# ---- block 1 ----
Block 1, placement view:
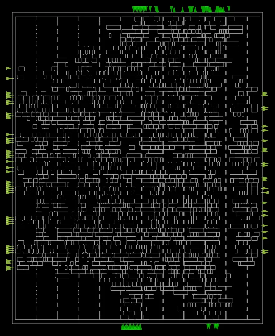
Block 1, metal 4:
Scale bar: 50 um. Supply wires on this layer in gray.
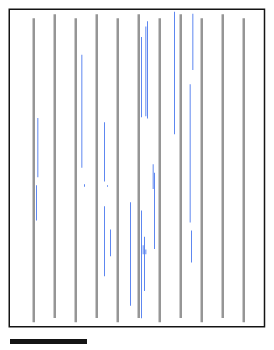
File: src/rtl/riscv_pkg.sv
// Shared types and constants for the RV32M divide unit.
// Latency: n/a (declarations only).
// Backpressure: n/a.
// Contents: div_op_t (op encoding), div_state_t (FSM states),
//           default widths, and the RISC-V special-case result constants.
package riscv_pkg;

  localparam int DEF_XLEN   = 32;
  localparam int DEF_REG_AW = 5;

  // Quotient returned for any divide by zero.
  localparam logic [DEF_XLEN-1:0] DIV_ONES = '1;
  // Most negative signed value; also the quotient of INT_MIN / -1.
  localparam logic [DEF_XLEN-1:0] INT_MIN  = {1'b1, {(DEF_XLEN-1){1'b0}}};

  typedef enum logic [1:0] {
    DIV  = 2'b00,
    DIVU = 2'b01,
    REM  = 2'b10,
    REMU = 2'b11
  } div_op_t;

  typedef enum logic [1:0] {
    IDLE = 2'b00,
    CALC = 2'b01,
    FIN  = 2'b10
  } div_state_t;

endpackage

File: src/rtl/div_unit_if.sv
// Pipeline-controller <-> divider bundle: request operands in, writeback out.
// Latency: n/a (wires only).
// Backpressure: none; the controller must watch busy and treats start while busy as dropped.
// master: drives start/flush/op/dividend/divisor/rd, sees busy/done/result/write_reg/reg_write.
// slave : the divider, opposite directions.
interface div_unit_if #(
  parameter int XLEN   = riscv_pkg::DEF_XLEN,
  parameter int REG_AW = riscv_pkg::DEF_REG_AW
) ();
  import riscv_pkg::*;

  logic              start;
  logic              flush;
  div_op_t           op;
  logic [XLEN-1:0]   dividend;
  logic [XLEN-1:0]   divisor;
  logic [REG_AW-1:0] rd;

  logic              busy;
  logic              done;
  logic [XLEN-1:0]   result;
  logic [REG_AW-1:0] write_reg;
  logic              reg_write;

  modport master (
    output start, flush, op, dividend, divisor, rd,
    input  busy, done, result, write_reg, reg_write
  );

  modport slave (
    input  start, flush, op, dividend, divisor, rd,
    output busy, done, result, write_reg, reg_write
  );

endinterface

File: src/rtl/div_step.sv
// One restoring-division iteration: shift {rem,quo} left, trial-subtract, restore on borrow.
// Latency: combinational.
// Backpressure: none.
// Ports: rem_in/quo_in partial remainder and quotient, dvsr divisor; rem_out/quo_out next values.
module div_step #(
  parameter int XLEN = riscv_pkg::DEF_XLEN
) (
  input  logic [XLEN-1:0] rem_in,
  input  logic [XLEN-1:0] quo_in,
  input  logic [XLEN-1:0] dvsr,
  output logic [XLEN-1:0] rem_out,
  output logic [XLEN-1:0] quo_out
);

  logic [XLEN:0] shifted;
  logic [XLEN:0] diff;

  always_comb begin
    // One extra bit holds the bit shifted out of rem; since rem < dvsr,
    // shifted < 2*dvsr and the borrow shows up as diff[XLEN].
    shifted = {rem_in, quo_in[XLEN-1]};
    diff    = shifted - {1'b0, dvsr};
    if (!diff[XLEN]) begin
      rem_out = diff[XLEN-1:0];
      quo_out = {quo_in[XLEN-2:0], 1'b1};
    end else begin
      rem_out = shifted[XLEN-1:0];
      quo_out = {quo_in[XLEN-2:0], 1'b0};
    end
  end

endmodule

File: src/rtl/div_unit.sv
// RV32M DIV/DIVU/REM/REMU, radix-2 restoring, one quotient bit per clock.
// Latency: XLEN+1 cycles from the sampling edge to done; 1 cycle for divide-by-zero and signed overflow.
// Backpressure: start is only honoured in IDLE; start while busy is dropped. flush aborts silently.
// Ports: CLK, RST_N (async active-low); bus = div_unit_if.slave carrying the request and
//        the register-file writeback (result/write_reg/reg_write, done pulse, busy).
module div_unit #(
  parameter int XLEN   = riscv_pkg::DEF_XLEN,
  parameter int REG_AW = riscv_pkg::DEF_REG_AW
) (
  input  logic       CLK,
  input  logic       RST_N,
  div_unit_if.slave  bus
);
  import riscv_pkg::*;

  localparam int              CW   = $clog2(XLEN + 1);
  localparam logic [CW-1:0]   LAST = CW'(XLEN - 1);
  localparam logic [XLEN-1:0] ONES = '1;
  localparam logic [XLEN-1:0] MINV = {1'b1, {(XLEN-1){1'b0}}};

  div_state_t        state, state_nxt;
  logic [XLEN-1:0]   rem_q, quo_q, dvsr_q;
  logic [CW-1:0]     cnt_q;
  logic              is_rem_q, q_neg_q, r_neg_q;
  logic [REG_AW-1:0] rd_q;
  logic [XLEN-1:0]   result_q;
  logic [REG_AW-1:0] wreg_q;

  logic [XLEN-1:0]   rem_nxt, quo_nxt;
  logic              in_signed, in_rem, a_neg, b_neg, div0, ovf, accept, fin_ok;
  logic [XLEN-1:0]   abs_a, abs_b, fin_val;

  div_step #(.XLEN(XLEN)) u_step (
    .rem_in  (rem_q),
    .quo_in  (quo_q),
    .dvsr    (dvsr_q),
    .rem_out (rem_nxt),
    .quo_out (quo_nxt)
  );

  // Request decode, only meaningful in IDLE.
  assign in_signed = (bus.op == DIV) || (bus.op == REM);
  assign in_rem    = (bus.op == REM) || (bus.op == REMU);
  assign a_neg     = in_signed && bus.dividend[XLEN-1];
  assign b_neg     = in_signed && bus.divisor[XLEN-1];
  assign abs_a     = a_neg ? -bus.dividend : bus.dividend;
  assign abs_b     = b_neg ? -bus.divisor  : bus.divisor;
  assign div0      = (bus.divisor == '0);
  assign ovf       = in_signed && (bus.dividend == MINV) && (bus.divisor == ONES);
  assign accept    = (state == IDLE) && bus.start && !bus.flush;

  // Sign correction applied on the way out; special cases park their
  // final values in quo_q/rem_q with both sign flags cleared.
  assign fin_val = is_rem_q ? (r_neg_q ? -rem_q : rem_q)
                            : (q_neg_q ? -quo_q : quo_q);

  // A flush in FIN suppresses the pulse and leaves the held result alone.
  assign fin_ok = (state == FIN) && !bus.flush;

  always_comb begin
    state_nxt = state;
    case (state)
      IDLE: if (accept) state_nxt = (div0 || ovf) ? FIN : CALC;
      CALC: begin
        if (bus.flush)          state_nxt = IDLE;
        else if (cnt_q == LAST) state_nxt = FIN;
      end
      FIN:     state_nxt = IDLE;
      default: state_nxt = IDLE;
    endcase
  end

  always_ff @(posedge CLK or negedge RST_N) begin
    if (!RST_N) begin
      state    <= IDLE;
      rem_q    <= '0;
      quo_q    <= '0;
      dvsr_q   <= '0;
      cnt_q    <= '0;
      is_rem_q <= 1'b0;
      q_neg_q  <= 1'b0;
      r_neg_q  <= 1'b0;
      rd_q     <= '0;
      result_q <= '0;
      wreg_q   <= '0;
    end else begin
      state <= state_nxt;
      case (state)
        IDLE: begin
          if (accept) begin
            is_rem_q <= in_rem;
            rd_q     <= bus.rd;
            cnt_q    <= '0;
            dvsr_q   <= abs_b;
            if (div0) begin
              quo_q   <= ONES;
              rem_q   <= bus.dividend;
              q_neg_q <= 1'b0;
              r_neg_q <= 1'b0;
            end else if (ovf) begin
              quo_q   <= MINV;
              rem_q   <= '0;
              q_neg_q <= 1'b0;
              r_neg_q <= 1'b0;
            end else begin
              quo_q   <= abs_a;
              rem_q   <= '0;
              q_neg_q <= a_neg ^ b_neg;
              r_neg_q <= a_neg;
            end
          end
        end
        CALC: begin
          if (!bus.flush) begin
            rem_q <= rem_nxt;
            quo_q <= quo_nxt;
            cnt_q <= cnt_q + 1'b1;
          end
        end
        FIN: begin
          if (fin_ok) begin
            result_q <= fin_val;
            wreg_q   <= rd_q;
          end
        end
        default: ;
      endcase
    end
  end

  assign bus.busy      = (state != IDLE);
  assign bus.done      = fin_ok;
  assign bus.result    = fin_ok ? fin_val : result_q;
  assign bus.write_reg = fin_ok ? rd_q : wreg_q;
  assign bus.reg_write = fin_ok && (rd_q != '0);

endmodule
File: src/flat_wrapper.sv
// flat-port wrapper written by rule: the top's interface ports become plain ports
module div_unit_flat import riscv_pkg::*;
#(
  parameter int XLEN   = riscv_pkg::DEF_XLEN,
  parameter int REG_AW = riscv_pkg::DEF_REG_AW
)
  (CLK, RST_N, bus_start, bus_flush, bus_op, bus_dividend, bus_divisor, bus_rd, bus_busy, bus_done, bus_result, bus_write_reg, bus_reg_write);
  div_unit_if #(.XLEN(XLEN), .REG_AW(REG_AW)) bus_i ();
  input  logic CLK;
  input  logic RST_N;
  input wire logic [$bits(bus_i.start)-1:0] bus_start;
  input wire logic [$bits(bus_i.flush)-1:0] bus_flush;
  input wire logic [$bits(bus_i.op)-1:0] bus_op;
  input wire logic [$bits(bus_i.dividend)-1:0] bus_dividend;
  input wire logic [$bits(bus_i.divisor)-1:0] bus_divisor;
  input wire logic [$bits(bus_i.rd)-1:0] bus_rd;
  output wire logic [$bits(bus_i.busy)-1:0] bus_busy;
  output wire logic [$bits(bus_i.done)-1:0] bus_done;
  output wire logic [$bits(bus_i.result)-1:0] bus_result;
  output wire logic [$bits(bus_i.write_reg)-1:0] bus_write_reg;
  output wire logic [$bits(bus_i.reg_write)-1:0] bus_reg_write;
  assign bus_i.start = bus_start;
  assign bus_i.flush = bus_flush;
  assign bus_i.op = bus_op;
  assign bus_i.dividend = bus_dividend;
  assign bus_i.divisor = bus_divisor;
  assign bus_i.rd = bus_rd;
  assign bus_busy = bus_i.busy;
  assign bus_done = bus_i.done;
  assign bus_result = bus_i.result;
  assign bus_write_reg = bus_i.write_reg;
  assign bus_reg_write = bus_i.reg_write;
  div_unit #(.XLEN(XLEN), .REG_AW(REG_AW)) u_core (.CLK(CLK), .RST_N(RST_N), .bus(bus_i));
endmodule
File: config.mk
export PLATFORM = sky130hd
export DESIGN_NAME = div_unit_flat
export DESIGN_NICKNAME = d
export VERILOG_FILES = /design/src/rtl/riscv_pkg.sv /design/src/rtl/div_unit_if.sv /design/src/rtl/div_step.sv /design/src/rtl/div_unit.sv /design/src/flat_wrapper.sv
export SDC_FILE = /design/constraint.sdc
export NUM_CORES = 1
export LEC_CHECK = 0
export CORE_ASPECT_RATIO = 1.25
export CORE_MARGIN = 1.5
export CORE_UTILIZATION = 35
export DETAILED_ROUTE_END_ITERATION = 8
export SYNTH_ARGS = -nofsm -noshare
export SYNTH_HDL_FRONTEND = slang
export SYNTH_SLANG_ARGS = --single-unit
File: constraint.sdc
create_clock -name CLK -period 7.1 [get_ports CLK]
set_input_delay 2.13 -clock CLK [delete_from_list [all_inputs] [get_ports CLK]]
set_output_delay 2.13 -clock CLK [all_outputs]
set_load 0.01 [all_outputs]
==> impl_metrics.yaml <==
# flow metrics
run_status:
  status: "finished clean"
routing:
  routedWlPerCell_um: 16.8
  vias_per_cell: 5.36
  drt_wl_total_um: 32900
placement:
  placed_cells: 1922
timing:
  fin_skew_ns: 0.0108
cells_and_area:
  drive_above_1_share_pct: 4.54
  diodes: 0
setup_path:
  path_buffers: 4
synthesis:
  syn_area_per_cell_um2: 7.76
  synth-edff-count: 0
  ys_cells: 1460
  most_common_cell: "o21ai_0"
global_routing:
  grt_max_degree: 94
  grt.total_usage_pct: 20.0
cts:
  cts_tree: "done"
  clockBufferDepth: 2
  post_cts_buffers: 0
die:
  die_h_um: 204
power:
  p_leak_nw: 5.44
## Picture notes: 'placement view' of block 1
flop share of the area: 27.7%
Fillers: 3236
Std-Cell Rows: 73
Post-Layout Cell Count: 1954
core area: 31900 um2

## Picture notes: 'metal 4' of block 1
longest straight run = 89.1 um
nets with wire on the layer = 19

==> metal layers <==
metal  GRT usage [%]  part of all wire [%]  vias to the layer above  routed length [um]
li1                -                     -                     5351                   -
met1            26.8                    47                     4826               15500
met2            33.0                    47                      238               15300
met3            2.52                   3.3                       48                1080
met4            6.59                   2.7                        2                 875
met5               0                 0.043                        -                  14
==> power by group <==
| group | internal [W] | switching (W) | total (W) |
|---|---|---|---|
| Sequential | 0.00117 | 0.000401 | 0.00157 |
| Combinational | 0.00135 | 0.00172 | 0.00308 |
| Clock | 0.000589 | 0.000363 | 0.000952 |
| Total | 0.00311 | 0.00249 | 0.00560 |

# ---- block 2 ----
**src/rtl/mux_scan_pkg.sv**
```systemverilog
// Shared types and sizing for the mux scan controller and its helpers.
// Combinational only; no latency and no flow control.
package mux_scan_pkg;

   localparam int NUM_CH = 4;
   localparam int SEL_W  = 2;

   typedef enum logic [1:0] {
      IDLE = 2'd0,
      SCAN = 2'd1,
      DONE = 2'd2
   } state_t;

endpackage

```
**src/rtl/mux_scan_next_ch.sv**
```systemverilog
// Finds the next enabled channel above cur (or at cur when incl=1); found=0 if none.
// Combinational, zero latency; no backpressure.
module mux_scan_next_ch
   import mux_scan_pkg::*;
(
   input  logic [SEL_W-1:0]  cur,
   input  logic [NUM_CH-1:0] mask,
   input  logic              incl,
   output logic [SEL_W-1:0]  nxt,
   output logic              found
);

   // Walk downwards so the lowest qualifying channel is the one left standing.
   always_comb begin
      nxt   = '0;
      found = 1'b0;
      for (int i = NUM_CH - 1; i >= 0; i--) begin
         if (mask[i] && ((i > int'(cur)) || (incl && (i == int'(cur))))) begin
            nxt   = i[SEL_W-1:0];
            found = 1'b1;
         end
      end
   end

endmodule

```
**src/rtl/mux_scan_ctrl.sv**
```systemverilog
// Scans enabled mux channels, dwelling DWELL cycles each, and publishes a snapshot on done.
// Pass takes N*DWELL cycles; start is ignored while busy. MUX_SCAN_AUTO_EN adds cont for back-to-back passes.
module mux_scan_ctrl
   import mux_scan_pkg::*;
#(
   parameter int DWELL = 4
)
(
   input  logic              clk,
   input  logic              rst,
   input  logic              start,
   input  logic [NUM_CH-1:0] mask,
   input  logic              mux_out,
`ifdef MUX_SCAN_AUTO_EN
   input  logic              cont,
`endif
   output logic [SEL_W-1:0]  sel,
   output logic              busy,
   output logic              done,
   output logic [NUM_CH-1:0] sample
);

   localparam logic [7:0] DWELL_M1 = 8'(DWELL - 1);

   state_t            state_q, state_d;
   logic [SEL_W-1:0]  sel_q, sel_d;
   logic [7:0]        cnt_q, cnt_d;
   logic [NUM_CH-1:0] mask_q, mask_d;
   logic [NUM_CH-1:0] shadow_q, shadow_d;
   logic [NUM_CH-1:0] sample_q, sample_d;

   logic [NUM_CH-1:0] first_mask;
   logic [SEL_W-1:0]  first_ch, adv_ch;
   logic              first_found, adv_found;

   // In IDLE the live mask is the one about to be latched; elsewhere only the latched copy counts.
   assign first_mask = (state_q == IDLE) ? mask : mask_q;

   mux_scan_next_ch u_first (
      .cur   ('0),
      .mask  (first_mask),
      .incl  (1'b1),
      .nxt   (first_ch),
      .found (first_found)
   );

   mux_scan_next_ch u_adv (
      .cur   (sel_q),
      .mask  (mask_q),
      .incl  (1'b0),
      .nxt   (adv_ch),
      .found (adv_found)
   );

   always_ff @(posedge clk) begin
      if (rst) begin
         state_q  <= IDLE;
         sel_q    <= '0;
         cnt_q    <= '0;
         mask_q   <= '0;
         shadow_q <= '0;
         sample_q <= '0;
      end else begin
         state_q  <= state_d;
         sel_q    <= sel_d;
         cnt_q    <= cnt_d;
         mask_q   <= mask_d;
         shadow_q <= shadow_d;
         sample_q <= sample_d;
      end
   end

   always_comb begin
      state_d  = state_q;
      sel_d    = sel_q;
      cnt_d    = cnt_q;
      mask_d   = mask_q;
      shadow_d = shadow_q;
      sample_d = sample_q;

      case (state_q)
         IDLE: begin
            if (start) begin
               mask_d   = mask;
               shadow_d = '0;
               cnt_d    = '0;
               if (first_found) begin
                  state_d = SCAN;
                  sel_d   = first_ch;
               end else begin
                  state_d  = DONE;
                  sample_d = '0;
               end
            end
         end

         SCAN: begin
            if (cnt_q == DWELL_M1) begin
               shadow_d[sel_q] = mux_out;
               cnt_d           = '0;
               if (adv_found) begin
                  sel_d = adv_ch;
               end else begin
                  // Publish including the bit captured on this same edge.
                  state_d  = DONE;
                  sample_d = shadow_d;
               end
            end else begin
               cnt_d = cnt_q + 8'd1;
            end
         end

         DONE: begin
            state_d = IDLE;
`ifdef MUX_SCAN_AUTO_EN
            if (cont && first_found) begin
               state_d  = SCAN;
               sel_d    = first_ch;
               cnt_d    = '0;
               shadow_d = '0;
            end
`endif
         end

         default: state_d = IDLE;
      endcase
   end

   assign sel    = sel_q;
   assign busy   = (state_q == SCAN);
   assign done   = (state_q == DONE);
   assign sample = sample_q;

endmodule

```
**config.mk**
```make
export PLATFORM = sky130hd
export DESIGN_NAME = mux_scan_ctrl
export DESIGN_NICKNAME = d
export VERILOG_FILES = /design/src/rtl/mux_scan_pkg.sv /design/src/rtl/mux_scan_next_ch.sv /design/src/rtl/mux_scan_ctrl.sv
export SDC_FILE = /design/constraint.sdc
export NUM_CORES = 1
export LEC_CHECK = 0
export ABC_AREA = 0
export CORE_MARGIN = 1
export CORE_UTILIZATION = 35
export CTS_CLUSTER_SIZE = 20
export DETAILED_ROUTE_END_ITERATION = 10
export PLACE_DENSITY = 0.63
export SLEW_MARGIN = 10
export SYNTH_ARGS = -nofsm -noshare
export SYNTH_HDL_FRONTEND = slang
export SYNTH_HIERARCHICAL = 1
export SYNTH_SLANG_ARGS = --single-unit
export TNS_END_PERCENT = 100
```
**constraint.sdc**
```tcl
create_clock -name clk -period 5.91 [get_ports clk]
set_input_delay 0.591 -clock clk [delete_from_list [all_inputs] [get_ports clk]]
set_output_delay 0.591 -clock clk [all_outputs]
set_load 0.01 [all_outputs]
```
==> impl_metrics.yaml <==
# flow metrics
timing:
  rsz0062_at_grt: "false"
routing:
  drc: 2
  drt_wl_total_um: 2930
  ant_nets: 0
cells_and_area:
  clkCellAreaFrac_pct: 4.05
  comb_share_pct: 55.3
synthesis:
  netlist.area_leader.share_pct: 33.0
  syn_area_um2: 1460
cts:
  cts_sinks: 24
  clockRootBuffer: "clkbuf_8"
run_status:
  status: "finished, violations left"
  violations: "DRC"
hold_path:
  min_path_type: "register to register"
setup_path:
  slowest_delay_ns: 0.40
  path_depth: 10
[worst paths after layout]
kind,from,to,slack [ns]
max,state_q[0]$_SDFFE_PP0P_,sample[3]$_SDFFE_PP0P_,3.22
min,sample[1]$_SDFFE_PP0P_,sample[1]$_SDFFE_PP0P_,0.46
max reg2reg,state_q[0]$_SDFFE_PP0P_,sample[3]$_SDFFE_PP0P_,3.22
min reg2reg,sample[1]$_SDFFE_PP0P_,sample[1]$_SDFFE_PP0P_,0.46
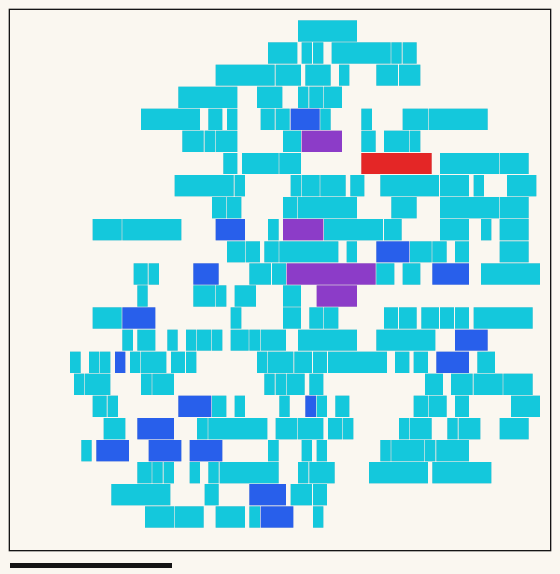
Block 2: cells by drive strength
Scale bar: 20 um.
cyan -> _0 and _1 cells  # cells 184, share 89%, most used nand2_1
purple -> _6 and larger  # cells 4, share 1.9%, most used clkbuf_8
red -> _3 and _4 cells  # cells 1, share 0.49%, most used nor4b_4
blue -> _2 cells  # cells 17, share 8.3%, most used mux2_2

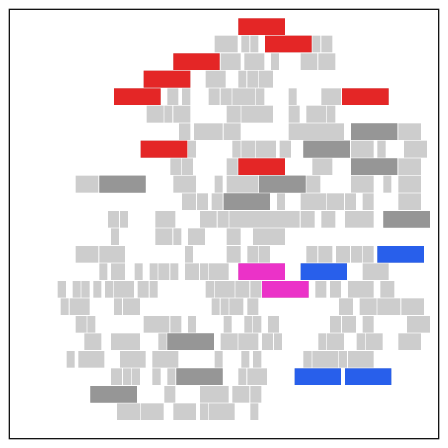
Block 2: sequential cells colored by netlist name
magenta -> sel  # sequential cells 2
red -> cnt_q  # sequential cells 8, where north
blue -> shadow_q  # sequential cells 4, where south-east


# ---- block 3 ----
--- config.mk ---
export PLATFORM = sky130hd
export DESIGN_NAME = contador_ctrl
export DESIGN_NICKNAME = d
export VERILOG_FILES = /design/src/rtl/contador_ctrl.sv
export SDC_FILE = /design/constraint.sdc
export NUM_CORES = 1
export LEC_CHECK = 0
export CAP_MARGIN = 20
export CORE_AREA = 10 10 68 70
export CTS_CLUSTER_DIAMETER = 200
export CTS_CLUSTER_SIZE = 12
export DETAILED_ROUTE_END_ITERATION = 10
export DIE_AREA = 0 0 78 80
export HOLD_SLACK_MARGIN = 0.15
export SLEW_MARGIN = 20
export SYNTH_ARGS = -nofsm -noshare
export SYNTH_HDL_FRONTEND = slang
export SYNTH_SLANG_ARGS = --single-unit
--- constraint.sdc ---
create_clock -name clk -period 2.6 [get_ports clk]
set_clock_uncertainty 0.15 [all_clocks]
set_input_delay 0.52 -clock clk [delete_from_list [all_inputs] [get_ports clk]]
set_output_delay 0.52 -clock clk [all_outputs]
set_load 0.01 [all_outputs]
--- src/rtl/contador_ctrl.sv ---
// -----------------------------------------------------------------------------
// contador_ctrl
//   Sequence counter with run/step control. The counter walks the fixed cycle
//   1 -> 7 -> 0 -> 2 -> 3 -> 1. Any other value (4, 5, 6) recovers to 1 on its
//   next advance. A run moves the counter one position per clock. It stops on
//   a latched target value once the requested number of full wraps (3 -> 1
//   transitions) has completed.
//
// Ports
//   clk          in   system clock, rising edge
//   rst_n        in   asynchronous active-low reset
//   start        in   run request (accepted only in IDLE)
//   stop_req     in   abort request (effective only in RUN)
//   step         in   single-step request (effective only in IDLE, start wins)
//   target[2:0]  in   stop value, latched when start is accepted
//   laps[W-1:0]  in   wraps to complete before stopping, latched with start
//   q[2:0]       out  current sequence value, registered
//   busy         out  high while in RUN
//   done         out  one-cycle pulse on run completion, registered
//   err          out  one-cycle pulse when start is rejected, registered
//   lap_cnt      out  wraps completed in the current or last run
//   o_dbg_state  out  FSM state encoding (IDLE=0, RUN=1, DONE=2)
//
// Handshake: start/stop_req/step are level requests sampled on every rising
// edge. There is no ready signal. A request is either acted on in that edge or
// dropped. done and err are single-cycle registered pulses.
// -----------------------------------------------------------------------------
module contador_ctrl #(
  parameter int LAPS_W = 4
) (
  input  logic              clk,
  input  logic              rst_n,
  input  logic              start,
  input  logic              stop_req,
  input  logic              step,
  input  logic [2:0]        target,
  input  logic [LAPS_W-1:0] laps,
  output logic [2:0]        q,
  output logic              busy,
  output logic              done,
  output logic              err,
  output logic [LAPS_W-1:0] lap_cnt,
  output logic [1:0]        o_dbg_state
);

  typedef enum logic [1:0] {
    S_IDLE = 2'd0,
    S_RUN  = 2'd1,
    S_DONE = 2'd2
  } state_t;

  state_t              r_state, w_state_nxt;
  logic [2:0]          r_q, w_q_nxt;
  logic [2:0]          r_tgt, w_tgt_nxt;
  logic [LAPS_W-1:0]   r_laps, w_laps_nxt;
  logic [LAPS_W-1:0]   r_lap, w_lap_nxt;
  logic                r_done, w_done_nxt;
  logic                r_err, w_err_nxt;

  logic [2:0]          w_seq_nxt;
  logic                w_wrap;
  logic [LAPS_W-1:0]   w_lap_inc;
  logic                w_tgt_legal;

  function automatic logic [2:0] seq_next(input logic [2:0] v);
    case (v)
      3'd1:    seq_next = 3'd7;
      3'd7:    seq_next = 3'd0;
      3'd0:    seq_next = 3'd2;
      3'd2:    seq_next = 3'd3;
      3'd3:    seq_next = 3'd1;
      default: seq_next = 3'd1;  // 4, 5, 6 recover to the sequence start
    endcase
  endfunction

  assign w_seq_nxt   = seq_next(r_q);
  assign w_wrap      = (r_q == 3'd3);  // 3 -> 1 closes one full lap
  assign w_lap_inc   = (r_lap == {LAPS_W{1'b1}}) ? r_lap : r_lap + LAPS_W'(1);
  assign w_tgt_legal = (target != 3'd4) && (target != 3'd5) && (target != 3'd6);

  always_comb begin
    w_state_nxt = r_state;
    w_q_nxt     = r_q;
    w_tgt_nxt   = r_tgt;
    w_laps_nxt  = r_laps;
    w_lap_nxt   = r_lap;
    w_done_nxt  = 1'b0;
    w_err_nxt   = 1'b0;

    case (r_state)
      S_IDLE: begin
        if (start) begin
          if (w_tgt_legal) begin
            // The counter does not move on the accept edge. The first advance
            // happens in RUN, so a run always takes at least one step.
            w_tgt_nxt   = target;
            w_laps_nxt  = laps;
            w_lap_nxt   = '0;
            w_state_nxt = S_RUN;
          end else begin
            w_err_nxt = 1'b1;
          end
        end else if (step) begin
          w_q_nxt = w_seq_nxt;
        end
      end

      S_RUN: begin
        if (stop_req) begin
          // Abort beats completion on the same edge. The counter freezes.
          w_state_nxt = S_IDLE;
        end else begin
          w_q_nxt = w_seq_nxt;
          if (w_wrap) w_lap_nxt = w_lap_inc;
          // Completion compares the lap count from before this edge, so
          // landing on target 1 via a wrap still counts that wrap afterwards.
          if ((w_seq_nxt == r_tgt) && (r_lap == r_laps)) begin
            w_state_nxt = S_DONE;
            w_done_nxt  = 1'b1;
          end
        end
      end

      S_DONE: begin
        w_state_nxt = S_IDLE;
      end

      default: begin
        w_state_nxt = S_IDLE;
      end
    endcase
  end

  always_ff @(posedge clk or negedge rst_n) begin
    if (!rst_n) begin
      r_state <= S_IDLE;
      r_q     <= 3'd1;
      r_tgt   <= '0;
      r_laps  <= '0;
      r_lap   <= '0;
      r_done  <= 1'b0;
      r_err   <= 1'b0;
    end else begin
      r_state <= w_state_nxt;
      r_q     <= w_q_nxt;
      r_tgt   <= w_tgt_nxt;
      r_laps  <= w_laps_nxt;
      r_lap   <= w_lap_nxt;
      r_done  <= w_done_nxt;
      r_err   <= w_err_nxt;
    end
  end

  assign q           = r_q;
  assign busy        = (r_state == S_RUN);
  assign done        = r_done;
  assign err         = r_err;
  assign lap_cnt     = r_lap;
  assign o_dbg_state = r_state;

endmodule

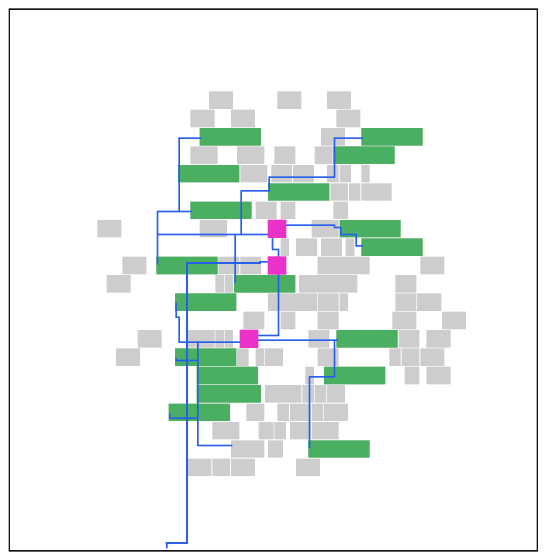
Block 3: clock distribution
magenta -> clock drivers  # count 3
blue -> clock wires  # length 256 um
green -> flip-flops  # count 18
routed clock nets = 4

==> impl_metrics.yaml <==
# flow metrics
cts:
  cts_resized: 0
  post_cts_buffers: 0
  clockBufferDepth: 2
run_status:
  status: "finished clean"
synthesis:
  ys_types: 37
  netlist.area_leader.share_pct: 43.8
  aoi_share_pct: 11.7
die:
  initCoreUtil_pct: 29.6
timing:
  final-hold-violation-count: 0
  final-max-slew-violation-count: 0
  tightest_slew_ns: 0.364
hold_path:
  hold_start: "r_tgt[2]$_DFFE_PN0P_"
power:
  power.switching_w: 0.000356
placement:
  place_congestion: 0.686
setup_path:
  cp_top_family: "flip-flops"
  worstPathArrival_ns: 1.48
cells_and_area:
  inverters_excl_clock: 3
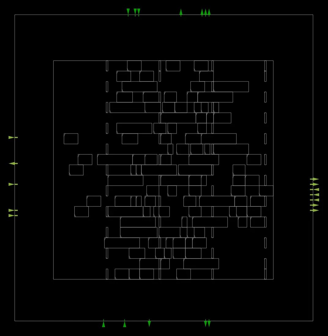
Block 3: placement view
Std-Cell Rows: 21
Tapcells: 46
Final Core Density: 39.4%
flop share of the area: 34.9%
core area: 3280 um2

power groups by stage:
stage,Clock [W],Combinational [W],Sequential [W]
global route,0.000189,0.000451,0.000471
finish,0.000171,0.000410,0.000455
CTS,0.000179,0.000420,0.000456
global placement,0,0.000408,0.000458
detailed placement,0,0.000419,0.000461
floorplan,0,0.000301,0.000427
per-layer routing:
layer	GRT usage [%]	up-vias	part of all wire (%)
li1	-	357	-
met1	7.24	337	43
met2	10.6	14	48
met3	2.14	2	6.5
met4	4.48	0	2.0
met5	0	-	0

# ---- block 4 ----
**src/rtl/led_seq_ctrl.sv**
```systemverilog
// led_seq_ctrl: steps the 3-bit decoder select in hold/up/down/bounce at a switch-selected rate,
// with a debounced active-low key that toggles run/pause.
// Ports: CLK clock; RST sync active-high reset; SW[1:0] mode, SW[3:2] speed (P = DIV_MAX >> SW[3:2]);
// KEY async active-low button; SEL registered select; STEP one-cycle pulse with each new SEL; RUN 1=running.
module led_seq_ctrl #(
    parameter int DIV_MAX    = 25_000_000,
    parameter int DEB_CYCLES = 1_000_000
) (
    input  logic       CLK,
    input  logic       RST,
    input  logic [3:0] SW,
    input  logic       KEY,
    output logic [2:0] SEL,
    output logic       STEP,
    output logic       RUN
);
    localparam int CW = $clog2(DIV_MAX);
    localparam int DW = $clog2(DEB_CYCLES + 1);
    typedef enum logic {UP, DN} dir_t;
    logic          k1, k2, kd, kd_n, run_n, step_n, tick;
    logic [DW-1:0] dcnt, dcnt_n;
    logic [CW-1:0] cnt, cnt_n;
    logic [31:0]   p;
    logic [2:0]    sel_n;
    dir_t          dir, dir_n;
    always_ff @(posedge CLK) begin
        if (RST) begin
            k1   <= 1'b1;
            k2   <= 1'b1;
            kd   <= 1'b1;
            dcnt <= '0;
            cnt  <= '0;
            dir  <= UP;
            SEL  <= 3'd0;
            STEP <= 1'b0;
            RUN  <= 1'b1;
        end else begin
            k1   <= KEY;
            k2   <= k1;
            kd   <= kd_n;
            dcnt <= dcnt_n;
            cnt  <= cnt_n;
            dir  <= dir_n;
            SEL  <= sel_n;
            STEP <= step_n;
            RUN  <= run_n;
        end
    end
    always_comb begin
        kd_n   = kd;
        dcnt_n = '0;
        // the new level is accepted one cycle after the counter has reached DEB_CYCLES
        if (k2 != kd) begin
            if (dcnt == DW'(DEB_CYCLES)) kd_n = k2;
            else dcnt_n = dcnt + DW'(1);
        end
        run_n = (kd && !kd_n) ? !RUN : RUN;
        p     = 32'(DIV_MAX) >> SW[3:2];
        // >= lets a speed-up that strands cnt above the new terminal tick on the next cycle
        tick  = RUN && (32'(cnt) >= p - 32'd1);
        cnt_n = tick ? '0 : (RUN ? cnt + CW'(1) : cnt);
        sel_n  = SEL;
        dir_n  = dir;
        step_n = tick && (SW[1:0] != 2'b00);
        if (tick) begin
            case (SW[1:0])
                2'b01:   sel_n = SEL + 3'd1;
                2'b10:   sel_n = SEL - 3'd1;
                2'b11: begin
                    if (dir == UP) begin
                        sel_n = (SEL == 3'd7) ? 3'd6 : SEL + 3'd1;
                        dir_n = (SEL == 3'd7) ? DN : UP;
                    end else begin
                        sel_n = (SEL == 3'd0) ? 3'd1 : SEL - 3'd1;
                        dir_n = (SEL == 3'd0) ? UP : DN;
                    end
                end
                default: sel_n = SEL;
            endcase
        end
    end
endmodule

```
**config.mk**
```make
export PLATFORM = sky130hd
export DESIGN_NAME = led_seq_ctrl
export DESIGN_NICKNAME = d
export VERILOG_FILES = /design/src/rtl/led_seq_ctrl.sv
export SDC_FILE = /design/constraint.sdc
export NUM_CORES = 1
export LEC_CHECK = 0
export CORE_ASPECT_RATIO = 2
export CORE_MARGIN = 2
export CORE_UTILIZATION = 50
export DETAILED_ROUTE_END_ITERATION = 6
export PLACE_DENSITY = 0.69
export SETUP_SLACK_MARGIN = 0.3
export SYNTH_ARGS = -nofsm -noshare
export SYNTH_HDL_FRONTEND = slang
export SYNTH_SLANG_ARGS = --single-unit
export TNS_END_PERCENT = 10
```
**constraint.sdc**
```tcl
create_clock -name CLK -period 3.8 [get_ports CLK]
set_input_delay 1.14 -clock CLK [delete_from_list [all_inputs] [get_ports CLK]]
set_output_delay 1.14 -clock CLK [all_outputs]
set_load 0.05 [all_outputs]
```
==> impl_metrics.yaml <==
# flow metrics
cells_and_area:
  mostFrequentLayoutCells: "54 x dfxtp_1, 53 x nor2_1, 26 x nand2_1, 26 x ha_1, 25 x xor2_1"
  clkCellAreaFrac_pct: 4.33
  buf_share_pct: 7.90
  comb_share_pct: 52.8
setup_path:
  crit_path_max_fanout: 4
  startpoint: "SW[3]"
  setup.worst_path.end: "dir$_SDFFE_PP0P_"
  r2r_slack_ns: 1.29
power:
  power.internal_w: 0.000867
  p_clk_w: 0.000468
  power.density_nw_per_um2: 319
  pwr-share-comb_pct: 6.6
routing:
  drc: 1
  ant_nets: 0
job:
  warning_count: 32
cts:
  htree_levels: 2
  cts_tree: "done"
die:
  die_h_um: 113
  core_um2: 5760
run_status:
  status: "finished, violations left"
  violations: "DRC"
timing:
  slew_headroom_pct: 57.1
  finalWorstSetupSlack_ns: 0.430
  final-max-slew-violation-count: 0
  fin_crit_sh_pct: 88.7
synthesis:
  synth-adder-area-share_pct: 12.0
  ys_area_um2: 2990
==> repair_timing <==
action,4_1_cts,5_1_grt
buffers inserted,3,2
gates resized,13,8
pin swaps,7,8
setup endpoints to repair,30,30
gates cloned,0,1
==> registers in the layout, summed over array words and instances (netlist names) <==
register  flops
SEL           3
kd            1
k1            1
STEP          1
dcnt         20
dir           1
k2            1
cnt          25
RUN           1
==> worst max-delay path, delay by kind of cell <==
kind                       cells  cell delay [ns]
AOI/OAI and AO/OA              4             0.71
and+or+nand+nor                5             0.93
adders and majority gates      2             0.42
buffers and inverters          3             0.36
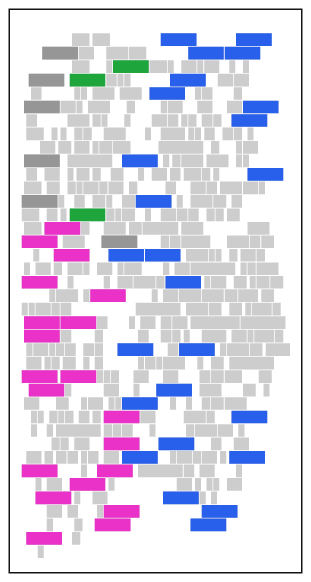
Block 4: sequential cells colored by netlist name
magenta -> dcnt  # sequential cells 20
blue -> cnt  # sequential cells 25
green -> SEL  # sequential cells 3
Flop area: 1080 um2
Seq power: 0.000575 W


# ---- block 5 ----
File: src/rtl/pipe_ctrl_pkg.sv
`default_nettype none
// ============================================================================
// Module   : pipe_ctrl_pkg
// Purpose  : Shared definitions for the pipeline controller: FSM state
//            encoding and the default RAM wait-cycle limit.
// Revision : 1.0  initial release
// ============================================================================
package pipe_ctrl_pkg;

    // Controller states; encoding is fixed so other blocks can decode it.
    typedef enum logic [1:0] {
        RUN      = 2'd0,
        MEM_WAIT = 2'd1,
        ERROR    = 2'd2
    } state_t;

    // Default number of consecutive RAM wait cycles tolerated before timeout.
    localparam int unsigned WAIT_MAX_DEFAULT = 8;

    // Width of the stall statistics output.
    localparam int unsigned STALL_W = 16;

endpackage
`default_nettype wire

File: src/rtl/pipe_ctrl_hazard_cmp.sv
`default_nettype none
// ============================================================================
// Module   : hazard_cmp
// Purpose  : Load-use hazard detection. Flags when the instruction in EX is a
//            RAM read whose (non-zero) destination feeds a source of the
//            instruction in ID.
// Revision : 1.0  initial release
// ============================================================================
module hazard_cmp
    import pipe_ctrl_pkg::*;
#(
    parameter int REG_ADDR_W = 5
) (
    input  logic [REG_ADDR_W-1:0] i_id_rs,
    input  logic [REG_ADDR_W-1:0] i_id_rt,
    input  logic [REG_ADDR_W-1:0] i_ex_rd,
    input  logic                  i_ex_e_read_ram,
    output logic                  o_hazard
);

    // Register 0 is hard-wired, so writing it never creates a dependency.
    assign o_hazard = i_ex_e_read_ram
                    & (i_ex_rd != '0)
                    & ((i_ex_rd == i_id_rs) | (i_ex_rd == i_id_rt));

endmodule
`default_nettype wire

File: src/rtl/pipe_ctrl.sv
`default_nettype none
// ============================================================================
// Module   : pipe_ctrl
// Purpose  : Pipeline stall/flush controller. Handles RAM wait states with a
//            timeout, taken-branch flushes and load-use bubbles. Outputs are
//            combinational from state and current inputs.
// Options  : PIPE_CTRL_STATS_EN - when defined, o_stall_cycles counts cycles
//            with the PC held (saturating); otherwise it is tied to zero.
// Revision : 1.0  initial release
// ============================================================================
module pipe_ctrl
    import pipe_ctrl_pkg::*;
#(
    parameter int WAIT_MAX   = WAIT_MAX_DEFAULT,
    parameter int REG_ADDR_W = 5
) (
    input  logic                  clk,
    input  logic                  rst_n,
    input  logic [REG_ADDR_W-1:0] i_id_rs,
    input  logic [REG_ADDR_W-1:0] i_id_rt,
    input  logic [REG_ADDR_W-1:0] i_ex_rd,
    input  logic                  i_ex_e_read_ram,
    input  logic                  i_mem_req,
    input  logic                  i_ram_ready,
    input  logic                  i_branch_taken,
    output logic                  o_pc_en,
    output logic                  o_buf0_en,
    output logic                  o_buf1_en,
    output logic                  o_buf2_en,
    output logic                  o_buf0_flush,
    output logic                  o_buf1_flush,
    output logic                  o_error,
    output logic [STALL_W-1:0]    o_stall_cycles
);

    localparam int              CNT_W      = $clog2(WAIT_MAX + 1);
    localparam logic [CNT_W-1:0] c_wait_max = CNT_W'(WAIT_MAX);
    localparam logic [CNT_W-1:0] c_cnt_one  = CNT_W'(1);

    state_t           r_state;
    state_t           w_state_nxt;
    logic [CNT_W-1:0] r_wait_cnt;
    logic [CNT_W-1:0] w_wait_cnt_nxt;
    logic [CNT_W-1:0] w_wait_inc;
    logic             r_branch_pending;
    logic             w_branch_pending_nxt;
    logic             w_mem_stall;
    logic             w_hazard;

    hazard_cmp #(
        .REG_ADDR_W (REG_ADDR_W)
    ) u_hazard_cmp (
        .i_id_rs         (i_id_rs),
        .i_id_rt         (i_id_rt),
        .i_ex_rd         (i_ex_rd),
        .i_ex_e_read_ram (i_ex_e_read_ram),
        .o_hazard        (w_hazard)
    );

    assign w_mem_stall = i_mem_req & ~i_ram_ready;

    // Wait counter increment, saturating so it can never wrap.
    assign w_wait_inc = (r_wait_cnt == c_wait_max) ? r_wait_cnt
                                                   : r_wait_cnt + c_cnt_one;

    // State, wait counter and deferred-branch flag registers.
    always_ff @(posedge clk or negedge rst_n) begin
        if (!rst_n) begin
            r_state          <= RUN;
            r_wait_cnt       <= '0;
            r_branch_pending <= 1'b0;
        end else begin
            r_state          <= w_state_nxt;
            r_wait_cnt       <= w_wait_cnt_nxt;
            r_branch_pending <= w_branch_pending_nxt;
        end
    end

    // Next-state and same-cycle output decode; priority is RAM wait, then
    // taken branch, then load-use hazard.
    always_comb begin
        w_state_nxt          = r_state;
        w_wait_cnt_nxt       = r_wait_cnt;
        w_branch_pending_nxt = r_branch_pending;
        o_pc_en              = 1'b0;
        o_buf0_en            = 1'b0;
        o_buf1_en            = 1'b0;
        o_buf2_en            = 1'b0;
        o_buf0_flush         = 1'b0;
        o_buf1_flush         = 1'b0;
        o_error              = 1'b0;

        if (!rst_n) begin
            // Hold everything and fill the front buffers with bubbles.
            o_buf0_flush = 1'b1;
            o_buf1_flush = 1'b1;
        end else begin
            case (r_state)
                RUN: begin
                    if (w_mem_stall) begin
                        w_state_nxt          = MEM_WAIT;
                        w_wait_cnt_nxt       = c_cnt_one;
                        w_branch_pending_nxt = i_branch_taken;
                    end else if (i_branch_taken) begin
                        o_pc_en      = 1'b1;
                        o_buf0_en    = 1'b1;
                        o_buf1_en    = 1'b1;
                        o_buf2_en    = 1'b1;
                        o_buf0_flush = 1'b1;
                        o_buf1_flush = 1'b1;
                    end else if (w_hazard) begin
                        // Hold PC and IF/ID one cycle, inject a bubble into EX.
                        o_buf1_en    = 1'b1;
                        o_buf2_en    = 1'b1;
                        o_buf1_flush = 1'b1;
                    end else begin
                        o_pc_en   = 1'b1;
                        o_buf0_en = 1'b1;
                        o_buf1_en = 1'b1;
                        o_buf2_en = 1'b1;
                    end
                end
                MEM_WAIT: begin
                    // Ready wins over a timeout landing in the same cycle.
                    if (i_ram_ready) begin
                        o_pc_en              = 1'b1;
                        o_buf0_en            = 1'b1;
                        o_buf1_en            = 1'b1;
                        o_buf2_en            = 1'b1;
                        o_buf0_flush         = r_branch_pending | i_branch_taken;
                        o_buf1_flush         = r_branch_pending | i_branch_taken;
                        w_state_nxt          = RUN;
                        w_wait_cnt_nxt       = '0;
                        w_branch_pending_nxt = 1'b0;
                    end else begin
                        w_wait_cnt_nxt       = w_wait_inc;
                        w_branch_pending_nxt = r_branch_pending | i_branch_taken;
                        if (w_wait_inc == c_wait_max) begin
                            w_state_nxt = ERROR;
                        end
                    end
                end
                ERROR: begin
                    o_error = 1'b1;
                end
                default: begin
                    w_state_nxt = RUN;
                end
            endcase
        end
    end

`ifdef PIPE_CTRL_STATS_EN
    logic [STALL_W-1:0] r_stall_cycles;

    // Count cycles with the PC held, saturating at all-ones.
    always_ff @(posedge clk or negedge rst_n) begin
        if (!rst_n) begin
            r_stall_cycles <= '0;
        end else if (!o_pc_en && (r_stall_cycles != {STALL_W{1'b1}})) begin
            r_stall_cycles <= r_stall_cycles + STALL_W'(1);
        end
    end

    assign o_stall_cycles = r_stall_cycles;
`else
    assign o_stall_cycles = '0;
`endif

endmodule
`default_nettype wire

File: config.mk
export PLATFORM = sky130hd
export DESIGN_NAME = pipe_ctrl
export DESIGN_NICKNAME = d
export VERILOG_FILES = /design/src/rtl/pipe_ctrl_pkg.sv /design/src/rtl/pipe_ctrl_hazard_cmp.sv /design/src/rtl/pipe_ctrl.sv
export SDC_FILE = /design/constraint.sdc
export NUM_CORES = 1
export LEC_CHECK = 0
export CORE_AREA = 2 2 39 41
export DETAILED_ROUTE_END_ITERATION = 10
export DIE_AREA = 0 0 41 43
export DONT_BUFFER_PORTS = 1
export HOLD_SLACK_MARGIN = 0.12
export MAX_ROUTING_LAYER = met4
export PLACE_DENSITY = 0.8
export SYNTH_ARGS = -nofsm -noshare
export SYNTH_HDL_FRONTEND = slang
export SYNTH_SLANG_ARGS = --single-unit
File: constraint.sdc
create_clock -name clk -period 6.7 [get_ports clk]
set_input_delay 2.01 -clock clk [delete_from_list [all_inputs] [get_ports clk]]
set_output_delay 2.01 -clock clk [all_outputs]
set_load 0.1 [all_outputs]
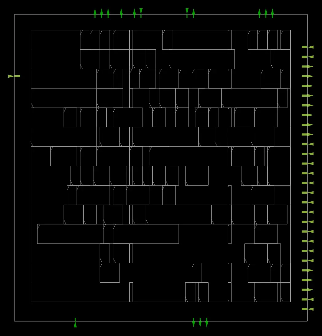
Block 5: placement view
Fillers: 134
flop share of the area: 22.5%
Final Core Density: 56.1%
Tapcells: 16
Post-Layout Cell Count: 118

==> impl_metrics.yaml <==
# flow metrics
synthesis:
  mux_area_share_pct: 0
  ys_seq_elements: 7
setup_path:
  cp_cell_sequence: "nor2_1 > a22oi_1 > o21ai_2 > buf_4 > a31o_1"
  slowest_delay_ns: 0.79
cells_and_area:
  mostFrequentLayoutCells: "16 x conb_1, 10 x xnor2_1, 7 x nand2_1, 7 x o21ai_0, 7 x dfrtp_1"
  largest_class: "logic gates"
  flops: 7
  seq_area_um2: 175
  clkCellAreaFrac_pct: 3.38
cts:
  post_cts_buffers: 0
timing:
  rsz0062_at_grt: "false"
  whs_ns: 0.527
  finalWorstSetupSlack_ns: 1.20
  fin_setup_tns_ns: 0
job:
  cap_violations: 0
power:
  power.internal_w: 0.0000916
  p_leak_nw: 0.339
global_routing:
  grt_max_degree: 15
run_status:
  status: "finished clean"
hold_path:
  holdPathEnd: "r_branch_pending$_DFFE_PN0P_"
die:
  num_rows: 14
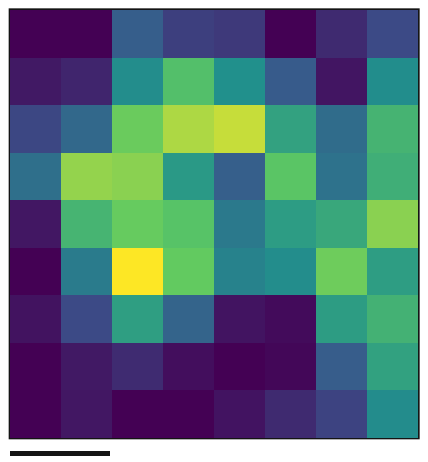
Block 5: routed metal per tile
Scale bar: 10 um. 8 x 9 tiles, from dark purple (low) to yellow (high), scaled to the fullest tile. Values are wire area over tile area, all layers added.
tiles over half the peak = 35%
fullest tile = 0.37
nearly empty tiles = 14%
vias post-DR: 623
total track usage: 17.9%
final wirelength: 1470 um
Avg WL per Cell: 12.5 um

-- registers in the layout, indices dropped and copies added, names as in the netlist --
signal and flops:
r_branch_pending 1, r_wait_cnt 4, r_state 2
-- per-layer routing --
layer  global-route usage, %  vias up  wire length (um)
met5                       -        -                 0
met4                    10.0        0                 8
met3                    1.57        2               132
met2                    28.4       30               735
met1                    20.9      272               593
li1                        -      319                 -
-- how the worst max path moves through the flow --
stage / to / cells past startpoint
after floorplan: o_buf1_flush / 4
after global placement: o_pc_en / 4
after detailed placement: o_buf1_flush / 5
after CTS: o_buf1_flush / 5
after global routing: o_buf1_flush / 5
final: o_buf1_flush / 5

# ---- block 6 ----
Block 6, sequential cells colored by netlist name:
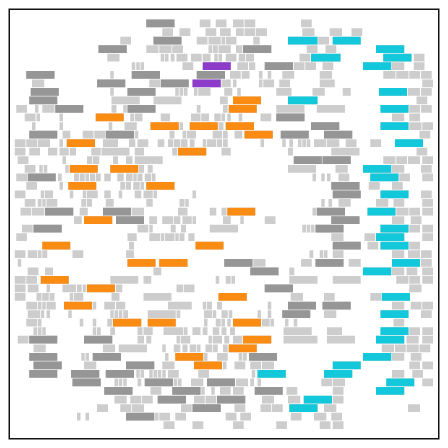
File: src/rtl/fetch_stage_if.sv
// fetch_stage_if: instruction-memory, redirect and decode handshake bundle for the fetch stage
interface fetch_stage_if;
  logic        imem_req;
  logic [31:0] imem_addr;
  logic        imem_gnt;
  logic        imem_rvalid;
  logic [31:0] imem_rdata;
  logic        br_taken;
  logic [31:0] br_target;
  logic        id_valid;
  logic        id_ready;
  logic [31:0] id_inst;
  logic [31:0] id_pc;
  modport master (
    output imem_req, imem_addr, id_valid, id_inst, id_pc,
    input  imem_gnt, imem_rvalid, imem_rdata, br_taken, br_target, id_ready
  );
  modport slave (
    input  imem_req, imem_addr, id_valid, id_inst, id_pc,
    output imem_gnt, imem_rvalid, imem_rdata, br_taken, br_target, id_ready
  );
endinterface

File: src/rtl/fetch_stage.sv
// fetch_stage: single-outstanding instruction fetch with branch redirect and a one-entry decode register
module fetch_stage #(
  parameter logic [31:0] RESET_PC = 32'h0000_0000,
  parameter logic [31:0] NOP_INST = 32'h0000_0013
) (
  input logic          clk,
  input logic          rst_n,
  fetch_stage_if.master bus
);
  typedef enum logic [1:0] {S_REQ, S_WAIT, S_DROP} state_t;
  state_t      state, state_nx;
  logic [31:0] pc, req_pc;
  logic        fire, load;
  always_ff @(posedge clk or negedge rst_n)
    if (!rst_n) state <= S_REQ;
    else        state <= state_nx;
  always_comb begin
    state_nx = state;
    unique case (state)
      S_REQ:   state_nx = fire ? S_WAIT : S_REQ;
      S_WAIT:  state_nx = bus.imem_rvalid ? S_REQ : bus.br_taken ? S_DROP : S_WAIT;
      S_DROP:  state_nx = bus.imem_rvalid ? S_REQ : S_DROP;
      default: state_nx = S_REQ;
    endcase
  end
  // request is held off while reset is asserted so the bus is quiet until release
  always_comb begin
    bus.imem_req  = rst_n & (state == S_REQ) & (~bus.id_valid | bus.id_ready) & ~bus.br_taken;
    bus.imem_addr = pc;
    fire          = bus.imem_req & bus.imem_gnt;
    load          = (state == S_WAIT) & bus.imem_rvalid & ~bus.br_taken;
  end
  always_ff @(posedge clk or negedge rst_n)
    if (!rst_n) begin
      pc           <= RESET_PC;
      req_pc       <= '0;
      bus.id_valid <= 1'b0;
      bus.id_inst  <= NOP_INST;
      bus.id_pc    <= '0;
    end else begin
      pc           <= bus.br_taken ? (bus.br_target & ~32'h3) : fire ? pc + 32'd4 : pc;
      bus.id_valid <= bus.br_taken ? 1'b0 : load ? 1'b1 : bus.id_valid & ~bus.id_ready;
      if (fire) req_pc <= pc;
      if (load) begin
        bus.id_inst <= bus.imem_rdata;
        bus.id_pc   <= req_pc;
      end
    end
endmodule
File: src/flat_wrapper.sv
// flat-port wrapper written by rule: the top's interface ports become plain ports
module fetch_stage_flat 
#(
  parameter logic [31:0] RESET_PC = 32'h0000_0000,
  parameter logic [31:0] NOP_INST = 32'h0000_0013
)
  (clk, rst_n, bus_imem_req, bus_imem_addr, bus_id_valid, bus_id_inst, bus_id_pc, bus_imem_gnt, bus_imem_rvalid, bus_imem_rdata, bus_br_taken, bus_br_target, bus_id_ready);
  fetch_stage_if bus_i ();
  input logic clk;
  input logic rst_n;
  output wire logic [$bits(bus_i.imem_req)-1:0] bus_imem_req;
  output wire logic [$bits(bus_i.imem_addr)-1:0] bus_imem_addr;
  output wire logic [$bits(bus_i.id_valid)-1:0] bus_id_valid;
  output wire logic [$bits(bus_i.id_inst)-1:0] bus_id_inst;
  output wire logic [$bits(bus_i.id_pc)-1:0] bus_id_pc;
  input wire logic [$bits(bus_i.imem_gnt)-1:0] bus_imem_gnt;
  input wire logic [$bits(bus_i.imem_rvalid)-1:0] bus_imem_rvalid;
  input wire logic [$bits(bus_i.imem_rdata)-1:0] bus_imem_rdata;
  input wire logic [$bits(bus_i.br_taken)-1:0] bus_br_taken;
  input wire logic [$bits(bus_i.br_target)-1:0] bus_br_target;
  input wire logic [$bits(bus_i.id_ready)-1:0] bus_id_ready;
  assign bus_imem_req = bus_i.imem_req;
  assign bus_imem_addr = bus_i.imem_addr;
  assign bus_id_valid = bus_i.id_valid;
  assign bus_id_inst = bus_i.id_inst;
  assign bus_id_pc = bus_i.id_pc;
  assign bus_i.imem_gnt = bus_imem_gnt;
  assign bus_i.imem_rvalid = bus_imem_rvalid;
  assign bus_i.imem_rdata = bus_imem_rdata;
  assign bus_i.br_taken = bus_br_taken;
  assign bus_i.br_target = bus_br_target;
  assign bus_i.id_ready = bus_id_ready;
  fetch_stage #(.RESET_PC(RESET_PC), .NOP_INST(NOP_INST)) u_core (.clk(clk), .rst_n(rst_n), .bus(bus_i));
endmodule
File: config.mk
export PLATFORM = sky130hd
export DESIGN_NAME = fetch_stage_flat
export DESIGN_NICKNAME = d
export VERILOG_FILES = /design/src/rtl/fetch_stage_if.sv /design/src/rtl/fetch_stage.sv /design/src/flat_wrapper.sv
export SDC_FILE = /design/constraint.sdc
export NUM_CORES = 1
export LEC_CHECK = 0
export CAP_MARGIN = 20
export CORE_UTILIZATION = 30
export CTS_CLUSTER_DIAMETER = 60
export DETAILED_ROUTE_END_ITERATION = 8
export PLACE_DENSITY = 0.63
export SLEW_MARGIN = 5
export SYNTH_ARGS = -nofsm -noshare
export SYNTH_HDL_FRONTEND = slang
export SYNTH_SLANG_ARGS = --single-unit
export TNS_END_PERCENT = 20
File: constraint.sdc
create_clock -name clk -period 4.92 [get_ports clk]
set_clock_uncertainty 0.05 [all_clocks]
set_input_delay 0.738 -clock clk [delete_from_list [all_inputs] [get_ports clk]]
set_output_delay 0.738 -clock clk [all_outputs]
set_load 0.1 [all_outputs]
==> impl_metrics.yaml <==
# flow metrics
run_status:
  status: "finished clean"
synthesis:
  synthCells: 493
  simple_gate_share_pct: 17.0
  seq_area_frac_synth_pct: 58.0
  synth-edff-count: 0
  synth-async-reset-ratio_pct: 100
  largest_area_cell: "dfrtp_1"
cts:
  clockRootBuffer: "clkbuf_16"
  clkSlewWorstSetupHoldPaths_ns: 0.05
job:
  warning_count: 28
cells_and_area:
  diodes: 0
  lay_top_count: "clkdlybuf4s50_1"
  largest_register: "u_core.bus.id_inst"
  inverters_excl_clock: 4
  clkCellAreaFrac_pct: 7.08
routing:
  vias: 4358
power:
  p_sw_share_pct: 47.6
  seq_power_share_pct: 29.7
setup_path:
  cp_top_family: "buffers and inverters"
  reg2reg_to: "u_core.bus.imem_addr[20]$_DFFE_PN0P_"
  setup.worst_path.end: "bus_imem_addr[13]"
  worstPathArrival_ns: 2.17
timing:
  period_needed_ns: 2.96
  tightest_slew_ns: 1.09
  slew_headroom_pct: 27.3
die:
  num_rows: 48
hold_path:
  holdPathEnd: "u_core.req_pc[14]$_DFFE_PN0P_"
placement:
  pre_cts_ws_ns: 1.64
global_routing:
  grt.total_usage_pct: 16.2
## Picture notes: 'sequential cells colored by netlist name' of block 6
orange -> u_core.bus.imem_addr  # sequential cells 30
cyan -> u_core.bus.id_inst  # sequential cells 32, where a column on the right
purple -> u_core.state  # sequential cells 2
not colored = 61

[Yosys cell counts (2+ instances only)]
library cell and instances:
nand2_1 123, dfrtp_1 122, mux2_2 63, o21ai_0 23
nand3_1 18, nor2_1 17, clkbuf_1 13, buf_2 12
nand4_1 10, o311ai_0 10, a31oi_1 6, and3_1 6
o211ai_1 6, a21oi_1 5, a32oi_1 5, and2_1 5
a22oi_1 4, and4_1 4, buf_4 4, inv_1 4
nor4_1 4, dfstp_2 3, buf_1 2, nor3_1 2
o21bai_1 2

# ---- block 7 ----
Block 7, sequential cells colored by netlist name:
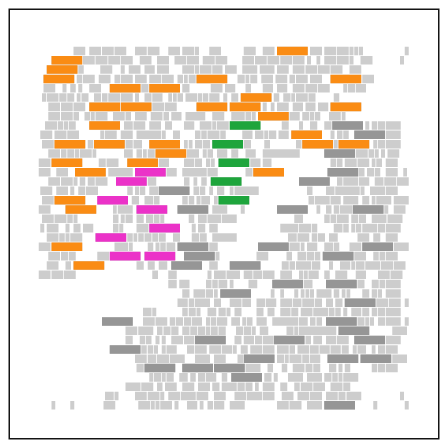
**config.mk**
```make
export PLATFORM = sky130hd
export DESIGN_NAME = rv_csr_trap_seq
export DESIGN_NICKNAME = d
export VERILOG_FILES = /design/src/rtl/rv_csr_pkg.sv /design/src/rtl/rv_csr_trap_prio.sv /design/src/rtl/rv_csr_trap_seq.sv
export SDC_FILE = /design/constraint.sdc
export NUM_CORES = 1
export LEC_CHECK = 0
export CORE_MARGIN = 8
export CORE_UTILIZATION = 43
export CTS_BUF_LIST = sky130_fd_sc_hd__clkbuf_4
export DETAILED_ROUTE_END_ITERATION = 10
export PLACE_DENSITY = 0.87
export SLEW_MARGIN = 25
export SYNTH_ARGS = -nofsm -noshare
export SYNTH_HDL_FRONTEND = slang
export SYNTH_SLANG_ARGS = --single-unit
```
**constraint.sdc**
```tcl
create_clock -name i_clk -period 2.6 [get_ports i_clk]
set_input_delay 0.39 -clock i_clk [delete_from_list [all_inputs] [get_ports i_clk]]
set_output_delay 0.39 -clock i_clk [all_outputs]
set_load 0.02 [all_outputs]
```
**src/rtl/rv_csr_pkg.sv**
```systemverilog
// rv_csr_pkg
//   Shared definitions for the machine-level CSR trap path: the trap
//   sequencer state and kind enums, mcause codes, mtvec mode encoding and
//   the trap-target helper used by the sequencer.
package rv_csr_pkg;

  typedef enum logic [2:0] {
    ST_IDLE  = 3'd0,
    ST_FLUSH = 3'd1,
    ST_SAVE  = 3'd2,
    ST_RET   = 3'd3,
    ST_JUMP  = 3'd4
  } trap_state_e;

  typedef enum logic {
    KIND_TRAP = 1'b0,
    KIND_RET  = 1'b1
  } trap_kind_e;

  localparam logic [31:0] CAUSE_ILLEGAL   = 32'h0000_0002;
  localparam logic [31:0] CAUSE_EBREAK    = 32'h0000_0003;
  localparam logic [31:0] CAUSE_ECALL_M   = 32'h0000_000B;
  localparam logic [31:0] CAUSE_INT_TIMER = 32'h8000_0007;
  localparam logic [31:0] CAUSE_INT_EXT   = 32'h8000_000B;

  localparam logic [1:0] MTVEC_MODE_VECTORED = 2'b01;

  // Trap target expressed in halfword-address form (bits [31:1]).
  // In that form the vectored offset 4*code becomes 2*code. Only mode 01
  // vectors, and only interrupts; modes 10/11 fall back to direct.
  function automatic logic [31:1] trap_target(input logic [31:0] mtvec,
                                              input logic        is_int,
                                              input logic [4:0]  code);
    logic [31:1] base;
    base = {mtvec[31:2], 1'b0};
    if (is_int && (mtvec[1:0] == MTVEC_MODE_VECTORED)) begin
      return base + {25'd0, code, 1'b0};
    end
    return base;
  endfunction

endpackage

```
**src/rtl/rv_csr_trap_prio.sv**
```systemverilog
// rv_csr_trap_prio
//   Combinational priority encoder for trap/return requests.
//   Order: illegal > ecall > ebreak > mret > external irq > timer irq.
//   Interrupts need the global MIE and their own enable bit.
// Ports:
//   i_illegal, i_ecall, i_ebreak, i_mret : event strobes
//   i_int_timer, i_int_ext               : pending interrupt levels
//   i_mstatus_mie, i_mie_mtie, i_mie_meie: enables
//   o_take  : some request wins this cycle
//   o_kind  : trap or return
//   o_cause : mcause value of the winner (0 for mret)
module rv_csr_trap_prio
  import rv_csr_pkg::*;
(
  input  logic        i_illegal,
  input  logic        i_ecall,
  input  logic        i_ebreak,
  input  logic        i_mret,
  input  logic        i_int_timer,
  input  logic        i_int_ext,
  input  logic        i_mstatus_mie,
  input  logic        i_mie_mtie,
  input  logic        i_mie_meie,
  output logic        o_take,
  output trap_kind_e  o_kind,
  output logic [31:0] o_cause
);

  logic ext_ok;
  logic timer_ok;

  assign ext_ok   = i_mstatus_mie & i_mie_meie & i_int_ext;
  assign timer_ok = i_mstatus_mie & i_mie_mtie & i_int_timer;

  always_comb begin
    o_take  = 1'b1;
    o_kind  = KIND_TRAP;
    o_cause = '0;
    if (i_illegal) begin
      o_cause = CAUSE_ILLEGAL;
    end else if (i_ecall) begin
      o_cause = CAUSE_ECALL_M;
    end else if (i_ebreak) begin
      o_cause = CAUSE_EBREAK;
    end else if (i_mret) begin
      o_kind = KIND_RET;
    end else if (ext_ok) begin
      o_cause = CAUSE_INT_EXT;
    end else if (timer_ok) begin
      o_cause = CAUSE_INT_TIMER;
    end else begin
      o_take = 1'b0;
    end
  end

endmodule

```
**src/rtl/rv_csr_trap_seq.sv**
```systemverilog
// rv_csr_trap_seq
//   Machine-mode trap sequencer. Accepts one exception, mret or enabled
//   interrupt while idle, drains the pipeline, performs the CSR update
//   (trap save or mret restore) and redirects fetch.
// Ports:
//   i_clk, i_reset_n          : clock, async active-low reset
//   i_ebreak/ecall/illegal/mret : execute-stage strobes
//   i_int_timer, i_int_ext    : pending interrupt levels
//   i_mstatus_mie, i_mie_*    : interrupt enables
//   i_pc, i_pc_next, i_mepc   : PCs, bits [IADDR_SPACE_BITS-1:1]
//   i_mtvec                   : mtvec CSR
//   i_pipe_empty              : pipeline drained
//   o_busy, o_flush           : sequence active / front-end kill
//   o_mepc_we/o_mepc, o_mcause_we/o_mcause : CSR writes
//   o_mstatus_trap/o_mstatus_ret : mstatus stack push / pop
//   o_pc_load/o_pc_target     : fetch redirect
//
// state  | meaning
// IDLE   | waiting; events and interrupts are evaluated here only
// FLUSH  | front end killed, waiting for drain or FLUSH_MAX timeout
// SAVE   | write mepc/mcause, push mstatus (trap)
// RET    | pop mstatus, sample mepc as target (mret)
// JUMP   | one-cycle fetch redirect
module rv_csr_trap_seq
  import rv_csr_pkg::*;
#(
  parameter int IADDR_SPACE_BITS = 32,
  parameter int FLUSH_MAX        = 15
) (
  input  logic                          i_clk,
  input  logic                          i_reset_n,
  input  logic                          i_ebreak,
  input  logic                          i_ecall,
  input  logic                          i_illegal,
  input  logic                          i_mret,
  input  logic                          i_int_timer,
  input  logic                          i_int_ext,
  input  logic                          i_mstatus_mie,
  input  logic                          i_mie_mtie,
  input  logic                          i_mie_meie,
  input  logic [IADDR_SPACE_BITS-1:1]   i_pc,
  input  logic [IADDR_SPACE_BITS-1:1]   i_pc_next,
  input  logic [31:0]                   i_mtvec,
  input  logic [IADDR_SPACE_BITS-1:1]   i_mepc,
  input  logic                          i_pipe_empty,
  output logic                          o_busy,
  output logic                          o_flush,
  output logic                          o_mepc_we,
  output logic [IADDR_SPACE_BITS-1:1]   o_mepc,
  output logic                          o_mcause_we,
  output logic [31:0]                   o_mcause,
  output logic                          o_mstatus_trap,
  output logic                          o_mstatus_ret,
  output logic                          o_pc_load,
  output logic [IADDR_SPACE_BITS-1:1]   o_pc_target
);

  localparam logic [7:0] FLUSH_CNT_MAX = 8'(FLUSH_MAX);

  trap_state_e                 state_q, state_d;
  logic [7:0]                  flush_cnt_q, flush_cnt_d;
  trap_kind_e                  kind_q, kind_d;
  logic [31:0]                 cause_q, cause_d;
  logic [IADDR_SPACE_BITS-1:1] epc_q, epc_d;
  logic [IADDR_SPACE_BITS-1:1] target_q, target_d;

  logic        prio_take;
  trap_kind_e  prio_kind;
  logic [31:0] prio_cause;
  logic [31:1] trap_tgt;

  rv_csr_trap_prio u_prio (
    .i_illegal     (i_illegal),
    .i_ecall       (i_ecall),
    .i_ebreak      (i_ebreak),
    .i_mret        (i_mret),
    .i_int_timer   (i_int_timer),
    .i_int_ext     (i_int_ext),
    .i_mstatus_mie (i_mstatus_mie),
    .i_mie_mtie    (i_mie_mtie),
    .i_mie_meie    (i_mie_meie),
    .o_take        (prio_take),
    .o_kind        (prio_kind),
    .o_cause       (prio_cause)
  );

  // mtvec is sampled in SAVE so a late CSR write still lands.
  assign trap_tgt = trap_target(i_mtvec, cause_q[31], cause_q[4:0]);

  always_comb begin
    state_d     = state_q;
    flush_cnt_d = flush_cnt_q;
    kind_d      = kind_q;
    cause_d     = cause_q;
    epc_d       = epc_q;
    target_d    = target_q;
    case (state_q)
      ST_IDLE: begin
        flush_cnt_d = '0;
        if (prio_take) begin
          state_d = ST_FLUSH;
          kind_d  = prio_kind;
          cause_d = prio_cause;
          // Interrupts resume at the next instruction, exceptions re-run it.
          epc_d   = prio_cause[31] ? i_pc_next : i_pc;
        end
      end
      ST_FLUSH: begin
        if (i_pipe_empty || (flush_cnt_q == FLUSH_CNT_MAX)) begin
          state_d     = (kind_q == KIND_RET) ? ST_RET : ST_SAVE;
          flush_cnt_d = '0;
        end else begin
          flush_cnt_d = flush_cnt_q + 8'd1;
        end
      end
      ST_SAVE: begin
        target_d = trap_tgt[IADDR_SPACE_BITS-1:1];
        state_d  = ST_JUMP;
      end
      ST_RET: begin
        target_d = i_mepc;
        state_d  = ST_JUMP;
      end
      ST_JUMP: begin
        state_d = ST_IDLE;
      end
      default: begin
        state_d = ST_IDLE;
      end
    endcase
  end

  always_ff @(posedge i_clk or negedge i_reset_n) begin
    if (!i_reset_n) begin
      state_q     <= ST_IDLE;
      flush_cnt_q <= '0;
      kind_q      <= KIND_TRAP;
      cause_q     <= '0;
      epc_q       <= '0;
      target_q    <= '0;
    end else begin
      state_q     <= state_d;
      flush_cnt_q <= flush_cnt_d;
      kind_q      <= kind_d;
      cause_q     <= cause_d;
      epc_q       <= epc_d;
      target_q    <= target_d;
    end
  end

  // Outputs decode registered state only; data buses are zeroed outside
  // their strobe so a stale capture never leaks.
  assign o_busy         = (state_q != ST_IDLE);
  assign o_flush        = (state_q != ST_IDLE);
  assign o_mepc_we      = (state_q == ST_SAVE);
  assign o_mcause_we    = (state_q == ST_SAVE);
  assign o_mstatus_trap = (state_q == ST_SAVE);
  assign o_mstatus_ret  = (state_q == ST_RET);
  assign o_pc_load      = (state_q == ST_JUMP);
  assign o_mepc         = (state_q == ST_SAVE) ? epc_q : '0;
  assign o_mcause       = (state_q == ST_SAVE) ? cause_q : '0;
  assign o_pc_target    = (state_q == ST_JUMP) ? target_q : '0;

endmodule

```
==> impl_metrics.yaml <==
# flow metrics
cells_and_area:
  mostFrequentLayoutCells: "151 x clkdlybuf4s50_1, 79 x dfrtp_1, 63 x nor2_1"
routing:
  drt_iter0_drc: 466
  drc: 0
  drt_wl_total_um: 18300
  routedWlPerCell_um: 19.5
  vias: 5240
global_routing:
  use_met3_pct: 5.28
timing:
  finalWorstSetupSlack_ns: 0.142
  whs_ns: 0.425
  slew_headroom_pct: 51.2
  final-max-slew-violation-count: 0
setup_path:
  regToRegStartpoint: "cause_q[1]$_DFFE_PN0P_"
  rr_worst_depth: 6
  start_kind: "register"
  worstPathArrival_ns: 2.07
cts:
  clkSlewWorstSetupHoldPaths_ns: 0.14
power:
  pwr-share-comb_pct: 53.1
hold_path:
  min_path_type: "primary input to asynchronous set/reset pin"
run_status:
  status: "finished clean"
synthesis:
  seq_area_frac_synth_pct: 38.8
placement:
  pre_cts_ws_ns: 0.00248
## Picture notes: 'sequential cells colored by netlist name' of block 7
green -> cause_q  # sequential cells 5
magenta -> flush_cnt_q  # sequential cells 8
orange -> epc_q  # sequential cells 31
Flop area: 1980 um2
flop share of the area: 26.2%

worst max path at each step:
stage                                     endpoint  slack (ns)  cells past startpoint
after floorplan           target_q[31]$_DFFE_PN0P_        0.39                      6
after CTS                               o_mepc[11]      0.0006                      5
final                                   o_mepc[24]        0.14                      4
after global routing                    o_mepc[24]        0.03                      4
after detailed placement  target_q[31]$_DFFE_PN0P_       0.002                      7
after global placement    target_q[31]$_DFFE_PN0P_        0.02                      7
state kept, by name, indices dropped and copies added (netlist names):
register / cells
epc_q: 31
target_q: 31
flush_cnt_q: 8
cause_q: 5
state_q: 3
kind_q: 1

# ---- block 8 ----
[src/rtl/anb_wr_burst_splitter_m.sv]
// ANB write burst splitter: re-issues master write bursts as bounded sub-bursts and regenerates last.
// Optional ANB_WR_SPLIT_OUT_REG_EN adds 2-entry register slices on the s_a and s_d channels.
module anb_wr_burst_splitter_m #(
    parameter int unsigned ADDR_W      = 32,
    parameter int unsigned LEN_W       = 8,
    parameter int unsigned DATA_W      = 64,
    parameter int unsigned MAX_BEATS   = 16,
    parameter int unsigned BOUND_BYTES = 4096,
    parameter int unsigned LFIFO_DEPTH = 4
) (
    input  logic              clk,
    input  logic              rst,
    input  logic              m_avalid,
    output logic              m_aready,
    input  logic [ADDR_W-1:0] m_addr,
    input  logic [LEN_W-1:0]  m_len,
    output logic              s_avalid,
    input  logic              s_aready,
    output logic [ADDR_W-1:0] s_addr,
    output logic [LEN_W-1:0]  s_len,
    input  logic              m_dvalid,
    output logic              m_dready,
    input  logic [DATA_W-1:0] m_data,
    input  logic              m_last,
    output logic              s_dvalid,
    input  logic              s_dready,
    output logic [DATA_W-1:0] s_data,
    output logic              s_last,
    output logic              last_err
);
    localparam int unsigned BEAT_B      = DATA_W / 8;
    localparam int unsigned BEAT_SH     = $clog2(BEAT_B);
    localparam int unsigned BOUND_SH    = $clog2(BOUND_BYTES);
    localparam int unsigned BOUND_BEATS = BOUND_BYTES / BEAT_B;
    localparam int unsigned PTR_W       = (LFIFO_DEPTH > 1) ? $clog2(LFIFO_DEPTH) : 1;
    localparam int unsigned CNT_W       = $clog2(LFIFO_DEPTH + 1);
    localparam int unsigned RW          = LEN_W + 1;

    typedef enum logic [0:0] {StIdle, StSplit} state_e;

    state_e            state_q;
    logic [ADDR_W-1:0] addr_q;
    logic [RW-1:0]     rem_q;
    logic              av_q;
    logic [ADDR_W-1:0] aaddr_q;
    logic [LEN_W-1:0]  alen_q;
    logic              m_aready_q;
    logic              last_err_q;

    logic              a_rdy, d_rdy, d_valid, d_last, d_hs;
    logic              m_hs, a_hs, issue;
    logic [ADDR_W-1:0] src_addr;
    logic [RW-1:0]     src_rem, n, rem_after;
    logic [31:0]       room, n32;

    // Length FIFO: {final sub-burst of master burst, beat count}
    logic [RW:0]       lmem [LFIFO_DEPTH];
    logic [PTR_W-1:0]  wptr_q, rptr_q;
    logic [CNT_W-1:0]  cnt_q, cnt_d;
    logic [RW-1:0]     bcnt_q;
    logic              lfifo_full, lfifo_nempty, pop;
    logic [RW:0]       head;

    assign lfifo_full   = (cnt_q == CNT_W'(LFIFO_DEPTH));
    assign lfifo_nempty = (cnt_q != '0);
    assign head         = lmem[rptr_q];

    always_comb begin
        m_hs = m_avalid & m_aready_q;
        a_hs = av_q & a_rdy;
        if (state_q == StIdle) begin
            src_addr = m_addr & ~ADDR_W'(BEAT_B - 1);
            src_rem  = RW'(m_len) + RW'(1);
        end else begin
            src_addr = addr_q;
            src_rem  = rem_q;
        end
        room = BOUND_BEATS - 32'(src_addr[BOUND_SH-1:BEAT_SH]);
        n32  = 32'(src_rem);
        if (n32 > MAX_BEATS) n32 = MAX_BEATS;
        if (n32 > room)      n32 = room;
        n         = RW'(n32);
        rem_after = src_rem - n;
        if (state_q == StIdle) issue = m_hs;
        else issue = (!av_q || a_hs) && (rem_q != '0) && !lfifo_full;
    end

    assign pop   = d_hs & d_last;
    assign cnt_d = cnt_q + CNT_W'(issue) - CNT_W'(pop);

    always_ff @(posedge clk or negedge rst) begin
        if (!rst) begin
            state_q    <= StIdle;
            addr_q     <= '0;
            rem_q      <= '0;
            av_q       <= 1'b0;
            aaddr_q    <= '0;
            alen_q     <= '0;
            m_aready_q <= 1'b0;
        end else begin
            if (issue) begin
                av_q    <= 1'b1;
                aaddr_q <= src_addr;
                alen_q  <= LEN_W'(n - RW'(1));
                addr_q  <= src_addr + (ADDR_W'(n) << BEAT_SH);
                rem_q   <= rem_after;
            end else if (a_hs) begin
                av_q <= 1'b0;
            end
            unique case (state_q)
                StIdle: begin
                    if (m_hs) state_q <= StSplit;
                    m_aready_q <= !m_hs && (cnt_d < CNT_W'(LFIFO_DEPTH));
                end
                StSplit: begin
                    if (a_hs && rem_q == '0) begin
                        state_q    <= StIdle;
                        m_aready_q <= (cnt_d < CNT_W'(LFIFO_DEPTH));
                    end
                end
            endcase
        end
    end

    always_ff @(posedge clk) begin
        if (issue) lmem[wptr_q] <= {rem_after == '0, n};
    end

    always_ff @(posedge clk or negedge rst) begin
        if (!rst) begin
            wptr_q     <= '0;
            rptr_q     <= '0;
            cnt_q      <= '0;
            bcnt_q     <= '0;
            last_err_q <= 1'b0;
        end else begin
            cnt_q <= cnt_d;
            if (issue) wptr_q <= (wptr_q == PTR_W'(LFIFO_DEPTH - 1)) ? '0 : wptr_q + PTR_W'(1);
            if (pop)   rptr_q <= (rptr_q == PTR_W'(LFIFO_DEPTH - 1)) ? '0 : rptr_q + PTR_W'(1);
            if (d_hs) begin
                bcnt_q <= d_last ? '0 : bcnt_q + RW'(1);
                // Master burst ends on the last beat of its final sub-burst
                if (m_last != (d_last && head[RW])) last_err_q <= 1'b1;
            end
        end
    end

    assign d_valid  = m_dvalid & lfifo_nempty;
    assign d_last   = lfifo_nempty && (bcnt_q == head[RW-1:0] - RW'(1));
    assign d_hs     = d_valid & d_rdy;
    assign m_dready = d_rdy & lfifo_nempty;
    assign m_aready = m_aready_q;
    assign last_err = last_err_q;

`ifdef ANB_WR_SPLIT_OUT_REG_EN
    logic [ADDR_W+LEN_W-1:0] a_out;
    logic [DATA_W:0]         d_out;

    reg_stage_m #(.W(ADDR_W + LEN_W)) u_a_slice (
        .clk       (clk),
        .rst       (rst),
        .in_valid  (av_q),
        .in_ready  (a_rdy),
        .in_data   ({aaddr_q, alen_q}),
        .out_valid (s_avalid),
        .out_ready (s_aready),
        .out_data  (a_out)
    );

    reg_stage_m #(.W(DATA_W + 1)) u_d_slice (
        .clk       (clk),
        .rst       (rst),
        .in_valid  (d_valid),
        .in_ready  (d_rdy),
        .in_data   ({d_last, m_data}),
        .out_valid (s_dvalid),
        .out_ready (s_dready),
        .out_data  (d_out)
    );

    assign s_addr = a_out[ADDR_W+LEN_W-1:LEN_W];
    assign s_len  = a_out[LEN_W-1:0];
    assign s_last = d_out[DATA_W];
    assign s_data = d_out[DATA_W-1:0];
`else
    assign s_avalid = av_q;
    assign s_addr   = aaddr_q;
    assign s_len    = alen_q;
    assign a_rdy    = s_aready;
    assign s_dvalid = d_valid;
    assign s_data   = m_data;
    assign s_last   = d_last;
    assign d_rdy    = s_dready;
`endif

endmodule

`ifdef ANB_WR_SPLIT_OUT_REG_EN
// Two-entry full-throughput register slice; in_ready depends only on local state.
module reg_stage_m #(
    parameter int unsigned W = 8
) (
    input  logic         clk,
    input  logic         rst,
    input  logic         in_valid,
    output logic         in_ready,
    input  logic [W-1:0] in_data,
    output logic         out_valid,
    input  logic         out_ready,
    output logic [W-1:0] out_data
);
    logic [W-1:0] buf_q [2];
    logic         wr_q, rd_q, push, pop;
    logic [1:0]   cnt_q;

    assign in_ready  = (cnt_q != 2'd2);
    assign out_valid = (cnt_q != 2'd0);
    assign out_data  = buf_q[rd_q];
    assign push      = in_valid & in_ready;
    assign pop       = out_valid & out_ready;

    always_ff @(posedge clk or negedge rst) begin
        if (!rst) begin
            buf_q[0] <= '0;
            buf_q[1] <= '0;
            wr_q     <= 1'b0;
            rd_q     <= 1'b0;
            cnt_q    <= 2'd0;
        end else begin
            if (push) begin
                buf_q[wr_q] <= in_data;
                wr_q        <= ~wr_q;
            end
            if (pop) rd_q <= ~rd_q;
            cnt_q <= cnt_q + 2'(push) - 2'(pop);
        end
    end
endmodule
`endif

[config.mk]
export PLATFORM = sky130hd
export DESIGN_NAME = anb_wr_burst_splitter_m
export DESIGN_NICKNAME = d
export VERILOG_FILES = /design/src/rtl/anb_wr_burst_splitter_m.sv
export SDC_FILE = /design/constraint.sdc
export NUM_CORES = 1
export LEC_CHECK = 0
export CAP_MARGIN = 25
export CORE_AREA = 4 4 133 135
export CTS_CLUSTER_DIAMETER = 50
export CTS_CLUSTER_SIZE = 30
export DETAILED_ROUTE_END_ITERATION = 12
export DIE_AREA = 0 0 137 139
export GPL_TIMING_DRIVEN = 0
export PLACE_DENSITY_LB_ADDON = 0.12
export SLEW_MARGIN = 10
export SYNTH_ARGS = -nofsm -noshare
export SYNTH_HDL_FRONTEND = slang
export SYNTH_HIERARCHICAL = 1
export SYNTH_SLANG_ARGS = --single-unit
[constraint.sdc]
create_clock -name clk -period 9.9 [get_ports clk]
set_input_delay 1.98 -clock clk [delete_from_list [all_inputs] [get_ports clk]]
set_output_delay 1.98 -clock clk [all_outputs]
set_load 0.005 [all_outputs]
==> impl_metrics.yaml <==
# flow metrics
global_routing:
  grt_overflow: 0
  grt.total_usage_pct: 26.4
  grt_pass1_wl_um: 39400
cts:
  cts-hold-fix-buffers: 0
  post_cts_buffers: 0
  clkSlewWorstSetupHoldPaths_ns: 0.06
  clock_latency_ns: 0.44
  cts_sinks: 135
cells_and_area:
  seq_share_pct: 31.3
  n_all_buffers: 260
  fin_area_um2: 11400
  inverters_excl_clock: 50
run_status:
  status: "finished clean"
placement:
  place_area_um2: 10800
  place_congestion: 0.945
synthesis:
  topCellsByArea: "dfrtp_1 26%, edfxtp_1 13%, buf_4 5.7%"
  synth-async-reset-ratio_pct: 70.4
  synth-adder-area-share_pct: 5.97
setup_path:
  reg2reg_to: "addr_q[29]$_DFFE_PN0P_"
  cp.required_ns: 10.23
routing:
  top_layer_used: "met4"
  ant_nets: 0
die:
  die_w_um: 137
  num_rows: 47
  core_um2: 16500
timing:
  slew_headroom_pct: 47.3
  tightest_slew_ns: 0.790
  rsz0062_at_grt: "false"
-- routing by layer --
metal	global-route usage [%]	vias up
met5	0	-
met4	8.35	0
met3	5.41	54
met2	41.4	406
met1	36.8	3659
li1	-	3656
-- sequential cells by signal, indices dropped and copies added, names as in the netlist --
signal    cells
addr_q       29
s_addr       29
state_q       1
bcnt_q        9
m_aready      1
cnt_q         3
rem_q         9
rptr_q        2
last_err      1
lmem         40
s_len         8
wptr_q        2
s_avalid      1
-- critical path, delay by kind of cell --
family          cells  cell delay, ns
buf+inv             5            1.67
xor+xnor            1            0.20
fa+ha+maj           3            0.98
compound gates     10            2.50
simple gates        8            1.77
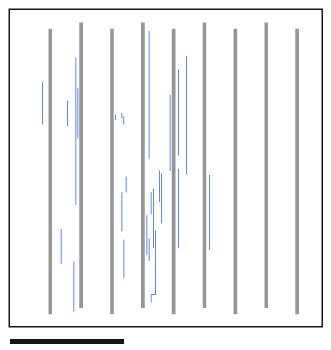
Block 8: metal 4
Scale bar: 50 um. Supply wires on this layer in gray.
nets with wire on the layer = 17
wire length on this layer = 576 um
share of all routed wire = 2.3%
main direction = vertical
final wirelength: 25300 um
vias post-DR: 7775


# ---- block 9 ----
Block 9, routed metal per tile:
Scale bar: 20 um. 14 x 14 tiles, from dark purple (low) to yellow (high), scaled to the fullest tile. Values are wire area over tile area, all layers added.
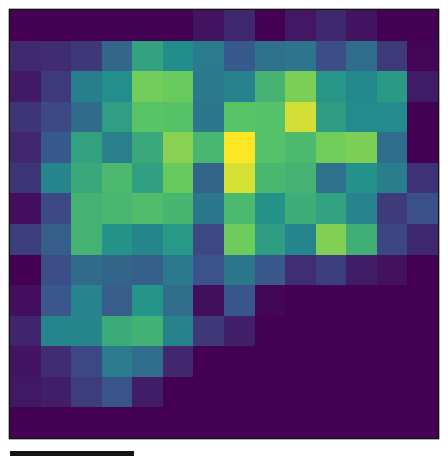
==> config.mk <==
export PLATFORM = sky130hd
export DESIGN_NAME = uart_transmitter
export DESIGN_NICKNAME = d
export VERILOG_FILES = /design/src/rtl/uart_transmitter.sv
export SDC_FILE = /design/constraint.sdc
export NUM_CORES = 1
export LEC_CHECK = 0
export CORE_MARGIN = 3
export CORE_UTILIZATION = 45
export DETAILED_ROUTE_END_ITERATION = 10
export HOLD_SLACK_MARGIN = 0.12
export PLACE_DENSITY = 0.73
export SYNTH_ARGS = -nofsm -noshare
export SYNTH_HDL_FRONTEND = slang
export SYNTH_SLANG_ARGS = --single-unit
==> constraint.sdc <==
create_clock -name clk -period 3.3 [get_ports clk]
set_clock_uncertainty 0.1 [all_clocks]
set_input_delay 0.66 -clock clk [delete_from_list [all_inputs] [get_ports clk]]
set_output_delay 0.66 -clock clk [all_outputs]
set_load 0.01 [all_outputs]
==> src/rtl/uart_transmitter.sv <==
// 8N1 UART transmitter with valid/ready input and a one-word holding buffer for gapless frames.
// States: IDLE = line idle | START = start bit | DATA = data bits LSB first | STOP = stop bit.
module uart_transmitter #(
  parameter int CLK_FREQ  = 50_000_000,
  parameter int BAUD_RATE = 115200,
  parameter int WIDTH     = 8
) (
  input  logic             clk,
  input  logic             reset,
  input  logic [WIDTH-1:0] dataIn,
  input  logic             dataValid,
  output logic             dataReady,
  output logic             uartTx,
  output logic             txBusy
);

  localparam int BAUD_COUNT = CLK_FREQ / BAUD_RATE;
  localparam int BAUD_W     = (BAUD_COUNT > 2) ? $clog2(BAUD_COUNT) : 1;

  generate
    if (BAUD_COUNT < 2) begin : gBaudCheck
      $error("uart_transmitter: CLK_FREQ / BAUD_RATE must be at least 2");
    end
    if (WIDTH < 5 || WIDTH > 9) begin : gWidthCheck
      $error("uart_transmitter: WIDTH must be in 5..9");
    end
  endgenerate

  typedef enum logic [1:0] {IDLE, START, DATA, STOP} stateType;

  stateType          state, stateNext;
  logic [WIDTH-1:0]  shiftReg, shiftNext;
  logic [WIDTH-1:0]  bufReg, bufNext;
  logic              bufFull, bufFullNext;
  logic [BAUD_W-1:0] baudCnt, baudNext;
  logic [3:0]        bitCnt, bitNext;
  logic              txNext, busyNext;
  logic              transfer, bitEnd;

  assign dataReady = !bufFull && !reset;
  assign transfer  = dataValid && dataReady;
  assign bitEnd    = (baudCnt == BAUD_W'(BAUD_COUNT - 1));

  always_comb begin
    stateNext   = state;
    shiftNext   = shiftReg;
    bufNext     = bufReg;
    bufFullNext = bufFull;
    baudNext    = (state == IDLE || bitEnd) ? '0 : baudCnt + BAUD_W'(1);
    bitNext     = bitCnt;
    txNext      = uartTx;

    case (state)
      IDLE: begin
        if (transfer) begin
          shiftNext = dataIn;
          stateNext = START;
          txNext    = 1'b0;
        end
      end
      START: begin
        if (bitEnd) begin
          stateNext = DATA;
          bitNext   = 4'd0;
          txNext    = shiftReg[0];
        end
      end
      DATA: begin
        if (bitEnd) begin
          shiftNext = shiftReg >> 1;
          bitNext   = bitCnt + 4'd1;
          if (bitCnt == 4'(WIDTH - 1)) begin
            stateNext = STOP;
            txNext    = 1'b1;
          end else begin
            txNext = shiftReg[1];
          end
        end
      end
      STOP: begin
        if (bitEnd) begin
          // Buffered word wins; otherwise a same-cycle handshake starts the next frame directly.
          if (bufFull) begin
            shiftNext   = bufReg;
            bufFullNext = 1'b0;
            stateNext   = START;
            txNext      = 1'b0;
          end else if (transfer) begin
            shiftNext = dataIn;
            stateNext = START;
            txNext    = 1'b0;
          end else begin
            stateNext = IDLE;
            txNext    = 1'b1;
          end
        end
      end
      default: begin
        stateNext = IDLE;
        txNext    = 1'b1;
      end
    endcase

    if (state != IDLE && transfer && !(state == STOP && bitEnd)) begin
      bufNext     = dataIn;
      bufFullNext = 1'b1;
    end

    busyNext = (stateNext != IDLE);
  end

  always_ff @(posedge clk) begin
    if (reset) begin
      state    <= IDLE;
      shiftReg <= '0;
      bufReg   <= '0;
      bufFull  <= 1'b0;
      baudCnt  <= '0;
      bitCnt   <= '0;
      uartTx   <= 1'b1;
      txBusy   <= 1'b0;
    end else begin
      state    <= stateNext;
      shiftReg <= shiftNext;
      bufReg   <= bufNext;
      bufFull  <= bufFullNext;
      baudCnt  <= baudNext;
      bitCnt   <= bitNext;
      uartTx   <= txNext;
      txBusy   <= busyNext;
    end
  end

endmodule
==> impl_metrics.yaml <==
# flow metrics
synthesis:
  seq_area_frac_synth_pct: 37.9
  synth-async-reset-ratio_pct: 0
  syn_area_um2: 1790
  ys_area_um2: 1790
  synth-edff-count: 0
  ys_top_logic_family: "simple AND/OR/NAND/NOR gates"
cts:
  htree_levels: 2
  cts-hold-fix-buffers: 0
  clkSlewWorstSetupHoldPaths_ns: 0.07
routing:
  drt_iter0_drc: 169
  routedWlPerCell_um: 14.4
  top_layer_used: "met4"
  vias_per_cell: 5.85
global_routing:
  grt_pass1_wl_um: 6960
  grt_overflow: 0
die:
  die_w_um: 69.1
job:
  warning_count: 27
cells_and_area:
  nFillCells: 368
  final_cells: 276
  diodes: 0
timing:
  final-max-slew-violation-count: 0
power:
  pwr-share-comb_pct: 12.3
  largestPowerGroup: "registers"
  power.internal_w: 0.000620
setup_path:
  reg2reg_to: "shiftReg[0]$_SDFFE_PP0P_"
run_status:
  status: "finished clean"
hold_path:
  min_path_type: "register to register"
Notes on 'routed metal per tile' of block 9 above:
mean over tiles = 0.13
emptiest ninth of the die = south-east
nearly empty tiles = 29%
densest ninth of the die = center
tiles over half the peak = 25%

-- cell type report --
class	instances	area, um2	share of cell area (%)
tap	48	60.1	2.96
inverter	7	26.3	1.29
clock inverter	1	7.51	0.370
sequential	34	681	33.5
timing repair buffer	17	160	7.89
multi-input combinational	163	1020	50.4
clock buffer	6	72.6	3.58
-- state kept, by name (all words and copies together) (netlist names) --
name	flops
baudCnt	9
bufReg	8
shiftReg	8
bitCnt	4
state	2
bufFull	1
txBusy	1
uartTx	1
-- worst max-delay path, delay by kind of cell --
family	cells	cell delay (ns)
simple gates	1	0.16
buf+inv	2	1.05

# ---- block 10 ----
Block 10, routed metal per tile:
Scale bar: 50 um. 31 x 32 tiles, from dark purple (low) to yellow (high), scaled to the fullest tile. Values are wire area over tile area, all layers added.
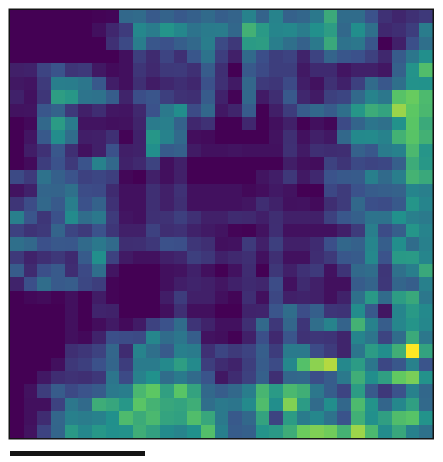
`src/rtl/apb_slave_ctrl.sv`:
```
// APB3/APB4 slave front-end for a bank of word registers.
// Tracks IDLE/SETUP/ACCESS, inserts WAIT_CYC wait states, decodes the word
// address into one-cycle write/read strobes and muxes register read data.
// Out-of-range or misaligned accesses complete with pslverr. A sticky
// prot_err flags protocol violations seen on the bus.
module apb_slave_ctrl #(
    parameter int ADDR_W    = 12,
    parameter int DATA_W    = 32,
    parameter int NUM_REGS  = 8,
    parameter int BASE_ADDR = 0,
    parameter int WAIT_CYC  = 1,
    parameter int STRB_EN   = 1
) (
    input  logic                         clk,
    input  logic                         rst_n,
    input  logic                         psel,
    input  logic                         penable,
    input  logic                         pwrite,
    input  logic [ADDR_W-1:0]            paddr,
    input  logic [DATA_W-1:0]            pwdata,
    input  logic [DATA_W/8-1:0]          pstrb,
    output logic                         pready,
    output logic                         pslverr,
    output logic [DATA_W-1:0]            prdata,
    output logic [NUM_REGS-1:0]          reg_wr_en,
    output logic [NUM_REGS-1:0]          reg_rd_en,
    output logic [DATA_W-1:0]            reg_wdata,
    output logic [DATA_W/8-1:0]          reg_wstrb,
    input  logic [NUM_REGS*DATA_W-1:0]   reg_rdata,
    output logic                         prot_err
);

    localparam int STRB_W = DATA_W / 8;
    localparam logic [ADDR_W-1:0] BASE      = ADDR_W'(BASE_ADDR);
    localparam logic [ADDR_W-1:0] NREGS     = ADDR_W'(NUM_REGS);
    localparam logic [3:0]        WAIT_INIT = 4'(WAIT_CYC);

    typedef enum logic [1:0] {
        ST_IDLE,
        ST_SETUP,
        ST_ACCESS
    } state_t;

    state_t            state_reg, state_next;
    logic [3:0]        cnt_reg, cnt_next;
    logic              prot_err_reg, prot_err_next;
    logic [ADDR_W-1:0] addr_reg, addr_next;
    logic              write_reg, write_next;

    logic [ADDR_W-1:0] off;
    logic [ADDR_W-1:0] idx;
    logic              hit;
    logic              acc_ok;
    logic [DATA_W-1:0] rd_slice [NUM_REGS];

    // Address decode; only meaningful while pready is high, when APB holds
    // paddr/pwrite stable.
    assign off    = paddr - BASE;
    assign idx    = off >> 2;
    assign hit    = (paddr >= BASE) && (paddr[1:0] == 2'b00) && (idx < NREGS);

    assign pready   = (state_reg == ST_ACCESS) && psel && penable && (cnt_reg == 4'd0);
    assign pslverr  = pready & ~hit;
    assign acc_ok   = pready & hit;
    assign prot_err = prot_err_reg;

    assign reg_wdata = pready ? pwdata : '0;

    generate
        if (STRB_EN != 0) begin : g_strb_pass
            assign reg_wstrb = pready ? pstrb : '0;
        end else begin : g_strb_ones
            assign reg_wstrb = pready ? {STRB_W{1'b1}} : '0;
        end
    endgenerate

    // Per-register strobes and read-data gating; at most one slice is nonzero.
    generate
        for (genvar gi = 0; gi < NUM_REGS; gi++) begin : g_reg
            assign reg_wr_en[gi] = acc_ok &  pwrite & (idx == ADDR_W'(gi));
            assign reg_rd_en[gi] = acc_ok & ~pwrite & (idx == ADDR_W'(gi));
            assign rd_slice[gi]  = reg_rd_en[gi] ? reg_rdata[gi*DATA_W +: DATA_W] : '0;
        end
    endgenerate

    // OR the gated slices together to form prdata.
    always_comb begin
        prdata = '0;
        for (int i = 0; i < NUM_REGS; i++) begin
            prdata = prdata | rd_slice[i];
        end
    end

    // State, wait counter, captured address/direction and sticky error flag.
    always_ff @(posedge clk or negedge rst_n) begin
        if (!rst_n) begin
            state_reg    <= ST_IDLE;
            cnt_reg      <= 4'd0;
            prot_err_reg <= 1'b0;
            addr_reg     <= '0;
            write_reg    <= 1'b0;
        end else begin
            state_reg    <= state_next;
            cnt_reg      <= cnt_next;
            prot_err_reg <= prot_err_next;
            addr_reg     <= addr_next;
            write_reg    <= write_next;
        end
    end

    // Next-state logic, wait-state counting and protocol checking.
    always_comb begin
        state_next    = state_reg;
        cnt_next      = cnt_reg;
        prot_err_next = prot_err_reg;
        addr_next     = addr_reg;
        write_next    = write_reg;
        case (state_reg)
            ST_IDLE: begin
                if (psel && !penable) begin
                    state_next = ST_SETUP;
                end else if (psel && penable) begin
                    // Enable without a setup phase: ignored, but recorded.
                    prot_err_next = 1'b1;
                end
            end
            ST_SETUP: begin
                if (penable) begin
                    prot_err_next = 1'b1;
                end
                addr_next  = paddr;
                write_next = pwrite;
                cnt_next   = WAIT_INIT;
                state_next = ST_ACCESS;
            end
            ST_ACCESS: begin
                if (!psel) begin
                    // Master aborted before completion.
                    state_next = ST_IDLE;
                    cnt_next   = 4'd0;
                end else begin
                    if ((paddr != addr_reg) || (pwrite != write_reg)) begin
                        prot_err_next = 1'b1;
                    end
                    if (pready) begin
                        // pready implies penable, so a same-cycle new setup
                        // (psel & ~penable) cannot coincide; return to IDLE.
                        state_next = ST_IDLE;
                    end else if (penable && (cnt_reg != 4'd0)) begin
                        cnt_next = cnt_reg - 4'd1;
                    end
                end
            end
            default: begin
                state_next = ST_IDLE;
            end
        endcase
    end

endmodule

```
`config.mk`:
```
export PLATFORM = sky130hd
export DESIGN_NAME = apb_slave_ctrl
export DESIGN_NICKNAME = d
export VERILOG_FILES = /design/src/rtl/apb_slave_ctrl.sv
export SDC_FILE = /design/constraint.sdc
export NUM_CORES = 1
export LEC_CHECK = 0
export CAP_MARGIN = 40
export CORE_AREA = 2 2 154 156
export CTS_BUF_LIST = sky130_fd_sc_hd__clkbuf_4
export CTS_CLUSTER_SIZE = 24
export DETAILED_ROUTE_END_ITERATION = 12
export DIE_AREA = 0 0 156 158
export PLACE_DENSITY_LB_ADDON = 0.08
export SYNTH_ARGS = -nofsm -noshare
export SYNTH_HDL_FRONTEND = slang
export SYNTH_SLANG_ARGS = --single-unit
```
`constraint.sdc`:
```
create_clock -name clk -period 4.2 [get_ports clk]
set_input_delay 0.84 -clock clk [delete_from_list [all_inputs] [get_ports clk]]
set_output_delay 0.84 -clock clk [all_outputs]
set_load 0.005 [all_outputs]
```
==> impl_metrics.yaml <==
# flow metrics
run_status:
  status: "finished clean"
cts:
  htree_levels: 1
timing:
  whs_ns: 0.541
  finalWorstSetupSlack_ns: 0.105
cells_and_area:
  comb_share_pct: 34.7
  nClkBuffers: 3
  area_growth_pct: 133
  drive_above_1_share_pct: 15.9
  n_all_buffers: 413
synthesis:
  mux_area_share_pct: 47.6
  ys_cells: 292
  synthCells: 292
routing:
  vias_per_cell: 4.44
setup_path:
  slowest_stage: "clkdlybuf4s50_1"
global_routing:
  busiest_layer: "met2"
die:
  io_pins: 396
hold_path:
  whs_path_depth: 1
  min_path_type: "register to register"
placement:
  place_congestion: 0.884
  pre_cts_ws_ns: 0.0742
Notes on 'routed metal per tile' of block 10 above:
densest ninth of the die = south-east
fullest tile = 0.59
emptiest ninth of the die = center
vias post-DR: 4311
final wirelength: 22600 um
Avg WL per Cell: 23.3 um
total track usage: 17.1%

[worst min-delay path by stage]
stage                                    to  slack (ns)
floorplan            cnt_reg[1]$_DFFE_PN0P_        0.49
global placement    addr_reg[2]$_DFFE_PN0N_        0.51
detailed placement  addr_reg[1]$_DFFE_PN0N_        0.52
CTS                 addr_reg[1]$_DFFE_PN0N_        0.54
global route        addr_reg[1]$_DFFE_PN0N_        0.55
finish              addr_reg[1]$_DFFE_PN0N_        0.54

# ---- block 11 ----
Block 11, clock distribution:
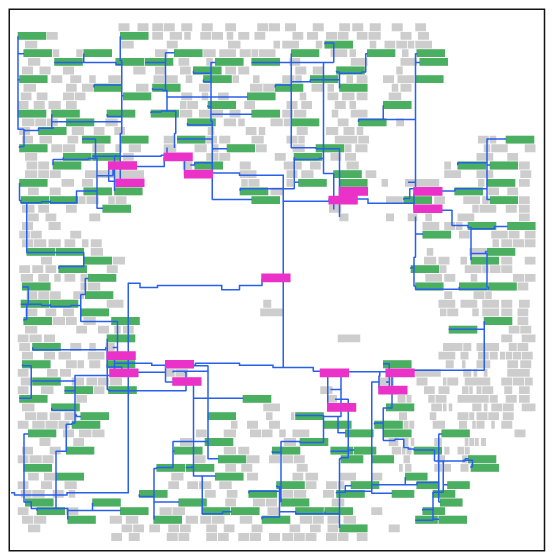
Block 11, routed metal per tile:
Scale bar: 50 um. 34 x 34 tiles, from dark purple (low) to yellow (high), scaled to the fullest tile. Values are wire area over tile area, all layers added.
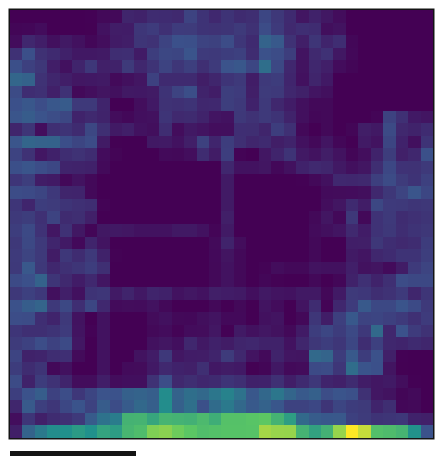
Block 11, metal 4:
Scale bar: 50 um. Supply wires on this layer in gray.
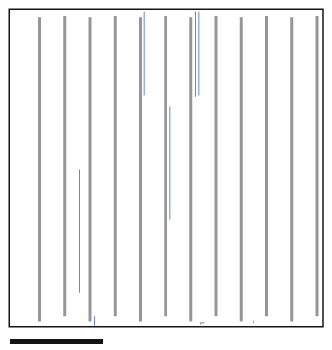
`config.mk`:
```
export PLATFORM = sky130hd
export DESIGN_NAME = scalar_add_issue
export DESIGN_NICKNAME = d
export VERILOG_FILES = /design/src/rtl/cray_scalar_pkg.sv /design/src/rtl/sreg_reservation.sv /design/src/rtl/scalar_add_issue.sv
export SDC_FILE = /design/constraint.sdc
export NUM_CORES = 1
export LEC_CHECK = 0
export ABC_CLOCK_PERIOD_IN_PS = 3200
export CAP_MARGIN = 10
export CORE_AREA = 2 2 166 168
export DETAILED_ROUTE_END_ITERATION = 7
export DIE_AREA = 0 0 168 170
export REMOVE_ABC_BUFFERS = 1
export SYNTH_ARGS = -nofsm -noshare
export SYNTH_HDL_FRONTEND = slang
export SYNTH_SLANG_ARGS = --single-unit
```
`constraint.sdc`:
```
create_clock -name clk -period 3.2 [get_ports clk]
set_clock_uncertainty 0.1 [all_clocks]
set_input_delay 0.64 -clock clk [delete_from_list [all_inputs] [get_ports clk]]
set_output_delay 0.64 -clock clk [all_outputs]
set_load 0.05 [all_outputs]
```
`src/rtl/cray_scalar_pkg.sv`:
```
// cray_scalar_pkg: shared widths, latency and opcodes for the scalar add pipeline
package cray_scalar_pkg;
    localparam int WORD_W       = 64;
    localparam int S_ADDR_W     = 3;
    localparam int SADD_LATENCY = 3;
    localparam logic [6:0] OP_SADD = 7'o060;
    localparam logic [6:0] OP_SSUB = 7'o061;
    function automatic logic is_sadd_op(input logic [6:0] op);
        return (op == OP_SADD) || (op == OP_SSUB);
    endfunction
endpackage

```
`src/rtl/sreg_reservation.sv`:
```
// sreg_reservation: S-register reservation bitmap with one set port, one clear port
// Ports: i_set/i_set_addr mark a destination busy, i_clr/i_clr_addr release it,
//        i_chk_{i,j,k} are looked up combinationally into o_res_{i,j,k}; o_busy = any bit set.
module sreg_reservation
    import cray_scalar_pkg::*;
#(
    parameter int AW = S_ADDR_W
) (
    input  logic          clk,
    input  logic          rst_n,
    input  logic          i_set,
    input  logic [AW-1:0] i_set_addr,
    input  logic          i_clr,
    input  logic [AW-1:0] i_clr_addr,
    input  logic [AW-1:0] i_chk_i,
    input  logic [AW-1:0] i_chk_j,
    input  logic [AW-1:0] i_chk_k,
    output logic          o_res_i,
    output logic          o_res_j,
    output logic          o_res_k,
    output logic          o_busy
);
    localparam int N = 1 << AW;
    logic [N-1:0] res_q, res_d;
    // set and clear of different bits on one edge are both honoured
    always_comb res_d = (res_q & ~({{(N-1){1'b0}}, i_clr} << i_clr_addr))
                      | ({{(N-1){1'b0}}, i_set} << i_set_addr);
    always_ff @(posedge clk or negedge rst_n)
        if (!rst_n) res_q <= '0;
        else        res_q <= res_d;
    assign o_res_i = res_q[i_chk_i];
    assign o_res_j = res_q[i_chk_j];
    assign o_res_k = res_q[i_chk_k];
    assign o_busy  = |res_q;
endmodule

```
`src/rtl/scalar_add_issue.sv`:
```
// scalar_add_issue: issue/writeback control for the 060/061 scalar add unit
// Ports: i_issue_* request (opcode, Si/Sj/Sk) handshaked by o_issue_rdy, o_illegal flags bad opcodes;
//        o_s{j,k}_addr / i_s{j,k}_data read the S file; o_instr/o_sj/o_sk feed the add unit;
//        o_wb_* write i_result back LATENCY clocks after capture; o_busy = any reservation.
module scalar_add_issue
    import cray_scalar_pkg::*;
#(
    parameter int WORD_W   = cray_scalar_pkg::WORD_W,
    parameter int S_ADDR_W = cray_scalar_pkg::S_ADDR_W,
    parameter int LATENCY  = SADD_LATENCY
) (
    input  logic                clk,
    input  logic                rst_n,
    input  logic                i_issue_vld,
    output logic                o_issue_rdy,
    output logic                o_illegal,
    input  logic [6:0]          i_instr,
    input  logic [S_ADDR_W-1:0] i_i,
    input  logic [S_ADDR_W-1:0] i_j,
    input  logic [S_ADDR_W-1:0] i_k,
    output logic [S_ADDR_W-1:0] o_sj_addr,
    output logic [S_ADDR_W-1:0] o_sk_addr,
    input  logic [WORD_W-1:0]   i_sj_data,
    input  logic [WORD_W-1:0]   i_sk_data,
    output logic [6:0]          o_instr,
    output logic [WORD_W-1:0]   o_sj,
    output logic [WORD_W-1:0]   o_sk,
    input  logic [WORD_W-1:0]   i_result,
    output logic                o_wb_vld,
    output logic [S_ADDR_W-1:0] o_wb_addr,
    output logic [WORD_W-1:0]   o_wb_data,
    output logic                o_busy
);
    logic                legal, accept, res_i, res_j, res_k;
    logic [6:0]          instr_q, instr_d;
    logic [WORD_W-1:0]   sj_q, sj_d, sk_q, sk_d;
    logic [LATENCY:0]    tag_vld_q, tag_vld_d;
    logic [S_ADDR_W-1:0] tag_addr_q [LATENCY+1];

    sreg_reservation #(.AW(S_ADDR_W)) u_res (
        .clk        (clk),
        .rst_n      (rst_n),
        .i_set      (accept),
        .i_set_addr (i_i),
        .i_clr      (tag_vld_q[LATENCY]),
        .i_clr_addr (tag_addr_q[LATENCY]),
        .i_chk_i    (i_i),
        .i_chk_j    (i_j),
        .i_chk_k    (i_k),
        .o_res_i    (res_i),
        .o_res_j    (res_j),
        .o_res_k    (res_k),
        .o_busy     (o_busy)
    );

    // S0 as Sj reads as zero, so a reservation on register 0 never blocks j
    always_comb begin
        legal       = is_sadd_op(i_instr);
        o_issue_rdy = legal && !res_i && !res_k && !((i_j != '0) && res_j);
        o_illegal   = i_issue_vld && !legal;
        accept      = i_issue_vld && o_issue_rdy;
        instr_d     = accept ? i_instr : instr_q;
        sj_d        = accept ? ((i_j == '0) ? '0 : i_sj_data) : sj_q;
        sk_d        = accept ? i_sk_data : sk_q;
        tag_vld_d   = {tag_vld_q[LATENCY-1:0], accept};
    end

    always_ff @(posedge clk or negedge rst_n)
        if (!rst_n) begin
            instr_q   <= '0;
            sj_q      <= '0;
            sk_q      <= '0;
            tag_vld_q <= '0;
        end else begin
            instr_q   <= instr_d;
            sj_q      <= sj_d;
            sk_q      <= sk_d;
            tag_vld_q <= tag_vld_d;
        end

    // destination tags need no reset: only the valid bits qualify them
    always_ff @(posedge clk) begin
        tag_addr_q[0] <= i_i;
        for (int s = 1; s <= LATENCY; s++) tag_addr_q[s] <= tag_addr_q[s-1];
    end

    assign o_sj_addr = i_j;
    assign o_sk_addr = i_k;
    assign o_instr   = instr_q;
    assign o_sj      = sj_q;
    assign o_sk      = sk_q;
    assign o_wb_vld  = tag_vld_q[LATENCY];
    assign o_wb_addr = tag_addr_q[LATENCY];
    assign o_wb_data = i_result;
endmodule

```
==> impl_metrics.yaml <==
# flow metrics
cells_and_area:
  comb_area_um2: 2460
  diodes: 0
  largest_class: "registers"
  flops: 159
synthesis:
  synth-edff-count: 0
  syn_area_um2: 7020
  synth_warnings: 0
  ys_top_logic_family: "multiplexers"
  ys_area_um2: 7020
  aoi_share_pct: 1.89
  ys_types: 29
  simple_gate_share_pct: 8.18
placement:
  port_buffers: 294
die:
  io_pins: 423
  initCoreUtil_pct: 26.3
cts:
  cts_resized: 1
  clock_latency_ns: 0.42
  cts_sinks: 159
  clockBufferDepth: 2
setup_path:
  cp_top_family: "buffers and inverters"
  slowest_delay_ns: 0.59
  rr_worst_depth: 7
run_status:
  status: "finished clean"
routing:
  vias_per_cell: 4.39
  routedWlPerCell_um: 20.4
global_routing:
  grt_overflow: 0
power:
  p_total_w: 0.00458
timing:
  fin_crit_sh_pct: 96.6
About 'clock distribution' of block 11:
green -> flip-flops  # count 159
magenta -> clock drivers  # count 17
blue -> clock wires  # length 2470 um
flops lie = spread over the die
routed clock nets = 18

About 'routed metal per tile' of block 11:
nearly empty tiles = 24%
mean over tiles = 0.14
densest ninth of the die = south
fullest tile = 1.1

About 'metal 4' of block 11:
nets with wire on the layer = 8
main direction = vertical
share of all routed wire = 1.2%
wire length on this layer = 270 um

metal layers:
| layer | vias up | wire length, um | track usage (%) |
|---|---|---|---|
| li1 | 2142 | - | - |
| met3 | 18 | 3890 | 13.9 |
| met2 | 321 | 9210 | 21.1 |
| met4 | 4 | 269 | 3.52 |
| met5 | - | 99 | 3.65 |
| met1 | 2361 | 9050 | 17.9 |
power breakdown:
| group | switching (W) | internal (W) | leakage, nW |
|---|---|---|---|
| logic | 0.000180 | 0.000236 | 2.47 |
| registers | 0.00000965 | 0.00202 | 2.11 |
| clock network | 0.000941 | 0.00118 | 0.297 |

# ---- block 12 ----
[config.mk]
export PLATFORM = sky130hd
export DESIGN_NAME = reg_writeback_flat
export DESIGN_NICKNAME = d
export VERILOG_FILES = /design/src/rtl/reg_writeback_if.sv /design/src/rtl/reg_writeback.sv /design/src/flat_wrapper.sv
export SDC_FILE = /design/constraint.sdc
export NUM_CORES = 1
export LEC_CHECK = 0
export CAP_MARGIN = 40
export CORE_MARGIN = 1.5
export CORE_UTILIZATION = 59
export DETAILED_ROUTE_END_ITERATION = 7
export GPL_ROUTABILITY_DRIVEN = 0
export GPL_TIMING_DRIVEN = 0
export HOLD_SLACK_MARGIN = 0.03
export PLACE_DENSITY = 0.83
export SLEW_MARGIN = 25
export SYNTH_ARGS = -nofsm -noshare
export SYNTH_HDL_FRONTEND = slang
export SYNTH_SLANG_ARGS = --single-unit
[constraint.sdc]
create_clock -name clk -period 4.48 [get_ports clk]
set_input_delay 0.896 -clock clk [delete_from_list [all_inputs] [get_ports clk]]
set_output_delay 0.896 -clock clk [all_outputs]
set_load 0.03 [all_outputs]
[src/rtl/reg_writeback_if.sv]
// Bundle of the writeback block's data-path signals: the ALU result feed,
// the load-result handshake, the load-issue notification, the scoreboard
// query pair and the register-file write port.
interface reg_writeback_if;

    // ALU result feed; it has no backpressure
    logic        alu_valid;
    logic [4:0]  alu_rd;
    logic [31:0] alu_data;

    // Load-result handshake; a transfer happens when ld_valid & ld_ready
    logic        ld_valid;
    logic        ld_ready;
    logic [4:0]  ld_rd;
    logic [31:0] ld_data;

    // Decode marks the destination of an issued load as pending
    logic        issue_valid;
    logic [4:0]  issue_rd;

    // Scoreboard queries used by decode to detect hazards
    logic [4:0]  q_rs1;
    logic [4:0]  q_rs2;
    logic        q_busy1;
    logic        q_busy2;

    // Register-file write port
    logic [4:0]  wb_rd;
    logic [31:0] wb_din;
    logic        wb_rw;
    logic        wb_enable;

    // Producer and consumer side: ALU, load unit, decode and regfile
    modport master (
        output alu_valid, alu_rd, alu_data,
        output ld_valid, ld_rd, ld_data,
        input  ld_ready,
        output issue_valid, issue_rd,
        output q_rs1, q_rs2,
        input  q_busy1, q_busy2,
        input  wb_rd, wb_din, wb_rw, wb_enable
    );

    // The writeback block itself
    modport slave (
        input  alu_valid, alu_rd, alu_data,
        input  ld_valid, ld_rd, ld_data,
        output ld_ready,
        input  issue_valid, issue_rd,
        input  q_rs1, q_rs2,
        output q_busy1, q_busy2,
        output wb_rd, wb_din, wb_rw, wb_enable
    );

endinterface

[src/rtl/reg_writeback.sv]
// Register-file writer. The ALU result always wins the single write port.
// Load results are buffered in a small FIFO and drained whenever the ALU
// leaves the port free. A pending-load scoreboard is kept so that decode can
// stall on RAW/WAW hazards against loads still in flight.
module reg_writeback #(
    parameter int unsigned DEPTH = 4,
    parameter int unsigned AW    = 2
) (
    input  logic           clk,
    input  logic           reset,
    reg_writeback_if.slave bus
);

    localparam logic [AW:0] FULL_COUNT = (AW+1)'(DEPTH);

    // FIFO storage and bookkeeping
    logic [4:0]  fifo_rd_q   [DEPTH];
    logic [4:0]  fifo_rd_d   [DEPTH];
    logic [31:0] fifo_data_q [DEPTH];
    logic [31:0] fifo_data_d [DEPTH];
    logic [AW-1:0] wr_ptr_q, wr_ptr_d;
    logic [AW-1:0] rd_ptr_q, rd_ptr_d;
    logic [AW:0]   count_q,  count_d;

    // Scoreboard
    logic [31:0] pending_q, pending_d;

    // Registered write port
    logic [4:0]  wb_rd_q,  wb_rd_d;
    logic [31:0] wb_din_q, wb_din_d;
    logic        wb_rw_q,  wb_rw_d;

    // Per-cycle decisions
    logic        alu_take;
    logic        fifo_empty;
    logic        ld_ready;
    logic        push;
    logic        pop;
    logic [4:0]  head_rd;
    logic [31:0] head_data;

    // ld_ready depends only on the registered count, so a full FIFO refuses
    // a load even in a cycle where it is popping.
    assign ld_ready      = (count_q != FULL_COUNT);
    assign bus.ld_ready  = ld_ready;
    assign bus.q_busy1   = pending_q[bus.q_rs1];
    assign bus.q_busy2   = pending_q[bus.q_rs2];
    assign bus.wb_rd     = wb_rd_q;
    assign bus.wb_din    = wb_din_q;
    assign bus.wb_rw     = wb_rw_q;
    assign bus.wb_enable = wb_rw_q;

    assign head_rd   = fifo_rd_q[rd_ptr_q];
    assign head_data = fifo_data_q[rd_ptr_q];

    // Port arbitration: a real ALU write pre-empts the FIFO; an ALU write to
    // x0 is dropped and leaves the port free for the FIFO head.
    always_comb begin
        alu_take   = bus.alu_valid && (bus.alu_rd != '0);
        fifo_empty = (count_q == '0);
        pop        = !alu_take && !fifo_empty;
        // Loads to x0 complete the handshake but are never buffered.
        push       = bus.ld_valid && ld_ready && (bus.ld_rd != '0);
    end

    // FIFO next state: write at the tail, advance pointers, track occupancy
    always_comb begin
        fifo_rd_d   = fifo_rd_q;
        fifo_data_d = fifo_data_q;
        wr_ptr_d    = wr_ptr_q;
        rd_ptr_d    = rd_ptr_q;
        count_d     = count_q;
        if (push) begin
            fifo_rd_d[wr_ptr_q]   = bus.ld_rd;
            fifo_data_d[wr_ptr_q] = bus.ld_data;
            wr_ptr_d              = wr_ptr_q + AW'(1);
        end
        if (pop) begin
            rd_ptr_d = rd_ptr_q + AW'(1);
        end
        case ({push, pop})
            2'b10:   count_d = count_q + (AW+1)'(1);
            2'b01:   count_d = count_q - (AW+1)'(1);
            default: count_d = count_q;
        endcase
    end

    // Write-port next state; address and data hold when nothing is written
    always_comb begin
        wb_rd_d  = wb_rd_q;
        wb_din_d = wb_din_q;
        wb_rw_d  = 1'b0;
        if (alu_take) begin
            wb_rd_d  = bus.alu_rd;
            wb_din_d = bus.alu_data;
            wb_rw_d  = 1'b1;
        end else if (pop) begin
            wb_rd_d  = head_rd;
            wb_din_d = head_data;
            wb_rw_d  = 1'b1;
        end
    end

    // Scoreboard next state: clear applied before set so a same-edge issue
    // to the register being popped keeps it pending.
    always_comb begin
        pending_d = pending_q;
        if (pop) begin
            pending_d[head_rd] = 1'b0;
        end
        if (bus.issue_valid && (bus.issue_rd != '0)) begin
            pending_d[bus.issue_rd] = 1'b1;
        end
        pending_d[0] = 1'b0;
    end

    // State registers; FIFO contents need no reset since pointers and count do
    always_ff @(posedge clk) begin
        fifo_rd_q   <= fifo_rd_d;
        fifo_data_q <= fifo_data_d;
        if (reset) begin
            wr_ptr_q  <= '0;
            rd_ptr_q  <= '0;
            count_q   <= '0;
            pending_q <= '0;
            wb_rd_q   <= '0;
            wb_din_q  <= '0;
            wb_rw_q   <= 1'b0;
        end else begin
            wr_ptr_q  <= wr_ptr_d;
            rd_ptr_q  <= rd_ptr_d;
            count_q   <= count_d;
            pending_q <= pending_d;
            wb_rd_q   <= wb_rd_d;
            wb_din_q  <= wb_din_d;
            wb_rw_q   <= wb_rw_d;
        end
    end

endmodule

[src/flat_wrapper.sv]
// flat-port wrapper written by rule: the top's interface ports become plain ports
module reg_writeback_flat 
#(
    parameter int unsigned DEPTH = 4,
    parameter int unsigned AW    = 2
)
  (clk, reset, bus_alu_valid, bus_alu_rd, bus_alu_data, bus_ld_valid, bus_ld_rd, bus_ld_data, bus_ld_ready, bus_issue_valid, bus_issue_rd, bus_q_rs1, bus_q_rs2, bus_q_busy1, bus_q_busy2, bus_wb_rd, bus_wb_din, bus_wb_rw, bus_wb_enable);
  reg_writeback_if bus_i ();
  input  logic clk;
  input  logic reset;
  input wire logic [$bits(bus_i.alu_valid)-1:0] bus_alu_valid;
  input wire logic [$bits(bus_i.alu_rd)-1:0] bus_alu_rd;
  input wire logic [$bits(bus_i.alu_data)-1:0] bus_alu_data;
  input wire logic [$bits(bus_i.ld_valid)-1:0] bus_ld_valid;
  input wire logic [$bits(bus_i.ld_rd)-1:0] bus_ld_rd;
  input wire logic [$bits(bus_i.ld_data)-1:0] bus_ld_data;
  output wire logic [$bits(bus_i.ld_ready)-1:0] bus_ld_ready;
  input wire logic [$bits(bus_i.issue_valid)-1:0] bus_issue_valid;
  input wire logic [$bits(bus_i.issue_rd)-1:0] bus_issue_rd;
  input wire logic [$bits(bus_i.q_rs1)-1:0] bus_q_rs1;
  input wire logic [$bits(bus_i.q_rs2)-1:0] bus_q_rs2;
  output wire logic [$bits(bus_i.q_busy1)-1:0] bus_q_busy1;
  output wire logic [$bits(bus_i.q_busy2)-1:0] bus_q_busy2;
  output wire logic [$bits(bus_i.wb_rd)-1:0] bus_wb_rd;
  output wire logic [$bits(bus_i.wb_din)-1:0] bus_wb_din;
  output wire logic [$bits(bus_i.wb_rw)-1:0] bus_wb_rw;
  output wire logic [$bits(bus_i.wb_enable)-1:0] bus_wb_enable;
  assign bus_i.alu_valid = bus_alu_valid;
  assign bus_i.alu_rd = bus_alu_rd;
  assign bus_i.alu_data = bus_alu_data;
  assign bus_i.ld_valid = bus_ld_valid;
  assign bus_i.ld_rd = bus_ld_rd;
  assign bus_i.ld_data = bus_ld_data;
  assign bus_ld_ready = bus_i.ld_ready;
  assign bus_i.issue_valid = bus_issue_valid;
  assign bus_i.issue_rd = bus_issue_rd;
  assign bus_i.q_rs1 = bus_q_rs1;
  assign bus_i.q_rs2 = bus_q_rs2;
  assign bus_q_busy1 = bus_i.q_busy1;
  assign bus_q_busy2 = bus_i.q_busy2;
  assign bus_wb_rd = bus_i.wb_rd;
  assign bus_wb_din = bus_i.wb_din;
  assign bus_wb_rw = bus_i.wb_rw;
  assign bus_wb_enable = bus_i.wb_enable;
  reg_writeback #(.DEPTH(DEPTH), .AW(AW)) u_core (.clk(clk), .reset(reset), .bus(bus_i));
endmodule
==> impl_metrics.yaml <==
# flow metrics
cells_and_area:
  seq_area_um2: 5970
  inverters_excl_clock: 9
  largest_class: "registers"
  fin_area_um2: 11800
  nClkBuffers: 27
  nFillCells: 932
  clkCellAreaFrac_pct: 5.83
  drive_above_1_share_pct: 12.7
  seq_share_pct: 50.6
  comb_area_um2: 3200
setup_path:
  r2r_slack_ns: 1.59
  path_buffers: 3
cts:
  cts-hold-fix-buffers: 0
  cts_resized: 0
synthesis:
  ys_cells: 684
  synth-async-reset-ratio_pct: 0
  seq_area_frac_synth_pct: 63.3
power:
  power.internal_w: 0.00409
  power.density_nw_per_um2: 510
  p_sw_share_pct: 32.0
placement:
  place_area_um2: 11100
run_status:
  status: "finished clean"
die:
  initCoreUtil_pct: 60.0
timing:
  tightest_slew_ns: 0.757
  fin_crit_sh_pct: 94.1
routing:
  vias_per_cell: 6.34
==> stage by stage <==
stage               worst slack, ns  total power [W]
finish                        0.263          0.00601
global route                  0.103          0.00624
CTS                          0.0286          0.00601
detailed placement           0.0341          0.00425
global placement              0.132          0.00415
floorplan                      1.18          0.00360
==> sequential cells by signal, indices dropped and copies added, names as in the netlist <==
register and flops:
u_core.fifo_data_q 128, u_core.bus.wb_din 32, u_core.pending_q 31, u_core.fifo_rd_q 20, u_core.bus.wb_rd 5, u_core.count_q 3
u_core.rd_ptr_q 2, u_core.wr_ptr_q 2, u_core.bus.wb_enable 1
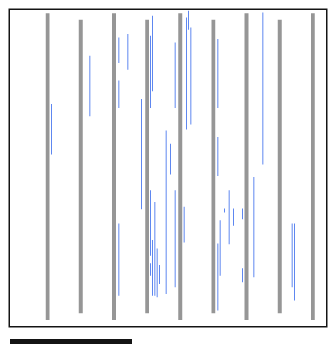
Block 12: metal 4
Scale bar: 50 um. Supply wires on this layer in gray.
longest straight run = 66.6 um
share of all routed wire = 3.6%
main direction = vertical
wire length on this layer = 877 um
nets with wire on the layer = 35

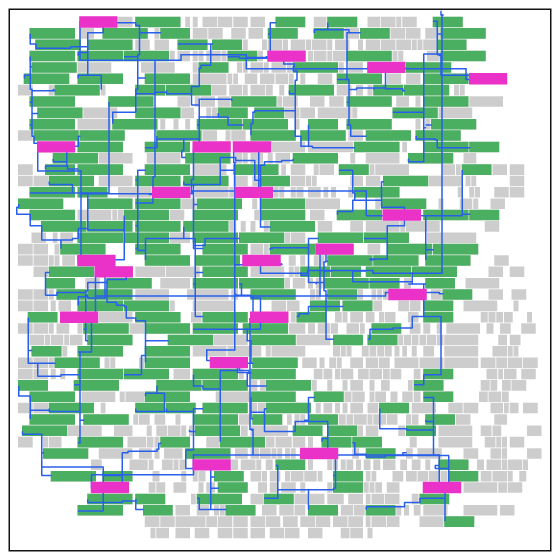
Block 12: clock distribution
green -> flip-flops  # count 224
magenta -> clock drivers  # count 22
blue -> clock wires  # length 2430 um
routed clock nets = 23
flops lie = spread over the die

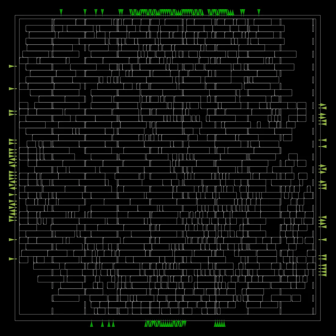
Block 12: placement view
Final Core Density: 75.0%
Seq cells: 224


# ---- block 13 ----
Block 13, sequential cells colored by netlist name:
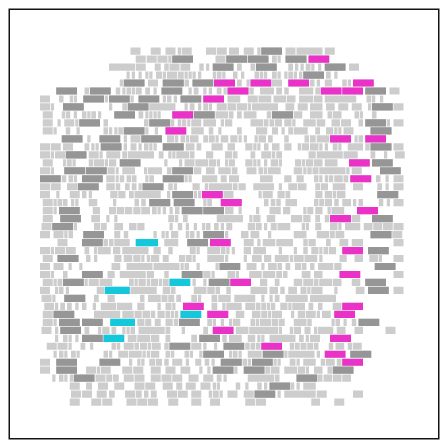
Block 13, routed metal per tile:
Scale bar: 50 um. 29 x 29 tiles, from dark purple (low) to yellow (high), scaled to the fullest tile. Values are wire area over tile area, all layers added.
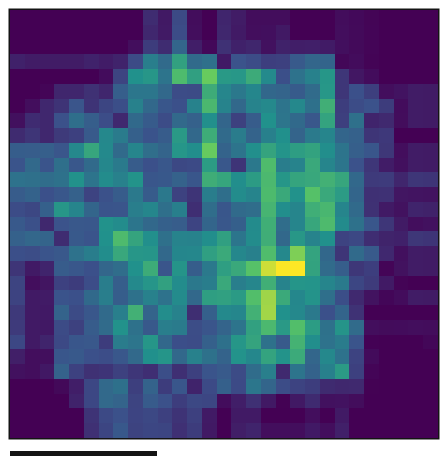
<file path="src/rtl/rsa_pkg.sv">
// Shared definitions for the modular-exponentiation datapath stages
// (long-division reducer and Montgomery multiplier).
package rsa_pkg;

  localparam int W_DEFAULT = 32;

  typedef enum logic {
    IDLE = 1'b0,
    RUN  = 1'b1
  } state_e;

  // A requested length of 0, or one wider than the operand, means "whole operand".
  function automatic int unsigned eff_len(input logic [31:0] len, input int unsigned w);
    if ((len == 32'd0) || (len > w)) begin
      return w;
    end
    return len;
  endfunction

endpackage

</file>
<file path="src/rtl/mod_reduce_seq_if.sv">
// Start/busy/done request bus between the exponentiation controller and the reducer.
interface mod_reduce_seq_if #(
  parameter int W = 32
);
  logic         start;
  logic [W-1:0] A;
  logic [W-1:0] N;
  logic [31:0]  len;
  logic         busy;
  logic         done;
  logic         err;
  logic [W-1:0] out;

  modport master (
    output start, A, N, len,
    input  busy, done, err, out
  );

  modport slave (
    input  start, A, N, len,
    output busy, done, err, out
  );
endinterface

</file>
<file path="src/rtl/cond_sub.sv">
// Conditional subtract: r = (t >= n) ? t - n : t. Shared with the Montgomery final
// correction step, so the width is a parameter.
module cond_sub
  import rsa_pkg::*;
#(
  parameter int WIDTH = W_DEFAULT + 1
) (
  input  logic [WIDTH-1:0] t_i,
  input  logic [WIDTH-1:0] n_i,
  output logic [WIDTH-1:0] r_o
);

  always_comb begin
    r_o = (t_i >= n_i) ? (t_i - n_i) : t_i;
  end

endmodule

</file>
<file path="src/rtl/mod_reduce_seq.sv">
// Bit-serial restoring reducer: out = A mod N, one operand bit per clock, MSB first.
// Feeds reduced operands into the Montgomery multiplier.
module mod_reduce_seq
  import rsa_pkg::*;
#(
  parameter int W     = W_DEFAULT,
  parameter int CNT_W = 6
) (
  input  logic           clk,
  input  logic           rstn,
  mod_reduce_seq_if.slave bus
);

  state_e             state_q, state_d;
  logic [W-1:0]       r_q, r_d;
  logic [CNT_W-1:0]   cnt_q, cnt_d;
  logic [W-1:0]       a_q, a_d;
  logic [W-1:0]       n_q, n_d;
  logic               busy_q, busy_d;
  logic               done_q, done_d;
  logic               err_q, err_d;
  logic [W-1:0]       out_q, out_d;

  logic [W-1:0]       bit_hit;
  logic               a_bit;
  logic [W:0]         t_val;
  logic [W:0]         sub_res;
  logic               sub_msb_unused;

  // Select A_cap[cnt] as an OR of one-hot matches; avoids an oversized index.
  genvar gi;
  generate
    for (gi = 0; gi < W; gi++) begin : g_bit_sel
      assign bit_hit[gi] = (cnt_q == CNT_W'(gi)) & a_q[gi];
    end
  endgenerate

  assign a_bit = |bit_hit;
  assign t_val = {r_q, a_bit};

  // R < N before each step, so T < 2N and a single W+1-bit subtract restores R < N.
  cond_sub #(
    .WIDTH(W + 1)
  ) u_cond_sub (
    .t_i(t_val),
    .n_i({1'b0, n_q}),
    .r_o(sub_res)
  );

  assign sub_msb_unused = sub_res[W];

  always_comb begin
    state_d = state_q;
    r_d     = r_q;
    cnt_d   = cnt_q;
    a_d     = a_q;
    n_d     = n_q;
    busy_d  = busy_q;
    done_d  = 1'b0;
    err_d   = err_q;
    out_d   = out_q;

    case (state_q)
      IDLE: begin
        if (bus.start) begin
          a_d = bus.A;
          n_d = bus.N;
          if (bus.N == '0) begin
            out_d  = '0;
            err_d  = 1'b1;
            done_d = 1'b1;
          end else begin
            r_d     = '0;
            cnt_d   = CNT_W'(eff_len(bus.len, W) - 1);
            busy_d  = 1'b1;
            state_d = RUN;
          end
        end
      end

      RUN: begin
        r_d = sub_res[W-1:0];
        if (cnt_q == '0) begin
          out_d   = sub_res[W-1:0];
          err_d   = 1'b0;
          done_d  = 1'b1;
          busy_d  = 1'b0;
          state_d = IDLE;
        end else begin
          cnt_d = cnt_q - 1'b1;
        end
      end

      default: begin
        state_d = IDLE;
        busy_d  = 1'b0;
      end
    endcase
  end

  always_ff @(posedge clk) begin
    if (rstn) begin
      state_q <= IDLE;
      r_q     <= '0;
      cnt_q   <= '0;
      a_q     <= '0;
      n_q     <= '0;
      busy_q  <= 1'b0;
      done_q  <= 1'b0;
      err_q   <= 1'b0;
      out_q   <= '0;
    end else begin
      state_q <= state_d;
      r_q     <= r_d;
      cnt_q   <= cnt_d;
      a_q     <= a_d;
      n_q     <= n_d;
      busy_q  <= busy_d;
      done_q  <= done_d;
      err_q   <= err_d;
      out_q   <= out_d;
    end
  end

  assign bus.busy = busy_q;
  assign bus.done = done_q;
  assign bus.err  = err_q;
  assign bus.out  = out_q;

endmodule

</file>
<file path="src/flat_wrapper.sv">
// flat-port wrapper written by rule: the top's interface ports become plain ports
module mod_reduce_seq_flat import rsa_pkg::*;
#(
  parameter int W     = W_DEFAULT,
  parameter int CNT_W = 6
)
  (clk, rstn, bus_start, bus_A, bus_N, bus_len, bus_busy, bus_done, bus_err, bus_out);
  mod_reduce_seq_if #(.W(W)) bus_i ();
  input  logic clk;
  input  logic rstn;
  input wire logic [$bits(bus_i.start)-1:0] bus_start;
  input wire logic [$bits(bus_i.A)-1:0] bus_A;
  input wire logic [$bits(bus_i.N)-1:0] bus_N;
  input wire logic [$bits(bus_i.len)-1:0] bus_len;
  output wire logic [$bits(bus_i.busy)-1:0] bus_busy;
  output wire logic [$bits(bus_i.done)-1:0] bus_done;
  output wire logic [$bits(bus_i.err)-1:0] bus_err;
  output wire logic [$bits(bus_i.out)-1:0] bus_out;
  assign bus_i.start = bus_start;
  assign bus_i.A = bus_A;
  assign bus_i.N = bus_N;
  assign bus_i.len = bus_len;
  assign bus_busy = bus_i.busy;
  assign bus_done = bus_i.done;
  assign bus_err = bus_i.err;
  assign bus_out = bus_i.out;
  mod_reduce_seq #(.W(W), .CNT_W(CNT_W)) u_core (.clk(clk), .rstn(rstn), .bus(bus_i));
endmodule
</file>
<file path="config.mk">
export PLATFORM = sky130hd
export DESIGN_NAME = mod_reduce_seq_flat
export DESIGN_NICKNAME = d
export VERILOG_FILES = /design/src/rtl/rsa_pkg.sv /design/src/rtl/mod_reduce_seq_if.sv /design/src/rtl/cond_sub.sv /design/src/rtl/mod_reduce_seq.sv /design/src/flat_wrapper.sv
export SDC_FILE = /design/constraint.sdc
export NUM_CORES = 1
export LEC_CHECK = 0
export CAP_MARGIN = 20
export CORE_MARGIN = 10
export CORE_UTILIZATION = 48
export CTS_CLUSTER_DIAMETER = 60
export DETAILED_ROUTE_END_ITERATION = 12
export HOLD_SLACK_MARGIN = 0.15
export PLACE_DENSITY = 0.79
export SETUP_SLACK_MARGIN = 0.15
export SYNTH_ARGS = -nofsm -noshare
export SYNTH_HDL_FRONTEND = slang
export SYNTH_SLANG_ARGS = --single-unit
</file>
<file path="constraint.sdc">
create_clock -name clk -period 4.38 [get_ports clk]
set_clock_uncertainty 0.15 [all_clocks]
set_input_delay 0.438 -clock clk [delete_from_list [all_inputs] [get_ports clk]]
set_output_delay 0.438 -clock clk [all_outputs]
set_load 0.01 [all_outputs]
</file>
==> impl_metrics.yaml <==
# flow metrics
run_status:
  status: "finished clean"
global_routing:
  grt_pass1_vias: 7266
  use_met3_pct: 6.15
  busiest_layer: "met2"
  grt_use_met2_pct: 35.3
cts:
  clockRootBuffer: "clkbuf_16"
  cts_sinks: 138
  htree_levels: 4
die:
  die_h_um: 146
routing:
  dr.pass1.iters: 5
  vias_per_cell: 5.62
setup_path:
  path_buffers: 5
  worstPathArrival_ns: 4.36
  cp_top_family: "AND-OR/OR-AND gates"
  path_depth: 20
  startpoint: "u_core.cnt_q[0]$_SDFFE_PP0P_"
  start_kind: "register"
synthesis:
  ys_area_um2: 7610
  ys_cells: 977
timing:
  finalWorstSetupSlack_ns: 0.198
  fmax_ghz: 0.239
power:
  p_clk_w: 0.00148
  largestPowerGroup: "combinational logic"
cells_and_area:
  drive_above_1_share_pct: 11.8
Notes on 'sequential cells colored by netlist name' of block 13 above:
cyan -> u_core.cnt_q  # sequential cells 6
magenta -> u_core.r_q  # sequential cells 32
not colored = 100

Notes on 'routed metal per tile' of block 13 above:
tiles over half the peak = 13%
mean over tiles = 0.18
fullest tile = 0.72
densest ninth of the die = center
nearly empty tiles = 17%

==> cell type report <==
cell class                 instances  area share (%)
inverter                          44            1.66
tap                              211            2.61
multi-input combinational        745            46.1
clock inverter                     9            1.11
timing repair buffer             171            16.1
sequential                       138            27.4
clock buffer                      23            4.93
==> logic make-up (layout without fill, tap and decap cells) <==
kind of cell	after synthesis	in the layout	share of synthesized area, %
AOI/OAI and AO/OA	294	294	23.8
xor gates and xnor gates	28	28	3.22
muxes	30	30	4.03
and+or+nand+nor	353	354	20.8
buffers and inverters	95	247	5.32
adders and majority gates	39	39	6.51
DFF	138	138	36.3

# ---- block 14 ----
### src/rtl/cpu_types_pkg.sv
// ============================================================================
// Package  : cpu_types_pkg
// Brief    : Shared RAM handshake and arbiter state types for mem_arbiter.
// Revision : 1.0 - initial release
// ============================================================================
`default_nettype none

package cpu_types_pkg;

  localparam int c_word_w_default  = 32;
  localparam int c_timeout_default = 15;

  typedef enum logic [1:0] {
    FREE   = 2'd0,
    BUSY   = 2'd1,
    ACCESS = 2'd2,
    ERROR  = 2'd3
  } ramstate_t;

  typedef enum logic [1:0] {
    IDLE  = 2'd0,
    DACC  = 2'd1,
    IACC  = 2'd2,
    FAULT = 2'd3
  } arb_state_t;

  // Counter width able to hold max_val itself.
  function automatic int cnt_width(input int max_val);
    return (max_val < 2) ? 1 : $clog2(max_val + 1);
  endfunction

endpackage

`default_nettype wire

### src/rtl/mem_arbiter_if.sv
// ============================================================================
// Interface : mem_arbiter_if
// Brief     : Fetch, data and RAM ports of mem_arbiter. master = requester/RAM
//             side, slave = arbiter. MEM_ARB_PERF_EN adds icnt/dcnt.
// Revision  : 1.0 - initial release
// ============================================================================
`default_nettype none

interface mem_arbiter_if
  import cpu_types_pkg::*;
#(
  parameter int WORD_W = c_word_w_default
);

  logic              iREN;
  logic [WORD_W-1:0] iaddr;
  logic [WORD_W-1:0] iload;
  logic              ihit;

  logic              dREN;
  logic              dWEN;
  logic [WORD_W-1:0] daddr;
  logic [WORD_W-1:0] dstore;
  logic [WORD_W-1:0] dload;
  logic              dhit;
  logic              ldst;

  logic              ramREN;
  logic              ramWEN;
  logic [WORD_W-1:0] ramaddr;
  logic [WORD_W-1:0] ramstore;
  logic [WORD_W-1:0] ramload;
  ramstate_t         ramstate;

  logic              err;
`ifdef MEM_ARB_PERF_EN
  logic [31:0]       icnt;
  logic [31:0]       dcnt;
`endif

  modport slave (
    input  iREN, iaddr, dREN, dWEN, daddr, dstore, ramload, ramstate,
    output iload, ihit, dload, dhit, ldst,
    output ramREN, ramWEN, ramaddr, ramstore, err
`ifdef MEM_ARB_PERF_EN
    , output icnt, dcnt
`endif
  );

  modport master (
    output iREN, iaddr, dREN, dWEN, daddr, dstore, ramload, ramstate,
    input  iload, ihit, dload, dhit, ldst,
    input  ramREN, ramWEN, ramaddr, ramstore, err
`ifdef MEM_ARB_PERF_EN
    , input icnt, dcnt
`endif
  );

endinterface

`default_nettype wire

### src/rtl/mem_arbiter.sv
// ============================================================================
// Module   : mem_arbiter
// Brief    : Single-port RAM arbiter between instruction fetch and data access,
//            data first, with per-access timeout and sticky fault state.
//            Optional MEM_ARB_PERF_EN builds icnt/dcnt hit counters.
// Revision : 1.0 - initial release
// ============================================================================
`default_nettype none

module mem_arbiter
  import cpu_types_pkg::*;
#(
  parameter int WORD_W  = c_word_w_default,
  parameter int TIMEOUT = c_timeout_default
) (
  input  logic          CLK,
  input  logic          RST,
  mem_arbiter_if.slave  bus
);

  localparam int              CNT_W         = cnt_width(TIMEOUT);
  localparam logic [CNT_W-1:0] c_timeout_cnt = CNT_W'(TIMEOUT);

  arb_state_t       state_q, state_d;
  logic [CNT_W-1:0] wait_q, wait_d;

  logic              w_dreq;
  logic              w_access;
  logic              w_error;
  logic              w_grant_req;
  logic [CNT_W-1:0]  w_wait_inc;

  logic              w_ram_ren;
  logic              w_ram_wen;
  logic [WORD_W-1:0] w_ram_addr;
  logic [WORD_W-1:0] w_ram_store;
  logic              w_ihit;
  logic              w_dhit;
  logic              w_fault;

  assign w_dreq      = bus.dREN | bus.dWEN;
  assign w_access    = (bus.ramstate == ACCESS);
  assign w_error     = (bus.ramstate == ERROR);
  assign w_grant_req = ((state_q == DACC) & w_dreq) | ((state_q == IACC) & bus.iREN);
  assign w_wait_inc  = wait_q + CNT_W'(1);

  always_ff @(posedge CLK) begin
    if (RST) begin
      state_q <= IDLE;
      wait_q  <= '0;
    end else begin
      state_q <= state_d;
      wait_q  <= wait_d;
    end
  end

  always_comb begin
    state_d = state_q;
    wait_d  = wait_q;
    case (state_q)
      IDLE: begin
        wait_d = '0;
        if (w_dreq)        state_d = DACC;
        else if (bus.iREN) state_d = IACC;
      end
      DACC, IACC: begin
        // A RAM error is reported even if the requester has just let go.
        if (w_error) begin
          state_d = FAULT;
        end else if (!w_grant_req || w_access) begin
          state_d = IDLE;
          wait_d  = '0;
        end else begin
          wait_d = w_wait_inc;
          if (w_wait_inc >= c_timeout_cnt) state_d = FAULT;
        end
      end
      FAULT:   state_d = FAULT;
      default: state_d = IDLE;
    endcase
  end

  always_comb begin
    w_ram_ren   = 1'b0;
    w_ram_wen   = 1'b0;
    w_ram_addr  = '0;
    w_ram_store = '0;
    w_ihit      = 1'b0;
    w_dhit      = 1'b0;
    w_fault     = 1'b0;
    case (state_q)
      DACC: begin
        w_ram_addr  = bus.daddr;
        w_ram_store = bus.dstore;
        w_ram_wen   = bus.dWEN;
        w_ram_ren   = bus.dREN & ~bus.dWEN;
        w_dhit      = w_dreq & w_access;
      end
      IACC: begin
        w_ram_addr = bus.iaddr;
        w_ram_ren  = 1'b1;
        w_ihit     = bus.iREN & w_access;
      end
      FAULT:   w_fault = 1'b1;
      default: ;
    endcase
  end

  assign bus.ramREN   = w_ram_ren;
  assign bus.ramWEN   = w_ram_wen;
  assign bus.ramaddr  = w_ram_addr;
  assign bus.ramstore = w_ram_store;
  assign bus.ihit     = w_ihit;
  assign bus.dhit     = w_dhit;
  assign bus.iload    = w_ihit ? bus.ramload : '0;
  assign bus.dload    = w_dhit ? bus.ramload : '0;
  assign bus.err      = w_fault;
  assign bus.ldst     = w_dreq & ~w_dhit;

`ifdef MEM_ARB_PERF_EN
  logic [31:0] icnt_q, icnt_d;
  logic [31:0] dcnt_q, dcnt_d;

  always_comb begin
    icnt_d = icnt_q + {31'd0, w_ihit};
    dcnt_d = dcnt_q + {31'd0, w_dhit};
  end

  always_ff @(posedge CLK) begin
    if (RST) begin
      icnt_q <= '0;
      dcnt_q <= '0;
    end else begin
      icnt_q <= icnt_d;
      dcnt_q <= dcnt_d;
    end
  end

  assign bus.icnt = icnt_q;
  assign bus.dcnt = dcnt_q;
`else
  // Hit counters are not built in this configuration.
`endif

endmodule

`default_nettype wire

### src/flat_wrapper.sv
// flat-port wrapper written by rule: the top's interface ports become plain ports
module mem_arbiter_flat import cpu_types_pkg::*;
#(
  parameter int WORD_W  = c_word_w_default,
  parameter int TIMEOUT = c_timeout_default
)
  (CLK, RST, bus_iREN, bus_iaddr, bus_dREN, bus_dWEN, bus_daddr, bus_dstore, bus_ramload, bus_ramstate, bus_iload, bus_ihit, bus_dload, bus_dhit, bus_ldst, bus_ramREN, bus_ramWEN, bus_ramaddr, bus_ramstore, bus_err);
  mem_arbiter_if #(.WORD_W(WORD_W)) bus_i ();
  input  logic CLK;
  input  logic RST;
  input wire logic [$bits(bus_i.iREN)-1:0] bus_iREN;
  input wire logic [$bits(bus_i.iaddr)-1:0] bus_iaddr;
  input wire logic [$bits(bus_i.dREN)-1:0] bus_dREN;
  input wire logic [$bits(bus_i.dWEN)-1:0] bus_dWEN;
  input wire logic [$bits(bus_i.daddr)-1:0] bus_daddr;
  input wire logic [$bits(bus_i.dstore)-1:0] bus_dstore;
  input wire logic [$bits(bus_i.ramload)-1:0] bus_ramload;
  input wire logic [$bits(bus_i.ramstate)-1:0] bus_ramstate;
  output wire logic [$bits(bus_i.iload)-1:0] bus_iload;
  output wire logic [$bits(bus_i.ihit)-1:0] bus_ihit;
  output wire logic [$bits(bus_i.dload)-1:0] bus_dload;
  output wire logic [$bits(bus_i.dhit)-1:0] bus_dhit;
  output wire logic [$bits(bus_i.ldst)-1:0] bus_ldst;
  output wire logic [$bits(bus_i.ramREN)-1:0] bus_ramREN;
  output wire logic [$bits(bus_i.ramWEN)-1:0] bus_ramWEN;
  output wire logic [$bits(bus_i.ramaddr)-1:0] bus_ramaddr;
  output wire logic [$bits(bus_i.ramstore)-1:0] bus_ramstore;
  output wire logic [$bits(bus_i.err)-1:0] bus_err;
  assign bus_i.iREN = bus_iREN;
  assign bus_i.iaddr = bus_iaddr;
  assign bus_i.dREN = bus_dREN;
  assign bus_i.dWEN = bus_dWEN;
  assign bus_i.daddr = bus_daddr;
  assign bus_i.dstore = bus_dstore;
  assign bus_i.ramload = bus_ramload;
  assign bus_i.ramstate = bus_ramstate;
  assign bus_iload = bus_i.iload;
  assign bus_ihit = bus_i.ihit;
  assign bus_dload = bus_i.dload;
  assign bus_dhit = bus_i.dhit;
  assign bus_ldst = bus_i.ldst;
  assign bus_ramREN = bus_i.ramREN;
  assign bus_ramWEN = bus_i.ramWEN;
  assign bus_ramaddr = bus_i.ramaddr;
  assign bus_ramstore = bus_i.ramstore;
  assign bus_err = bus_i.err;
  mem_arbiter #(.WORD_W(WORD_W), .TIMEOUT(TIMEOUT)) u_core (.CLK(CLK), .RST(RST), .bus(bus_i));
endmodule
### config.mk
export PLATFORM = sky130hd
export DESIGN_NAME = mem_arbiter_flat
export DESIGN_NICKNAME = d
export VERILOG_FILES = /design/src/rtl/cpu_types_pkg.sv /design/src/rtl/mem_arbiter_if.sv /design/src/rtl/mem_arbiter.sv /design/src/flat_wrapper.sv
export SDC_FILE = /design/constraint.sdc
export NUM_CORES = 1
export LEC_CHECK = 0
export CORE_AREA = 2 2 105 107
export DETAILED_ROUTE_END_ITERATION = 12
export DIE_AREA = 0 0 107 109
export DONT_BUFFER_PORTS = 1
export GPL_TIMING_DRIVEN = 0
export SLEW_MARGIN = 20
export SYNTH_ARGS = -nofsm -noshare
export SYNTH_HDL_FRONTEND = slang
export SYNTH_SLANG_ARGS = --single-unit
### constraint.sdc
create_clock -name CLK -period 2.5 [get_ports CLK]
set_clock_uncertainty 0.15 [all_clocks]
set_input_delay 0.5 -clock CLK [delete_from_list [all_inputs] [get_ports CLK]]
set_output_delay 0.5 -clock CLK [all_outputs]
set_load 0.05 [all_outputs]
==> impl_metrics.yaml <==
# flow metrics
synthesis:
  yosys-top-cells-count: "97 x and2_1, 34 x nor2b_1, 32 x a22oi_1"
  flop_cell: "dfxtp_1"
  synth_warnings: 0
  synthCells: 243
setup_path:
  cp_cell_sequence: "inv_1 > ha_2 > o21ai_2 > nor2_4 > clkbuf_2 > and2_2"
  path_depth: 6
  setup.worst_path.end: "bus_dload[22]"
timing:
  fin_setup_tns_ns: 0
  setup_viol_count_final: 0
  final-max-slew-violation-count: 0
run_status:
  status: "finished clean"
cells_and_area:
  final_cells: 390
  buf_share_pct: 9.20
  drive_above_1_share_pct: 66.7
  nClkBuffers: 3
  nFillCells: 1132
job:
  cap_violations: 0
global_routing:
  grt_use_met2_pct: 23.9
hold_path:
  min_path_type: "register to register"
routing:
  vias_per_cell: 4.79
die:
  core_um2: 10600
[sequential cells by signal, indices dropped and copies added (netlist names)]
name	cells
u_core.state_q	2
u_core.wait_q	4
[layout by cell type (no fill, tap or decap), drive strengths merged, types with 2 or more instances in the layout]
master / netlist / routed
a211oi: 2 / 2
a21oi: 4 / 4
a22oi: 32 / 32
a311oi: 3 / 3
and2: 97 / 97
buf: 4 / 10
clkbuf: 18 / 18
dfxtp: 6 / 6
ha: 7 / 7
inv: 5 / 5
nand2: 3 / 3
nand2b: 4 / 4
nand3: 2 / 2
nand3b: 2 / 2
nor2: 9 / 9
nor2b: 34 / 34
o21ai: 2 / 2
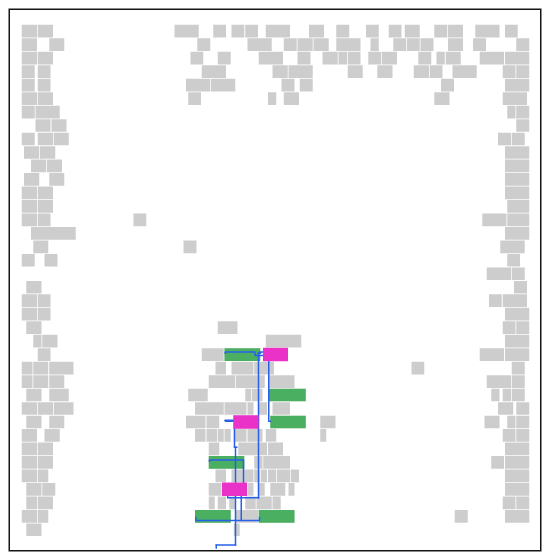
Block 14: clock distribution
magenta -> clock drivers  # count 3
green -> flip-flops  # count 6
blue -> clock wires  # length 142 um
routed clock nets = 4
flops lie = south

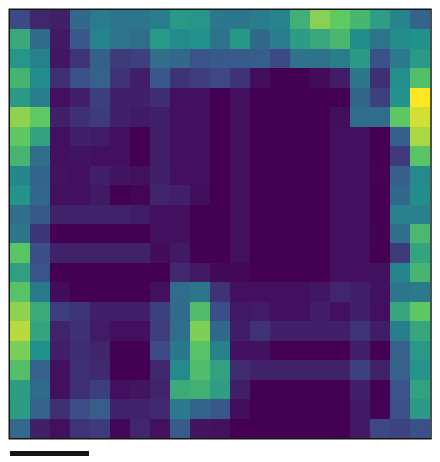
Block 14: routed metal per tile
Scale bar: 20 um. 21 x 22 tiles, from dark purple (low) to yellow (high), scaled to the fullest tile. Values are wire area over tile area, all layers added.
emptiest ninth of the die = center
fullest tile = 0.59
mean over tiles = 0.12
Avg WL per Cell: 21.8 um
vias post-DR: 1869
final wirelength: 8490 um


# ---- block 15 ----
Block 15, clock distribution:
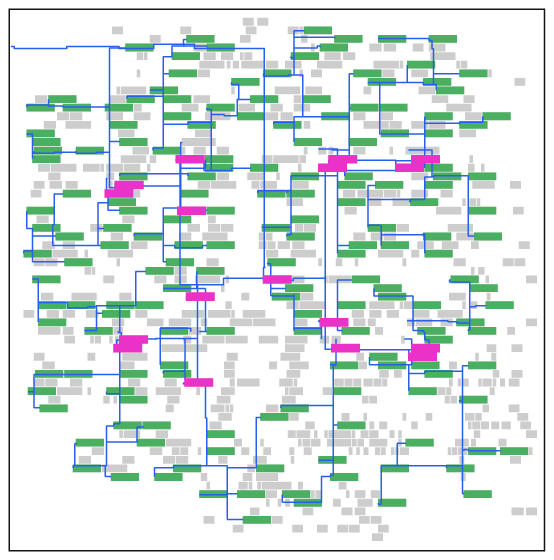
Block 15, routed metal per tile:
Scale bar: 50 um. 34 x 34 tiles, from dark purple (low) to yellow (high), scaled to the fullest tile. Values are wire area over tile area, all layers added.
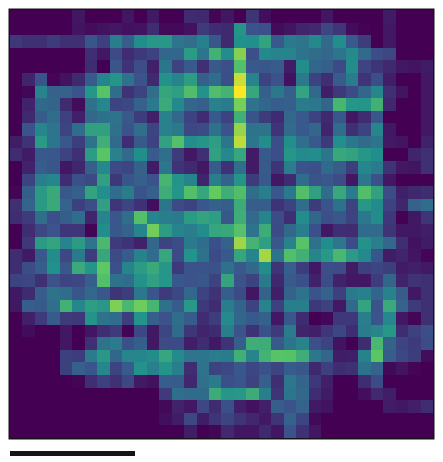
Block 15, placement view:
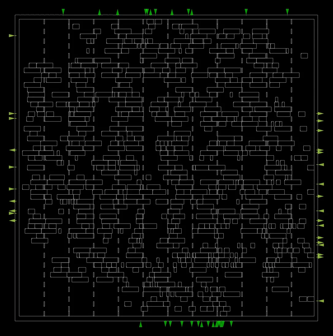
File: config.mk
export PLATFORM = sky130hd
export DESIGN_NAME = parking_request_scheduler
export DESIGN_NICKNAME = d
export VERILOG_FILES = /design/src/rtl/parking_request_scheduler.sv
export SDC_FILE = /design/constraint.sdc
export NUM_CORES = 1
export LEC_CHECK = 0
export CAP_MARGIN = 20
export CELL_PAD_IN_SITES_DETAIL_PLACEMENT = 0
export CELL_PAD_IN_SITES_GLOBAL_PLACEMENT = 1
export CORE_AREA = 2 2 167 169
export DETAILED_ROUTE_END_ITERATION = 7
export DIE_AREA = 0 0 169 171
export HOLD_SLACK_MARGIN = 0.06
export PLACE_DENSITY_LB_ADDON = 0.1
export SYNTH_ARGS = -nofsm -noshare
export SYNTH_HDL_FRONTEND = slang
export SYNTH_SLANG_ARGS = --single-unit
export TNS_END_PERCENT = 5
File: constraint.sdc
create_clock -name clock -period 2.88 [get_ports clock]
set_input_delay 0.432 -clock clock [delete_from_list [all_inputs] [get_ports clock]]
set_output_delay 0.432 -clock clock [all_outputs]
set_load 0.005 [all_outputs]
File: src/rtl/parking_request_scheduler.sv
// Front-end scheduler for the parking elevator: queues entry/exit plates in two FIFOs,
// arbitrates with a bounded exit burst, and issues one request at a time with a done timeout.
module parking_request_scheduler #(
    parameter int unsigned DEPTH     = 4,
    parameter int unsigned OUT_BURST = 2,
    parameter int unsigned TIMEOUT   = 64,
    parameter int unsigned CW        = $clog2(DEPTH) + 1
) (
    input  logic          clock,
    input  logic          reset,
    input  logic          in_mode,
    input  logic          out_mode,
    input  logic [15:0]   license_plate,
    input  logic          leakage,
    input  logic          lot_full,
    input  logic          issue_ready,
    input  logic          op_done,
    output logic          issue_valid,
    output logic [15:0]   issue_plate,
    output logic          issue_is_out,
    output logic          in_reject,
    output logic          out_reject,
    output logic [CW-1:0] in_count,
    output logic [CW-1:0] out_count,
    output logic          busy,
    output logic          timeout_err,
    output logic [1:0]    state_dbg
);

    localparam int unsigned PW = $clog2(DEPTH);
    localparam int unsigned SW = $clog2(OUT_BURST + 1);
    localparam int unsigned TW = (TIMEOUT > 1) ? $clog2(TIMEOUT) : 1;

    typedef enum logic [1:0] {
        S_IDLE = 2'b00,
        S_ISSUE = 2'b01,
        S_WAIT_DONE = 2'b10
    } state_e;

    state_e        state_q, state_d;
    logic [15:0]   in_mem_q  [DEPTH];
    logic [15:0]   in_mem_d  [DEPTH];
    logic [15:0]   out_mem_q [DEPTH];
    logic [15:0]   out_mem_d [DEPTH];
    logic [PW-1:0] in_wr_q, in_wr_d, in_rd_q, in_rd_d;
    logic [PW-1:0] out_wr_q, out_wr_d, out_rd_q, out_rd_d;
    logic [CW-1:0] in_cnt_q, in_cnt_d, out_cnt_q, out_cnt_d;
    logic [SW-1:0] streak_q, streak_d;
    logic [TW-1:0] timer_q, timer_d;
    logic          valid_q, valid_d;
    logic [15:0]   plate_q, plate_d;
    logic          is_out_q, is_out_d;
    logic          in_rej_q, in_rej_d;
    logic          out_rej_q, out_rej_d;
    logic          terr_q, terr_d;

    logic          plate_ok, in_full, out_full;
    logic          in_push, out_push, in_pop, out_pop;

    always_comb begin
        plate_ok = (license_plate != '0);
        in_full  = (in_cnt_q == CW'(DEPTH));
        out_full = (out_cnt_q == CW'(DEPTH));

        // Simultaneous strobes are ambiguous, so neither side is accepted.
        in_push   = in_mode & ~out_mode & plate_ok & ~in_full & ~lot_full & ~leakage;
        out_push  = out_mode & ~in_mode & plate_ok & ~out_full;
        in_rej_d  = in_mode & ~in_push;
        out_rej_d = out_mode & ~out_push;

        state_d  = state_q;
        streak_d = streak_q;
        timer_d  = timer_q;
        valid_d  = valid_q;
        plate_d  = plate_q;
        is_out_d = is_out_q;
        terr_d   = terr_q;
        in_pop   = 1'b0;
        out_pop  = 1'b0;

        case (state_q)
            S_IDLE: begin
                if (!leakage) begin
                    if ((out_cnt_q != '0) &&
                        ((streak_q < SW'(OUT_BURST)) || (in_cnt_q == '0))) begin
                        out_pop  = 1'b1;
                        plate_d  = out_mem_q[out_rd_q];
                        is_out_d = 1'b1;
                        valid_d  = 1'b1;
                        state_d  = S_ISSUE;
                        if (streak_q < SW'(OUT_BURST)) begin
                            streak_d = streak_q + SW'(1);
                        end
                    end else if (in_cnt_q != '0) begin
                        in_pop   = 1'b1;
                        plate_d  = in_mem_q[in_rd_q];
                        is_out_d = 1'b0;
                        valid_d  = 1'b1;
                        streak_d = '0;
                        state_d  = S_ISSUE;
                    end
                end
            end
            S_ISSUE: begin
                if (issue_ready) begin
                    valid_d = 1'b0;
                    timer_d = '0;
                    state_d = S_WAIT_DONE;
                end
            end
            S_WAIT_DONE: begin
                if (op_done) begin
                    state_d = S_IDLE;
                end else if (timer_q == TW'(TIMEOUT - 1)) begin
                    terr_d  = 1'b1;
                    state_d = S_IDLE;
                end else begin
                    timer_d = timer_q + TW'(1);
                end
            end
            default: state_d = S_IDLE;
        endcase

        in_mem_d  = in_mem_q;
        out_mem_d = out_mem_q;
        in_wr_d   = in_wr_q;
        in_rd_d   = in_rd_q;
        out_wr_d  = out_wr_q;
        out_rd_d  = out_rd_q;

        if (in_push) begin
            in_mem_d[in_wr_q] = license_plate;
            in_wr_d = in_wr_q + PW'(1);
        end
        if (out_push) begin
            out_mem_d[out_wr_q] = license_plate;
            out_wr_d = out_wr_q + PW'(1);
        end
        if (in_pop) begin
            in_rd_d = in_rd_q + PW'(1);
        end
        if (out_pop) begin
            out_rd_d = out_rd_q + PW'(1);
        end

        case ({in_push, in_pop})
            2'b10:   in_cnt_d = in_cnt_q + CW'(1);
            2'b01:   in_cnt_d = in_cnt_q - CW'(1);
            default: in_cnt_d = in_cnt_q;
        endcase
        case ({out_push, out_pop})
            2'b10:   out_cnt_d = out_cnt_q + CW'(1);
            2'b01:   out_cnt_d = out_cnt_q - CW'(1);
            default: out_cnt_d = out_cnt_q;
        endcase
    end

    always_ff @(posedge clock or negedge reset) begin
        if (!reset) begin
            state_q   <= S_IDLE;
            in_wr_q   <= '0;
            in_rd_q   <= '0;
            out_wr_q  <= '0;
            out_rd_q  <= '0;
            in_cnt_q  <= '0;
            out_cnt_q <= '0;
            streak_q  <= '0;
            timer_q   <= '0;
            valid_q   <= 1'b0;
            plate_q   <= '0;
            is_out_q  <= 1'b0;
            in_rej_q  <= 1'b0;
            out_rej_q <= 1'b0;
            terr_q    <= 1'b0;
            for (int unsigned i = 0; i < DEPTH; i++) begin
                in_mem_q[i]  <= '0;
                out_mem_q[i] <= '0;
            end
        end else begin
            state_q   <= state_d;
            in_wr_q   <= in_wr_d;
            in_rd_q   <= in_rd_d;
            out_wr_q  <= out_wr_d;
            out_rd_q  <= out_rd_d;
            in_cnt_q  <= in_cnt_d;
            out_cnt_q <= out_cnt_d;
            streak_q  <= streak_d;
            timer_q   <= timer_d;
            valid_q   <= valid_d;
            plate_q   <= plate_d;
            is_out_q  <= is_out_d;
            in_rej_q  <= in_rej_d;
            out_rej_q <= out_rej_d;
            terr_q    <= terr_d;
            in_mem_q  <= in_mem_d;
            out_mem_q <= out_mem_d;
        end
    end

    assign issue_valid  = valid_q;
    assign issue_plate  = plate_q;
    assign issue_is_out = is_out_q;
    assign in_reject    = in_rej_q;
    assign out_reject   = out_rej_q;
    assign in_count     = in_cnt_q;
    assign out_count    = out_cnt_q;
    assign busy         = (state_q != S_IDLE);
    assign timeout_err  = terr_q;
    assign state_dbg    = state_q;

endmodule
==> impl_metrics.yaml <==
# flow metrics
die:
  io_pins: 54
power:
  power.switching_w: 0.00339
timing:
  whs_ns: 0.470
synthesis:
  seq_area_frac_synth_pct: 54.2
  synth-async-reset-ratio_pct: 100
  yosys-top-cells-count: "173 x dfrtp_1, 60 x mux2_2, 42 x nand2_1"
setup_path:
  slowest_delay_ns: 0.57
run_status:
  status: "finished clean"
routing:
  drc: 0
global_routing:
  grt_pass1_vias: 5293
hold_path:
  min_path_type: "register to register"
cells_and_area:
  inverters_excl_clock: 16
  mostFrequentLayoutCells: "173 x dfrtp_1, 60 x mux2_2, 52 x clkdlybuf4s50_1"
  nClkBuffers: 19
  n_all_buffers: 109
Notes on 'clock distribution' of block 15 above:
green -> flip-flops  # count 173
blue -> clock wires  # length 2350 um
magenta -> clock drivers  # count 17
flops lie = spread over the die
routed clock nets = 18

Notes on 'routed metal per tile' of block 15 above:
tiles over half the peak = 13%
fullest tile = 0.42
emptiest ninth of the die = south-west
nearly empty tiles = 17%

Notes on 'placement view' of block 15 above:
Post-Layout Cell Count: 1005
Seq cells: 173
Std-Cell Rows: 61
core area: 27300 um2

-- cell families after synthesis --
kind of cell,count (synthesis),synth area share (%)
AOI/OAI and AO/OA,39,3.45
muxes,163,29.4
and+or+nand+nor,100,6.51
DFF,173,54.2
xor gates and xnor gates,15,1.65
adders and majority gates,13,2.23
buffers and inverters,43,2.54
-- metal layers --
| layer | track usage [%] | up-vias | share of wire [%] |
|---|---|---|---|
| li1 | - | 2173 | - |
| met2 | 25.9 | 52 | 50 |
| met3 | 2.43 | 18 | 1.9 |
| met1 | 20.1 | 2550 | 47 |
| met4 | 3.68 | 0 | 1.3 |
| met5 | 0 | - | 0 |

# ---- block 16 ----
### config.mk
export PLATFORM = sky130hd
export DESIGN_NAME = nibble_serial_adder
export DESIGN_NICKNAME = d
export VERILOG_FILES = /design/src/rtl/adder_pkg.sv /design/src/rtl/four_bit_adder.sv /design/src/rtl/nibble_serial_adder.sv
export SDC_FILE = /design/constraint.sdc
export NUM_CORES = 1
export LEC_CHECK = 0
export CELL_PAD_IN_SITES_DETAIL_PLACEMENT = 1
export CELL_PAD_IN_SITES_GLOBAL_PLACEMENT = 2
export CORE_MARGIN = 8
export CORE_UTILIZATION = 33
export CTS_CLUSTER_SIZE = 20
export DETAILED_ROUTE_END_ITERATION = 7
export PLACE_DENSITY_LB_ADDON = 0.15
export SLEW_MARGIN = 20
export SYNTH_ARGS = -nofsm -noshare
export SYNTH_HDL_FRONTEND = slang
export SYNTH_SLANG_ARGS = --single-unit
### constraint.sdc
create_clock -name clk -period 3.24 [get_ports clk]
set_input_delay 0.486 -clock clk [delete_from_list [all_inputs] [get_ports clk]]
set_output_delay 0.486 -clock clk [all_outputs]
set_load 0.05 [all_outputs]
### src/rtl/adder_pkg.sv
// Shared constants and types for the nibble-serial adder.
// NIBBLE is the slice width handled per clock; state_t encodes the
// sequencing FSM; clog2 sizes the nibble counter.
package adder_pkg;

  localparam int NIBBLE = 4;

  typedef enum logic [1:0] {
    IDLE = 2'd0,
    RUN  = 2'd1,
    DONE = 2'd2
  } state_t;

  // Ceiling log2, never below 1 so a counter always has at least one bit.
  function automatic int clog2(input int n);
    int r;
    r = 0;
    while ((1 << r) < n) r++;
    return (r < 1) ? 1 : r;
  endfunction

endpackage

### src/rtl/four_bit_adder.sv
// Purely combinational 4-bit ripple adder: {c_out, sum} = x + y + c_in.
module four_bit_adder
  import adder_pkg::*;
(
  input  logic [NIBBLE-1:0] x,
  input  logic [NIBBLE-1:0] y,
  input  logic              c_in,
  output logic [NIBBLE-1:0] sum,
  output logic              c_out
);

  assign {c_out, sum} = {1'b0, x} + {1'b0, y} + {{NIBBLE{1'b0}}, c_in};

endmodule

### src/rtl/nibble_serial_adder.sv
// Nibble-serial adder: adds two WIDTH-bit operands one nibble per clock
// through a single four_bit_adder, chaining the carry through a register.
// Valid/ready handshake on both sides; result held in DONE until taken.
// Optional macro NIBBLE_ADDER_OVF_EN adds a signed-overflow output ovf.
module nibble_serial_adder
  import adder_pkg::*;
#(
  parameter int WIDTH = 16
) (
  input  logic             clk,
  input  logic             rst_n,
  input  logic             in_valid,
  output logic             in_ready,
  input  logic [WIDTH-1:0] a,
  input  logic [WIDTH-1:0] b,
  input  logic             c_in,
  output logic             out_valid,
  input  logic             out_ready,
  output logic [WIDTH-1:0] sum,
  output logic             c_out
`ifdef NIBBLE_ADDER_OVF_EN
  ,
  output logic             ovf
`endif
);

  localparam int NIB   = WIDTH / NIBBLE;
  localparam int CNT_W = clog2(NIB);

  state_t state_reg, state_next;

  logic [WIDTH-1:0]  a_reg, b_reg, sum_reg;
  logic              carry_reg, c_out_reg;
  logic [CNT_W-1:0]  cnt_reg;
  logic              last_nib;

  logic [NIBBLE-1:0] nib_sum;
  logic              nib_carry;

  // Low nibbles of the shifting operands plus the chained carry.
  four_bit_adder u_adder (
    .x     (a_reg[NIBBLE-1:0]),
    .y     (b_reg[NIBBLE-1:0]),
    .c_in  (carry_reg),
    .sum   (nib_sum),
    .c_out (nib_carry)
  );

  assign last_nib = (cnt_reg == CNT_W'(NIB - 1));

  // State register; reset aborts any operation in flight.
  always_ff @(posedge clk or negedge rst_n) begin
    if (!rst_n) state_reg <= IDLE;
    else        state_reg <= state_next;
  end

  // Next-state and handshake outputs; ready/valid come straight from state.
  always_comb begin
    state_next = state_reg;
    in_ready   = 1'b0;
    out_valid  = 1'b0;
    case (state_reg)
      IDLE: begin
        in_ready = 1'b1;
        if (in_valid) state_next = RUN;
      end
      RUN: begin
        if (last_nib) state_next = DONE;
      end
      DONE: begin
        out_valid = 1'b1;
        if (out_ready) state_next = IDLE;
      end
      default: state_next = IDLE;
    endcase
  end

  // Datapath: latch operands on accept, then shift one nibble per RUN cycle.
  // Sum nibbles enter at the top so after NIB shifts sum_reg is aligned.
  always_ff @(posedge clk or negedge rst_n) begin
    if (!rst_n) begin
      a_reg     <= '0;
      b_reg     <= '0;
      sum_reg   <= '0;
      carry_reg <= 1'b0;
      c_out_reg <= 1'b0;
      cnt_reg   <= '0;
    end else begin
      case (state_reg)
        IDLE: begin
          if (in_valid) begin
            a_reg     <= a;
            b_reg     <= b;
            carry_reg <= c_in;
            cnt_reg   <= '0;
          end
        end
        RUN: begin
          a_reg     <= a_reg >> NIBBLE;
          b_reg     <= b_reg >> NIBBLE;
          sum_reg   <= {nib_sum, sum_reg[WIDTH-1:NIBBLE]};
          carry_reg <= nib_carry;
          cnt_reg   <= cnt_reg + 1'b1;
          if (last_nib) c_out_reg <= nib_carry;
        end
        default: ;
      endcase
    end
  end

  assign sum   = sum_reg;
  assign c_out = c_out_reg;

`ifdef NIBBLE_ADDER_OVF_EN
  logic sign_a_reg, sign_b_reg, ovf_reg;

  // Operand sign bits are captured at accept (the shift registers lose them);
  // overflow is resolved on the final nibble from the result's sign bit.
  always_ff @(posedge clk or negedge rst_n) begin
    if (!rst_n) begin
      sign_a_reg <= 1'b0;
      sign_b_reg <= 1'b0;
      ovf_reg    <= 1'b0;
    end else begin
      if (state_reg == IDLE && in_valid) begin
        sign_a_reg <= a[WIDTH-1];
        sign_b_reg <= b[WIDTH-1];
      end
      if (state_reg == RUN && last_nib)
        ovf_reg <= (sign_a_reg == sign_b_reg) && (nib_sum[NIBBLE-1] != sign_a_reg);
    end
  end

  assign ovf = ovf_reg;
`endif

endmodule

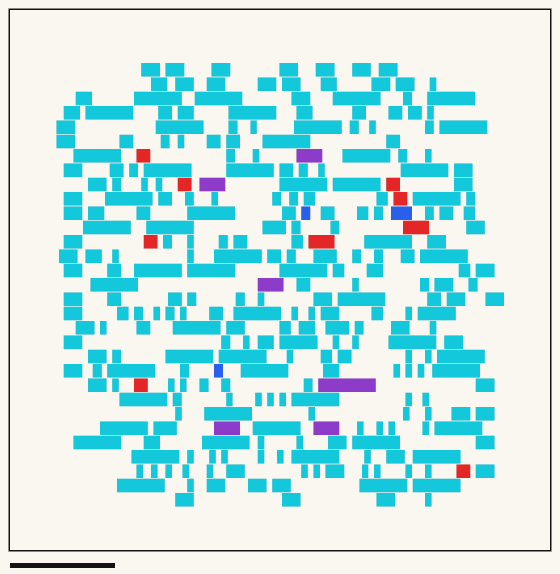
Block 16: cells by drive strength
Scale bar: 20 um.
cyan -> _0 and _1 cells  # cells 276, share 94%, most used nand2_1
red -> _3 and _4 cells  # cells 9, share 3.1%, most used buf_4
purple -> _6 and larger  # cells 6, share 2.0%, most used clkbuf_8
blue -> _2 cells  # cells 3, share 1.0%, most used clkinv_2

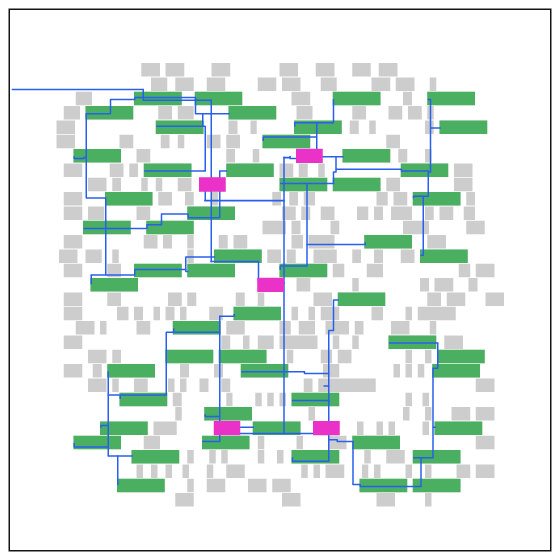
Block 16: clock distribution
green -> flip-flops  # count 54
blue -> clock wires  # length 729 um
magenta -> clock drivers  # count 5
routed clock nets = 6
Late-Pin Clk Latency: 0.31 ns
Clk power: 0.000454 W
skew final: 0.0136 ns
Clock power frac: 14.4%

==> impl_metrics.yaml <==
# flow metrics
global_routing:
  grt_max_degree: 46
setup_path:
  slowest_delay_ns: 0.80
  setup.worst_path.end: "out_valid"
  crit_path_max_fanout: 13
  r2r_slack_ns: 1.05
  critical_path_class: "register to primary output"
  path_depth: 3
  cp.required_ns: 2.75
timing:
  final-hold-violation-count: 0
  slew_headroom_pct: 47.1
placement:
  port_buffers: 55
  place_area_um2: 3070
die:
  die_w_um: 102
  initCoreUtil_pct: 34.0
  dieArea_um2: 10500
  die_h_um: 102
run_status:
  status: "finished clean"
synthesis:
  ys_area_um2: 2470
  mux_area_share_pct: 0.811
cells_and_area:
  clkCellAreaFrac_pct: 3.43
power:
  p_total_w: 0.00316
==> layer usage <==
| layer | global-route usage [%] | vias to the layer above | share of wire, % |
|---|---|---|---|
| met5 | 0 | - | 0 |
| met4 | 4.06 | 0 | 1.3 |
| met3 | 2.79 | 6 | 3.6 |
| met2 | 20.5 | 36 | 46 |
| met1 | 18.1 | 965 | 49 |
| li1 | - | 939 | - |
==> report_power, final <==
group	leakage (nW)	switching, W	internal [W]
clock	0.0579	0.000226	0.000228
sequential	0.695	0.000210	0.000952
combinational	0.654	0.000979	0.000563

# ---- block 17 ----
Block 17, clock distribution:
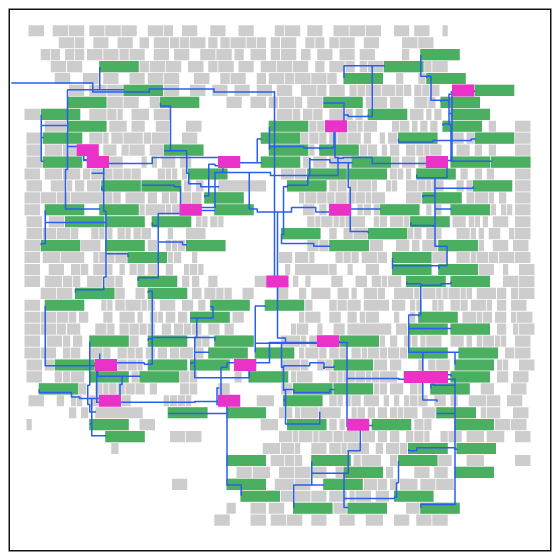
Block 17, sequential cells colored by netlist name:
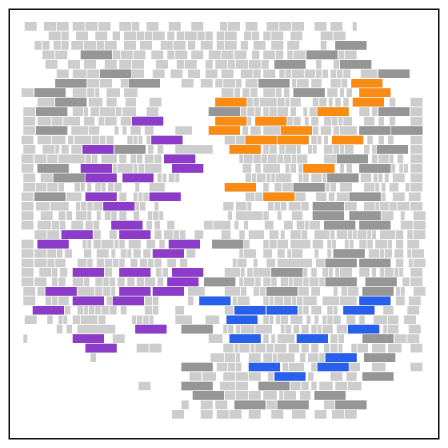
===== config.mk =====
export PLATFORM = sky130hd
export DESIGN_NAME = assembler_sequencer
export DESIGN_NICKNAME = d
export VERILOG_FILES = /design/src/rtl/assembler_sequencer.sv
export SDC_FILE = /design/constraint.sdc
export NUM_CORES = 1
export LEC_CHECK = 0
export CORE_MARGIN = 3
export CORE_UTILIZATION = 50
export CTS_BUF_LIST = sky130_fd_sc_hd__clkbuf_2 sky130_fd_sc_hd__clkbuf_4 sky130_fd_sc_hd__clkbuf_8
export DETAILED_ROUTE_END_ITERATION = 10
export PLACE_DENSITY = 0.92
export SLEW_MARGIN = 20
export SYNTH_ARGS = -nofsm -noshare
export SYNTH_HDL_FRONTEND = slang
export SYNTH_SLANG_ARGS = --single-unit
export TNS_END_PERCENT = 50

===== constraint.sdc =====
create_clock -name clk_in -period 5.1 [get_ports clk_in]
set_input_delay 1.02 -clock clk_in [delete_from_list [all_inputs] [get_ports clk_in]]
set_output_delay 1.02 -clock clk_in [all_outputs]
set_load 0.02 [all_outputs]

===== src/rtl/assembler_sequencer.sv =====
// Two-pass source streamer for the on-chip assembler: pass 1 feeds the parser for label/PC mapping,
// pass 2 re-feeds it and writes each encoded instruction into instruction memory.
module assembler_sequencer #(
   parameter int  SRC_DEPTH  = 4096,
   parameter int  IMEM_DEPTH = 1024,
   localparam int SRC_AW     = $clog2(SRC_DEPTH),
   localparam int IMEM_AW    = $clog2(IMEM_DEPTH)
) (
   input  logic               clk_in,
   input  logic               rst_in,
   input  logic               start_in,
   input  logic [SRC_AW:0]    src_len_in,
   output logic [SRC_AW-1:0]  src_addr_out,
   input  logic [7:0]         src_data_in,
   output logic               char_valid_out,
   output logic [7:0]         char_out,
   input  logic               parser_ready_in,
   input  logic               line_done_in,
   input  logic               line_is_inst_in,
   input  logic               line_error_in,
   input  logic [31:0]        inst_in,
   output logic               pass_out,
   output logic [31:0]        pc_out,
   output logic               imem_we_out,
   output logic [IMEM_AW-1:0] imem_addr_out,
   output logic [31:0]        imem_data_out,
   output logic [1:0]         state_out,
   output logic               busy_out,
   output logic               done_out,
   output logic               error_out,
   output logic [15:0]        error_line_out,
   output logic [IMEM_AW:0]   inst_count_out
);

   localparam logic [31:0] IMEM_BYTES = 32'(4 * IMEM_DEPTH);

   typedef enum logic [1:0] {
      S_IDLE     = 2'd0,
      S_PC_MAP   = 2'd1,
      S_INST_MAP = 2'd2,
      S_ERROR    = 2'd3
   } state_t;

   state_t            state, state_nxt;
   logic [SRC_AW:0]   len_q, fidx;
   logic              fetch_done;
   logic              rd_valid, rd_last;
   logic              skid_valid, skid_last;
   logic [7:0]        skid_data;
   logic [31:0]       pc;
   logic [15:0]       line_cnt, error_line;
   logic [IMEM_AW:0]  inst_count;
   logic              done_q;

   logic       busy, occ, xfer, issue, cur_last, pass_end, start_ok;
   logic       line_evt, inst_inc, overflow, fail, write_ok;
   logic [7:0] cur_char;

   // Handshake: a character moves to the parser in every cycle where char_valid_out and
   // parser_ready_in are both high; char_out is stable while valid is held without ready.
   // At most one byte is ever buffered: either the BRAM read in flight or the skid copy.
   assign busy     = (state == S_PC_MAP) || (state == S_INST_MAP);
   assign occ      = skid_valid | rd_valid;
   assign cur_char = skid_valid ? skid_data : (rd_last ? 8'h0A : src_data_in);
   assign cur_last = skid_valid ? skid_last : rd_last;
   assign xfer     = busy & occ & parser_ready_in;
   assign issue    = busy & !fetch_done & (!occ | parser_ready_in);
   assign pass_end = xfer & cur_last;
   assign start_ok = start_in & ((state == S_IDLE) || (state == S_ERROR));

   assign line_evt = busy & line_done_in;
   assign inst_inc = line_evt & line_is_inst_in;
   assign overflow = (state == S_INST_MAP) & inst_inc & !line_error_in & (pc == IMEM_BYTES);
   assign fail     = (line_evt & line_error_in) | overflow;
   assign write_ok = (state == S_INST_MAP) & inst_inc & !line_error_in & !overflow;

   always_ff @(posedge clk_in or posedge rst_in) begin
      if (rst_in) state <= S_IDLE;
      else        state <= state_nxt;
   end

   always_comb begin
      state_nxt = state;
      case (state)
         S_IDLE, S_ERROR: if (start_in) state_nxt = S_PC_MAP;
         S_PC_MAP: begin
            if (fail)          state_nxt = S_ERROR;
            else if (pass_end) state_nxt = S_INST_MAP;
         end
         S_INST_MAP: begin
            if (fail)          state_nxt = S_ERROR;
            else if (pass_end) state_nxt = S_IDLE;
         end
         default: state_nxt = S_IDLE;
      endcase
   end

   always_comb begin
      busy_out       = busy;
      error_out      = (state == S_ERROR);
      pass_out       = (state == S_INST_MAP);
      state_out      = state;
      char_valid_out = busy & occ;
      char_out       = (busy & occ) ? cur_char : 8'h00;
      imem_we_out    = write_ok;
      imem_addr_out  = pc[IMEM_AW+1:2];
      imem_data_out  = write_ok ? inst_in : 32'h0;
      src_addr_out   = fidx[SRC_AW-1:0];
      pc_out         = pc;
      done_out       = done_q;
      error_line_out = error_line;
      inst_count_out = inst_count;
   end

   always_ff @(posedge clk_in or posedge rst_in) begin
      if (rst_in) begin
         len_q      <= '0;
         fidx       <= '0;
         fetch_done <= 1'b0;
         rd_valid   <= 1'b0;
         rd_last    <= 1'b0;
         skid_valid <= 1'b0;
         skid_last  <= 1'b0;
         skid_data  <= 8'h00;
         pc         <= 32'h0;
         line_cnt   <= 16'h0;
         error_line <= 16'h0;
         inst_count <= '0;
         done_q     <= 1'b0;
      end else begin
         done_q <= 1'b0;
         if (start_ok) begin
            len_q      <= src_len_in;
            fidx       <= '0;
            fetch_done <= 1'b0;
            rd_valid   <= 1'b0;
            rd_last    <= 1'b0;
            skid_valid <= 1'b0;
            skid_last  <= 1'b0;
            pc         <= 32'h0;
            line_cnt   <= 16'h0;
            error_line <= 16'h0;
         end else if (busy) begin
            if (fail) begin
               error_line <= line_cnt + 16'd1;
               rd_valid   <= 1'b0;
               skid_valid <= 1'b0;
            end else if (pass_end) begin
               fidx       <= '0;
               fetch_done <= 1'b0;
               rd_valid   <= 1'b0;
               rd_last    <= 1'b0;
               skid_valid <= 1'b0;
               skid_last  <= 1'b0;
               pc         <= 32'h0;
               line_cnt   <= 16'h0;
               if (state == S_INST_MAP) begin
                  done_q     <= 1'b1;
                  inst_count <= pc[IMEM_AW+2:2] + {{IMEM_AW{1'b0}}, inst_inc};
               end
            end else begin
               // Index len_q is the synthetic newline: no BRAM byte, but same one-cycle timing.
               if (issue) begin
                  if (fidx == len_q) fetch_done <= 1'b1;
                  else               fidx       <= fidx + 1'b1;
               end
               rd_valid   <= issue;
               rd_last    <= issue & (fidx == len_q);
               skid_valid <= occ & !parser_ready_in;
               skid_data  <= cur_char;
               skid_last  <= cur_last;
               if (line_evt) begin
                  line_cnt <= line_cnt + 16'd1;
                  if (line_is_inst_in) pc <= pc + 32'd4;
               end
            end
         end
      end
   end

endmodule


==> impl_metrics.yaml <==
# flow metrics
synthesis:
  seq_area_frac_synth_pct: 42.0
  most_common_cell: "dfrtp_1"
  yosys-top-cells-count: "115 x dfrtp_1, 87 x o21ai_0, 65 x nor2_1"
  synth-adder-area-share_pct: 1.64
run_status:
  status: "finished clean"
placement:
  pre_cts_ws_ns: 0.907
  place_congestion: 0.870
  port_buffers: 186
power:
  p_clk_w: 0.000879
  p_total_w: 0.00367
cts:
  htree_levels: 4
  cts_made_buffers: 17
global_routing:
  grt_pass1_vias: 5911
setup_path:
  start_kind: "register"
  cp.required_ns: 4.08
  critical_path_class: "register to primary output"
  slowest_delay_ns: 0.63
cells_and_area:
  comb_area_um2: 3490
  final_cells: 1088
timing:
  final-hold-violation-count: 0
  setup_viol_count_final: 0
## Picture notes: 'clock distribution' of block 17
blue -> clock wires  # length 1530 um
magenta -> clock drivers  # count 17
green -> flip-flops  # count 115
flops lie = spread over the die
routed clock nets = 18

## Picture notes: 'sequential cells colored by netlist name' of block 17
orange -> line_cnt  # sequential cells 16
blue -> fidx  # sequential cells 13
purple -> pc_out  # sequential cells 30
flop share of the area: 32.0%
Flop area: 2880 um2
Seq power: 0.00130 W
Final Core Density: 67.6%

metal layers:
layer	vias up	routed length, um
met3	25	1340
met4	0	257
met5	-	0
met1	3050	7910
li1	2974	-
met2	286	9200
cell usage in the layout, fill, tap and decap left out, types with 12 or more instances in the layout:
master and n:
clkdlybuf4s50_1 186, dfrtp_1 115, o21ai_0 87, nor2_1 65, nand2_1 61, and2_1 40, nand3_1 36, mux2_2 24
xor2_1 23, clkbuf_8 22, nand4_1 21, a21oi_1 19, a31oi_1 16, nand2b_1 15, o31ai_1 15, xnor2_1 12

# ---- block 18 ----
[src/rtl/input_buffer.sv]
// input_buffer: per-port input FIFO for a NOC router.
//   Stores incoming flits and presents the head flit first-word-fall-through.
//   Each entry carries an extra tag bit that marks header flits.
//   The arbiter sees three things from this block:
//     - an empty flag;
//     - the 16-bit destination of the packet at the head;
//     - a one-cycle credit pulse for every flit it pops.
// Ports:
//   clk                  router clock, rising edge
//   reset                asynchronous active-low reset
//   ib_data_i/valid_i    incoming flit and its valid strobe
//   ib_read_i            pop request from the arbiter
//   ib_data_o            head flit (0 when empty)
//   ib_empty_o/full_o    occupancy flags
//   ib_addr_header_o     bits [15:0] of the latest header to reach the head
//   ib_head_is_header_o  head entry is a header flit
//   ib_credit_o          registered credit-return pulse (pop delayed 1 cycle)
//   ib_overflow_o        sticky: a write arrived while full without a pop
module input_buffer #(
  parameter int unsigned FLIT_W    = 32,
  parameter int unsigned DEPTH     = 4,
  parameter int unsigned PKT_FLITS = 4
) (
  input  logic              clk,
  input  logic              reset,
  input  logic [FLIT_W-1:0] ib_data_i,
  input  logic              ib_valid_i,
  input  logic              ib_read_i,
  output logic [FLIT_W-1:0] ib_data_o,
  output logic              ib_empty_o,
  output logic              ib_full_o,
  output logic [15:0]       ib_addr_header_o,
  output logic              ib_head_is_header_o,
  output logic              ib_credit_o,
  output logic              ib_overflow_o
);

  localparam int unsigned PTR_W = $clog2(DEPTH);
  localparam int unsigned CNT_W = PTR_W + 1;
  localparam int unsigned FC_W  = $clog2(PKT_FLITS);

  localparam logic [CNT_W-1:0] FULL_CNT  = CNT_W'(DEPTH);
  localparam logic [FC_W-1:0]  LAST_FLIT = FC_W'(PKT_FLITS - 1);

  // Bit FLIT_W of each entry is the header tag.
  logic [FLIT_W:0]    mem_q [DEPTH];

  logic [PTR_W-1:0]   wr_ptr_q, wr_ptr_d;
  logic [PTR_W-1:0]   rd_ptr_q, rd_ptr_d;
  logic [CNT_W-1:0]   count_q, count_d;
  logic [FC_W-1:0]    flit_cnt_q, flit_cnt_d;
  logic [15:0]        hdr_q, hdr_d;
  logic               credit_q, credit_d;
  logic               ovf_q, ovf_d;

  logic               empty, full, push, pop;
  logic [FLIT_W:0]    head;

  assign head  = mem_q[rd_ptr_q];
  assign empty = (count_q == '0);
  assign full  = (count_q == FULL_CNT);
  assign pop   = ib_read_i & ~empty;
  // A pop frees a slot on the same edge, so a full FIFO can still accept.
  assign push  = ib_valid_i & (~full | pop);

  always_comb begin
    wr_ptr_d   = wr_ptr_q;
    rd_ptr_d   = rd_ptr_q;
    count_d    = count_q;
    flit_cnt_d = flit_cnt_q;
    hdr_d      = hdr_q;
    credit_d   = pop;
    ovf_d      = ovf_q | (ib_valid_i & full & ~pop);

    if (push) begin
      wr_ptr_d   = wr_ptr_q + PTR_W'(1);
      flit_cnt_d = (flit_cnt_q == LAST_FLIT) ? '0 : flit_cnt_q + FC_W'(1);
    end
    if (pop) begin
      rd_ptr_d = rd_ptr_q + PTR_W'(1);
    end

    unique case ({push, pop})
      2'b10:   count_d = count_q + CNT_W'(1);
      2'b01:   count_d = count_q - CNT_W'(1);
      default: count_d = count_q;
    endcase

    // Holds across body flits so the arbiter keeps a stable destination.
    if (!empty && head[FLIT_W]) begin
      hdr_d = head[15:0];
    end
  end

  always_ff @(posedge clk or negedge reset) begin
    if (!reset) begin
      wr_ptr_q   <= '0;
      rd_ptr_q   <= '0;
      count_q    <= '0;
      flit_cnt_q <= '0;
      hdr_q      <= '0;
      credit_q   <= 1'b0;
      ovf_q      <= 1'b0;
    end else begin
      wr_ptr_q   <= wr_ptr_d;
      rd_ptr_q   <= rd_ptr_d;
      count_q    <= count_d;
      flit_cnt_q <= flit_cnt_d;
      hdr_q      <= hdr_d;
      credit_q   <= credit_d;
      ovf_q      <= ovf_d;
    end
  end

  // Storage needs no reset: every head output is gated by the empty flag.
  always_ff @(posedge clk) begin
    if (push) begin
      mem_q[wr_ptr_q] <= {(flit_cnt_q == '0), ib_data_i};
    end
  end

  assign ib_data_o           = empty ? '0 : head[FLIT_W-1:0];
  assign ib_head_is_header_o = ~empty & head[FLIT_W];
  assign ib_empty_o          = empty;
  assign ib_full_o           = full;
  assign ib_addr_header_o    = hdr_q;
  assign ib_credit_o         = credit_q;
  assign ib_overflow_o       = ovf_q;

endmodule

[config.mk]
export PLATFORM = sky130hd
export DESIGN_NAME = input_buffer
export DESIGN_NICKNAME = d
export VERILOG_FILES = /design/src/rtl/input_buffer.sv
export SDC_FILE = /design/constraint.sdc
export NUM_CORES = 1
export LEC_CHECK = 0
export CORE_MARGIN = 2
export CORE_UTILIZATION = 55
export CTS_CLUSTER_DIAMETER = 80
export CTS_CLUSTER_SIZE = 12
export DETAILED_ROUTE_END_ITERATION = 10
export PLACE_DENSITY = 0.8
export SYNTH_ARGS = -nofsm -noshare
export SYNTH_HDL_FRONTEND = slang
export SYNTH_SLANG_ARGS = --single-unit
[constraint.sdc]
create_clock -name clk -period 2.9 [get_ports clk]
set_input_delay 0.58 -clock clk [delete_from_list [all_inputs] [get_ports clk]]
set_output_delay 0.58 -clock clk [all_outputs]
set_load 0.05 [all_outputs]
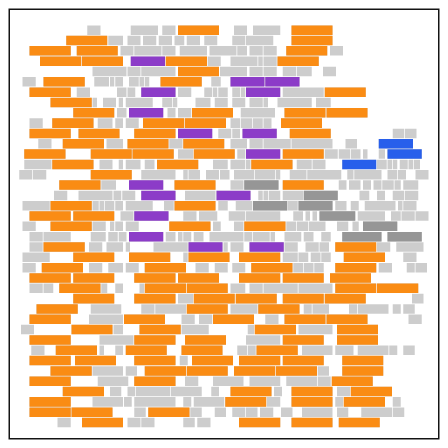
Block 18: sequential cells colored by netlist name
purple -> ib_addr_header_o  # sequential cells 16
orange -> mem_q  # sequential cells 132, where spread over the die
blue -> count_q  # sequential cells 3

==> impl_metrics.yaml <==
# flow metrics
placement:
  pre_cts_ws_ns: 0.248
  hpwlAfterDp_um: 8220
  port_buffers: 88
  place_area_um2: 7750
synthesis:
  synth-edff-count: 132
  aoi_share_pct: 5.35
  largest_area_cell: "edfxtp_1"
  synthCells: 370
  ys_top_logic_family: "multiplexers"
  ys_cells: 370
  syn_area_um2: 6510
  simple_gate_share_pct: 6.33
timing:
  period_needed_ns: 2.84
  final-hold-violation-count: 0
  slew_headroom_pct: 26.1
  final-max-slew-violation-count: 0
setup_path:
  path_depth: 5
  startpoint: "rd_ptr_q[1]$_DFFE_PN0N_"
  cp_cell_sequence: "buf_4 > mux2_2 > nor2_1 > a211oi_1 > buf_12"
global_routing:
  grt_max_degree: 35
routing:
  routedWlPerCell_um: 20.9
  ant_nets: 0
run_status:
  status: "finished clean"
cells_and_area:
  nFillCells: 693
cts:
  cts-hold-fix-buffers: 0
die:
  num_rows: 39
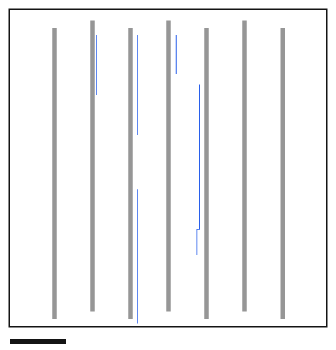
Block 18: metal 4
Scale bar: 20 um. Supply wires on this layer in gray.
share of all routed wire = 1.4%
nets with wire on the layer = 5
longest straight run = 51.5 um
vias post-DR: 3656
final wirelength: 13100 um

-- layer usage --
layer	wire (um)	vias up	track usage, %
met1	5440	1879	28.7
met4	179	0	7.15
met3	655	13	5.14
met2	6840	100	36.0
met5	0	-	0
li1	-	1664	-
-- flip-flops by register name (all words and copies together), names as in the netlist --
register / cells
ib_credit_o: 1
ib_addr_header_o: 16
count_q: 3
flit_cnt_q: 2
mem_q: 132
rd_ptr_q: 2
ib_overflow_o: 1
wr_ptr_q: 2

# ---- block 19 ----
Block 19, sequential cells colored by netlist name:
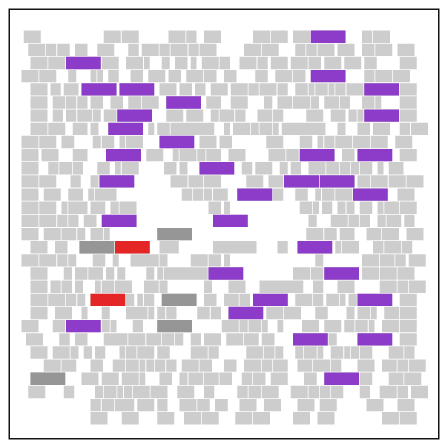
Block 19, routed metal per tile:
Scale bar: 20 um. 18 x 18 tiles, from dark purple (low) to yellow (high), scaled to the fullest tile. Values are wire area over tile area, all layers added.
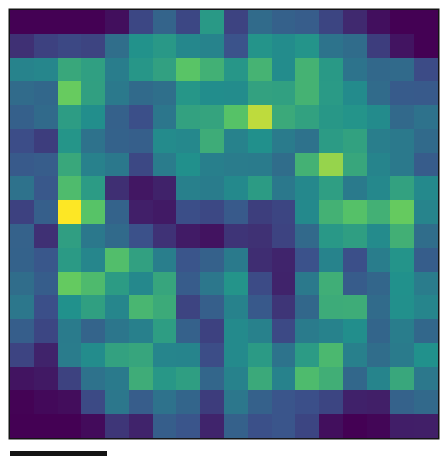
Block 19, clock distribution:
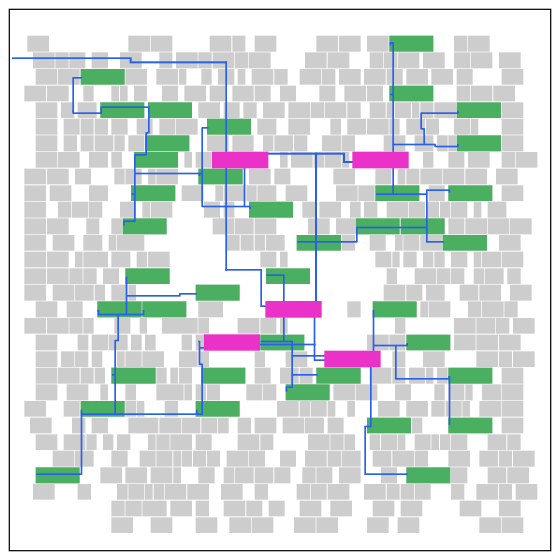
## src/rtl/rr_burst_mux.sv

```systemverilog
// rr_burst_mux: round-robin arbiter front end that locks the winner for a whole burst
// and forwards its beats through a 1-deep registered output stage.
module rr_burst_mux #(
    parameter int nReq  = 4,
    parameter int W     = 32,
    parameter int SRC_W = $clog2(nReq)
) (
    input  logic                     clock,
    input  logic                     reset,
    input  logic [nReq-1:0]          in_valid,
    output logic [nReq-1:0]          in_ready,
    input  logic [nReq-1:0][W-1:0]   in_data,
    input  logic [nReq-1:0]          in_last,
    output logic [nReq-1:0]          arb_request,
    input  logic [nReq-1:0]          arb_grant,
    output logic                     arb_trigger,
    output logic                     out_valid,
    input  logic                     out_ready,
    output logic [W-1:0]             out_data,
    output logic                     out_last,
    output logic [SRC_W-1:0]         out_src
);
    typedef enum logic {IDLE, LOCKED} state_t;
    state_t           state;
    logic [SRC_W-1:0] lock_idx;
    logic [SRC_W-1:0] idx;
    logic [nReq-1:0]  acc;
    logic [nReq-1:0]  lock_vec;
    logic             space;
    logic             sel_last;
    logic [W-1:0]     sel_data;
    always_comb begin
        space       = !out_valid || out_ready;
        lock_vec    = nReq'(1) << lock_idx;
        in_ready    = (reset || !space) ? '0 : (state == IDLE) ? (arb_grant & in_valid) : lock_vec;
        acc         = in_valid & in_ready;
        arb_trigger = !reset && state == IDLE && |in_ready;
        arb_request = (state == IDLE) ? in_valid : '0;
        idx         = '0;
        for (int i = 0; i < nReq; i++)
            if (acc[i]) idx = SRC_W'(i);
        sel_data = in_data[idx];
        sel_last = in_last[idx];
    end
    always_ff @(posedge clock) begin
        if (reset) begin
            state     <= IDLE;
            lock_idx  <= '0;
            out_valid <= 1'b0;
            out_data  <= '0;
            out_last  <= 1'b0;
            out_src   <= '0;
        end else if (|acc) begin
            out_valid <= 1'b1;
            out_data  <= sel_data;
            out_last  <= sel_last;
            out_src   <= idx;
            // a multi-beat first beat locks the port; its last beat releases it
            if (state == IDLE && !sel_last) begin
                state    <= LOCKED;
                lock_idx <= idx;
            end else if (state == LOCKED && sel_last) begin
                state <= IDLE;
            end
        end else if (out_ready) begin
            out_valid <= 1'b0;
        end
    end
    a_grant_onehot0: assert property (@(posedge clock) disable iff (reset) $onehot0(arb_grant));
    a_trigger_one:   assert property (@(posedge clock) disable iff (reset) arb_trigger |-> $onehot(in_ready));
    a_ready_onehot0: assert property (@(posedge clock) disable iff (reset) $onehot0(in_ready));
endmodule

```

## config.mk

```make
export PLATFORM = sky130hd
export DESIGN_NAME = rr_burst_mux
export DESIGN_NICKNAME = d
export VERILOG_FILES = /design/src/rtl/rr_burst_mux.sv
export SDC_FILE = /design/constraint.sdc
export NUM_CORES = 1
export LEC_CHECK = 0
export CORE_MARGIN = 2
export CORE_UTILIZATION = 40
export CTS_BUF_LIST = sky130_fd_sc_hd__clkbuf_16
export DETAILED_ROUTE_END_ITERATION = 16
export HOLD_SLACK_MARGIN = 0.02
export PLACE_DENSITY_LB_ADDON = 0.3
export SETUP_SLACK_MARGIN = 0.2
export SYNTH_ARGS = -nofsm -noshare
export SYNTH_HDL_FRONTEND = slang
export SYNTH_SLANG_ARGS = --single-unit
```

## constraint.sdc

```tcl
create_clock -name clock -period 7 [get_ports clock]
set_input_delay 1.05 -clock clock [delete_from_list [all_inputs] [get_ports clock]]
set_output_delay 1.05 -clock clock [all_outputs]
set_load 0.1 [all_outputs]
```

==> impl_metrics.yaml <==
# flow metrics
run_status:
  status: "finished clean"
cells_and_area:
  finalNetCount: 675
  lay_top_count: "clkdlybuf4s50_1"
  area_growth_pct: 69.2
  drive_above_1_share_pct: 9.81
  seq_area_um2: 781
  fin_area_um2: 4830
setup_path:
  slowest_delay_ns: 0.97
  worstPathArrival_ns: 3.47
timing:
  slew_headroom_pct: 16.9
  period_needed_ns: 4.52
  finalWorstSetupSlack_ns: 2.48
  final-hold-violation-count: 0
  setup_viol_count_final: 0
  whs_ns: 0.481
routing:
  dr.pass1.iters: 4
  vias_per_cell: 5.87
  drt_iter0_drc: 183
synthesis:
  ys_area_um2: 2860
  ys_sh_xor_pct: 0
  synth-edff-count: 0
  synthCells: 375
placement:
  place_congestion: 0.817
  placed_cells: 620
cts:
  htree_levels: 2
  clkSlewWorstSetupHoldPaths_ns: 0.06
  clockBufferDepth: 2
power:
  ir_drop_v: 0.000105
die:
  io_pins: 188
Notes on 'sequential cells colored by netlist name' of block 19 above:
purple -> out_data  # sequential cells 32
red -> out_src  # sequential cells 2
not colored = 5
Final Core Density: 70.3%
Seq power: 0.000260 W
flop share of the area: 16.2%

Notes on 'routed metal per tile' of block 19 above:
mean over tiles = 0.24
tiles over half the peak = 26%
fullest tile = 0.63
nearly empty tiles = 4.0%
vias post-DR: 3674
total track usage: 28.6%
Avg WL per Cell: 18.1 um
final wirelength: 11300 um

Notes on 'clock distribution' of block 19 above:
magenta -> clock drivers  # count 5
green -> flip-flops  # count 39
blue -> clock wires  # length 556 um
routed clock nets = 6
Late-Pin Clk Latency: 0.28 ns
Clk power: 0.000212 W
skew final: 0.00403 ns
Clock power frac: 22.0%

==> metal layers <==
metal	part of all wire [%]	global-route usage [%]	vias up
met3	8.8	6.25	14
met2	50	50.4	190
met4	1.8	9.09	0
met5	0	0	-
li1	-	-	1744
met1	40	34.5	1726
==> cells by family after synthesis <==
| group | count (synthesis) |
|---|---|
| AND/OR/NAND/NOR | 131 |
| AND-OR/OR-AND | 157 |
| flip-flops | 39 |
| buffers and inverters | 47 |
| adder cells (fa/ha/maj) | 1 |
==> registers in the layout, indices dropped and copies added, names as in the netlist <==
register / cells
lock_idx: 2
out_data: 32
out_last: 1
out_src: 2
out_valid: 1
state: 1

# ---- block 20 ----
Block 20, routed metal per tile:
Scale bar: 20 um. 13 x 11 tiles, from dark purple (low) to yellow (high), scaled to the fullest tile. Values are wire area over tile area, all layers added.
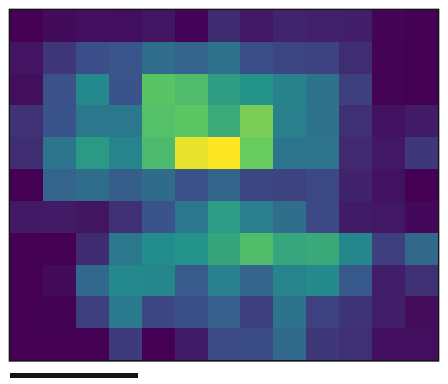
Block 20, cells by drive strength:
Scale bar: 20 um.
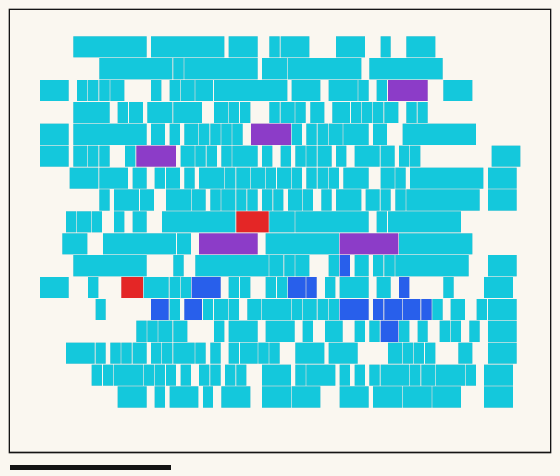
Block 20, placement view:
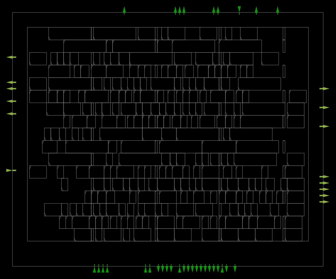
`src/rtl/multicycle_control_if.sv`:
```
// Control bundle between the multi-cycle controller and the MIPS datapath:
// decode inputs (enable, opcode, zero) and every mux select / write strobe.
interface multicycle_control_if #(
    parameter int CNT_W = 16
);
    logic             enable;
    logic [5:0]       opcode;
    logic             zero;
    logic             pc_en;
    logic [1:0]       pc_source;
    logic             iord;
    logic             mem_read;
    logic             mem_write;
    logic             ir_write;
    logic             reg_dst;
    logic             mem_to_reg;
    logic             reg_write;
    logic             alu_src_a;
    logic [1:0]       alu_src_b;
    logic [1:0]       alu_op;
    logic [3:0]       state;
    logic             illegal_op;
    logic [CNT_W-1:0] instr_count;

    // Datapath / board side: drives enable and decode inputs, observes controls.
    modport master (
        output enable, opcode, zero,
        input  pc_en, pc_source, iord, mem_read, mem_write, ir_write,
               reg_dst, mem_to_reg, reg_write, alu_src_a, alu_src_b,
               alu_op, state, illegal_op, instr_count
    );

    // Controller side.
    modport slave (
        input  enable, opcode, zero,
        output pc_en, pc_source, iord, mem_read, mem_write, ir_write,
               reg_dst, mem_to_reg, reg_write, alu_src_a, alu_src_b,
               alu_op, state, illegal_op, instr_count
    );
endinterface

```
`src/rtl/multicycle_control.sv`:
```
// Multi-cycle MIPS control FSM. Moore decode of the registered state drives
// all datapath selects; write strobes are gated by enable and reset so that
// switch-stepping and mid-instruction reset never produce stray writes.
module multicycle_control #(
    parameter int CNT_W = 16
) (
    input  logic               clk,
    input  logic               reset,
    multicycle_control_if.slave bus
);
    localparam logic [5:0] OP_RTYPE = 6'b000000;
    localparam logic [5:0] OP_LW    = 6'b100011;
    localparam logic [5:0] OP_SW    = 6'b101011;
    localparam logic [5:0] OP_BEQ   = 6'b000100;
    localparam logic [5:0] OP_J     = 6'b000010;
    localparam logic [5:0] OP_ADDI  = 6'b001000;

    typedef enum logic [3:0] {
        S_FETCH     = 4'd0,
        S_DECODE    = 4'd1,
        S_MEM_ADDR  = 4'd2,
        S_MEM_READ  = 4'd3,
        S_MEM_WB    = 4'd4,
        S_MEM_WRITE = 4'd5,
        S_R_EXEC    = 4'd6,
        S_R_WB      = 4'd7,
        S_BRANCH    = 4'd8,
        S_JUMP      = 4'd9,
        S_ADDI_EXEC = 4'd10,
        S_ADDI_WB   = 4'd11
    } state_t;

    state_t           r_state;
    state_t           w_next;
    logic [CNT_W-1:0] r_count;
    logic             w_illegal;
    logic             w_gate;
    logic             w_pc_write;
    logic             w_pc_write_cond;
    logic [1:0]       w_pc_source;
    logic             w_iord;
    logic             w_mem_read;
    logic             w_mem_write;
    logic             w_ir_write;
    logic             w_reg_dst;
    logic             w_mem_to_reg;
    logic             w_reg_write;
    logic             w_alu_src_a;
    logic [1:0]       w_alu_src_b;
    logic [1:0]       w_alu_op;

    // State register: advances only on enabled edges, async reset to FETCH.
    always_ff @(posedge clk or posedge reset) begin
        if (reset) begin
            r_state <= S_FETCH;
        end else if (bus.enable) begin
            r_state <= w_next;
        end else begin
            r_state <= r_state;
        end
    end

    // Next-state logic; opcode is only looked at in DECODE and MEM_ADDR.
    always_comb begin
        w_next    = r_state;
        w_illegal = 1'b0;
        case (r_state)
            S_FETCH:     w_next = S_DECODE;
            S_DECODE: begin
                case (bus.opcode)
                    OP_LW, OP_SW: w_next = S_MEM_ADDR;
                    OP_RTYPE:     w_next = S_R_EXEC;
                    OP_BEQ:       w_next = S_BRANCH;
                    OP_J:         w_next = S_JUMP;
                    OP_ADDI:      w_next = S_ADDI_EXEC;
                    default: begin
                        w_next    = S_FETCH;
                        w_illegal = 1'b1;
                    end
                endcase
            end
            S_MEM_ADDR: begin
                if (bus.opcode == OP_LW) begin
                    w_next = S_MEM_READ;
                end else begin
                    w_next = S_MEM_WRITE;
                end
            end
            S_MEM_READ:  w_next = S_MEM_WB;
            S_MEM_WB:    w_next = S_FETCH;
            S_MEM_WRITE: w_next = S_FETCH;
            S_R_EXEC:    w_next = S_R_WB;
            S_R_WB:      w_next = S_FETCH;
            S_BRANCH:    w_next = S_FETCH;
            S_JUMP:      w_next = S_FETCH;
            S_ADDI_EXEC: w_next = S_ADDI_WB;
            S_ADDI_WB:   w_next = S_FETCH;
            default:     w_next = S_FETCH;
        endcase
    end

    // Moore output decode of the current state; unlisted signals stay 0.
    always_comb begin
        w_pc_write      = 1'b0;
        w_pc_write_cond = 1'b0;
        w_pc_source     = 2'b00;
        w_iord          = 1'b0;
        w_mem_read      = 1'b0;
        w_mem_write     = 1'b0;
        w_ir_write      = 1'b0;
        w_reg_dst       = 1'b0;
        w_mem_to_reg    = 1'b0;
        w_reg_write     = 1'b0;
        w_alu_src_a     = 1'b0;
        w_alu_src_b     = 2'b00;
        w_alu_op        = 2'b00;
        case (r_state)
            S_FETCH: begin
                w_mem_read  = 1'b1;
                w_ir_write  = 1'b1;
                w_alu_src_b = 2'b01;
                w_pc_write  = 1'b1;
            end
            S_DECODE:    w_alu_src_b = 2'b11;
            S_MEM_ADDR, S_ADDI_EXEC: begin
                w_alu_src_a = 1'b1;
                w_alu_src_b = 2'b10;
            end
            S_MEM_READ: begin
                w_mem_read = 1'b1;
                w_iord     = 1'b1;
            end
            S_MEM_WB: begin
                w_mem_to_reg = 1'b1;
                w_reg_write  = 1'b1;
            end
            S_MEM_WRITE: begin
                w_mem_write = 1'b1;
                w_iord      = 1'b1;
            end
            S_R_EXEC: begin
                w_alu_src_a = 1'b1;
                w_alu_op    = 2'b10;
            end
            S_R_WB: begin
                w_reg_dst   = 1'b1;
                w_reg_write = 1'b1;
            end
            S_ADDI_WB:   w_reg_write = 1'b1;
            S_BRANCH: begin
                w_alu_src_a     = 1'b1;
                w_alu_op        = 2'b01;
                w_pc_write_cond = 1'b1;
                w_pc_source     = 2'b01;
            end
            S_JUMP: begin
                w_pc_write  = 1'b1;
                w_pc_source = 2'b10;
            end
            default: begin
                w_pc_write = 1'b0;
            end
        endcase
    end

    // Retired-instruction counter: bumps when an enabled edge returns to FETCH.
    always_ff @(posedge clk or posedge reset) begin
        if (reset) begin
            r_count <= {CNT_W{1'b0}};
        end else if (bus.enable && (w_next == S_FETCH) && (r_state != S_FETCH)) begin
            r_count <= r_count + {{(CNT_W-1){1'b0}}, 1'b1};
        end else begin
            r_count <= r_count;
        end
    end

    // Strobes are live only while stepping is enabled and reset is released;
    // combinational so reset kills them without waiting for a clock.
    assign w_gate = bus.enable & ~reset;

    assign bus.pc_en       = (w_pc_write | (w_pc_write_cond & bus.zero)) & w_gate;
    assign bus.ir_write    = w_ir_write  & w_gate;
    assign bus.reg_write   = w_reg_write & w_gate;
    assign bus.mem_write   = w_mem_write & w_gate;
    assign bus.illegal_op  = w_illegal   & w_gate;
    assign bus.pc_source   = w_pc_source;
    assign bus.iord        = w_iord;
    assign bus.mem_read    = w_mem_read;
    assign bus.reg_dst     = w_reg_dst;
    assign bus.mem_to_reg  = w_mem_to_reg;
    assign bus.alu_src_a   = w_alu_src_a;
    assign bus.alu_src_b   = w_alu_src_b;
    assign bus.alu_op      = w_alu_op;
    assign bus.state       = r_state;
    assign bus.instr_count = r_count;
endmodule

```
`src/flat_wrapper.sv`:
```
// flat-port wrapper written by rule: the top's interface ports become plain ports
module multicycle_control_flat 
#(
    parameter int CNT_W = 16
)
  (clk, reset, bus_enable, bus_opcode, bus_zero, bus_pc_en, bus_pc_source, bus_iord, bus_mem_read, bus_mem_write, bus_ir_write, bus_reg_dst, bus_mem_to_reg, bus_reg_write, bus_alu_src_a, bus_alu_src_b, bus_alu_op, bus_state, bus_illegal_op, bus_instr_count);
  multicycle_control_if #(.CNT_W(CNT_W)) bus_i ();
  input  logic clk;
  input  logic reset;
  input wire logic [$bits(bus_i.enable)-1:0] bus_enable;
  input wire logic [$bits(bus_i.opcode)-1:0] bus_opcode;
  input wire logic [$bits(bus_i.zero)-1:0] bus_zero;
  output wire logic [$bits(bus_i.pc_en)-1:0] bus_pc_en;
  output wire logic [$bits(bus_i.pc_source)-1:0] bus_pc_source;
  output wire logic [$bits(bus_i.iord)-1:0] bus_iord;
  output wire logic [$bits(bus_i.mem_read)-1:0] bus_mem_read;
  output wire logic [$bits(bus_i.mem_write)-1:0] bus_mem_write;
  output wire logic [$bits(bus_i.ir_write)-1:0] bus_ir_write;
  output wire logic [$bits(bus_i.reg_dst)-1:0] bus_reg_dst;
  output wire logic [$bits(bus_i.mem_to_reg)-1:0] bus_mem_to_reg;
  output wire logic [$bits(bus_i.reg_write)-1:0] bus_reg_write;
  output wire logic [$bits(bus_i.alu_src_a)-1:0] bus_alu_src_a;
  output wire logic [$bits(bus_i.alu_src_b)-1:0] bus_alu_src_b;
  output wire logic [$bits(bus_i.alu_op)-1:0] bus_alu_op;
  output wire logic [$bits(bus_i.state)-1:0] bus_state;
  output wire logic [$bits(bus_i.illegal_op)-1:0] bus_illegal_op;
  output wire logic [$bits(bus_i.instr_count)-1:0] bus_instr_count;
  assign bus_i.enable = bus_enable;
  assign bus_i.opcode = bus_opcode;
  assign bus_i.zero = bus_zero;
  assign bus_pc_en = bus_i.pc_en;
  assign bus_pc_source = bus_i.pc_source;
  assign bus_iord = bus_i.iord;
  assign bus_mem_read = bus_i.mem_read;
  assign bus_mem_write = bus_i.mem_write;
  assign bus_ir_write = bus_i.ir_write;
  assign bus_reg_dst = bus_i.reg_dst;
  assign bus_mem_to_reg = bus_i.mem_to_reg;
  assign bus_reg_write = bus_i.reg_write;
  assign bus_alu_src_a = bus_i.alu_src_a;
  assign bus_alu_src_b = bus_i.alu_src_b;
  assign bus_alu_op = bus_i.alu_op;
  assign bus_state = bus_i.state;
  assign bus_illegal_op = bus_i.illegal_op;
  assign bus_instr_count = bus_i.instr_count;
  multicycle_control #(.CNT_W(CNT_W)) u_core (.clk(clk), .reset(reset), .bus(bus_i));
endmodule
```
`config.mk`:
```
export PLATFORM = sky130hd
export DESIGN_NAME = multicycle_control_flat
export DESIGN_NICKNAME = d
export VERILOG_FILES = /design/src/rtl/multicycle_control_if.sv /design/src/rtl/multicycle_control.sv /design/src/flat_wrapper.sv
export SDC_FILE = /design/constraint.sdc
export NUM_CORES = 1
export LEC_CHECK = 0
export ABC_AREA = 1
export CORE_ASPECT_RATIO = 0.8
export CORE_MARGIN = 3
export CORE_UTILIZATION = 51
export CTS_CLUSTER_DIAMETER = 30
export DETAILED_ROUTE_END_ITERATION = 12
export PLACE_DENSITY = 0.95
export SYNTH_ARGS = -nofsm -noshare
export SYNTH_HDL_FRONTEND = slang
export SYNTH_SLANG_ARGS = --single-unit
```
`constraint.sdc`:
```
create_clock -name clk -period 4.5 [get_ports clk]
set_input_delay 0.9 -clock clk [delete_from_list [all_inputs] [get_ports clk]]
set_output_delay 0.9 -clock clk [all_outputs]
set_load 0.02 [all_outputs]
```
==> impl_metrics.yaml <==
# flow metrics
power:
  clkPwrFrac_pct: 18.5
  p_sw_share_pct: 39.0
  power.switching_w: 0.000239
routing:
  drt_wl_total_um: 3650
  drc: 0
  wl_met1_um: 1810
  dr.pass1.iters: 4
  ant_nets: 0
global_routing:
  use_met3_pct: 4.85
cells_and_area:
  comb_area_um2: 873
  largest_register_ff_count: 16
  lay_top_count: "nand2_1"
  buf_share_pct: 22.5
synthesis:
  ys_seq_elements: 20
  netlist.area_leader.share_pct: 32.8
  most_common_cell: "nand2_1"
  ys_area_um2: 1520
die:
  initCoreUtil_pct: 54.3
hold_path:
  holdPathEnd: "u_core.bus.instr_count[13]$_DFFE_PP0P_"
placement:
  port_buffers: 45
cts:
  clockBufferDepth: 2
run_status:
  status: "finished clean"
job:
  warning_count: 26
setup_path:
  rr_worst_depth: 11
Notes on 'routed metal per tile' of block 20 above:
mean over tiles = 0.16
nearly empty tiles = 13%
fullest tile = 0.61

Notes on 'cells by drive strength' of block 20 above:
red -> _3 and _4 cells  # cells 2, share 0.72%
purple -> _6 and larger  # cells 5, share 1.8%, most used clkbuf_8
cyan -> _0 and _1 cells  # cells 256, share 93%, most used nand2_1
blue -> _2 cells  # cells 13, share 4.7%, most used inv_2
synth-to-layout area growth: 33.4%
Signal buffers: 46
Setup WS post-layout: 0.940 ns

Notes on 'placement view' of block 20 above:
Tapcells: 38
Post-Layout Cell Count: 314
flop share of the area: 24.6%
Fillers: 231
Seq cells: 20

-- critical path: stages --
cell and delay (ns):
clkdlybuf4s50_1 0.47, nor2_2 0.20, nor2_1 0.07, nand2_1 0.07
nand2_1 0.06, nor4_1 0.23, clkdlybuf4s50_1 0.65
-- cell families after synthesis --
group	after synthesis	share of synthesized area, %
DFF	20	32.8
and+or+nand+nor	153	45.7
AOI/OAI and AO/OA	11	3.86
buffers and inverters	35	9.85
adders and majority gates	1	0.821
xor gates and xnor gates	12	6.90

# ---- block 21 ----
$ cat src/rtl/combat_arbiter_pkg.sv
// Shared types and defaults for the combat arbiter: FSM states, player ids,
// the 8-bit stat type and a saturating subtract helper.
package combat_arbiter_pkg;

  localparam int unsigned DATA_W         = 8;
  localparam int unsigned MAX_HEALTH_DEF = 15;
  localparam int unsigned MAX_SHIELD_DEF = 15;

  typedef logic [DATA_W-1:0] stat_t;

  typedef enum logic [1:0] {
    IDLE  = 2'd0,
    APPLY = 2'd1,
    OVER  = 2'd2
  } state_t;

  typedef enum logic {
    P1 = 1'b0,
    P2 = 1'b1
  } player_t;

  function automatic stat_t sat_sub(input stat_t a, input stat_t b);
    return (a >= b) ? stat_t'(a - b) : '0;
  endfunction

endpackage

$ cat src/rtl/combat_arbiter_if.sv
// Player/renderer-facing signal bundle of the combat arbiter.
// master = game side driving requests, slave = the arbiter.
interface combat_arbiter_if;

  logic                      round_restart;
  logic                      p1_attack_req;
  logic                      p2_attack_req;
  logic                      p1_shield_active;
  logic                      p2_shield_active;
  logic                      in_range;
  combat_arbiter_pkg::stat_t p1_health;
  combat_arbiter_pkg::stat_t p2_health;
  combat_arbiter_pkg::stat_t p1_shield;
  combat_arbiter_pkg::stat_t p2_shield;
  logic                      p1_ready;
  logic                      p2_ready;
  logic                      p1_hit;
  logic                      p2_hit;
  logic                      p1_blocked;
  logic                      p2_blocked;
  logic                      busy;
  logic                      game_over;
  logic                      winner;

  modport master (
    output round_restart, p1_attack_req, p2_attack_req,
           p1_shield_active, p2_shield_active, in_range,
    input  p1_health, p2_health, p1_shield, p2_shield, p1_ready, p2_ready,
           p1_hit, p2_hit, p1_blocked, p2_blocked, busy, game_over, winner
  );

  modport slave (
    input  round_restart, p1_attack_req, p2_attack_req,
           p1_shield_active, p2_shield_active, in_range,
    output p1_health, p2_health, p1_shield, p2_shield, p1_ready, p2_ready,
           p1_hit, p2_hit, p1_blocked, p2_blocked, busy, game_over, winner
  );

endinterface

$ cat src/rtl/combat_arbiter_cooldown.sv
// Per-player attack cooldown: loads on grant, counts down to zero and holds.
module combat_arbiter_cooldown #(
  parameter int unsigned COOLDOWN = 25_000_000
) (
  input  logic clk_i,
  input  logic rst_i,
  input  logic clear_i,
  input  logic load_i,
  input  logic en_i,
  output logic zero_o
);

  localparam int unsigned CW = $clog2(COOLDOWN + 1);

  logic [CW-1:0] cnt_q, cnt_d;

  always_comb begin
    cnt_d = cnt_q;
    if (clear_i) begin
      cnt_d = '0;
    end else if (load_i) begin
      cnt_d = CW'(COOLDOWN);
    end else if (en_i && (cnt_q != '0)) begin
      cnt_d = cnt_q - 1'b1;
    end
  end

  always_ff @(posedge clk_i or posedge rst_i) begin
    if (rst_i) cnt_q <= '0;
    else       cnt_q <= cnt_d;
  end

  assign zero_o = (cnt_q == '0);

endmodule

$ cat src/rtl/combat_arbiter.sv
// Owns both players' health/shield, serializes attack requests round-robin,
// resolves hits against range and shield, regenerates shields, detects game over.
module combat_arbiter
  import combat_arbiter_pkg::*;
#(
  parameter int unsigned MAX_HEALTH    = MAX_HEALTH_DEF,
  parameter int unsigned MAX_SHIELD    = MAX_SHIELD_DEF,
  parameter int unsigned ATTACK_DAMAGE = 3,
  parameter int unsigned SHIELD_COST   = 2,
  parameter int unsigned COOLDOWN      = 25_000_000,
  parameter int unsigned REGEN_PERIOD  = 50_000_000
) (
  input logic              clk,
  input logic              reset,
  combat_arbiter_if.slave  bus
);

  localparam int unsigned RW = $clog2(REGEN_PERIOD);

  state_t          state_q, state_d;
  player_t         last_q, last_d, atk_q, atk_d;
  logic            rng_q, rng_d, shs_q, shs_d, winner_q, winner_d;
  logic [1:0]      pend_q, pend_d, hit_q, hit_d, blk_q, blk_d;
  stat_t [1:0]     health_q, health_d, shield_q, shield_d;
  logic [RW-1:0]   regen_q, regen_d;

  logic [1:0]      req, shact, cd_zero;
  logic            restart, any_pend, grant, regen_wrap;
  logic            blocked_now, hit_now;
  player_t         gsel, def;
  stat_t           new_health, new_shield;

  assign req      = {bus.p2_attack_req, bus.p1_attack_req};
  assign shact    = {bus.p2_shield_active, bus.p1_shield_active};
  assign restart  = bus.round_restart;
  assign any_pend = |pend_q;
  // A tie goes to whoever was not granted last.
  assign gsel     = (&pend_q) ? player_t'(~last_q) : (pend_q[0] ? P1 : P2);
  assign grant    = (state_q == IDLE) && any_pend;
  assign def      = player_t'(~atk_q);

  assign blocked_now = (state_q == APPLY) && rng_q && shs_q && (shield_q[def] != '0);
  assign hit_now     = (state_q == APPLY) && rng_q && !blocked_now;
  assign new_health  = sat_sub(health_q[def], stat_t'(ATTACK_DAMAGE));
  assign new_shield  = sat_sub(shield_q[def], stat_t'(SHIELD_COST));
  assign regen_wrap  = (regen_q == RW'(REGEN_PERIOD - 1));

  combat_arbiter_cooldown #(.COOLDOWN(COOLDOWN)) u_cd_p1 (
    .clk_i   (clk),
    .rst_i   (reset),
    .clear_i (restart),
    .load_i  (grant && (gsel == P1)),
    .en_i    (state_q != OVER),
    .zero_o  (cd_zero[0])
  );

  combat_arbiter_cooldown #(.COOLDOWN(COOLDOWN)) u_cd_p2 (
    .clk_i   (clk),
    .rst_i   (reset),
    .clear_i (restart),
    .load_i  (grant && (gsel == P2)),
    .en_i    (state_q != OVER),
    .zero_o  (cd_zero[1])
  );

  always_ff @(posedge clk or posedge reset) begin
    if (reset) state_q <= IDLE;
    else       state_q <= state_d;
  end

  always_comb begin
    state_d = state_q;
    unique case (state_q)
      IDLE:    if (any_pend) state_d = APPLY;
      APPLY:   state_d = (hit_now && (new_health == '0)) ? OVER : IDLE;
      OVER:    state_d = OVER;
      default: state_d = IDLE;
    endcase
    if (restart) state_d = IDLE;
  end

  always_comb begin
    bus.busy      = (state_q != IDLE);
    bus.game_over = (state_q == OVER);
  end

  always_comb begin
    pend_d   = pend_q;
    last_d   = last_q;
    atk_d    = atk_q;
    rng_d    = rng_q;
    shs_d    = shs_q;
    winner_d = winner_q;
    health_d = health_q;
    shield_d = shield_q;
    regen_d  = regen_q;
    hit_d    = '0;
    blk_d    = '0;
    if (state_q != OVER) begin
      regen_d = regen_wrap ? '0 : regen_q + 1'b1;
      for (int unsigned p = 0; p < 2; p++) begin
        if (regen_wrap && !shact[p] && (shield_q[p] < stat_t'(MAX_SHIELD)))
          shield_d[p] = shield_q[p] + 1'b1;
        if (req[p] && !pend_q[p] && cd_zero[p])
          pend_d[p] = 1'b1;
      end
      if (grant) begin
        pend_d[gsel] = 1'b0;
        atk_d        = gsel;
        last_d       = gsel;
        rng_d        = bus.in_range;
        shs_d        = (gsel == P1) ? shact[1] : shact[0];
      end
      // Written after regen so a block on the wrap edge overrides that tick.
      if (blocked_now) begin
        shield_d[def] = new_shield;
        blk_d[def]    = 1'b1;
      end
      if (hit_now) begin
        health_d[def] = new_health;
        hit_d[def]    = 1'b1;
        if (new_health == '0) winner_d = atk_q;
      end
    end
    if (state_d == OVER) pend_d = '0;
    if (restart) begin
      pend_d   = '0;
      last_d   = P2;
      atk_d    = P1;
      rng_d    = 1'b0;
      shs_d    = 1'b0;
      winner_d = 1'b0;
      health_d = {2{stat_t'(MAX_HEALTH)}};
      shield_d = {2{stat_t'(MAX_SHIELD)}};
      regen_d  = '0;
      hit_d    = '0;
      blk_d    = '0;
    end
  end

  always_ff @(posedge clk or posedge reset) begin
    if (reset) begin
      pend_q   <= '0;
      last_q   <= P2;
      atk_q    <= P1;
      rng_q    <= 1'b0;
      shs_q    <= 1'b0;
      winner_q <= 1'b0;
      health_q <= {2{stat_t'(MAX_HEALTH)}};
      shield_q <= {2{stat_t'(MAX_SHIELD)}};
      regen_q  <= '0;
      hit_q    <= '0;
      blk_q    <= '0;
    end else begin
      pend_q   <= pend_d;
      last_q   <= last_d;
      atk_q    <= atk_d;
      rng_q    <= rng_d;
      shs_q    <= shs_d;
      winner_q <= winner_d;
      health_q <= health_d;
      shield_q <= shield_d;
      regen_q  <= regen_d;
      hit_q    <= hit_d;
      blk_q    <= blk_d;
    end
  end

  assign bus.p1_health  = health_q[0];
  assign bus.p2_health  = health_q[1];
  assign bus.p1_shield  = shield_q[0];
  assign bus.p2_shield  = shield_q[1];
  assign bus.p1_ready   = cd_zero[0] && !pend_q[0];
  assign bus.p2_ready   = cd_zero[1] && !pend_q[1];
  assign bus.p1_hit     = hit_q[0];
  assign bus.p2_hit     = hit_q[1];
  assign bus.p1_blocked = blk_q[0];
  assign bus.p2_blocked = blk_q[1];
  assign bus.winner     = winner_q;

endmodule

$ cat src/flat_wrapper.sv
// flat-port wrapper written by rule: the top's interface ports become plain ports
module combat_arbiter_flat import combat_arbiter_pkg::*;
#(
  parameter int unsigned MAX_HEALTH    = MAX_HEALTH_DEF,
  parameter int unsigned MAX_SHIELD    = MAX_SHIELD_DEF,
  parameter int unsigned ATTACK_DAMAGE = 3,
  parameter int unsigned SHIELD_COST   = 2,
  parameter int unsigned COOLDOWN      = 25_000_000,
  parameter int unsigned REGEN_PERIOD  = 50_000_000
)
  (clk, reset, bus_round_restart, bus_p1_attack_req, bus_p2_attack_req, bus_p1_shield_active, bus_p2_shield_active, bus_in_range, bus_p1_health, bus_p2_health, bus_p1_shield, bus_p2_shield, bus_p1_ready, bus_p2_ready, bus_p1_hit, bus_p2_hit, bus_p1_blocked, bus_p2_blocked, bus_busy, bus_game_over, bus_winner);
  combat_arbiter_if bus_i ();
  input logic clk;
  input logic reset;
  input wire logic [$bits(bus_i.round_restart)-1:0] bus_round_restart;
  input wire logic [$bits(bus_i.p1_attack_req)-1:0] bus_p1_attack_req;
  input wire logic [$bits(bus_i.p2_attack_req)-1:0] bus_p2_attack_req;
  input wire logic [$bits(bus_i.p1_shield_active)-1:0] bus_p1_shield_active;
  input wire logic [$bits(bus_i.p2_shield_active)-1:0] bus_p2_shield_active;
  input wire logic [$bits(bus_i.in_range)-1:0] bus_in_range;
  output wire logic [$bits(bus_i.p1_health)-1:0] bus_p1_health;
  output wire logic [$bits(bus_i.p2_health)-1:0] bus_p2_health;
  output wire logic [$bits(bus_i.p1_shield)-1:0] bus_p1_shield;
  output wire logic [$bits(bus_i.p2_shield)-1:0] bus_p2_shield;
  output wire logic [$bits(bus_i.p1_ready)-1:0] bus_p1_ready;
  output wire logic [$bits(bus_i.p2_ready)-1:0] bus_p2_ready;
  output wire logic [$bits(bus_i.p1_hit)-1:0] bus_p1_hit;
  output wire logic [$bits(bus_i.p2_hit)-1:0] bus_p2_hit;
  output wire logic [$bits(bus_i.p1_blocked)-1:0] bus_p1_blocked;
  output wire logic [$bits(bus_i.p2_blocked)-1:0] bus_p2_blocked;
  output wire logic [$bits(bus_i.busy)-1:0] bus_busy;
  output wire logic [$bits(bus_i.game_over)-1:0] bus_game_over;
  output wire logic [$bits(bus_i.winner)-1:0] bus_winner;
  assign bus_i.round_restart = bus_round_restart;
  assign bus_i.p1_attack_req = bus_p1_attack_req;
  assign bus_i.p2_attack_req = bus_p2_attack_req;
  assign bus_i.p1_shield_active = bus_p1_shield_active;
  assign bus_i.p2_shield_active = bus_p2_shield_active;
  assign bus_i.in_range = bus_in_range;
  assign bus_p1_health = bus_i.p1_health;
  assign bus_p2_health = bus_i.p2_health;
  assign bus_p1_shield = bus_i.p1_shield;
  assign bus_p2_shield = bus_i.p2_shield;
  assign bus_p1_ready = bus_i.p1_ready;
  assign bus_p2_ready = bus_i.p2_ready;
  assign bus_p1_hit = bus_i.p1_hit;
  assign bus_p2_hit = bus_i.p2_hit;
  assign bus_p1_blocked = bus_i.p1_blocked;
  assign bus_p2_blocked = bus_i.p2_blocked;
  assign bus_busy = bus_i.busy;
  assign bus_game_over = bus_i.game_over;
  assign bus_winner = bus_i.winner;
  combat_arbiter #(.MAX_HEALTH(MAX_HEALTH), .MAX_SHIELD(MAX_SHIELD), .ATTACK_DAMAGE(ATTACK_DAMAGE), .SHIELD_COST(SHIELD_COST), .COOLDOWN(COOLDOWN), .REGEN_PERIOD(REGEN_PERIOD)) u_core (.clk(clk), .reset(reset), .bus(bus_i));
endmodule
$ cat config.mk
export PLATFORM = sky130hd
export DESIGN_NAME = combat_arbiter_flat
export DESIGN_NICKNAME = d
export VERILOG_FILES = /design/src/rtl/combat_arbiter_pkg.sv /design/src/rtl/combat_arbiter_if.sv /design/src/rtl/combat_arbiter_cooldown.sv /design/src/rtl/combat_arbiter.sv /design/src/flat_wrapper.sv
export SDC_FILE = /design/constraint.sdc
export NUM_CORES = 1
export LEC_CHECK = 0
export CORE_UTILIZATION = 30
export CTS_BUF_LIST = sky130_fd_sc_hd__clkbuf_4 sky130_fd_sc_hd__clkbuf_8
export DETAILED_ROUTE_END_ITERATION = 16
export GPL_TIMING_DRIVEN = 0
export REMOVE_ABC_BUFFERS = 1
export SLEW_MARGIN = 20
export SYNTH_ARGS = -nofsm -noshare
export SYNTH_HDL_FRONTEND = slang
export SYNTH_SLANG_ARGS = --single-unit
export TNS_END_PERCENT = 5
$ cat constraint.sdc
create_clock -name clk -period 4.7 [get_ports clk]
set_input_delay 0.94 -clock clk [delete_from_list [all_inputs] [get_ports clk]]
set_output_delay 0.94 -clock clk [all_outputs]
set_load 0.01 [all_outputs]
==> impl_metrics.yaml <==
# flow metrics
global_routing:
  grt_overflow: 0
cells_and_area:
  inverters_excl_clock: 19
  drive_above_1_share_pct: 10.3
  nClkBuffers: 21
  buf_share_pct: 7.02
  mostFrequentLayoutCells: "103 x dfrtp_1, 98 x nor2_1, 47 x clkdlybuf4s50_1"
  fin_area_um2: 7960
setup_path:
  cp.required_ns: 3.76
  rr_worst_depth: 7
  crit_path_max_fanout: 9
synthesis:
  netlist.area_leader.share_pct: 39.0
  ys_types: 58
  aoi_share_pct: 11.5
  synth-async-reset-ratio_pct: 100
  ys_area_um2: 6680
  most_common_cell: "dfrtp_1"
cts:
  post_cts_buffers: 0
  clockBufferDepth: 2
  cts_made_buffers: 17
die:
  die_w_um: 151
  dieArea_um2: 22900
hold_path:
  min_path_type: "register to register"
  whs_path_depth: 1
placement:
  placed_cells: 1015
  place_area_um2: 7490
timing:
  final-max-slew-violation-count: 0
  rsz0062_at_grt: "false"
  fin_setup_tns_ns: 0
run_status:
  status: "finished clean"
per-layer routing:
layer	vias up	GRT usage (%)	routed length (um)
met5	-	0	0
met4	0	4.70	130
met3	8	3.73	593
met2	81	23.2	7270
met1	2601	20.9	7780
li1	2621	-	-
report_power, final:
part           switching (W)  internal [W]  leakage, nW  total (W)
sequential          0.000217       0.00124         1.60    0.00145
clock               0.000440      0.000672        0.237    0.00111
combinational       0.000882      0.000668         1.58    0.00155
worst max-delay path: stages, from the launching register on:
cell             delay [ns]
dfrtp_1                0.43
or4_1                  0.59
or3_1                  0.55
or4_1                  0.56
nor2_1                 0.18
clkdlybuf4s50_1        0.58
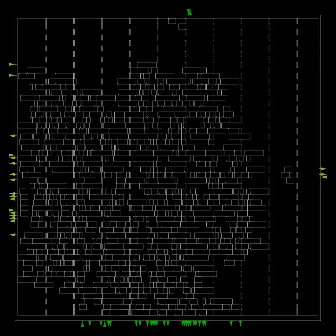
Block 21: placement view
Post-Layout Cell Count: 1047
flop share of the area: 38.3%
Final Core Density: 36.5%
Seq cells: 121
Tapcells: 280


# ---- block 22 ----
## config.mk

```make
export PLATFORM = sky130hd
export DESIGN_NAME = dmem_arbiter_flat
export DESIGN_NICKNAME = d
export VERILOG_FILES = /design/src/rtl/dmem_pkg.sv /design/src/rtl/dmem_arbiter_if.sv /design/src/rtl/dmem_arbiter_rr_arb2.sv /design/src/rtl/dmem_arbiter.sv /design/src/flat_wrapper.sv
export SDC_FILE = /design/constraint.sdc
export NUM_CORES = 1
export LEC_CHECK = 0
export ABC_CLOCK_PERIOD_IN_PS = 1700
export CAP_MARGIN = 20
export CORE_AREA = 2 2 207 209
export DETAILED_ROUTE_END_ITERATION = 8
export DIE_AREA = 0 0 209 211
export GPL_TIMING_DRIVEN = 0
export HOLD_SLACK_MARGIN = 0.03
export PLACE_DENSITY = 0.52
export SYNTH_ARGS = -nofsm -noshare
export SYNTH_HDL_FRONTEND = slang
export SYNTH_SLANG_ARGS = --single-unit
export TNS_END_PERCENT = 50
```

## constraint.sdc

```tcl
create_clock -name clk -period 1.7 [get_ports clk]
set_input_delay 0.34 -clock clk [delete_from_list [all_inputs] [get_ports clk]]
set_output_delay 0.34 -clock clk [all_outputs]
set_load 0.03 [all_outputs]
```

## src/rtl/dmem_pkg.sv

```systemverilog
// Shared types and constants for the data-memory arbiter slice.
package dmem_pkg;

  typedef enum logic [1:0] {IDLE, ACCESS, RESP} dmem_arb_state_t;

  localparam int PORT_IF    = 0;
  localparam int PORT_LSU   = 1;
  localparam int ALIGN_BITS = 3;

  function automatic logic is_misaligned(input logic [ALIGN_BITS-1:0] low);
    return |low;
  endfunction

endpackage

```

## src/rtl/dmem_arbiter_if.sv

```systemverilog
// Request/response bundle between the two requesters and the memory arbiter.
interface dmem_arbiter_if #(
  parameter int ADDR_W = 64,
  parameter int DATA_W = 64
);

  logic [1:0]          req_valid;
  logic [1:0]          req_ready;
  logic [1:0]          req_we;
  logic [2*ADDR_W-1:0] req_addr;
  logic [2*DATA_W-1:0] req_wdata;
  logic [1:0]          rsp_valid;
  logic [1:0]          rsp_ready;
  logic [DATA_W-1:0]   rsp_rdata;
  logic                rsp_err;

  modport master (
    output req_valid, req_we, req_addr, req_wdata, rsp_ready,
    input  req_ready, rsp_valid, rsp_rdata, rsp_err
  );

  modport slave (
    input  req_valid, req_we, req_addr, req_wdata, rsp_ready,
    output req_ready, rsp_valid, rsp_rdata, rsp_err
  );

endinterface

```

## src/rtl/dmem_arbiter_rr_arb2.sv

```systemverilog
// Two-way round-robin grant: the port that did not win last time has priority.
module rr_arb2 (
  input  logic [1:0] valid,
  input  logic       last_grant,
  output logic [1:0] grant
);

  logic other;

  always_comb begin
    other = ~last_grant;
    grant = 2'b00;
    if (valid[other])
      grant[other] = 1'b1;
    else if (valid[last_grant])
      grant[last_grant] = 1'b1;
  end

endmodule

```

## src/rtl/dmem_arbiter.sv

```systemverilog
// Arbiter/sequencer sharing one single-port data memory between fetch and LSU.
module dmem_arbiter
  import dmem_pkg::*;
#(
  parameter int ADDR_W  = 64,
  parameter int DATA_W  = 64,
  parameter int LATENCY = 2
) (
  input  logic              clk,
  input  logic              reset,
  dmem_arbiter_if.slave     bus,
  output logic [ADDR_W-1:0] mem_addr,
  output logic              mem_we,
  output logic [DATA_W-1:0] mem_wdata,
  input  logic [DATA_W-1:0] mem_rdata,
  input  logic              mem_err
);

  localparam int               CNT_W    = $clog2(LATENCY + 1);
  localparam logic [CNT_W-1:0] CNT_INIT = CNT_W'(LATENCY - 1);

  dmem_arb_state_t   state;
  logic [CNT_W-1:0]  cnt;
  logic              last_grant;
  logic              gnt_port;
  logic              we_q;
  logic [DATA_W-1:0] rdata_q;
  logic              err_q;

  logic [1:0]        grant;
  logic              sel_port;
  logic              sel_we;
  logic              accept;
  logic              misaligned;
  logic [ADDR_W-1:0] sel_addr;
  logic [DATA_W-1:0] sel_wdata;

  rr_arb2 u_rr (
    .valid      (bus.req_valid),
    .last_grant (last_grant),
    .grant      (grant)
  );

  always_comb begin
    sel_port   = grant[PORT_LSU];
    accept     = (state == IDLE) && (grant != 2'b00) && !reset;
    sel_addr   = sel_port ? bus.req_addr[PORT_LSU*ADDR_W +: ADDR_W]
                          : bus.req_addr[PORT_IF*ADDR_W +: ADDR_W];
    sel_wdata  = sel_port ? bus.req_wdata[PORT_LSU*DATA_W +: DATA_W]
                          : bus.req_wdata[PORT_IF*DATA_W +: DATA_W];
    sel_we     = bus.req_we[sel_port];
    misaligned = is_misaligned(sel_addr[ALIGN_BITS-1:0]);

    bus.req_ready = accept ? grant : 2'b00;
    bus.rsp_valid = 2'b00;
    if (state == RESP)
      bus.rsp_valid[gnt_port] = 1'b1;
    bus.rsp_rdata = rdata_q;
    bus.rsp_err   = err_q;

    // Single write pulse on the final ACCESS cycle; reset suppresses it.
    mem_we = (state == ACCESS) && (cnt == '0) && we_q && !reset;
  end

  always_ff @(posedge clk) begin
    if (reset) begin
      state      <= IDLE;
      cnt        <= '0;
      last_grant <= 1'b1;
      gnt_port   <= 1'b0;
      we_q       <= 1'b0;
      rdata_q    <= '0;
      err_q      <= 1'b0;
      mem_addr   <= '0;
      mem_wdata  <= '0;
    end else begin
      unique case (state)
        IDLE: begin
          if (accept) begin
            last_grant <= sel_port;
            gnt_port   <= sel_port;
            we_q       <= sel_we;
            // Misaligned requests bypass memory so mem_addr keeps its old value.
            if (misaligned) begin
              rdata_q <= '0;
              err_q   <= 1'b1;
              state   <= RESP;
            end else begin
              mem_addr  <= sel_addr;
              mem_wdata <= sel_wdata;
              cnt       <= CNT_INIT;
              state     <= ACCESS;
            end
          end
        end
        ACCESS: begin
          if (cnt == '0) begin
            rdata_q <= we_q ? '0 : mem_rdata;
            err_q   <= mem_err;
            state   <= RESP;
          end else begin
            cnt <= cnt - 1'b1;
          end
        end
        RESP: begin
          if (bus.rsp_ready[gnt_port])
            state <= IDLE;
        end
        default: state <= IDLE;
      endcase
    end
  end

endmodule
```

## src/flat_wrapper.sv

```systemverilog
// flat-port wrapper written by rule: the top's interface ports become plain ports
module dmem_arbiter_flat import dmem_pkg::*;
#(
  parameter int ADDR_W  = 64,
  parameter int DATA_W  = 64,
  parameter int LATENCY = 2
)
  (clk, reset, mem_addr, mem_we, mem_wdata, mem_rdata, mem_err, bus_req_valid, bus_req_we, bus_req_addr, bus_req_wdata, bus_rsp_ready, bus_req_ready, bus_rsp_valid, bus_rsp_rdata, bus_rsp_err);
  dmem_arbiter_if #(.ADDR_W(ADDR_W), .DATA_W(DATA_W)) bus_i ();
  input  logic clk;
  input  logic reset;
  output logic [ADDR_W-1:0] mem_addr;
  output logic mem_we;
  output logic [DATA_W-1:0] mem_wdata;
  input  logic [DATA_W-1:0] mem_rdata;
  input  logic mem_err;
  input wire logic [$bits(bus_i.req_valid)-1:0] bus_req_valid;
  input wire logic [$bits(bus_i.req_we)-1:0] bus_req_we;
  input wire logic [$bits(bus_i.req_addr)-1:0] bus_req_addr;
  input wire logic [$bits(bus_i.req_wdata)-1:0] bus_req_wdata;
  input wire logic [$bits(bus_i.rsp_ready)-1:0] bus_rsp_ready;
  output wire logic [$bits(bus_i.req_ready)-1:0] bus_req_ready;
  output wire logic [$bits(bus_i.rsp_valid)-1:0] bus_rsp_valid;
  output wire logic [$bits(bus_i.rsp_rdata)-1:0] bus_rsp_rdata;
  output wire logic [$bits(bus_i.rsp_err)-1:0] bus_rsp_err;
  assign bus_i.req_valid = bus_req_valid;
  assign bus_i.req_we = bus_req_we;
  assign bus_i.req_addr = bus_req_addr;
  assign bus_i.req_wdata = bus_req_wdata;
  assign bus_i.rsp_ready = bus_rsp_ready;
  assign bus_req_ready = bus_i.req_ready;
  assign bus_rsp_valid = bus_i.rsp_valid;
  assign bus_rsp_rdata = bus_i.rsp_rdata;
  assign bus_rsp_err = bus_i.rsp_err;
  dmem_arbiter #(.ADDR_W(ADDR_W), .DATA_W(DATA_W), .LATENCY(LATENCY)) u_core (.clk(clk), .reset(reset), .bus(bus_i), .mem_addr(mem_addr), .mem_we(mem_we), .mem_wdata(mem_wdata), .mem_rdata(mem_rdata), .mem_err(mem_err));
endmodule
```

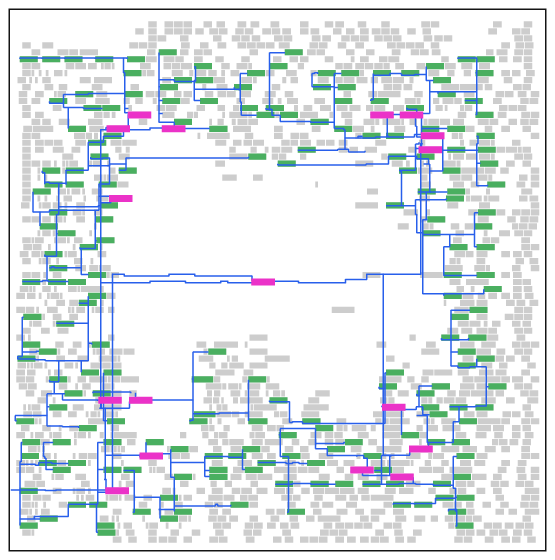
Block 22: clock distribution
green -> flip-flops  # count 200
magenta -> clock drivers  # count 17
blue -> clock wires  # length 3180 um
flops lie = spread over the die

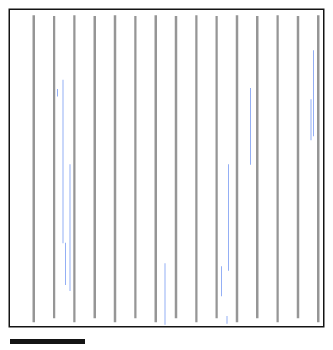
Block 22: metal 4
Scale bar: 50 um. Supply wires on this layer in gray.
nets with wire on the layer = 8
share of all routed wire = 1.2%
main direction = vertical
wire length on this layer = 497 um
final wirelength: 41600 um
vias post-DR: 9229

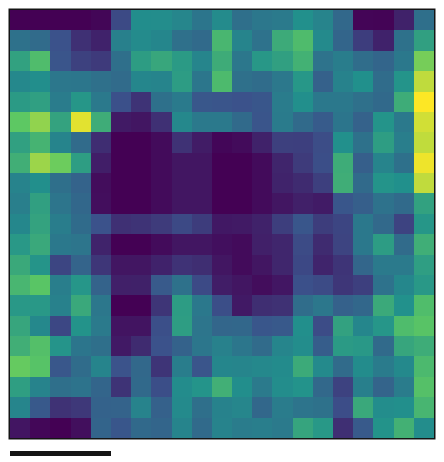
Block 22: routed metal per tile
Scale bar: 50 um. 21 x 21 tiles, from dark purple (low) to yellow (high), scaled to the fullest tile. Values are wire area over tile area, all layers added.
nearly empty tiles = 6.3%
mean over tiles = 0.15
tiles over half the peak = 22%
total track usage: 17.2%
Avg WL per Cell: 20.3 um

==> impl_metrics.yaml <==
# flow metrics
cells_and_area:
  final_cells: 2048
  utilization_pct: 42.9
  flops: 200
  comb_area_um2: 5510
  clkCellAreaFrac_pct: 2.94
  comb_cells: 614
  area_growth_pct: 104
  inverters_excl_clock: 6
placement:
  port_buffers: 525
  placed_cells: 1976
power:
  seq_power_w: 0.00490
die:
  initCoreUtil_pct: 21.0
  dieArea_um2: 44100
synthesis:
  synth-edff-count: 0
  synth-adder-area-share_pct: 0.143
  aoi_share_pct: 18.9
  ys_sh_xor_pct: 0
timing:
  finalWorstSetupSlack_ns: -0.330
  setup_viol_count_final: 315
  fin_crit_sh_pct: 119
run_status:
  status: "finished, violations left"
  violations: "setup timing"
cts:
  clockBufferDepth: 2
setup_path:
  endpoint_kind: "primary output"
  cp.required_ns: 1.36
==> worst register-to-register path, delay by kind of cell (launching register included) <==
kind | cells | cell delay (ns)
buffers and inverters | 5 | 0.73
DFF | 1 | 0.33
AOI/OAI and AO/OA | 2 | 0.36
muxes | 1 | 0.34
and+or+nand+nor | 1 | 0.10
==> routing by layer <==
layer / part of all wire [%] / vias up / track usage, %
li1: - / 4473 / -
met1: 41 / 4399 / 20.1
met2: 50 / 327 / 30.0
met3: 7.4 / 26 / 5.90
met4: 1.2 / 4 / 4.58
met5: 0.065 / - / 0

# ---- block 23 ----
**src/rtl/multi_key_detect.sv**
```systemverilog
// N-channel key front end: synchronise, debounce, and emit press/release/hold pulses
// plus a stable pressed level per key, gated by a power-up blanking window.
module multi_key_detect #(
    parameter int unsigned N_KEYS     = 4,
    parameter bit          ACTIVE_LOW = 1'b1,
    parameter int unsigned BLANK_CYC  = 5000,
    parameter int unsigned DB_CYC     = 500000,
    parameter int unsigned HOLD_CYC   = 50000000
) (
    input  logic              CLK,
    input  logic              RST_N,
    input  logic [N_KEYS-1:0] Pin_In,
    output logic [N_KEYS-1:0] Key_State,
    output logic [N_KEYS-1:0] Press_Sig,
    output logic [N_KEYS-1:0] Release_Sig,
    output logic [N_KEYS-1:0] Hold_Sig,
    output logic              Ready
);

    localparam int unsigned BLANK_W = $clog2((BLANK_CYC > 2) ? BLANK_CYC : 2) + 1;
    localparam int unsigned DB_W    = $clog2((DB_CYC > 2) ? DB_CYC : 2) + 1;
    localparam int unsigned HOLD_W  = $clog2((HOLD_CYC > 2) ? HOLD_CYC : 2) + 1;

    localparam int unsigned BLANK_LAST_I = (BLANK_CYC > 0) ? BLANK_CYC - 1 : 0;
    localparam int unsigned DB_LAST_I    = (DB_CYC > 0) ? DB_CYC - 1 : 0;
    localparam int unsigned HOLD_LAST_I  = (HOLD_CYC > 0) ? HOLD_CYC - 1 : 0;

    localparam logic [BLANK_W-1:0] BLANK_LAST = BLANK_W'(BLANK_LAST_I);
    localparam logic [DB_W-1:0]    DB_LAST    = DB_W'(DB_LAST_I);
    localparam logic [HOLD_W-1:0]  HOLD_LAST  = HOLD_W'(HOLD_LAST_I);
    localparam logic [HOLD_W-1:0]  HOLD_MAX   = HOLD_W'(HOLD_CYC);
    localparam bit                 HOLD_EN    = (HOLD_CYC != 0);

    typedef enum logic {
        ST_BLANK = 1'b0,
        ST_RUN   = 1'b1
    } state_e;

    state_e              state_q, state_d;
    logic [BLANK_W-1:0]  blank_cnt_q, blank_cnt_d;
    logic                ready_q, ready_d;

    logic [N_KEYS-1:0]   pin_norm;
    logic [N_KEYS-1:0]   sync1_q, sync2_q;

    logic [N_KEYS-1:0]   key_q, key_d;
    logic [N_KEYS-1:0]   press_q, press_d;
    logic [N_KEYS-1:0]   rel_q, rel_d;
    logic [N_KEYS-1:0]   hold_sig_q, hold_sig_d;

    logic [N_KEYS-1:0][DB_W-1:0]   db_cnt_q, db_cnt_d;
    logic [N_KEYS-1:0][HOLD_W-1:0] hold_cnt_q, hold_cnt_d;

    // Normalise polarity so that 1 always means pressed downstream.
    assign pin_norm = ACTIVE_LOW ? ~Pin_In : Pin_In;

    // Two-flop synchroniser; reset value is the released level.
    always_ff @(posedge CLK or negedge RST_N) begin
        if (!RST_N) begin
            sync1_q <= '0;
            sync2_q <= '0;
        end else begin
            sync1_q <= pin_norm;
            sync2_q <= sync1_q;
        end
    end

    // Blanking window state register.
    always_ff @(posedge CLK or negedge RST_N) begin
        if (!RST_N) begin
            state_q     <= ST_BLANK;
            blank_cnt_q <= '0;
            ready_q     <= 1'b0;
        end else begin
            state_q     <= state_d;
            blank_cnt_q <= blank_cnt_d;
            ready_q     <= ready_d;
        end
    end

    // Blanking next-state: count edges until the window has elapsed, then stay in RUN.
    always_comb begin
        state_d     = state_q;
        blank_cnt_d = blank_cnt_q;
        ready_d     = 1'b0;
        case (state_q)
            ST_BLANK: begin
                blank_cnt_d = blank_cnt_q + BLANK_W'(1);
                if (blank_cnt_q == BLANK_LAST) begin
                    state_d = ST_RUN;
                    ready_d = 1'b1;
                end
            end
            ST_RUN: begin
                ready_d = 1'b1;
            end
            default: begin
                state_d = ST_BLANK;
            end
        endcase
    end

    // Per-channel debounce and hold timing; channels never interact.
    always_comb begin
        key_d      = key_q;
        db_cnt_d   = db_cnt_q;
        hold_cnt_d = hold_cnt_q;
        press_d    = '0;
        rel_d      = '0;
        hold_sig_d = '0;
        for (int i = 0; i < int'(N_KEYS); i++) begin
            if (!ready_q) begin
                // Track the pin silently so a key held at power-up never reports a press.
                key_d[i]      = sync2_q[i];
                db_cnt_d[i]   = '0;
                hold_cnt_d[i] = '0;
            end else begin
                if (sync2_q[i] == key_q[i]) begin
                    db_cnt_d[i] = '0;
                end else if (db_cnt_q[i] == DB_LAST) begin
                    key_d[i]    = sync2_q[i];
                    db_cnt_d[i] = '0;
                    press_d[i]  = sync2_q[i];
                    rel_d[i]    = ~sync2_q[i];
                end else begin
                    db_cnt_d[i] = db_cnt_q[i] + DB_W'(1);
                end

                // Saturating hold counter gives exactly one pulse per press.
                if (!HOLD_EN || !key_q[i]) begin
                    hold_cnt_d[i] = '0;
                end else if (hold_cnt_q[i] < HOLD_MAX) begin
                    hold_cnt_d[i] = hold_cnt_q[i] + HOLD_W'(1);
                    if (hold_cnt_q[i] == HOLD_LAST) begin
                        hold_sig_d[i] = 1'b1;
                    end
                end
            end
        end
    end

    // Channel state and pulse registers.
    always_ff @(posedge CLK or negedge RST_N) begin
        if (!RST_N) begin
            key_q      <= '0;
            press_q    <= '0;
            rel_q      <= '0;
            hold_sig_q <= '0;
            db_cnt_q   <= '0;
            hold_cnt_q <= '0;
        end else begin
            key_q      <= key_d;
            press_q    <= press_d;
            rel_q      <= rel_d;
            hold_sig_q <= hold_sig_d;
            db_cnt_q   <= db_cnt_d;
            hold_cnt_q <= hold_cnt_d;
        end
    end

    assign Key_State   = key_q;
    assign Press_Sig   = press_q;
    assign Release_Sig = rel_q;
    assign Hold_Sig    = hold_sig_q;
    assign Ready       = ready_q;

endmodule

```
**config.mk**
```make
export PLATFORM = sky130hd
export DESIGN_NAME = multi_key_detect
export DESIGN_NICKNAME = d
export VERILOG_FILES = /design/src/rtl/multi_key_detect.sv
export SDC_FILE = /design/constraint.sdc
export NUM_CORES = 1
export LEC_CHECK = 0
export ABC_AREA = 1
export CORE_ASPECT_RATIO = 0.5
export CORE_UTILIZATION = 41
export CTS_BUF_LIST = sky130_fd_sc_hd__clkbuf_8
export CTS_CLUSTER_DIAMETER = 200
export CTS_CLUSTER_SIZE = 24
export DETAILED_ROUTE_END_ITERATION = 12
export MAX_ROUTING_LAYER = met4
export PLACE_DENSITY = 0.65
export SYNTH_ARGS = -nofsm -noshare
export SYNTH_HDL_FRONTEND = slang
export SYNTH_SLANG_ARGS = --single-unit
```
**constraint.sdc**
```tcl
create_clock -name CLK -period 1.8 [get_ports CLK]
set_input_delay 0.54 -clock CLK [delete_from_list [all_inputs] [get_ports CLK]]
set_output_delay 0.54 -clock CLK [all_outputs]
set_load 0.03 [all_outputs]
```
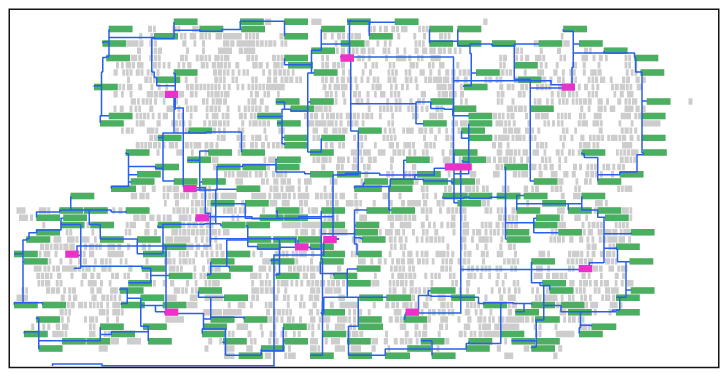
Block 23: clock distribution
green -> flip-flops  # count 227
magenta -> clock drivers  # count 13
blue -> clock wires  # length 3060 um
routed clock nets = 14
flops lie = spread over the die
Clk power: 0.00236 W
skew final: 0.0377 ns
Clock power frac: 30.6%

==> impl_metrics.yaml <==
# flow metrics
setup_path:
  crit_path_max_fanout: 2
  setup.worst_path.end: "Ready"
  crit_path_frequent_cell: "buf_6"
  slowest_stage: "dfrtp_4"
  cp.required_ns: 1.26
  path_depth: 2
  critical_path_class: "register to primary output"
global_routing:
  grt_max_degree: 81
  grt.total_usage_pct: 20.7
die:
  initCoreUtil_pct: 42.3
  die_h_um: 134
  nWellTaps: 465
timing:
  fmax_ghz: 0.535
  period_needed_ns: 1.87
  finalWorstSetupSlack_ns: -0.0699
  setup_viol_count_final: 1
synthesis:
  netlist.area_leader.share_pct: 40.0
  ys_sh_xor_pct: 4.07
  largest_area_cell: "dfrtp_1"
routing:
  vias: 13200
  top_layer_used: "met4"
run_status:
  status: "finished, violations left"
  violations: "setup timing"
cts:
  clockBufferDepth: 3
  cts_resized: 52
cells_and_area:
  largest_register_ff_count: 108
  seq_share_pct: 36.2
power:
  p_leak_nw: 6.55
  ir_drop_v: 0.000417
placement:
  port_buffers: 22
==> per-stage QoR <==
| stage | instance area, um2 | setup TNS [ns] | util [%] | power (W) | hold WS [ns] |
|---|---|---|---|---|---|
| final | 15700 | -0.0699 | 46.9 | 0.00774 | 0.333 |
| after global routing | 15700 | -0.427 | 46.9 | 0.00807 | 0.339 |
| after CTS | 15500 | -0.113 | 46.3 | 0.00787 | 0.335 |
| after detailed placement | 15300 | 0 | 45.5 | 0.00547 | 0.335 |
| after global placement | 15300 | 0 | 45.5 | 0.00546 | 0.333 |
| after floorplan | 14200 | 0 | - | 0.00528 | 0.244 |

# ---- block 24 ----
Block 24, routed metal per tile:
Scale bar: 20 um. 22 x 22 tiles, from dark purple (low) to yellow (high), scaled to the fullest tile. Values are wire area over tile area, all layers added.
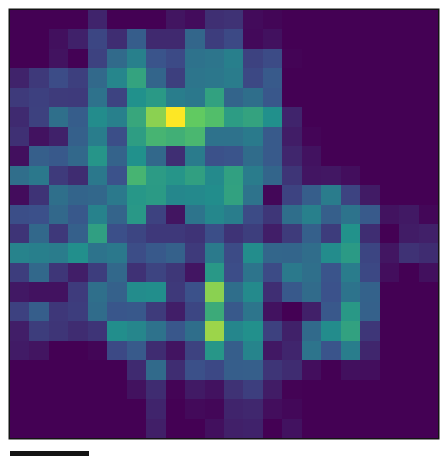
Block 24, clock distribution:
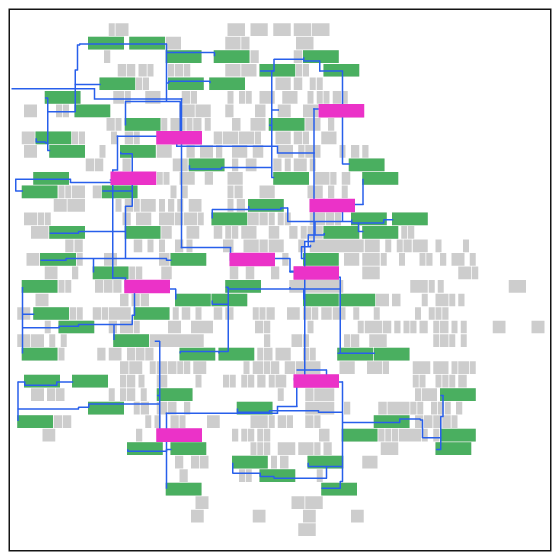
File: config.mk
export PLATFORM = sky130hd
export DESIGN_NAME = sd_block_receiver_flat
export DESIGN_NICKNAME = d
export VERILOG_FILES = /design/src/rtl/sd_block_receiver_if.sv /design/src/rtl/sd_block_receiver.sv /design/src/flat_wrapper.sv
export SDC_FILE = /design/constraint.sdc
export NUM_CORES = 1
export LEC_CHECK = 0
export ABC_AREA = 1
export CORE_UTILIZATION = 30
export DETAILED_ROUTE_END_ITERATION = 8
export HOLD_SLACK_MARGIN = 0.06
export PLACE_DENSITY = 0.54
export SLEW_MARGIN = 15
export SYNTH_ARGS = -nofsm -noshare
export SYNTH_HDL_FRONTEND = slang
export SYNTH_SLANG_ARGS = --single-unit
File: constraint.sdc
create_clock -name i_clk -period 3.2 [get_ports i_clk]
set_input_delay 0.96 -clock i_clk [delete_from_list [all_inputs] [get_ports i_clk]]
set_output_delay 0.96 -clock i_clk [all_outputs]
set_load 0.1 [all_outputs]
File: src/rtl/sd_block_receiver_if.sv
// Bus between the SD data-block receiver, the SPI byte engine and the sector buffer.
// The receiver uses the slave view. The byte engine, the buffer and the controller use the master view.
interface sd_block_receiver_if;
  logic       start;
  logic       req_byte;
  logic       rx_valid;
  logic [7:0] rx_byte;
  logic       wr_en;
  logic [8:0] wr_addr;
  logic [7:0] wr_data;
  logic       busy;
  logic       done;
  logic       crc_err;
  logic       tok_err;
  logic       timeout;

  modport slave (
    input  start, rx_valid, rx_byte,
    output req_byte, wr_en, wr_addr, wr_data, busy, done, crc_err, tok_err, timeout
  );

  modport master (
    output start, rx_valid, rx_byte,
    input  req_byte, wr_en, wr_addr, wr_data, busy, done, crc_err, tok_err, timeout
  );
endinterface

File: src/rtl/sd_block_receiver.sv
// SD SPI-mode data block receiver.
// It polls for the start token, then stores BLOCK_LEN data bytes in the sector buffer.
// It then checks the trailing CRC16 and reports the result with a single done pulse.
//
// state      | meaning
// -----------+------------------------------------------------------------
// IDLE       | waiting for start; status flags hold the last result
// WAIT_TOKEN | polling bytes until 0xFE, an error token or poll timeout
// DATA       | each received byte goes to the buffer and into the CRC
// CRC_HI     | capturing the high byte of the card's CRC16
// CRC_LO     | capturing the low byte and comparing against computed CRC
// FINISH     | one-cycle done pulse, then back to IDLE
module sd_block_receiver #(
  parameter int BLOCK_LEN     = 512,
  parameter int TOKEN_TIMEOUT = 1023
) (
  input  logic                 i_clk,
  input  logic                 i_rst,
  sd_block_receiver_if.slave   io_bus
);

  localparam logic [2:0] S_IDLE       = 3'd0;
  localparam logic [2:0] S_WAIT_TOKEN = 3'd1;
  localparam logic [2:0] S_DATA       = 3'd2;
  localparam logic [2:0] S_CRC_HI     = 3'd3;
  localparam logic [2:0] S_CRC_LO     = 3'd4;
  localparam logic [2:0] S_FINISH     = 3'd5;

  localparam int         PW       = $clog2(TOKEN_TIMEOUT + 1);
  localparam logic [PW-1:0] TO_MAX = PW'(TOKEN_TIMEOUT);
  localparam logic [8:0] LAST_IDX = 9'(BLOCK_LEN - 1);

  logic [2:0]    r_state;
  logic          r_pend;
  logic [PW-1:0] r_poll;
  logic [8:0]    r_byte_cnt;
  logic [15:0]   r_crc;
  logic [7:0]    r_crc_hi;
  logic          r_req;
  logic          r_wr_en;
  logic [8:0]    r_wr_addr;
  logic [7:0]    r_wr_data;
  logic          r_crc_err;
  logic          r_tok_err;
  logic          r_timeout;

  logic [PW-1:0] w_poll_next;
  logic [7:0]    w_rx;
  logic          w_err_token;

  // One byte of CRC16-CCITT (0x1021), MSB first, folded into a single cycle.
  function automatic logic [15:0] crc16_upd(input logic [15:0] c, input logic [7:0] d);
    logic [15:0] r;
    r = c;
    for (int i = 7; i >= 0; i--) begin
      if (r[15] ^ d[i]) r = {r[14:0], 1'b0} ^ 16'h1021;
      else              r = {r[14:0], 1'b0};
    end
    return r;
  endfunction

  assign w_rx        = io_bus.rx_byte;
  assign w_poll_next = r_poll + 1'b1;
  assign w_err_token = (w_rx[7:4] == 4'h0) && (w_rx[3:0] != 4'h0);

  assign io_bus.req_byte = r_req;
  assign io_bus.wr_en    = r_wr_en;
  assign io_bus.wr_addr  = r_wr_addr;
  assign io_bus.wr_data  = r_wr_data;
  assign io_bus.busy     = (r_state != S_IDLE);
  assign io_bus.done     = (r_state == S_FINISH);
  assign io_bus.crc_err  = r_crc_err;
  assign io_bus.tok_err  = r_tok_err;
  assign io_bus.timeout  = r_timeout;

  // Main sequencer: one outstanding byte request at a time, then act on the byte that comes back.
  always_ff @(posedge i_clk) begin
    if (i_rst) begin
      r_state    <= S_IDLE;
      r_pend     <= 1'b0;
      r_poll     <= '0;
      r_byte_cnt <= '0;
      r_crc      <= '0;
      r_crc_hi   <= '0;
      r_req      <= 1'b0;
      r_wr_en    <= 1'b0;
      r_wr_addr  <= '0;
      r_wr_data  <= '0;
      r_crc_err  <= 1'b0;
      r_tok_err  <= 1'b0;
      r_timeout  <= 1'b0;
    end else begin
      r_req   <= 1'b0;
      r_wr_en <= 1'b0;
      case (r_state)
        S_IDLE: begin
          if (io_bus.start) begin
            r_poll     <= '0;
            r_byte_cnt <= '0;
            r_crc      <= '0;
            r_pend     <= 1'b0;
            r_crc_err  <= 1'b0;
            r_tok_err  <= 1'b0;
            r_timeout  <= 1'b0;
            r_state    <= S_WAIT_TOKEN;
          end
        end
        S_WAIT_TOKEN, S_DATA, S_CRC_HI, S_CRC_LO: begin
          if (!r_pend) begin
            // A byte arriving here has no matching request and is dropped.
            r_req  <= 1'b1;
            r_pend <= 1'b1;
          end else if (io_bus.rx_valid) begin
            r_pend <= 1'b0;
            case (r_state)
              S_WAIT_TOKEN: begin
                if (w_rx == 8'hFE) begin
                  r_state <= S_DATA;
                end else if (w_err_token) begin
                  r_tok_err <= 1'b1;
                  r_state   <= S_FINISH;
                end else begin
                  r_poll <= w_poll_next;
                  if (w_poll_next == TO_MAX) begin
                    r_timeout <= 1'b1;
                    r_state   <= S_FINISH;
                  end
                end
              end
              S_DATA: begin
                r_wr_en    <= 1'b1;
                r_wr_addr  <= r_byte_cnt;
                r_wr_data  <= w_rx;
                r_crc      <= crc16_upd(r_crc, w_rx);
                r_byte_cnt <= r_byte_cnt + 9'd1;
                if (r_byte_cnt == LAST_IDX) r_state <= S_CRC_HI;
              end
              S_CRC_HI: begin
                r_crc_hi <= w_rx;
                r_state  <= S_CRC_LO;
              end
              default: begin
                r_crc_err <= ({r_crc_hi, w_rx} != r_crc);
                r_state   <= S_FINISH;
              end
            endcase
          end
        end
        S_FINISH: r_state <= S_IDLE;
        default:  r_state <= S_IDLE;
      endcase
    end
  end

endmodule

File: src/flat_wrapper.sv
// flat-port wrapper written by rule: the top's interface ports become plain ports
module sd_block_receiver_flat 
#(
  parameter int BLOCK_LEN     = 512,
  parameter int TOKEN_TIMEOUT = 1023
)
  (i_clk, i_rst, io_bus_start, io_bus_rx_valid, io_bus_rx_byte, io_bus_req_byte, io_bus_wr_en, io_bus_wr_addr, io_bus_wr_data, io_bus_busy, io_bus_done, io_bus_crc_err, io_bus_tok_err, io_bus_timeout);
  sd_block_receiver_if io_bus_i ();
  input  logic i_clk;
  input  logic i_rst;
  input wire logic [$bits(io_bus_i.start)-1:0] io_bus_start;
  input wire logic [$bits(io_bus_i.rx_valid)-1:0] io_bus_rx_valid;
  input wire logic [$bits(io_bus_i.rx_byte)-1:0] io_bus_rx_byte;
  output wire logic [$bits(io_bus_i.req_byte)-1:0] io_bus_req_byte;
  output wire logic [$bits(io_bus_i.wr_en)-1:0] io_bus_wr_en;
  output wire logic [$bits(io_bus_i.wr_addr)-1:0] io_bus_wr_addr;
  output wire logic [$bits(io_bus_i.wr_data)-1:0] io_bus_wr_data;
  output wire logic [$bits(io_bus_i.busy)-1:0] io_bus_busy;
  output wire logic [$bits(io_bus_i.done)-1:0] io_bus_done;
  output wire logic [$bits(io_bus_i.crc_err)-1:0] io_bus_crc_err;
  output wire logic [$bits(io_bus_i.tok_err)-1:0] io_bus_tok_err;
  output wire logic [$bits(io_bus_i.timeout)-1:0] io_bus_timeout;
  assign io_bus_i.start = io_bus_start;
  assign io_bus_i.rx_valid = io_bus_rx_valid;
  assign io_bus_i.rx_byte = io_bus_rx_byte;
  assign io_bus_req_byte = io_bus_i.req_byte;
  assign io_bus_wr_en = io_bus_i.wr_en;
  assign io_bus_wr_addr = io_bus_i.wr_addr;
  assign io_bus_wr_data = io_bus_i.wr_data;
  assign io_bus_busy = io_bus_i.busy;
  assign io_bus_done = io_bus_i.done;
  assign io_bus_crc_err = io_bus_i.crc_err;
  assign io_bus_tok_err = io_bus_i.tok_err;
  assign io_bus_timeout = io_bus_i.timeout;
  sd_block_receiver #(.BLOCK_LEN(BLOCK_LEN), .TOKEN_TIMEOUT(TOKEN_TIMEOUT)) u_core (.i_clk(i_clk), .i_rst(i_rst), .io_bus(io_bus_i));
endmodule
==> impl_metrics.yaml <==
# flow metrics
die:
  num_rows: 38
  initCoreUtil_pct: 31.1
timing:
  setup_viol_count_final: 0
synthesis:
  synth_warnings: 0
  ys_seq_elements: 69
  ys_sh_xor_pct: 9.23
  seq_area_frac_synth_pct: 40.5
  mux_area_share_pct: 0
  ys_area_um2: 3410
placement:
  placed_cells: 631
  place_area_um2: 3870
cells_and_area:
  comb_share_pct: 43.2
  final_cells: 647
  seq_share_pct: 32.7
  lay_top_count: "nand2_1"
routing:
  top_layer_used: "met4"
cts:
  cts-hold-fix-buffers: 0
global_routing:
  grt_use_met2_pct: 24.9
run_status:
  status: "finished clean"
power:
  p_total_w: 0.00314
About 'routed metal per tile' of block 24:
fullest tile = 0.59
mean over tiles = 0.11
nearly empty tiles = 33%
emptiest ninth of the die = north-east
tiles over half the peak = 7.4%

About 'clock distribution' of block 24:
blue -> clock wires  # length 996 um
magenta -> clock drivers  # count 9
green -> flip-flops  # count 69
flops lie = spread over the die

==> sequential cells by signal (all words and copies together) (netlist names) <==
signal                  count
u_core.r_crc               16
u_core.r_poll              10
u_core.io_bus.wr_addr       9
u_core.r_byte_cnt           9
u_core.io_bus.wr_data       8
u_core.r_crc_hi             8
u_core.r_state              3
u_core.io_bus.crc_err       1
u_core.io_bus.req_byte      1
u_core.io_bus.timeout       1
u_core.io_bus.tok_err       1
u_core.io_bus.wr_en         1
u_core.r_pend               1
==> power by group <==
part,switching [W],leakage (nW),internal [W]
logic,0.000715,0.874,0.000267
registers,0.0000625,0.558,0.000925
clock network,0.000387,0.165,0.000781


==> layout pictures side by side <==
Cells by drive strength.
panel A
Scale bar: 10 um.
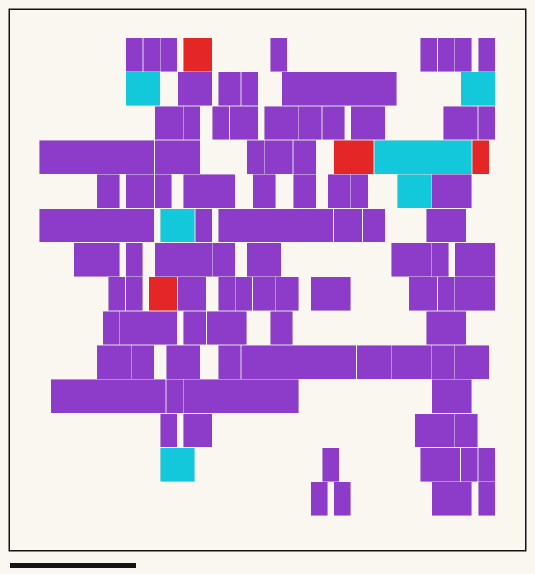
panel B
Scale bar: 20 um.
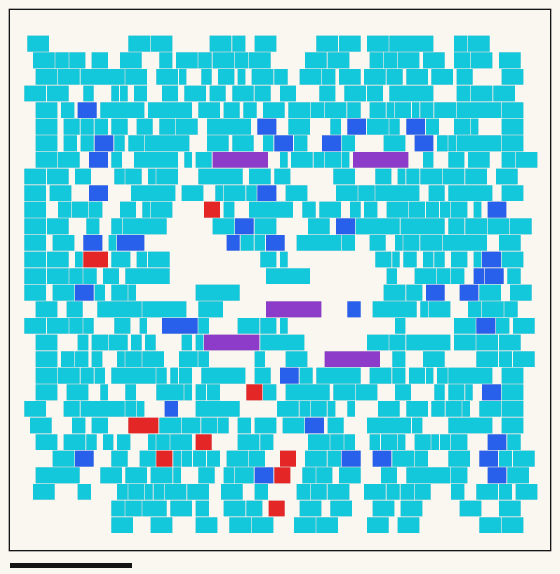
panel C
Scale bar: 20 um.
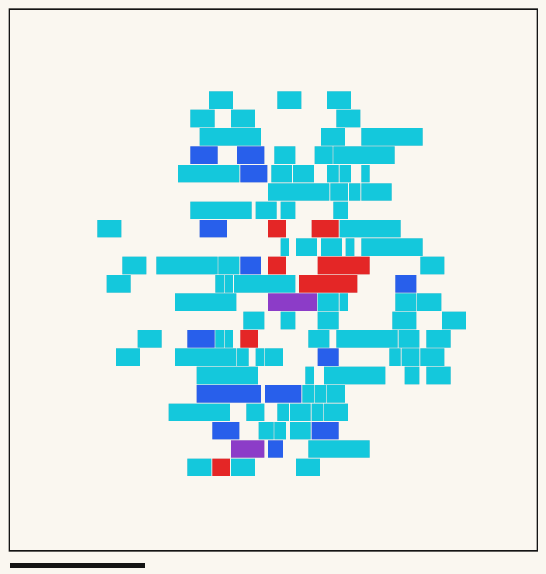
panel D
Scale bar: 20 um.
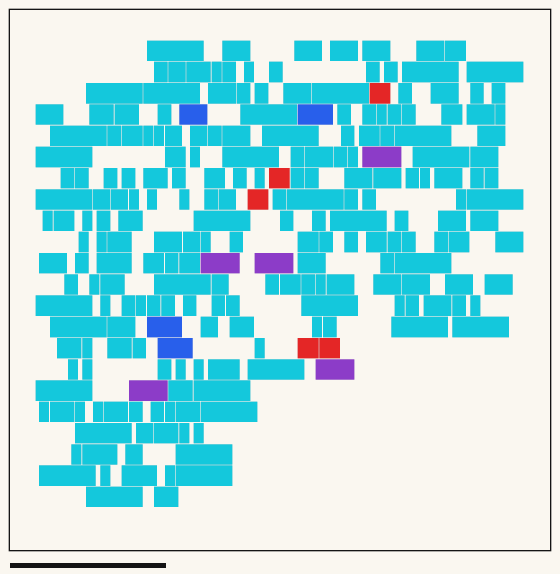
panel E
Scale bar: 20 um.
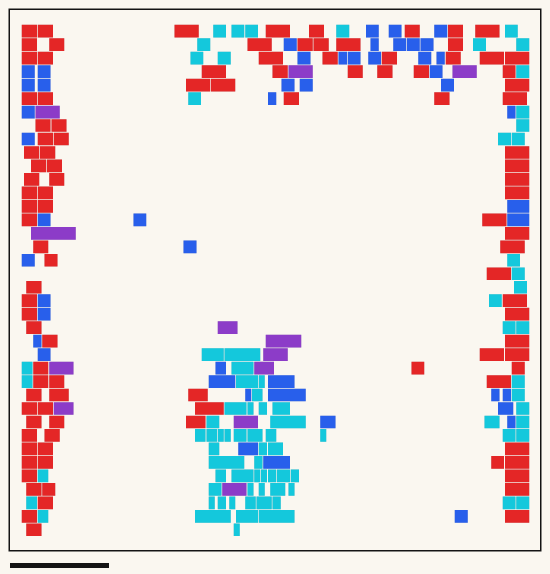
panel F
Scale bar: 50 um.
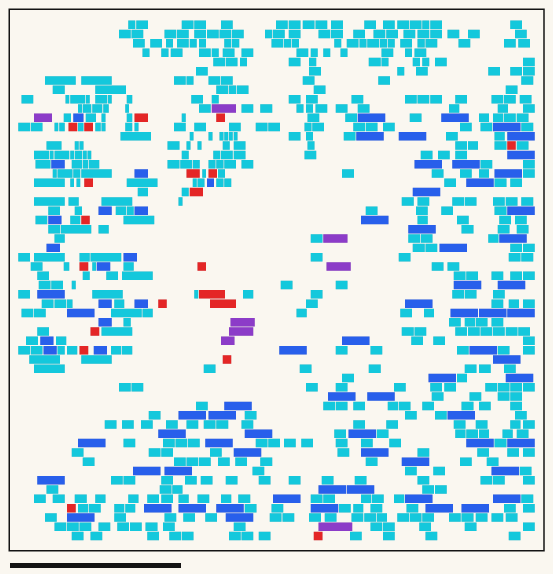
| picture | from |
|---|---|
| panel E | block 14 |
| panel F | block 10 |
| panel C | block 3 |
| panel B | block 19 |
| panel D | block 9 |
| panel A | block 5 |


==> gallery <==
Clock distribution.
picture 1
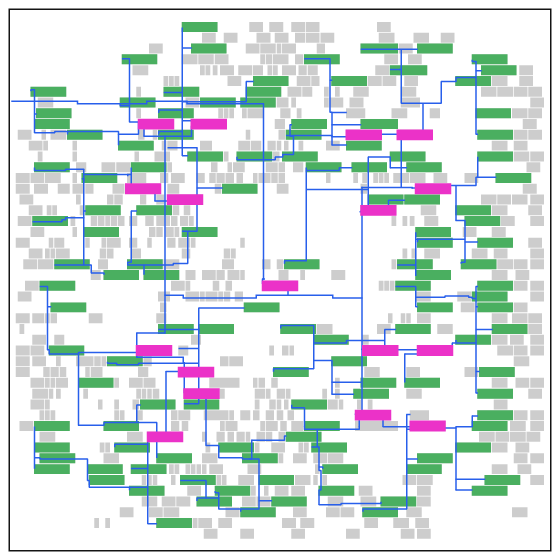
picture 2
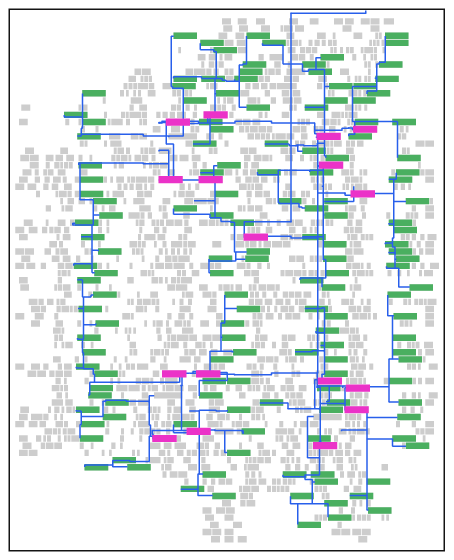
picture 3
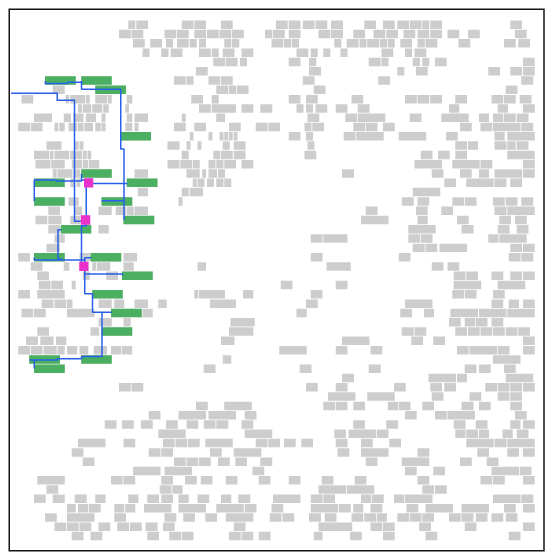
picture 4
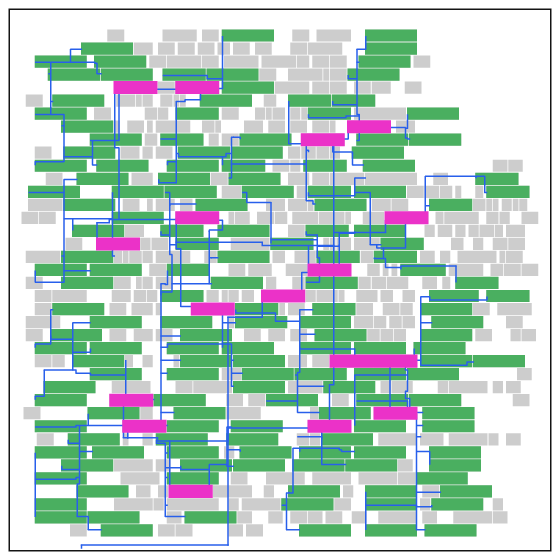
picture 5
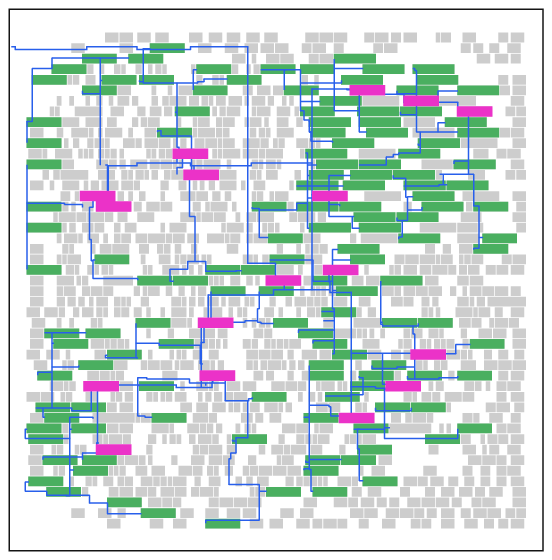
picture 6
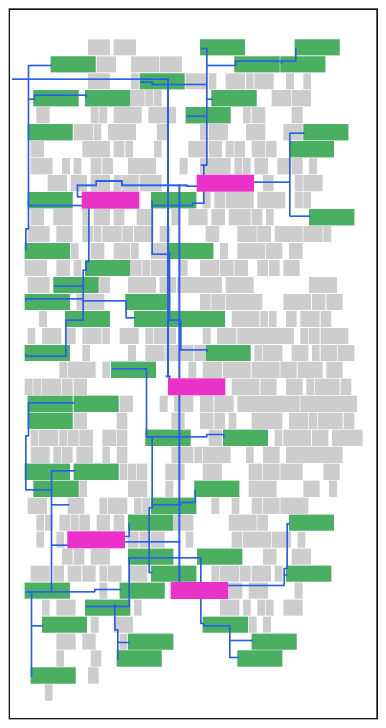
picture 6: block 4
picture 3: block 10
picture 1: block 6
picture 5: block 8
picture 4: block 18
picture 2: block 1

Power figures rest on the tool's default switching activity, not on a simulated workload.
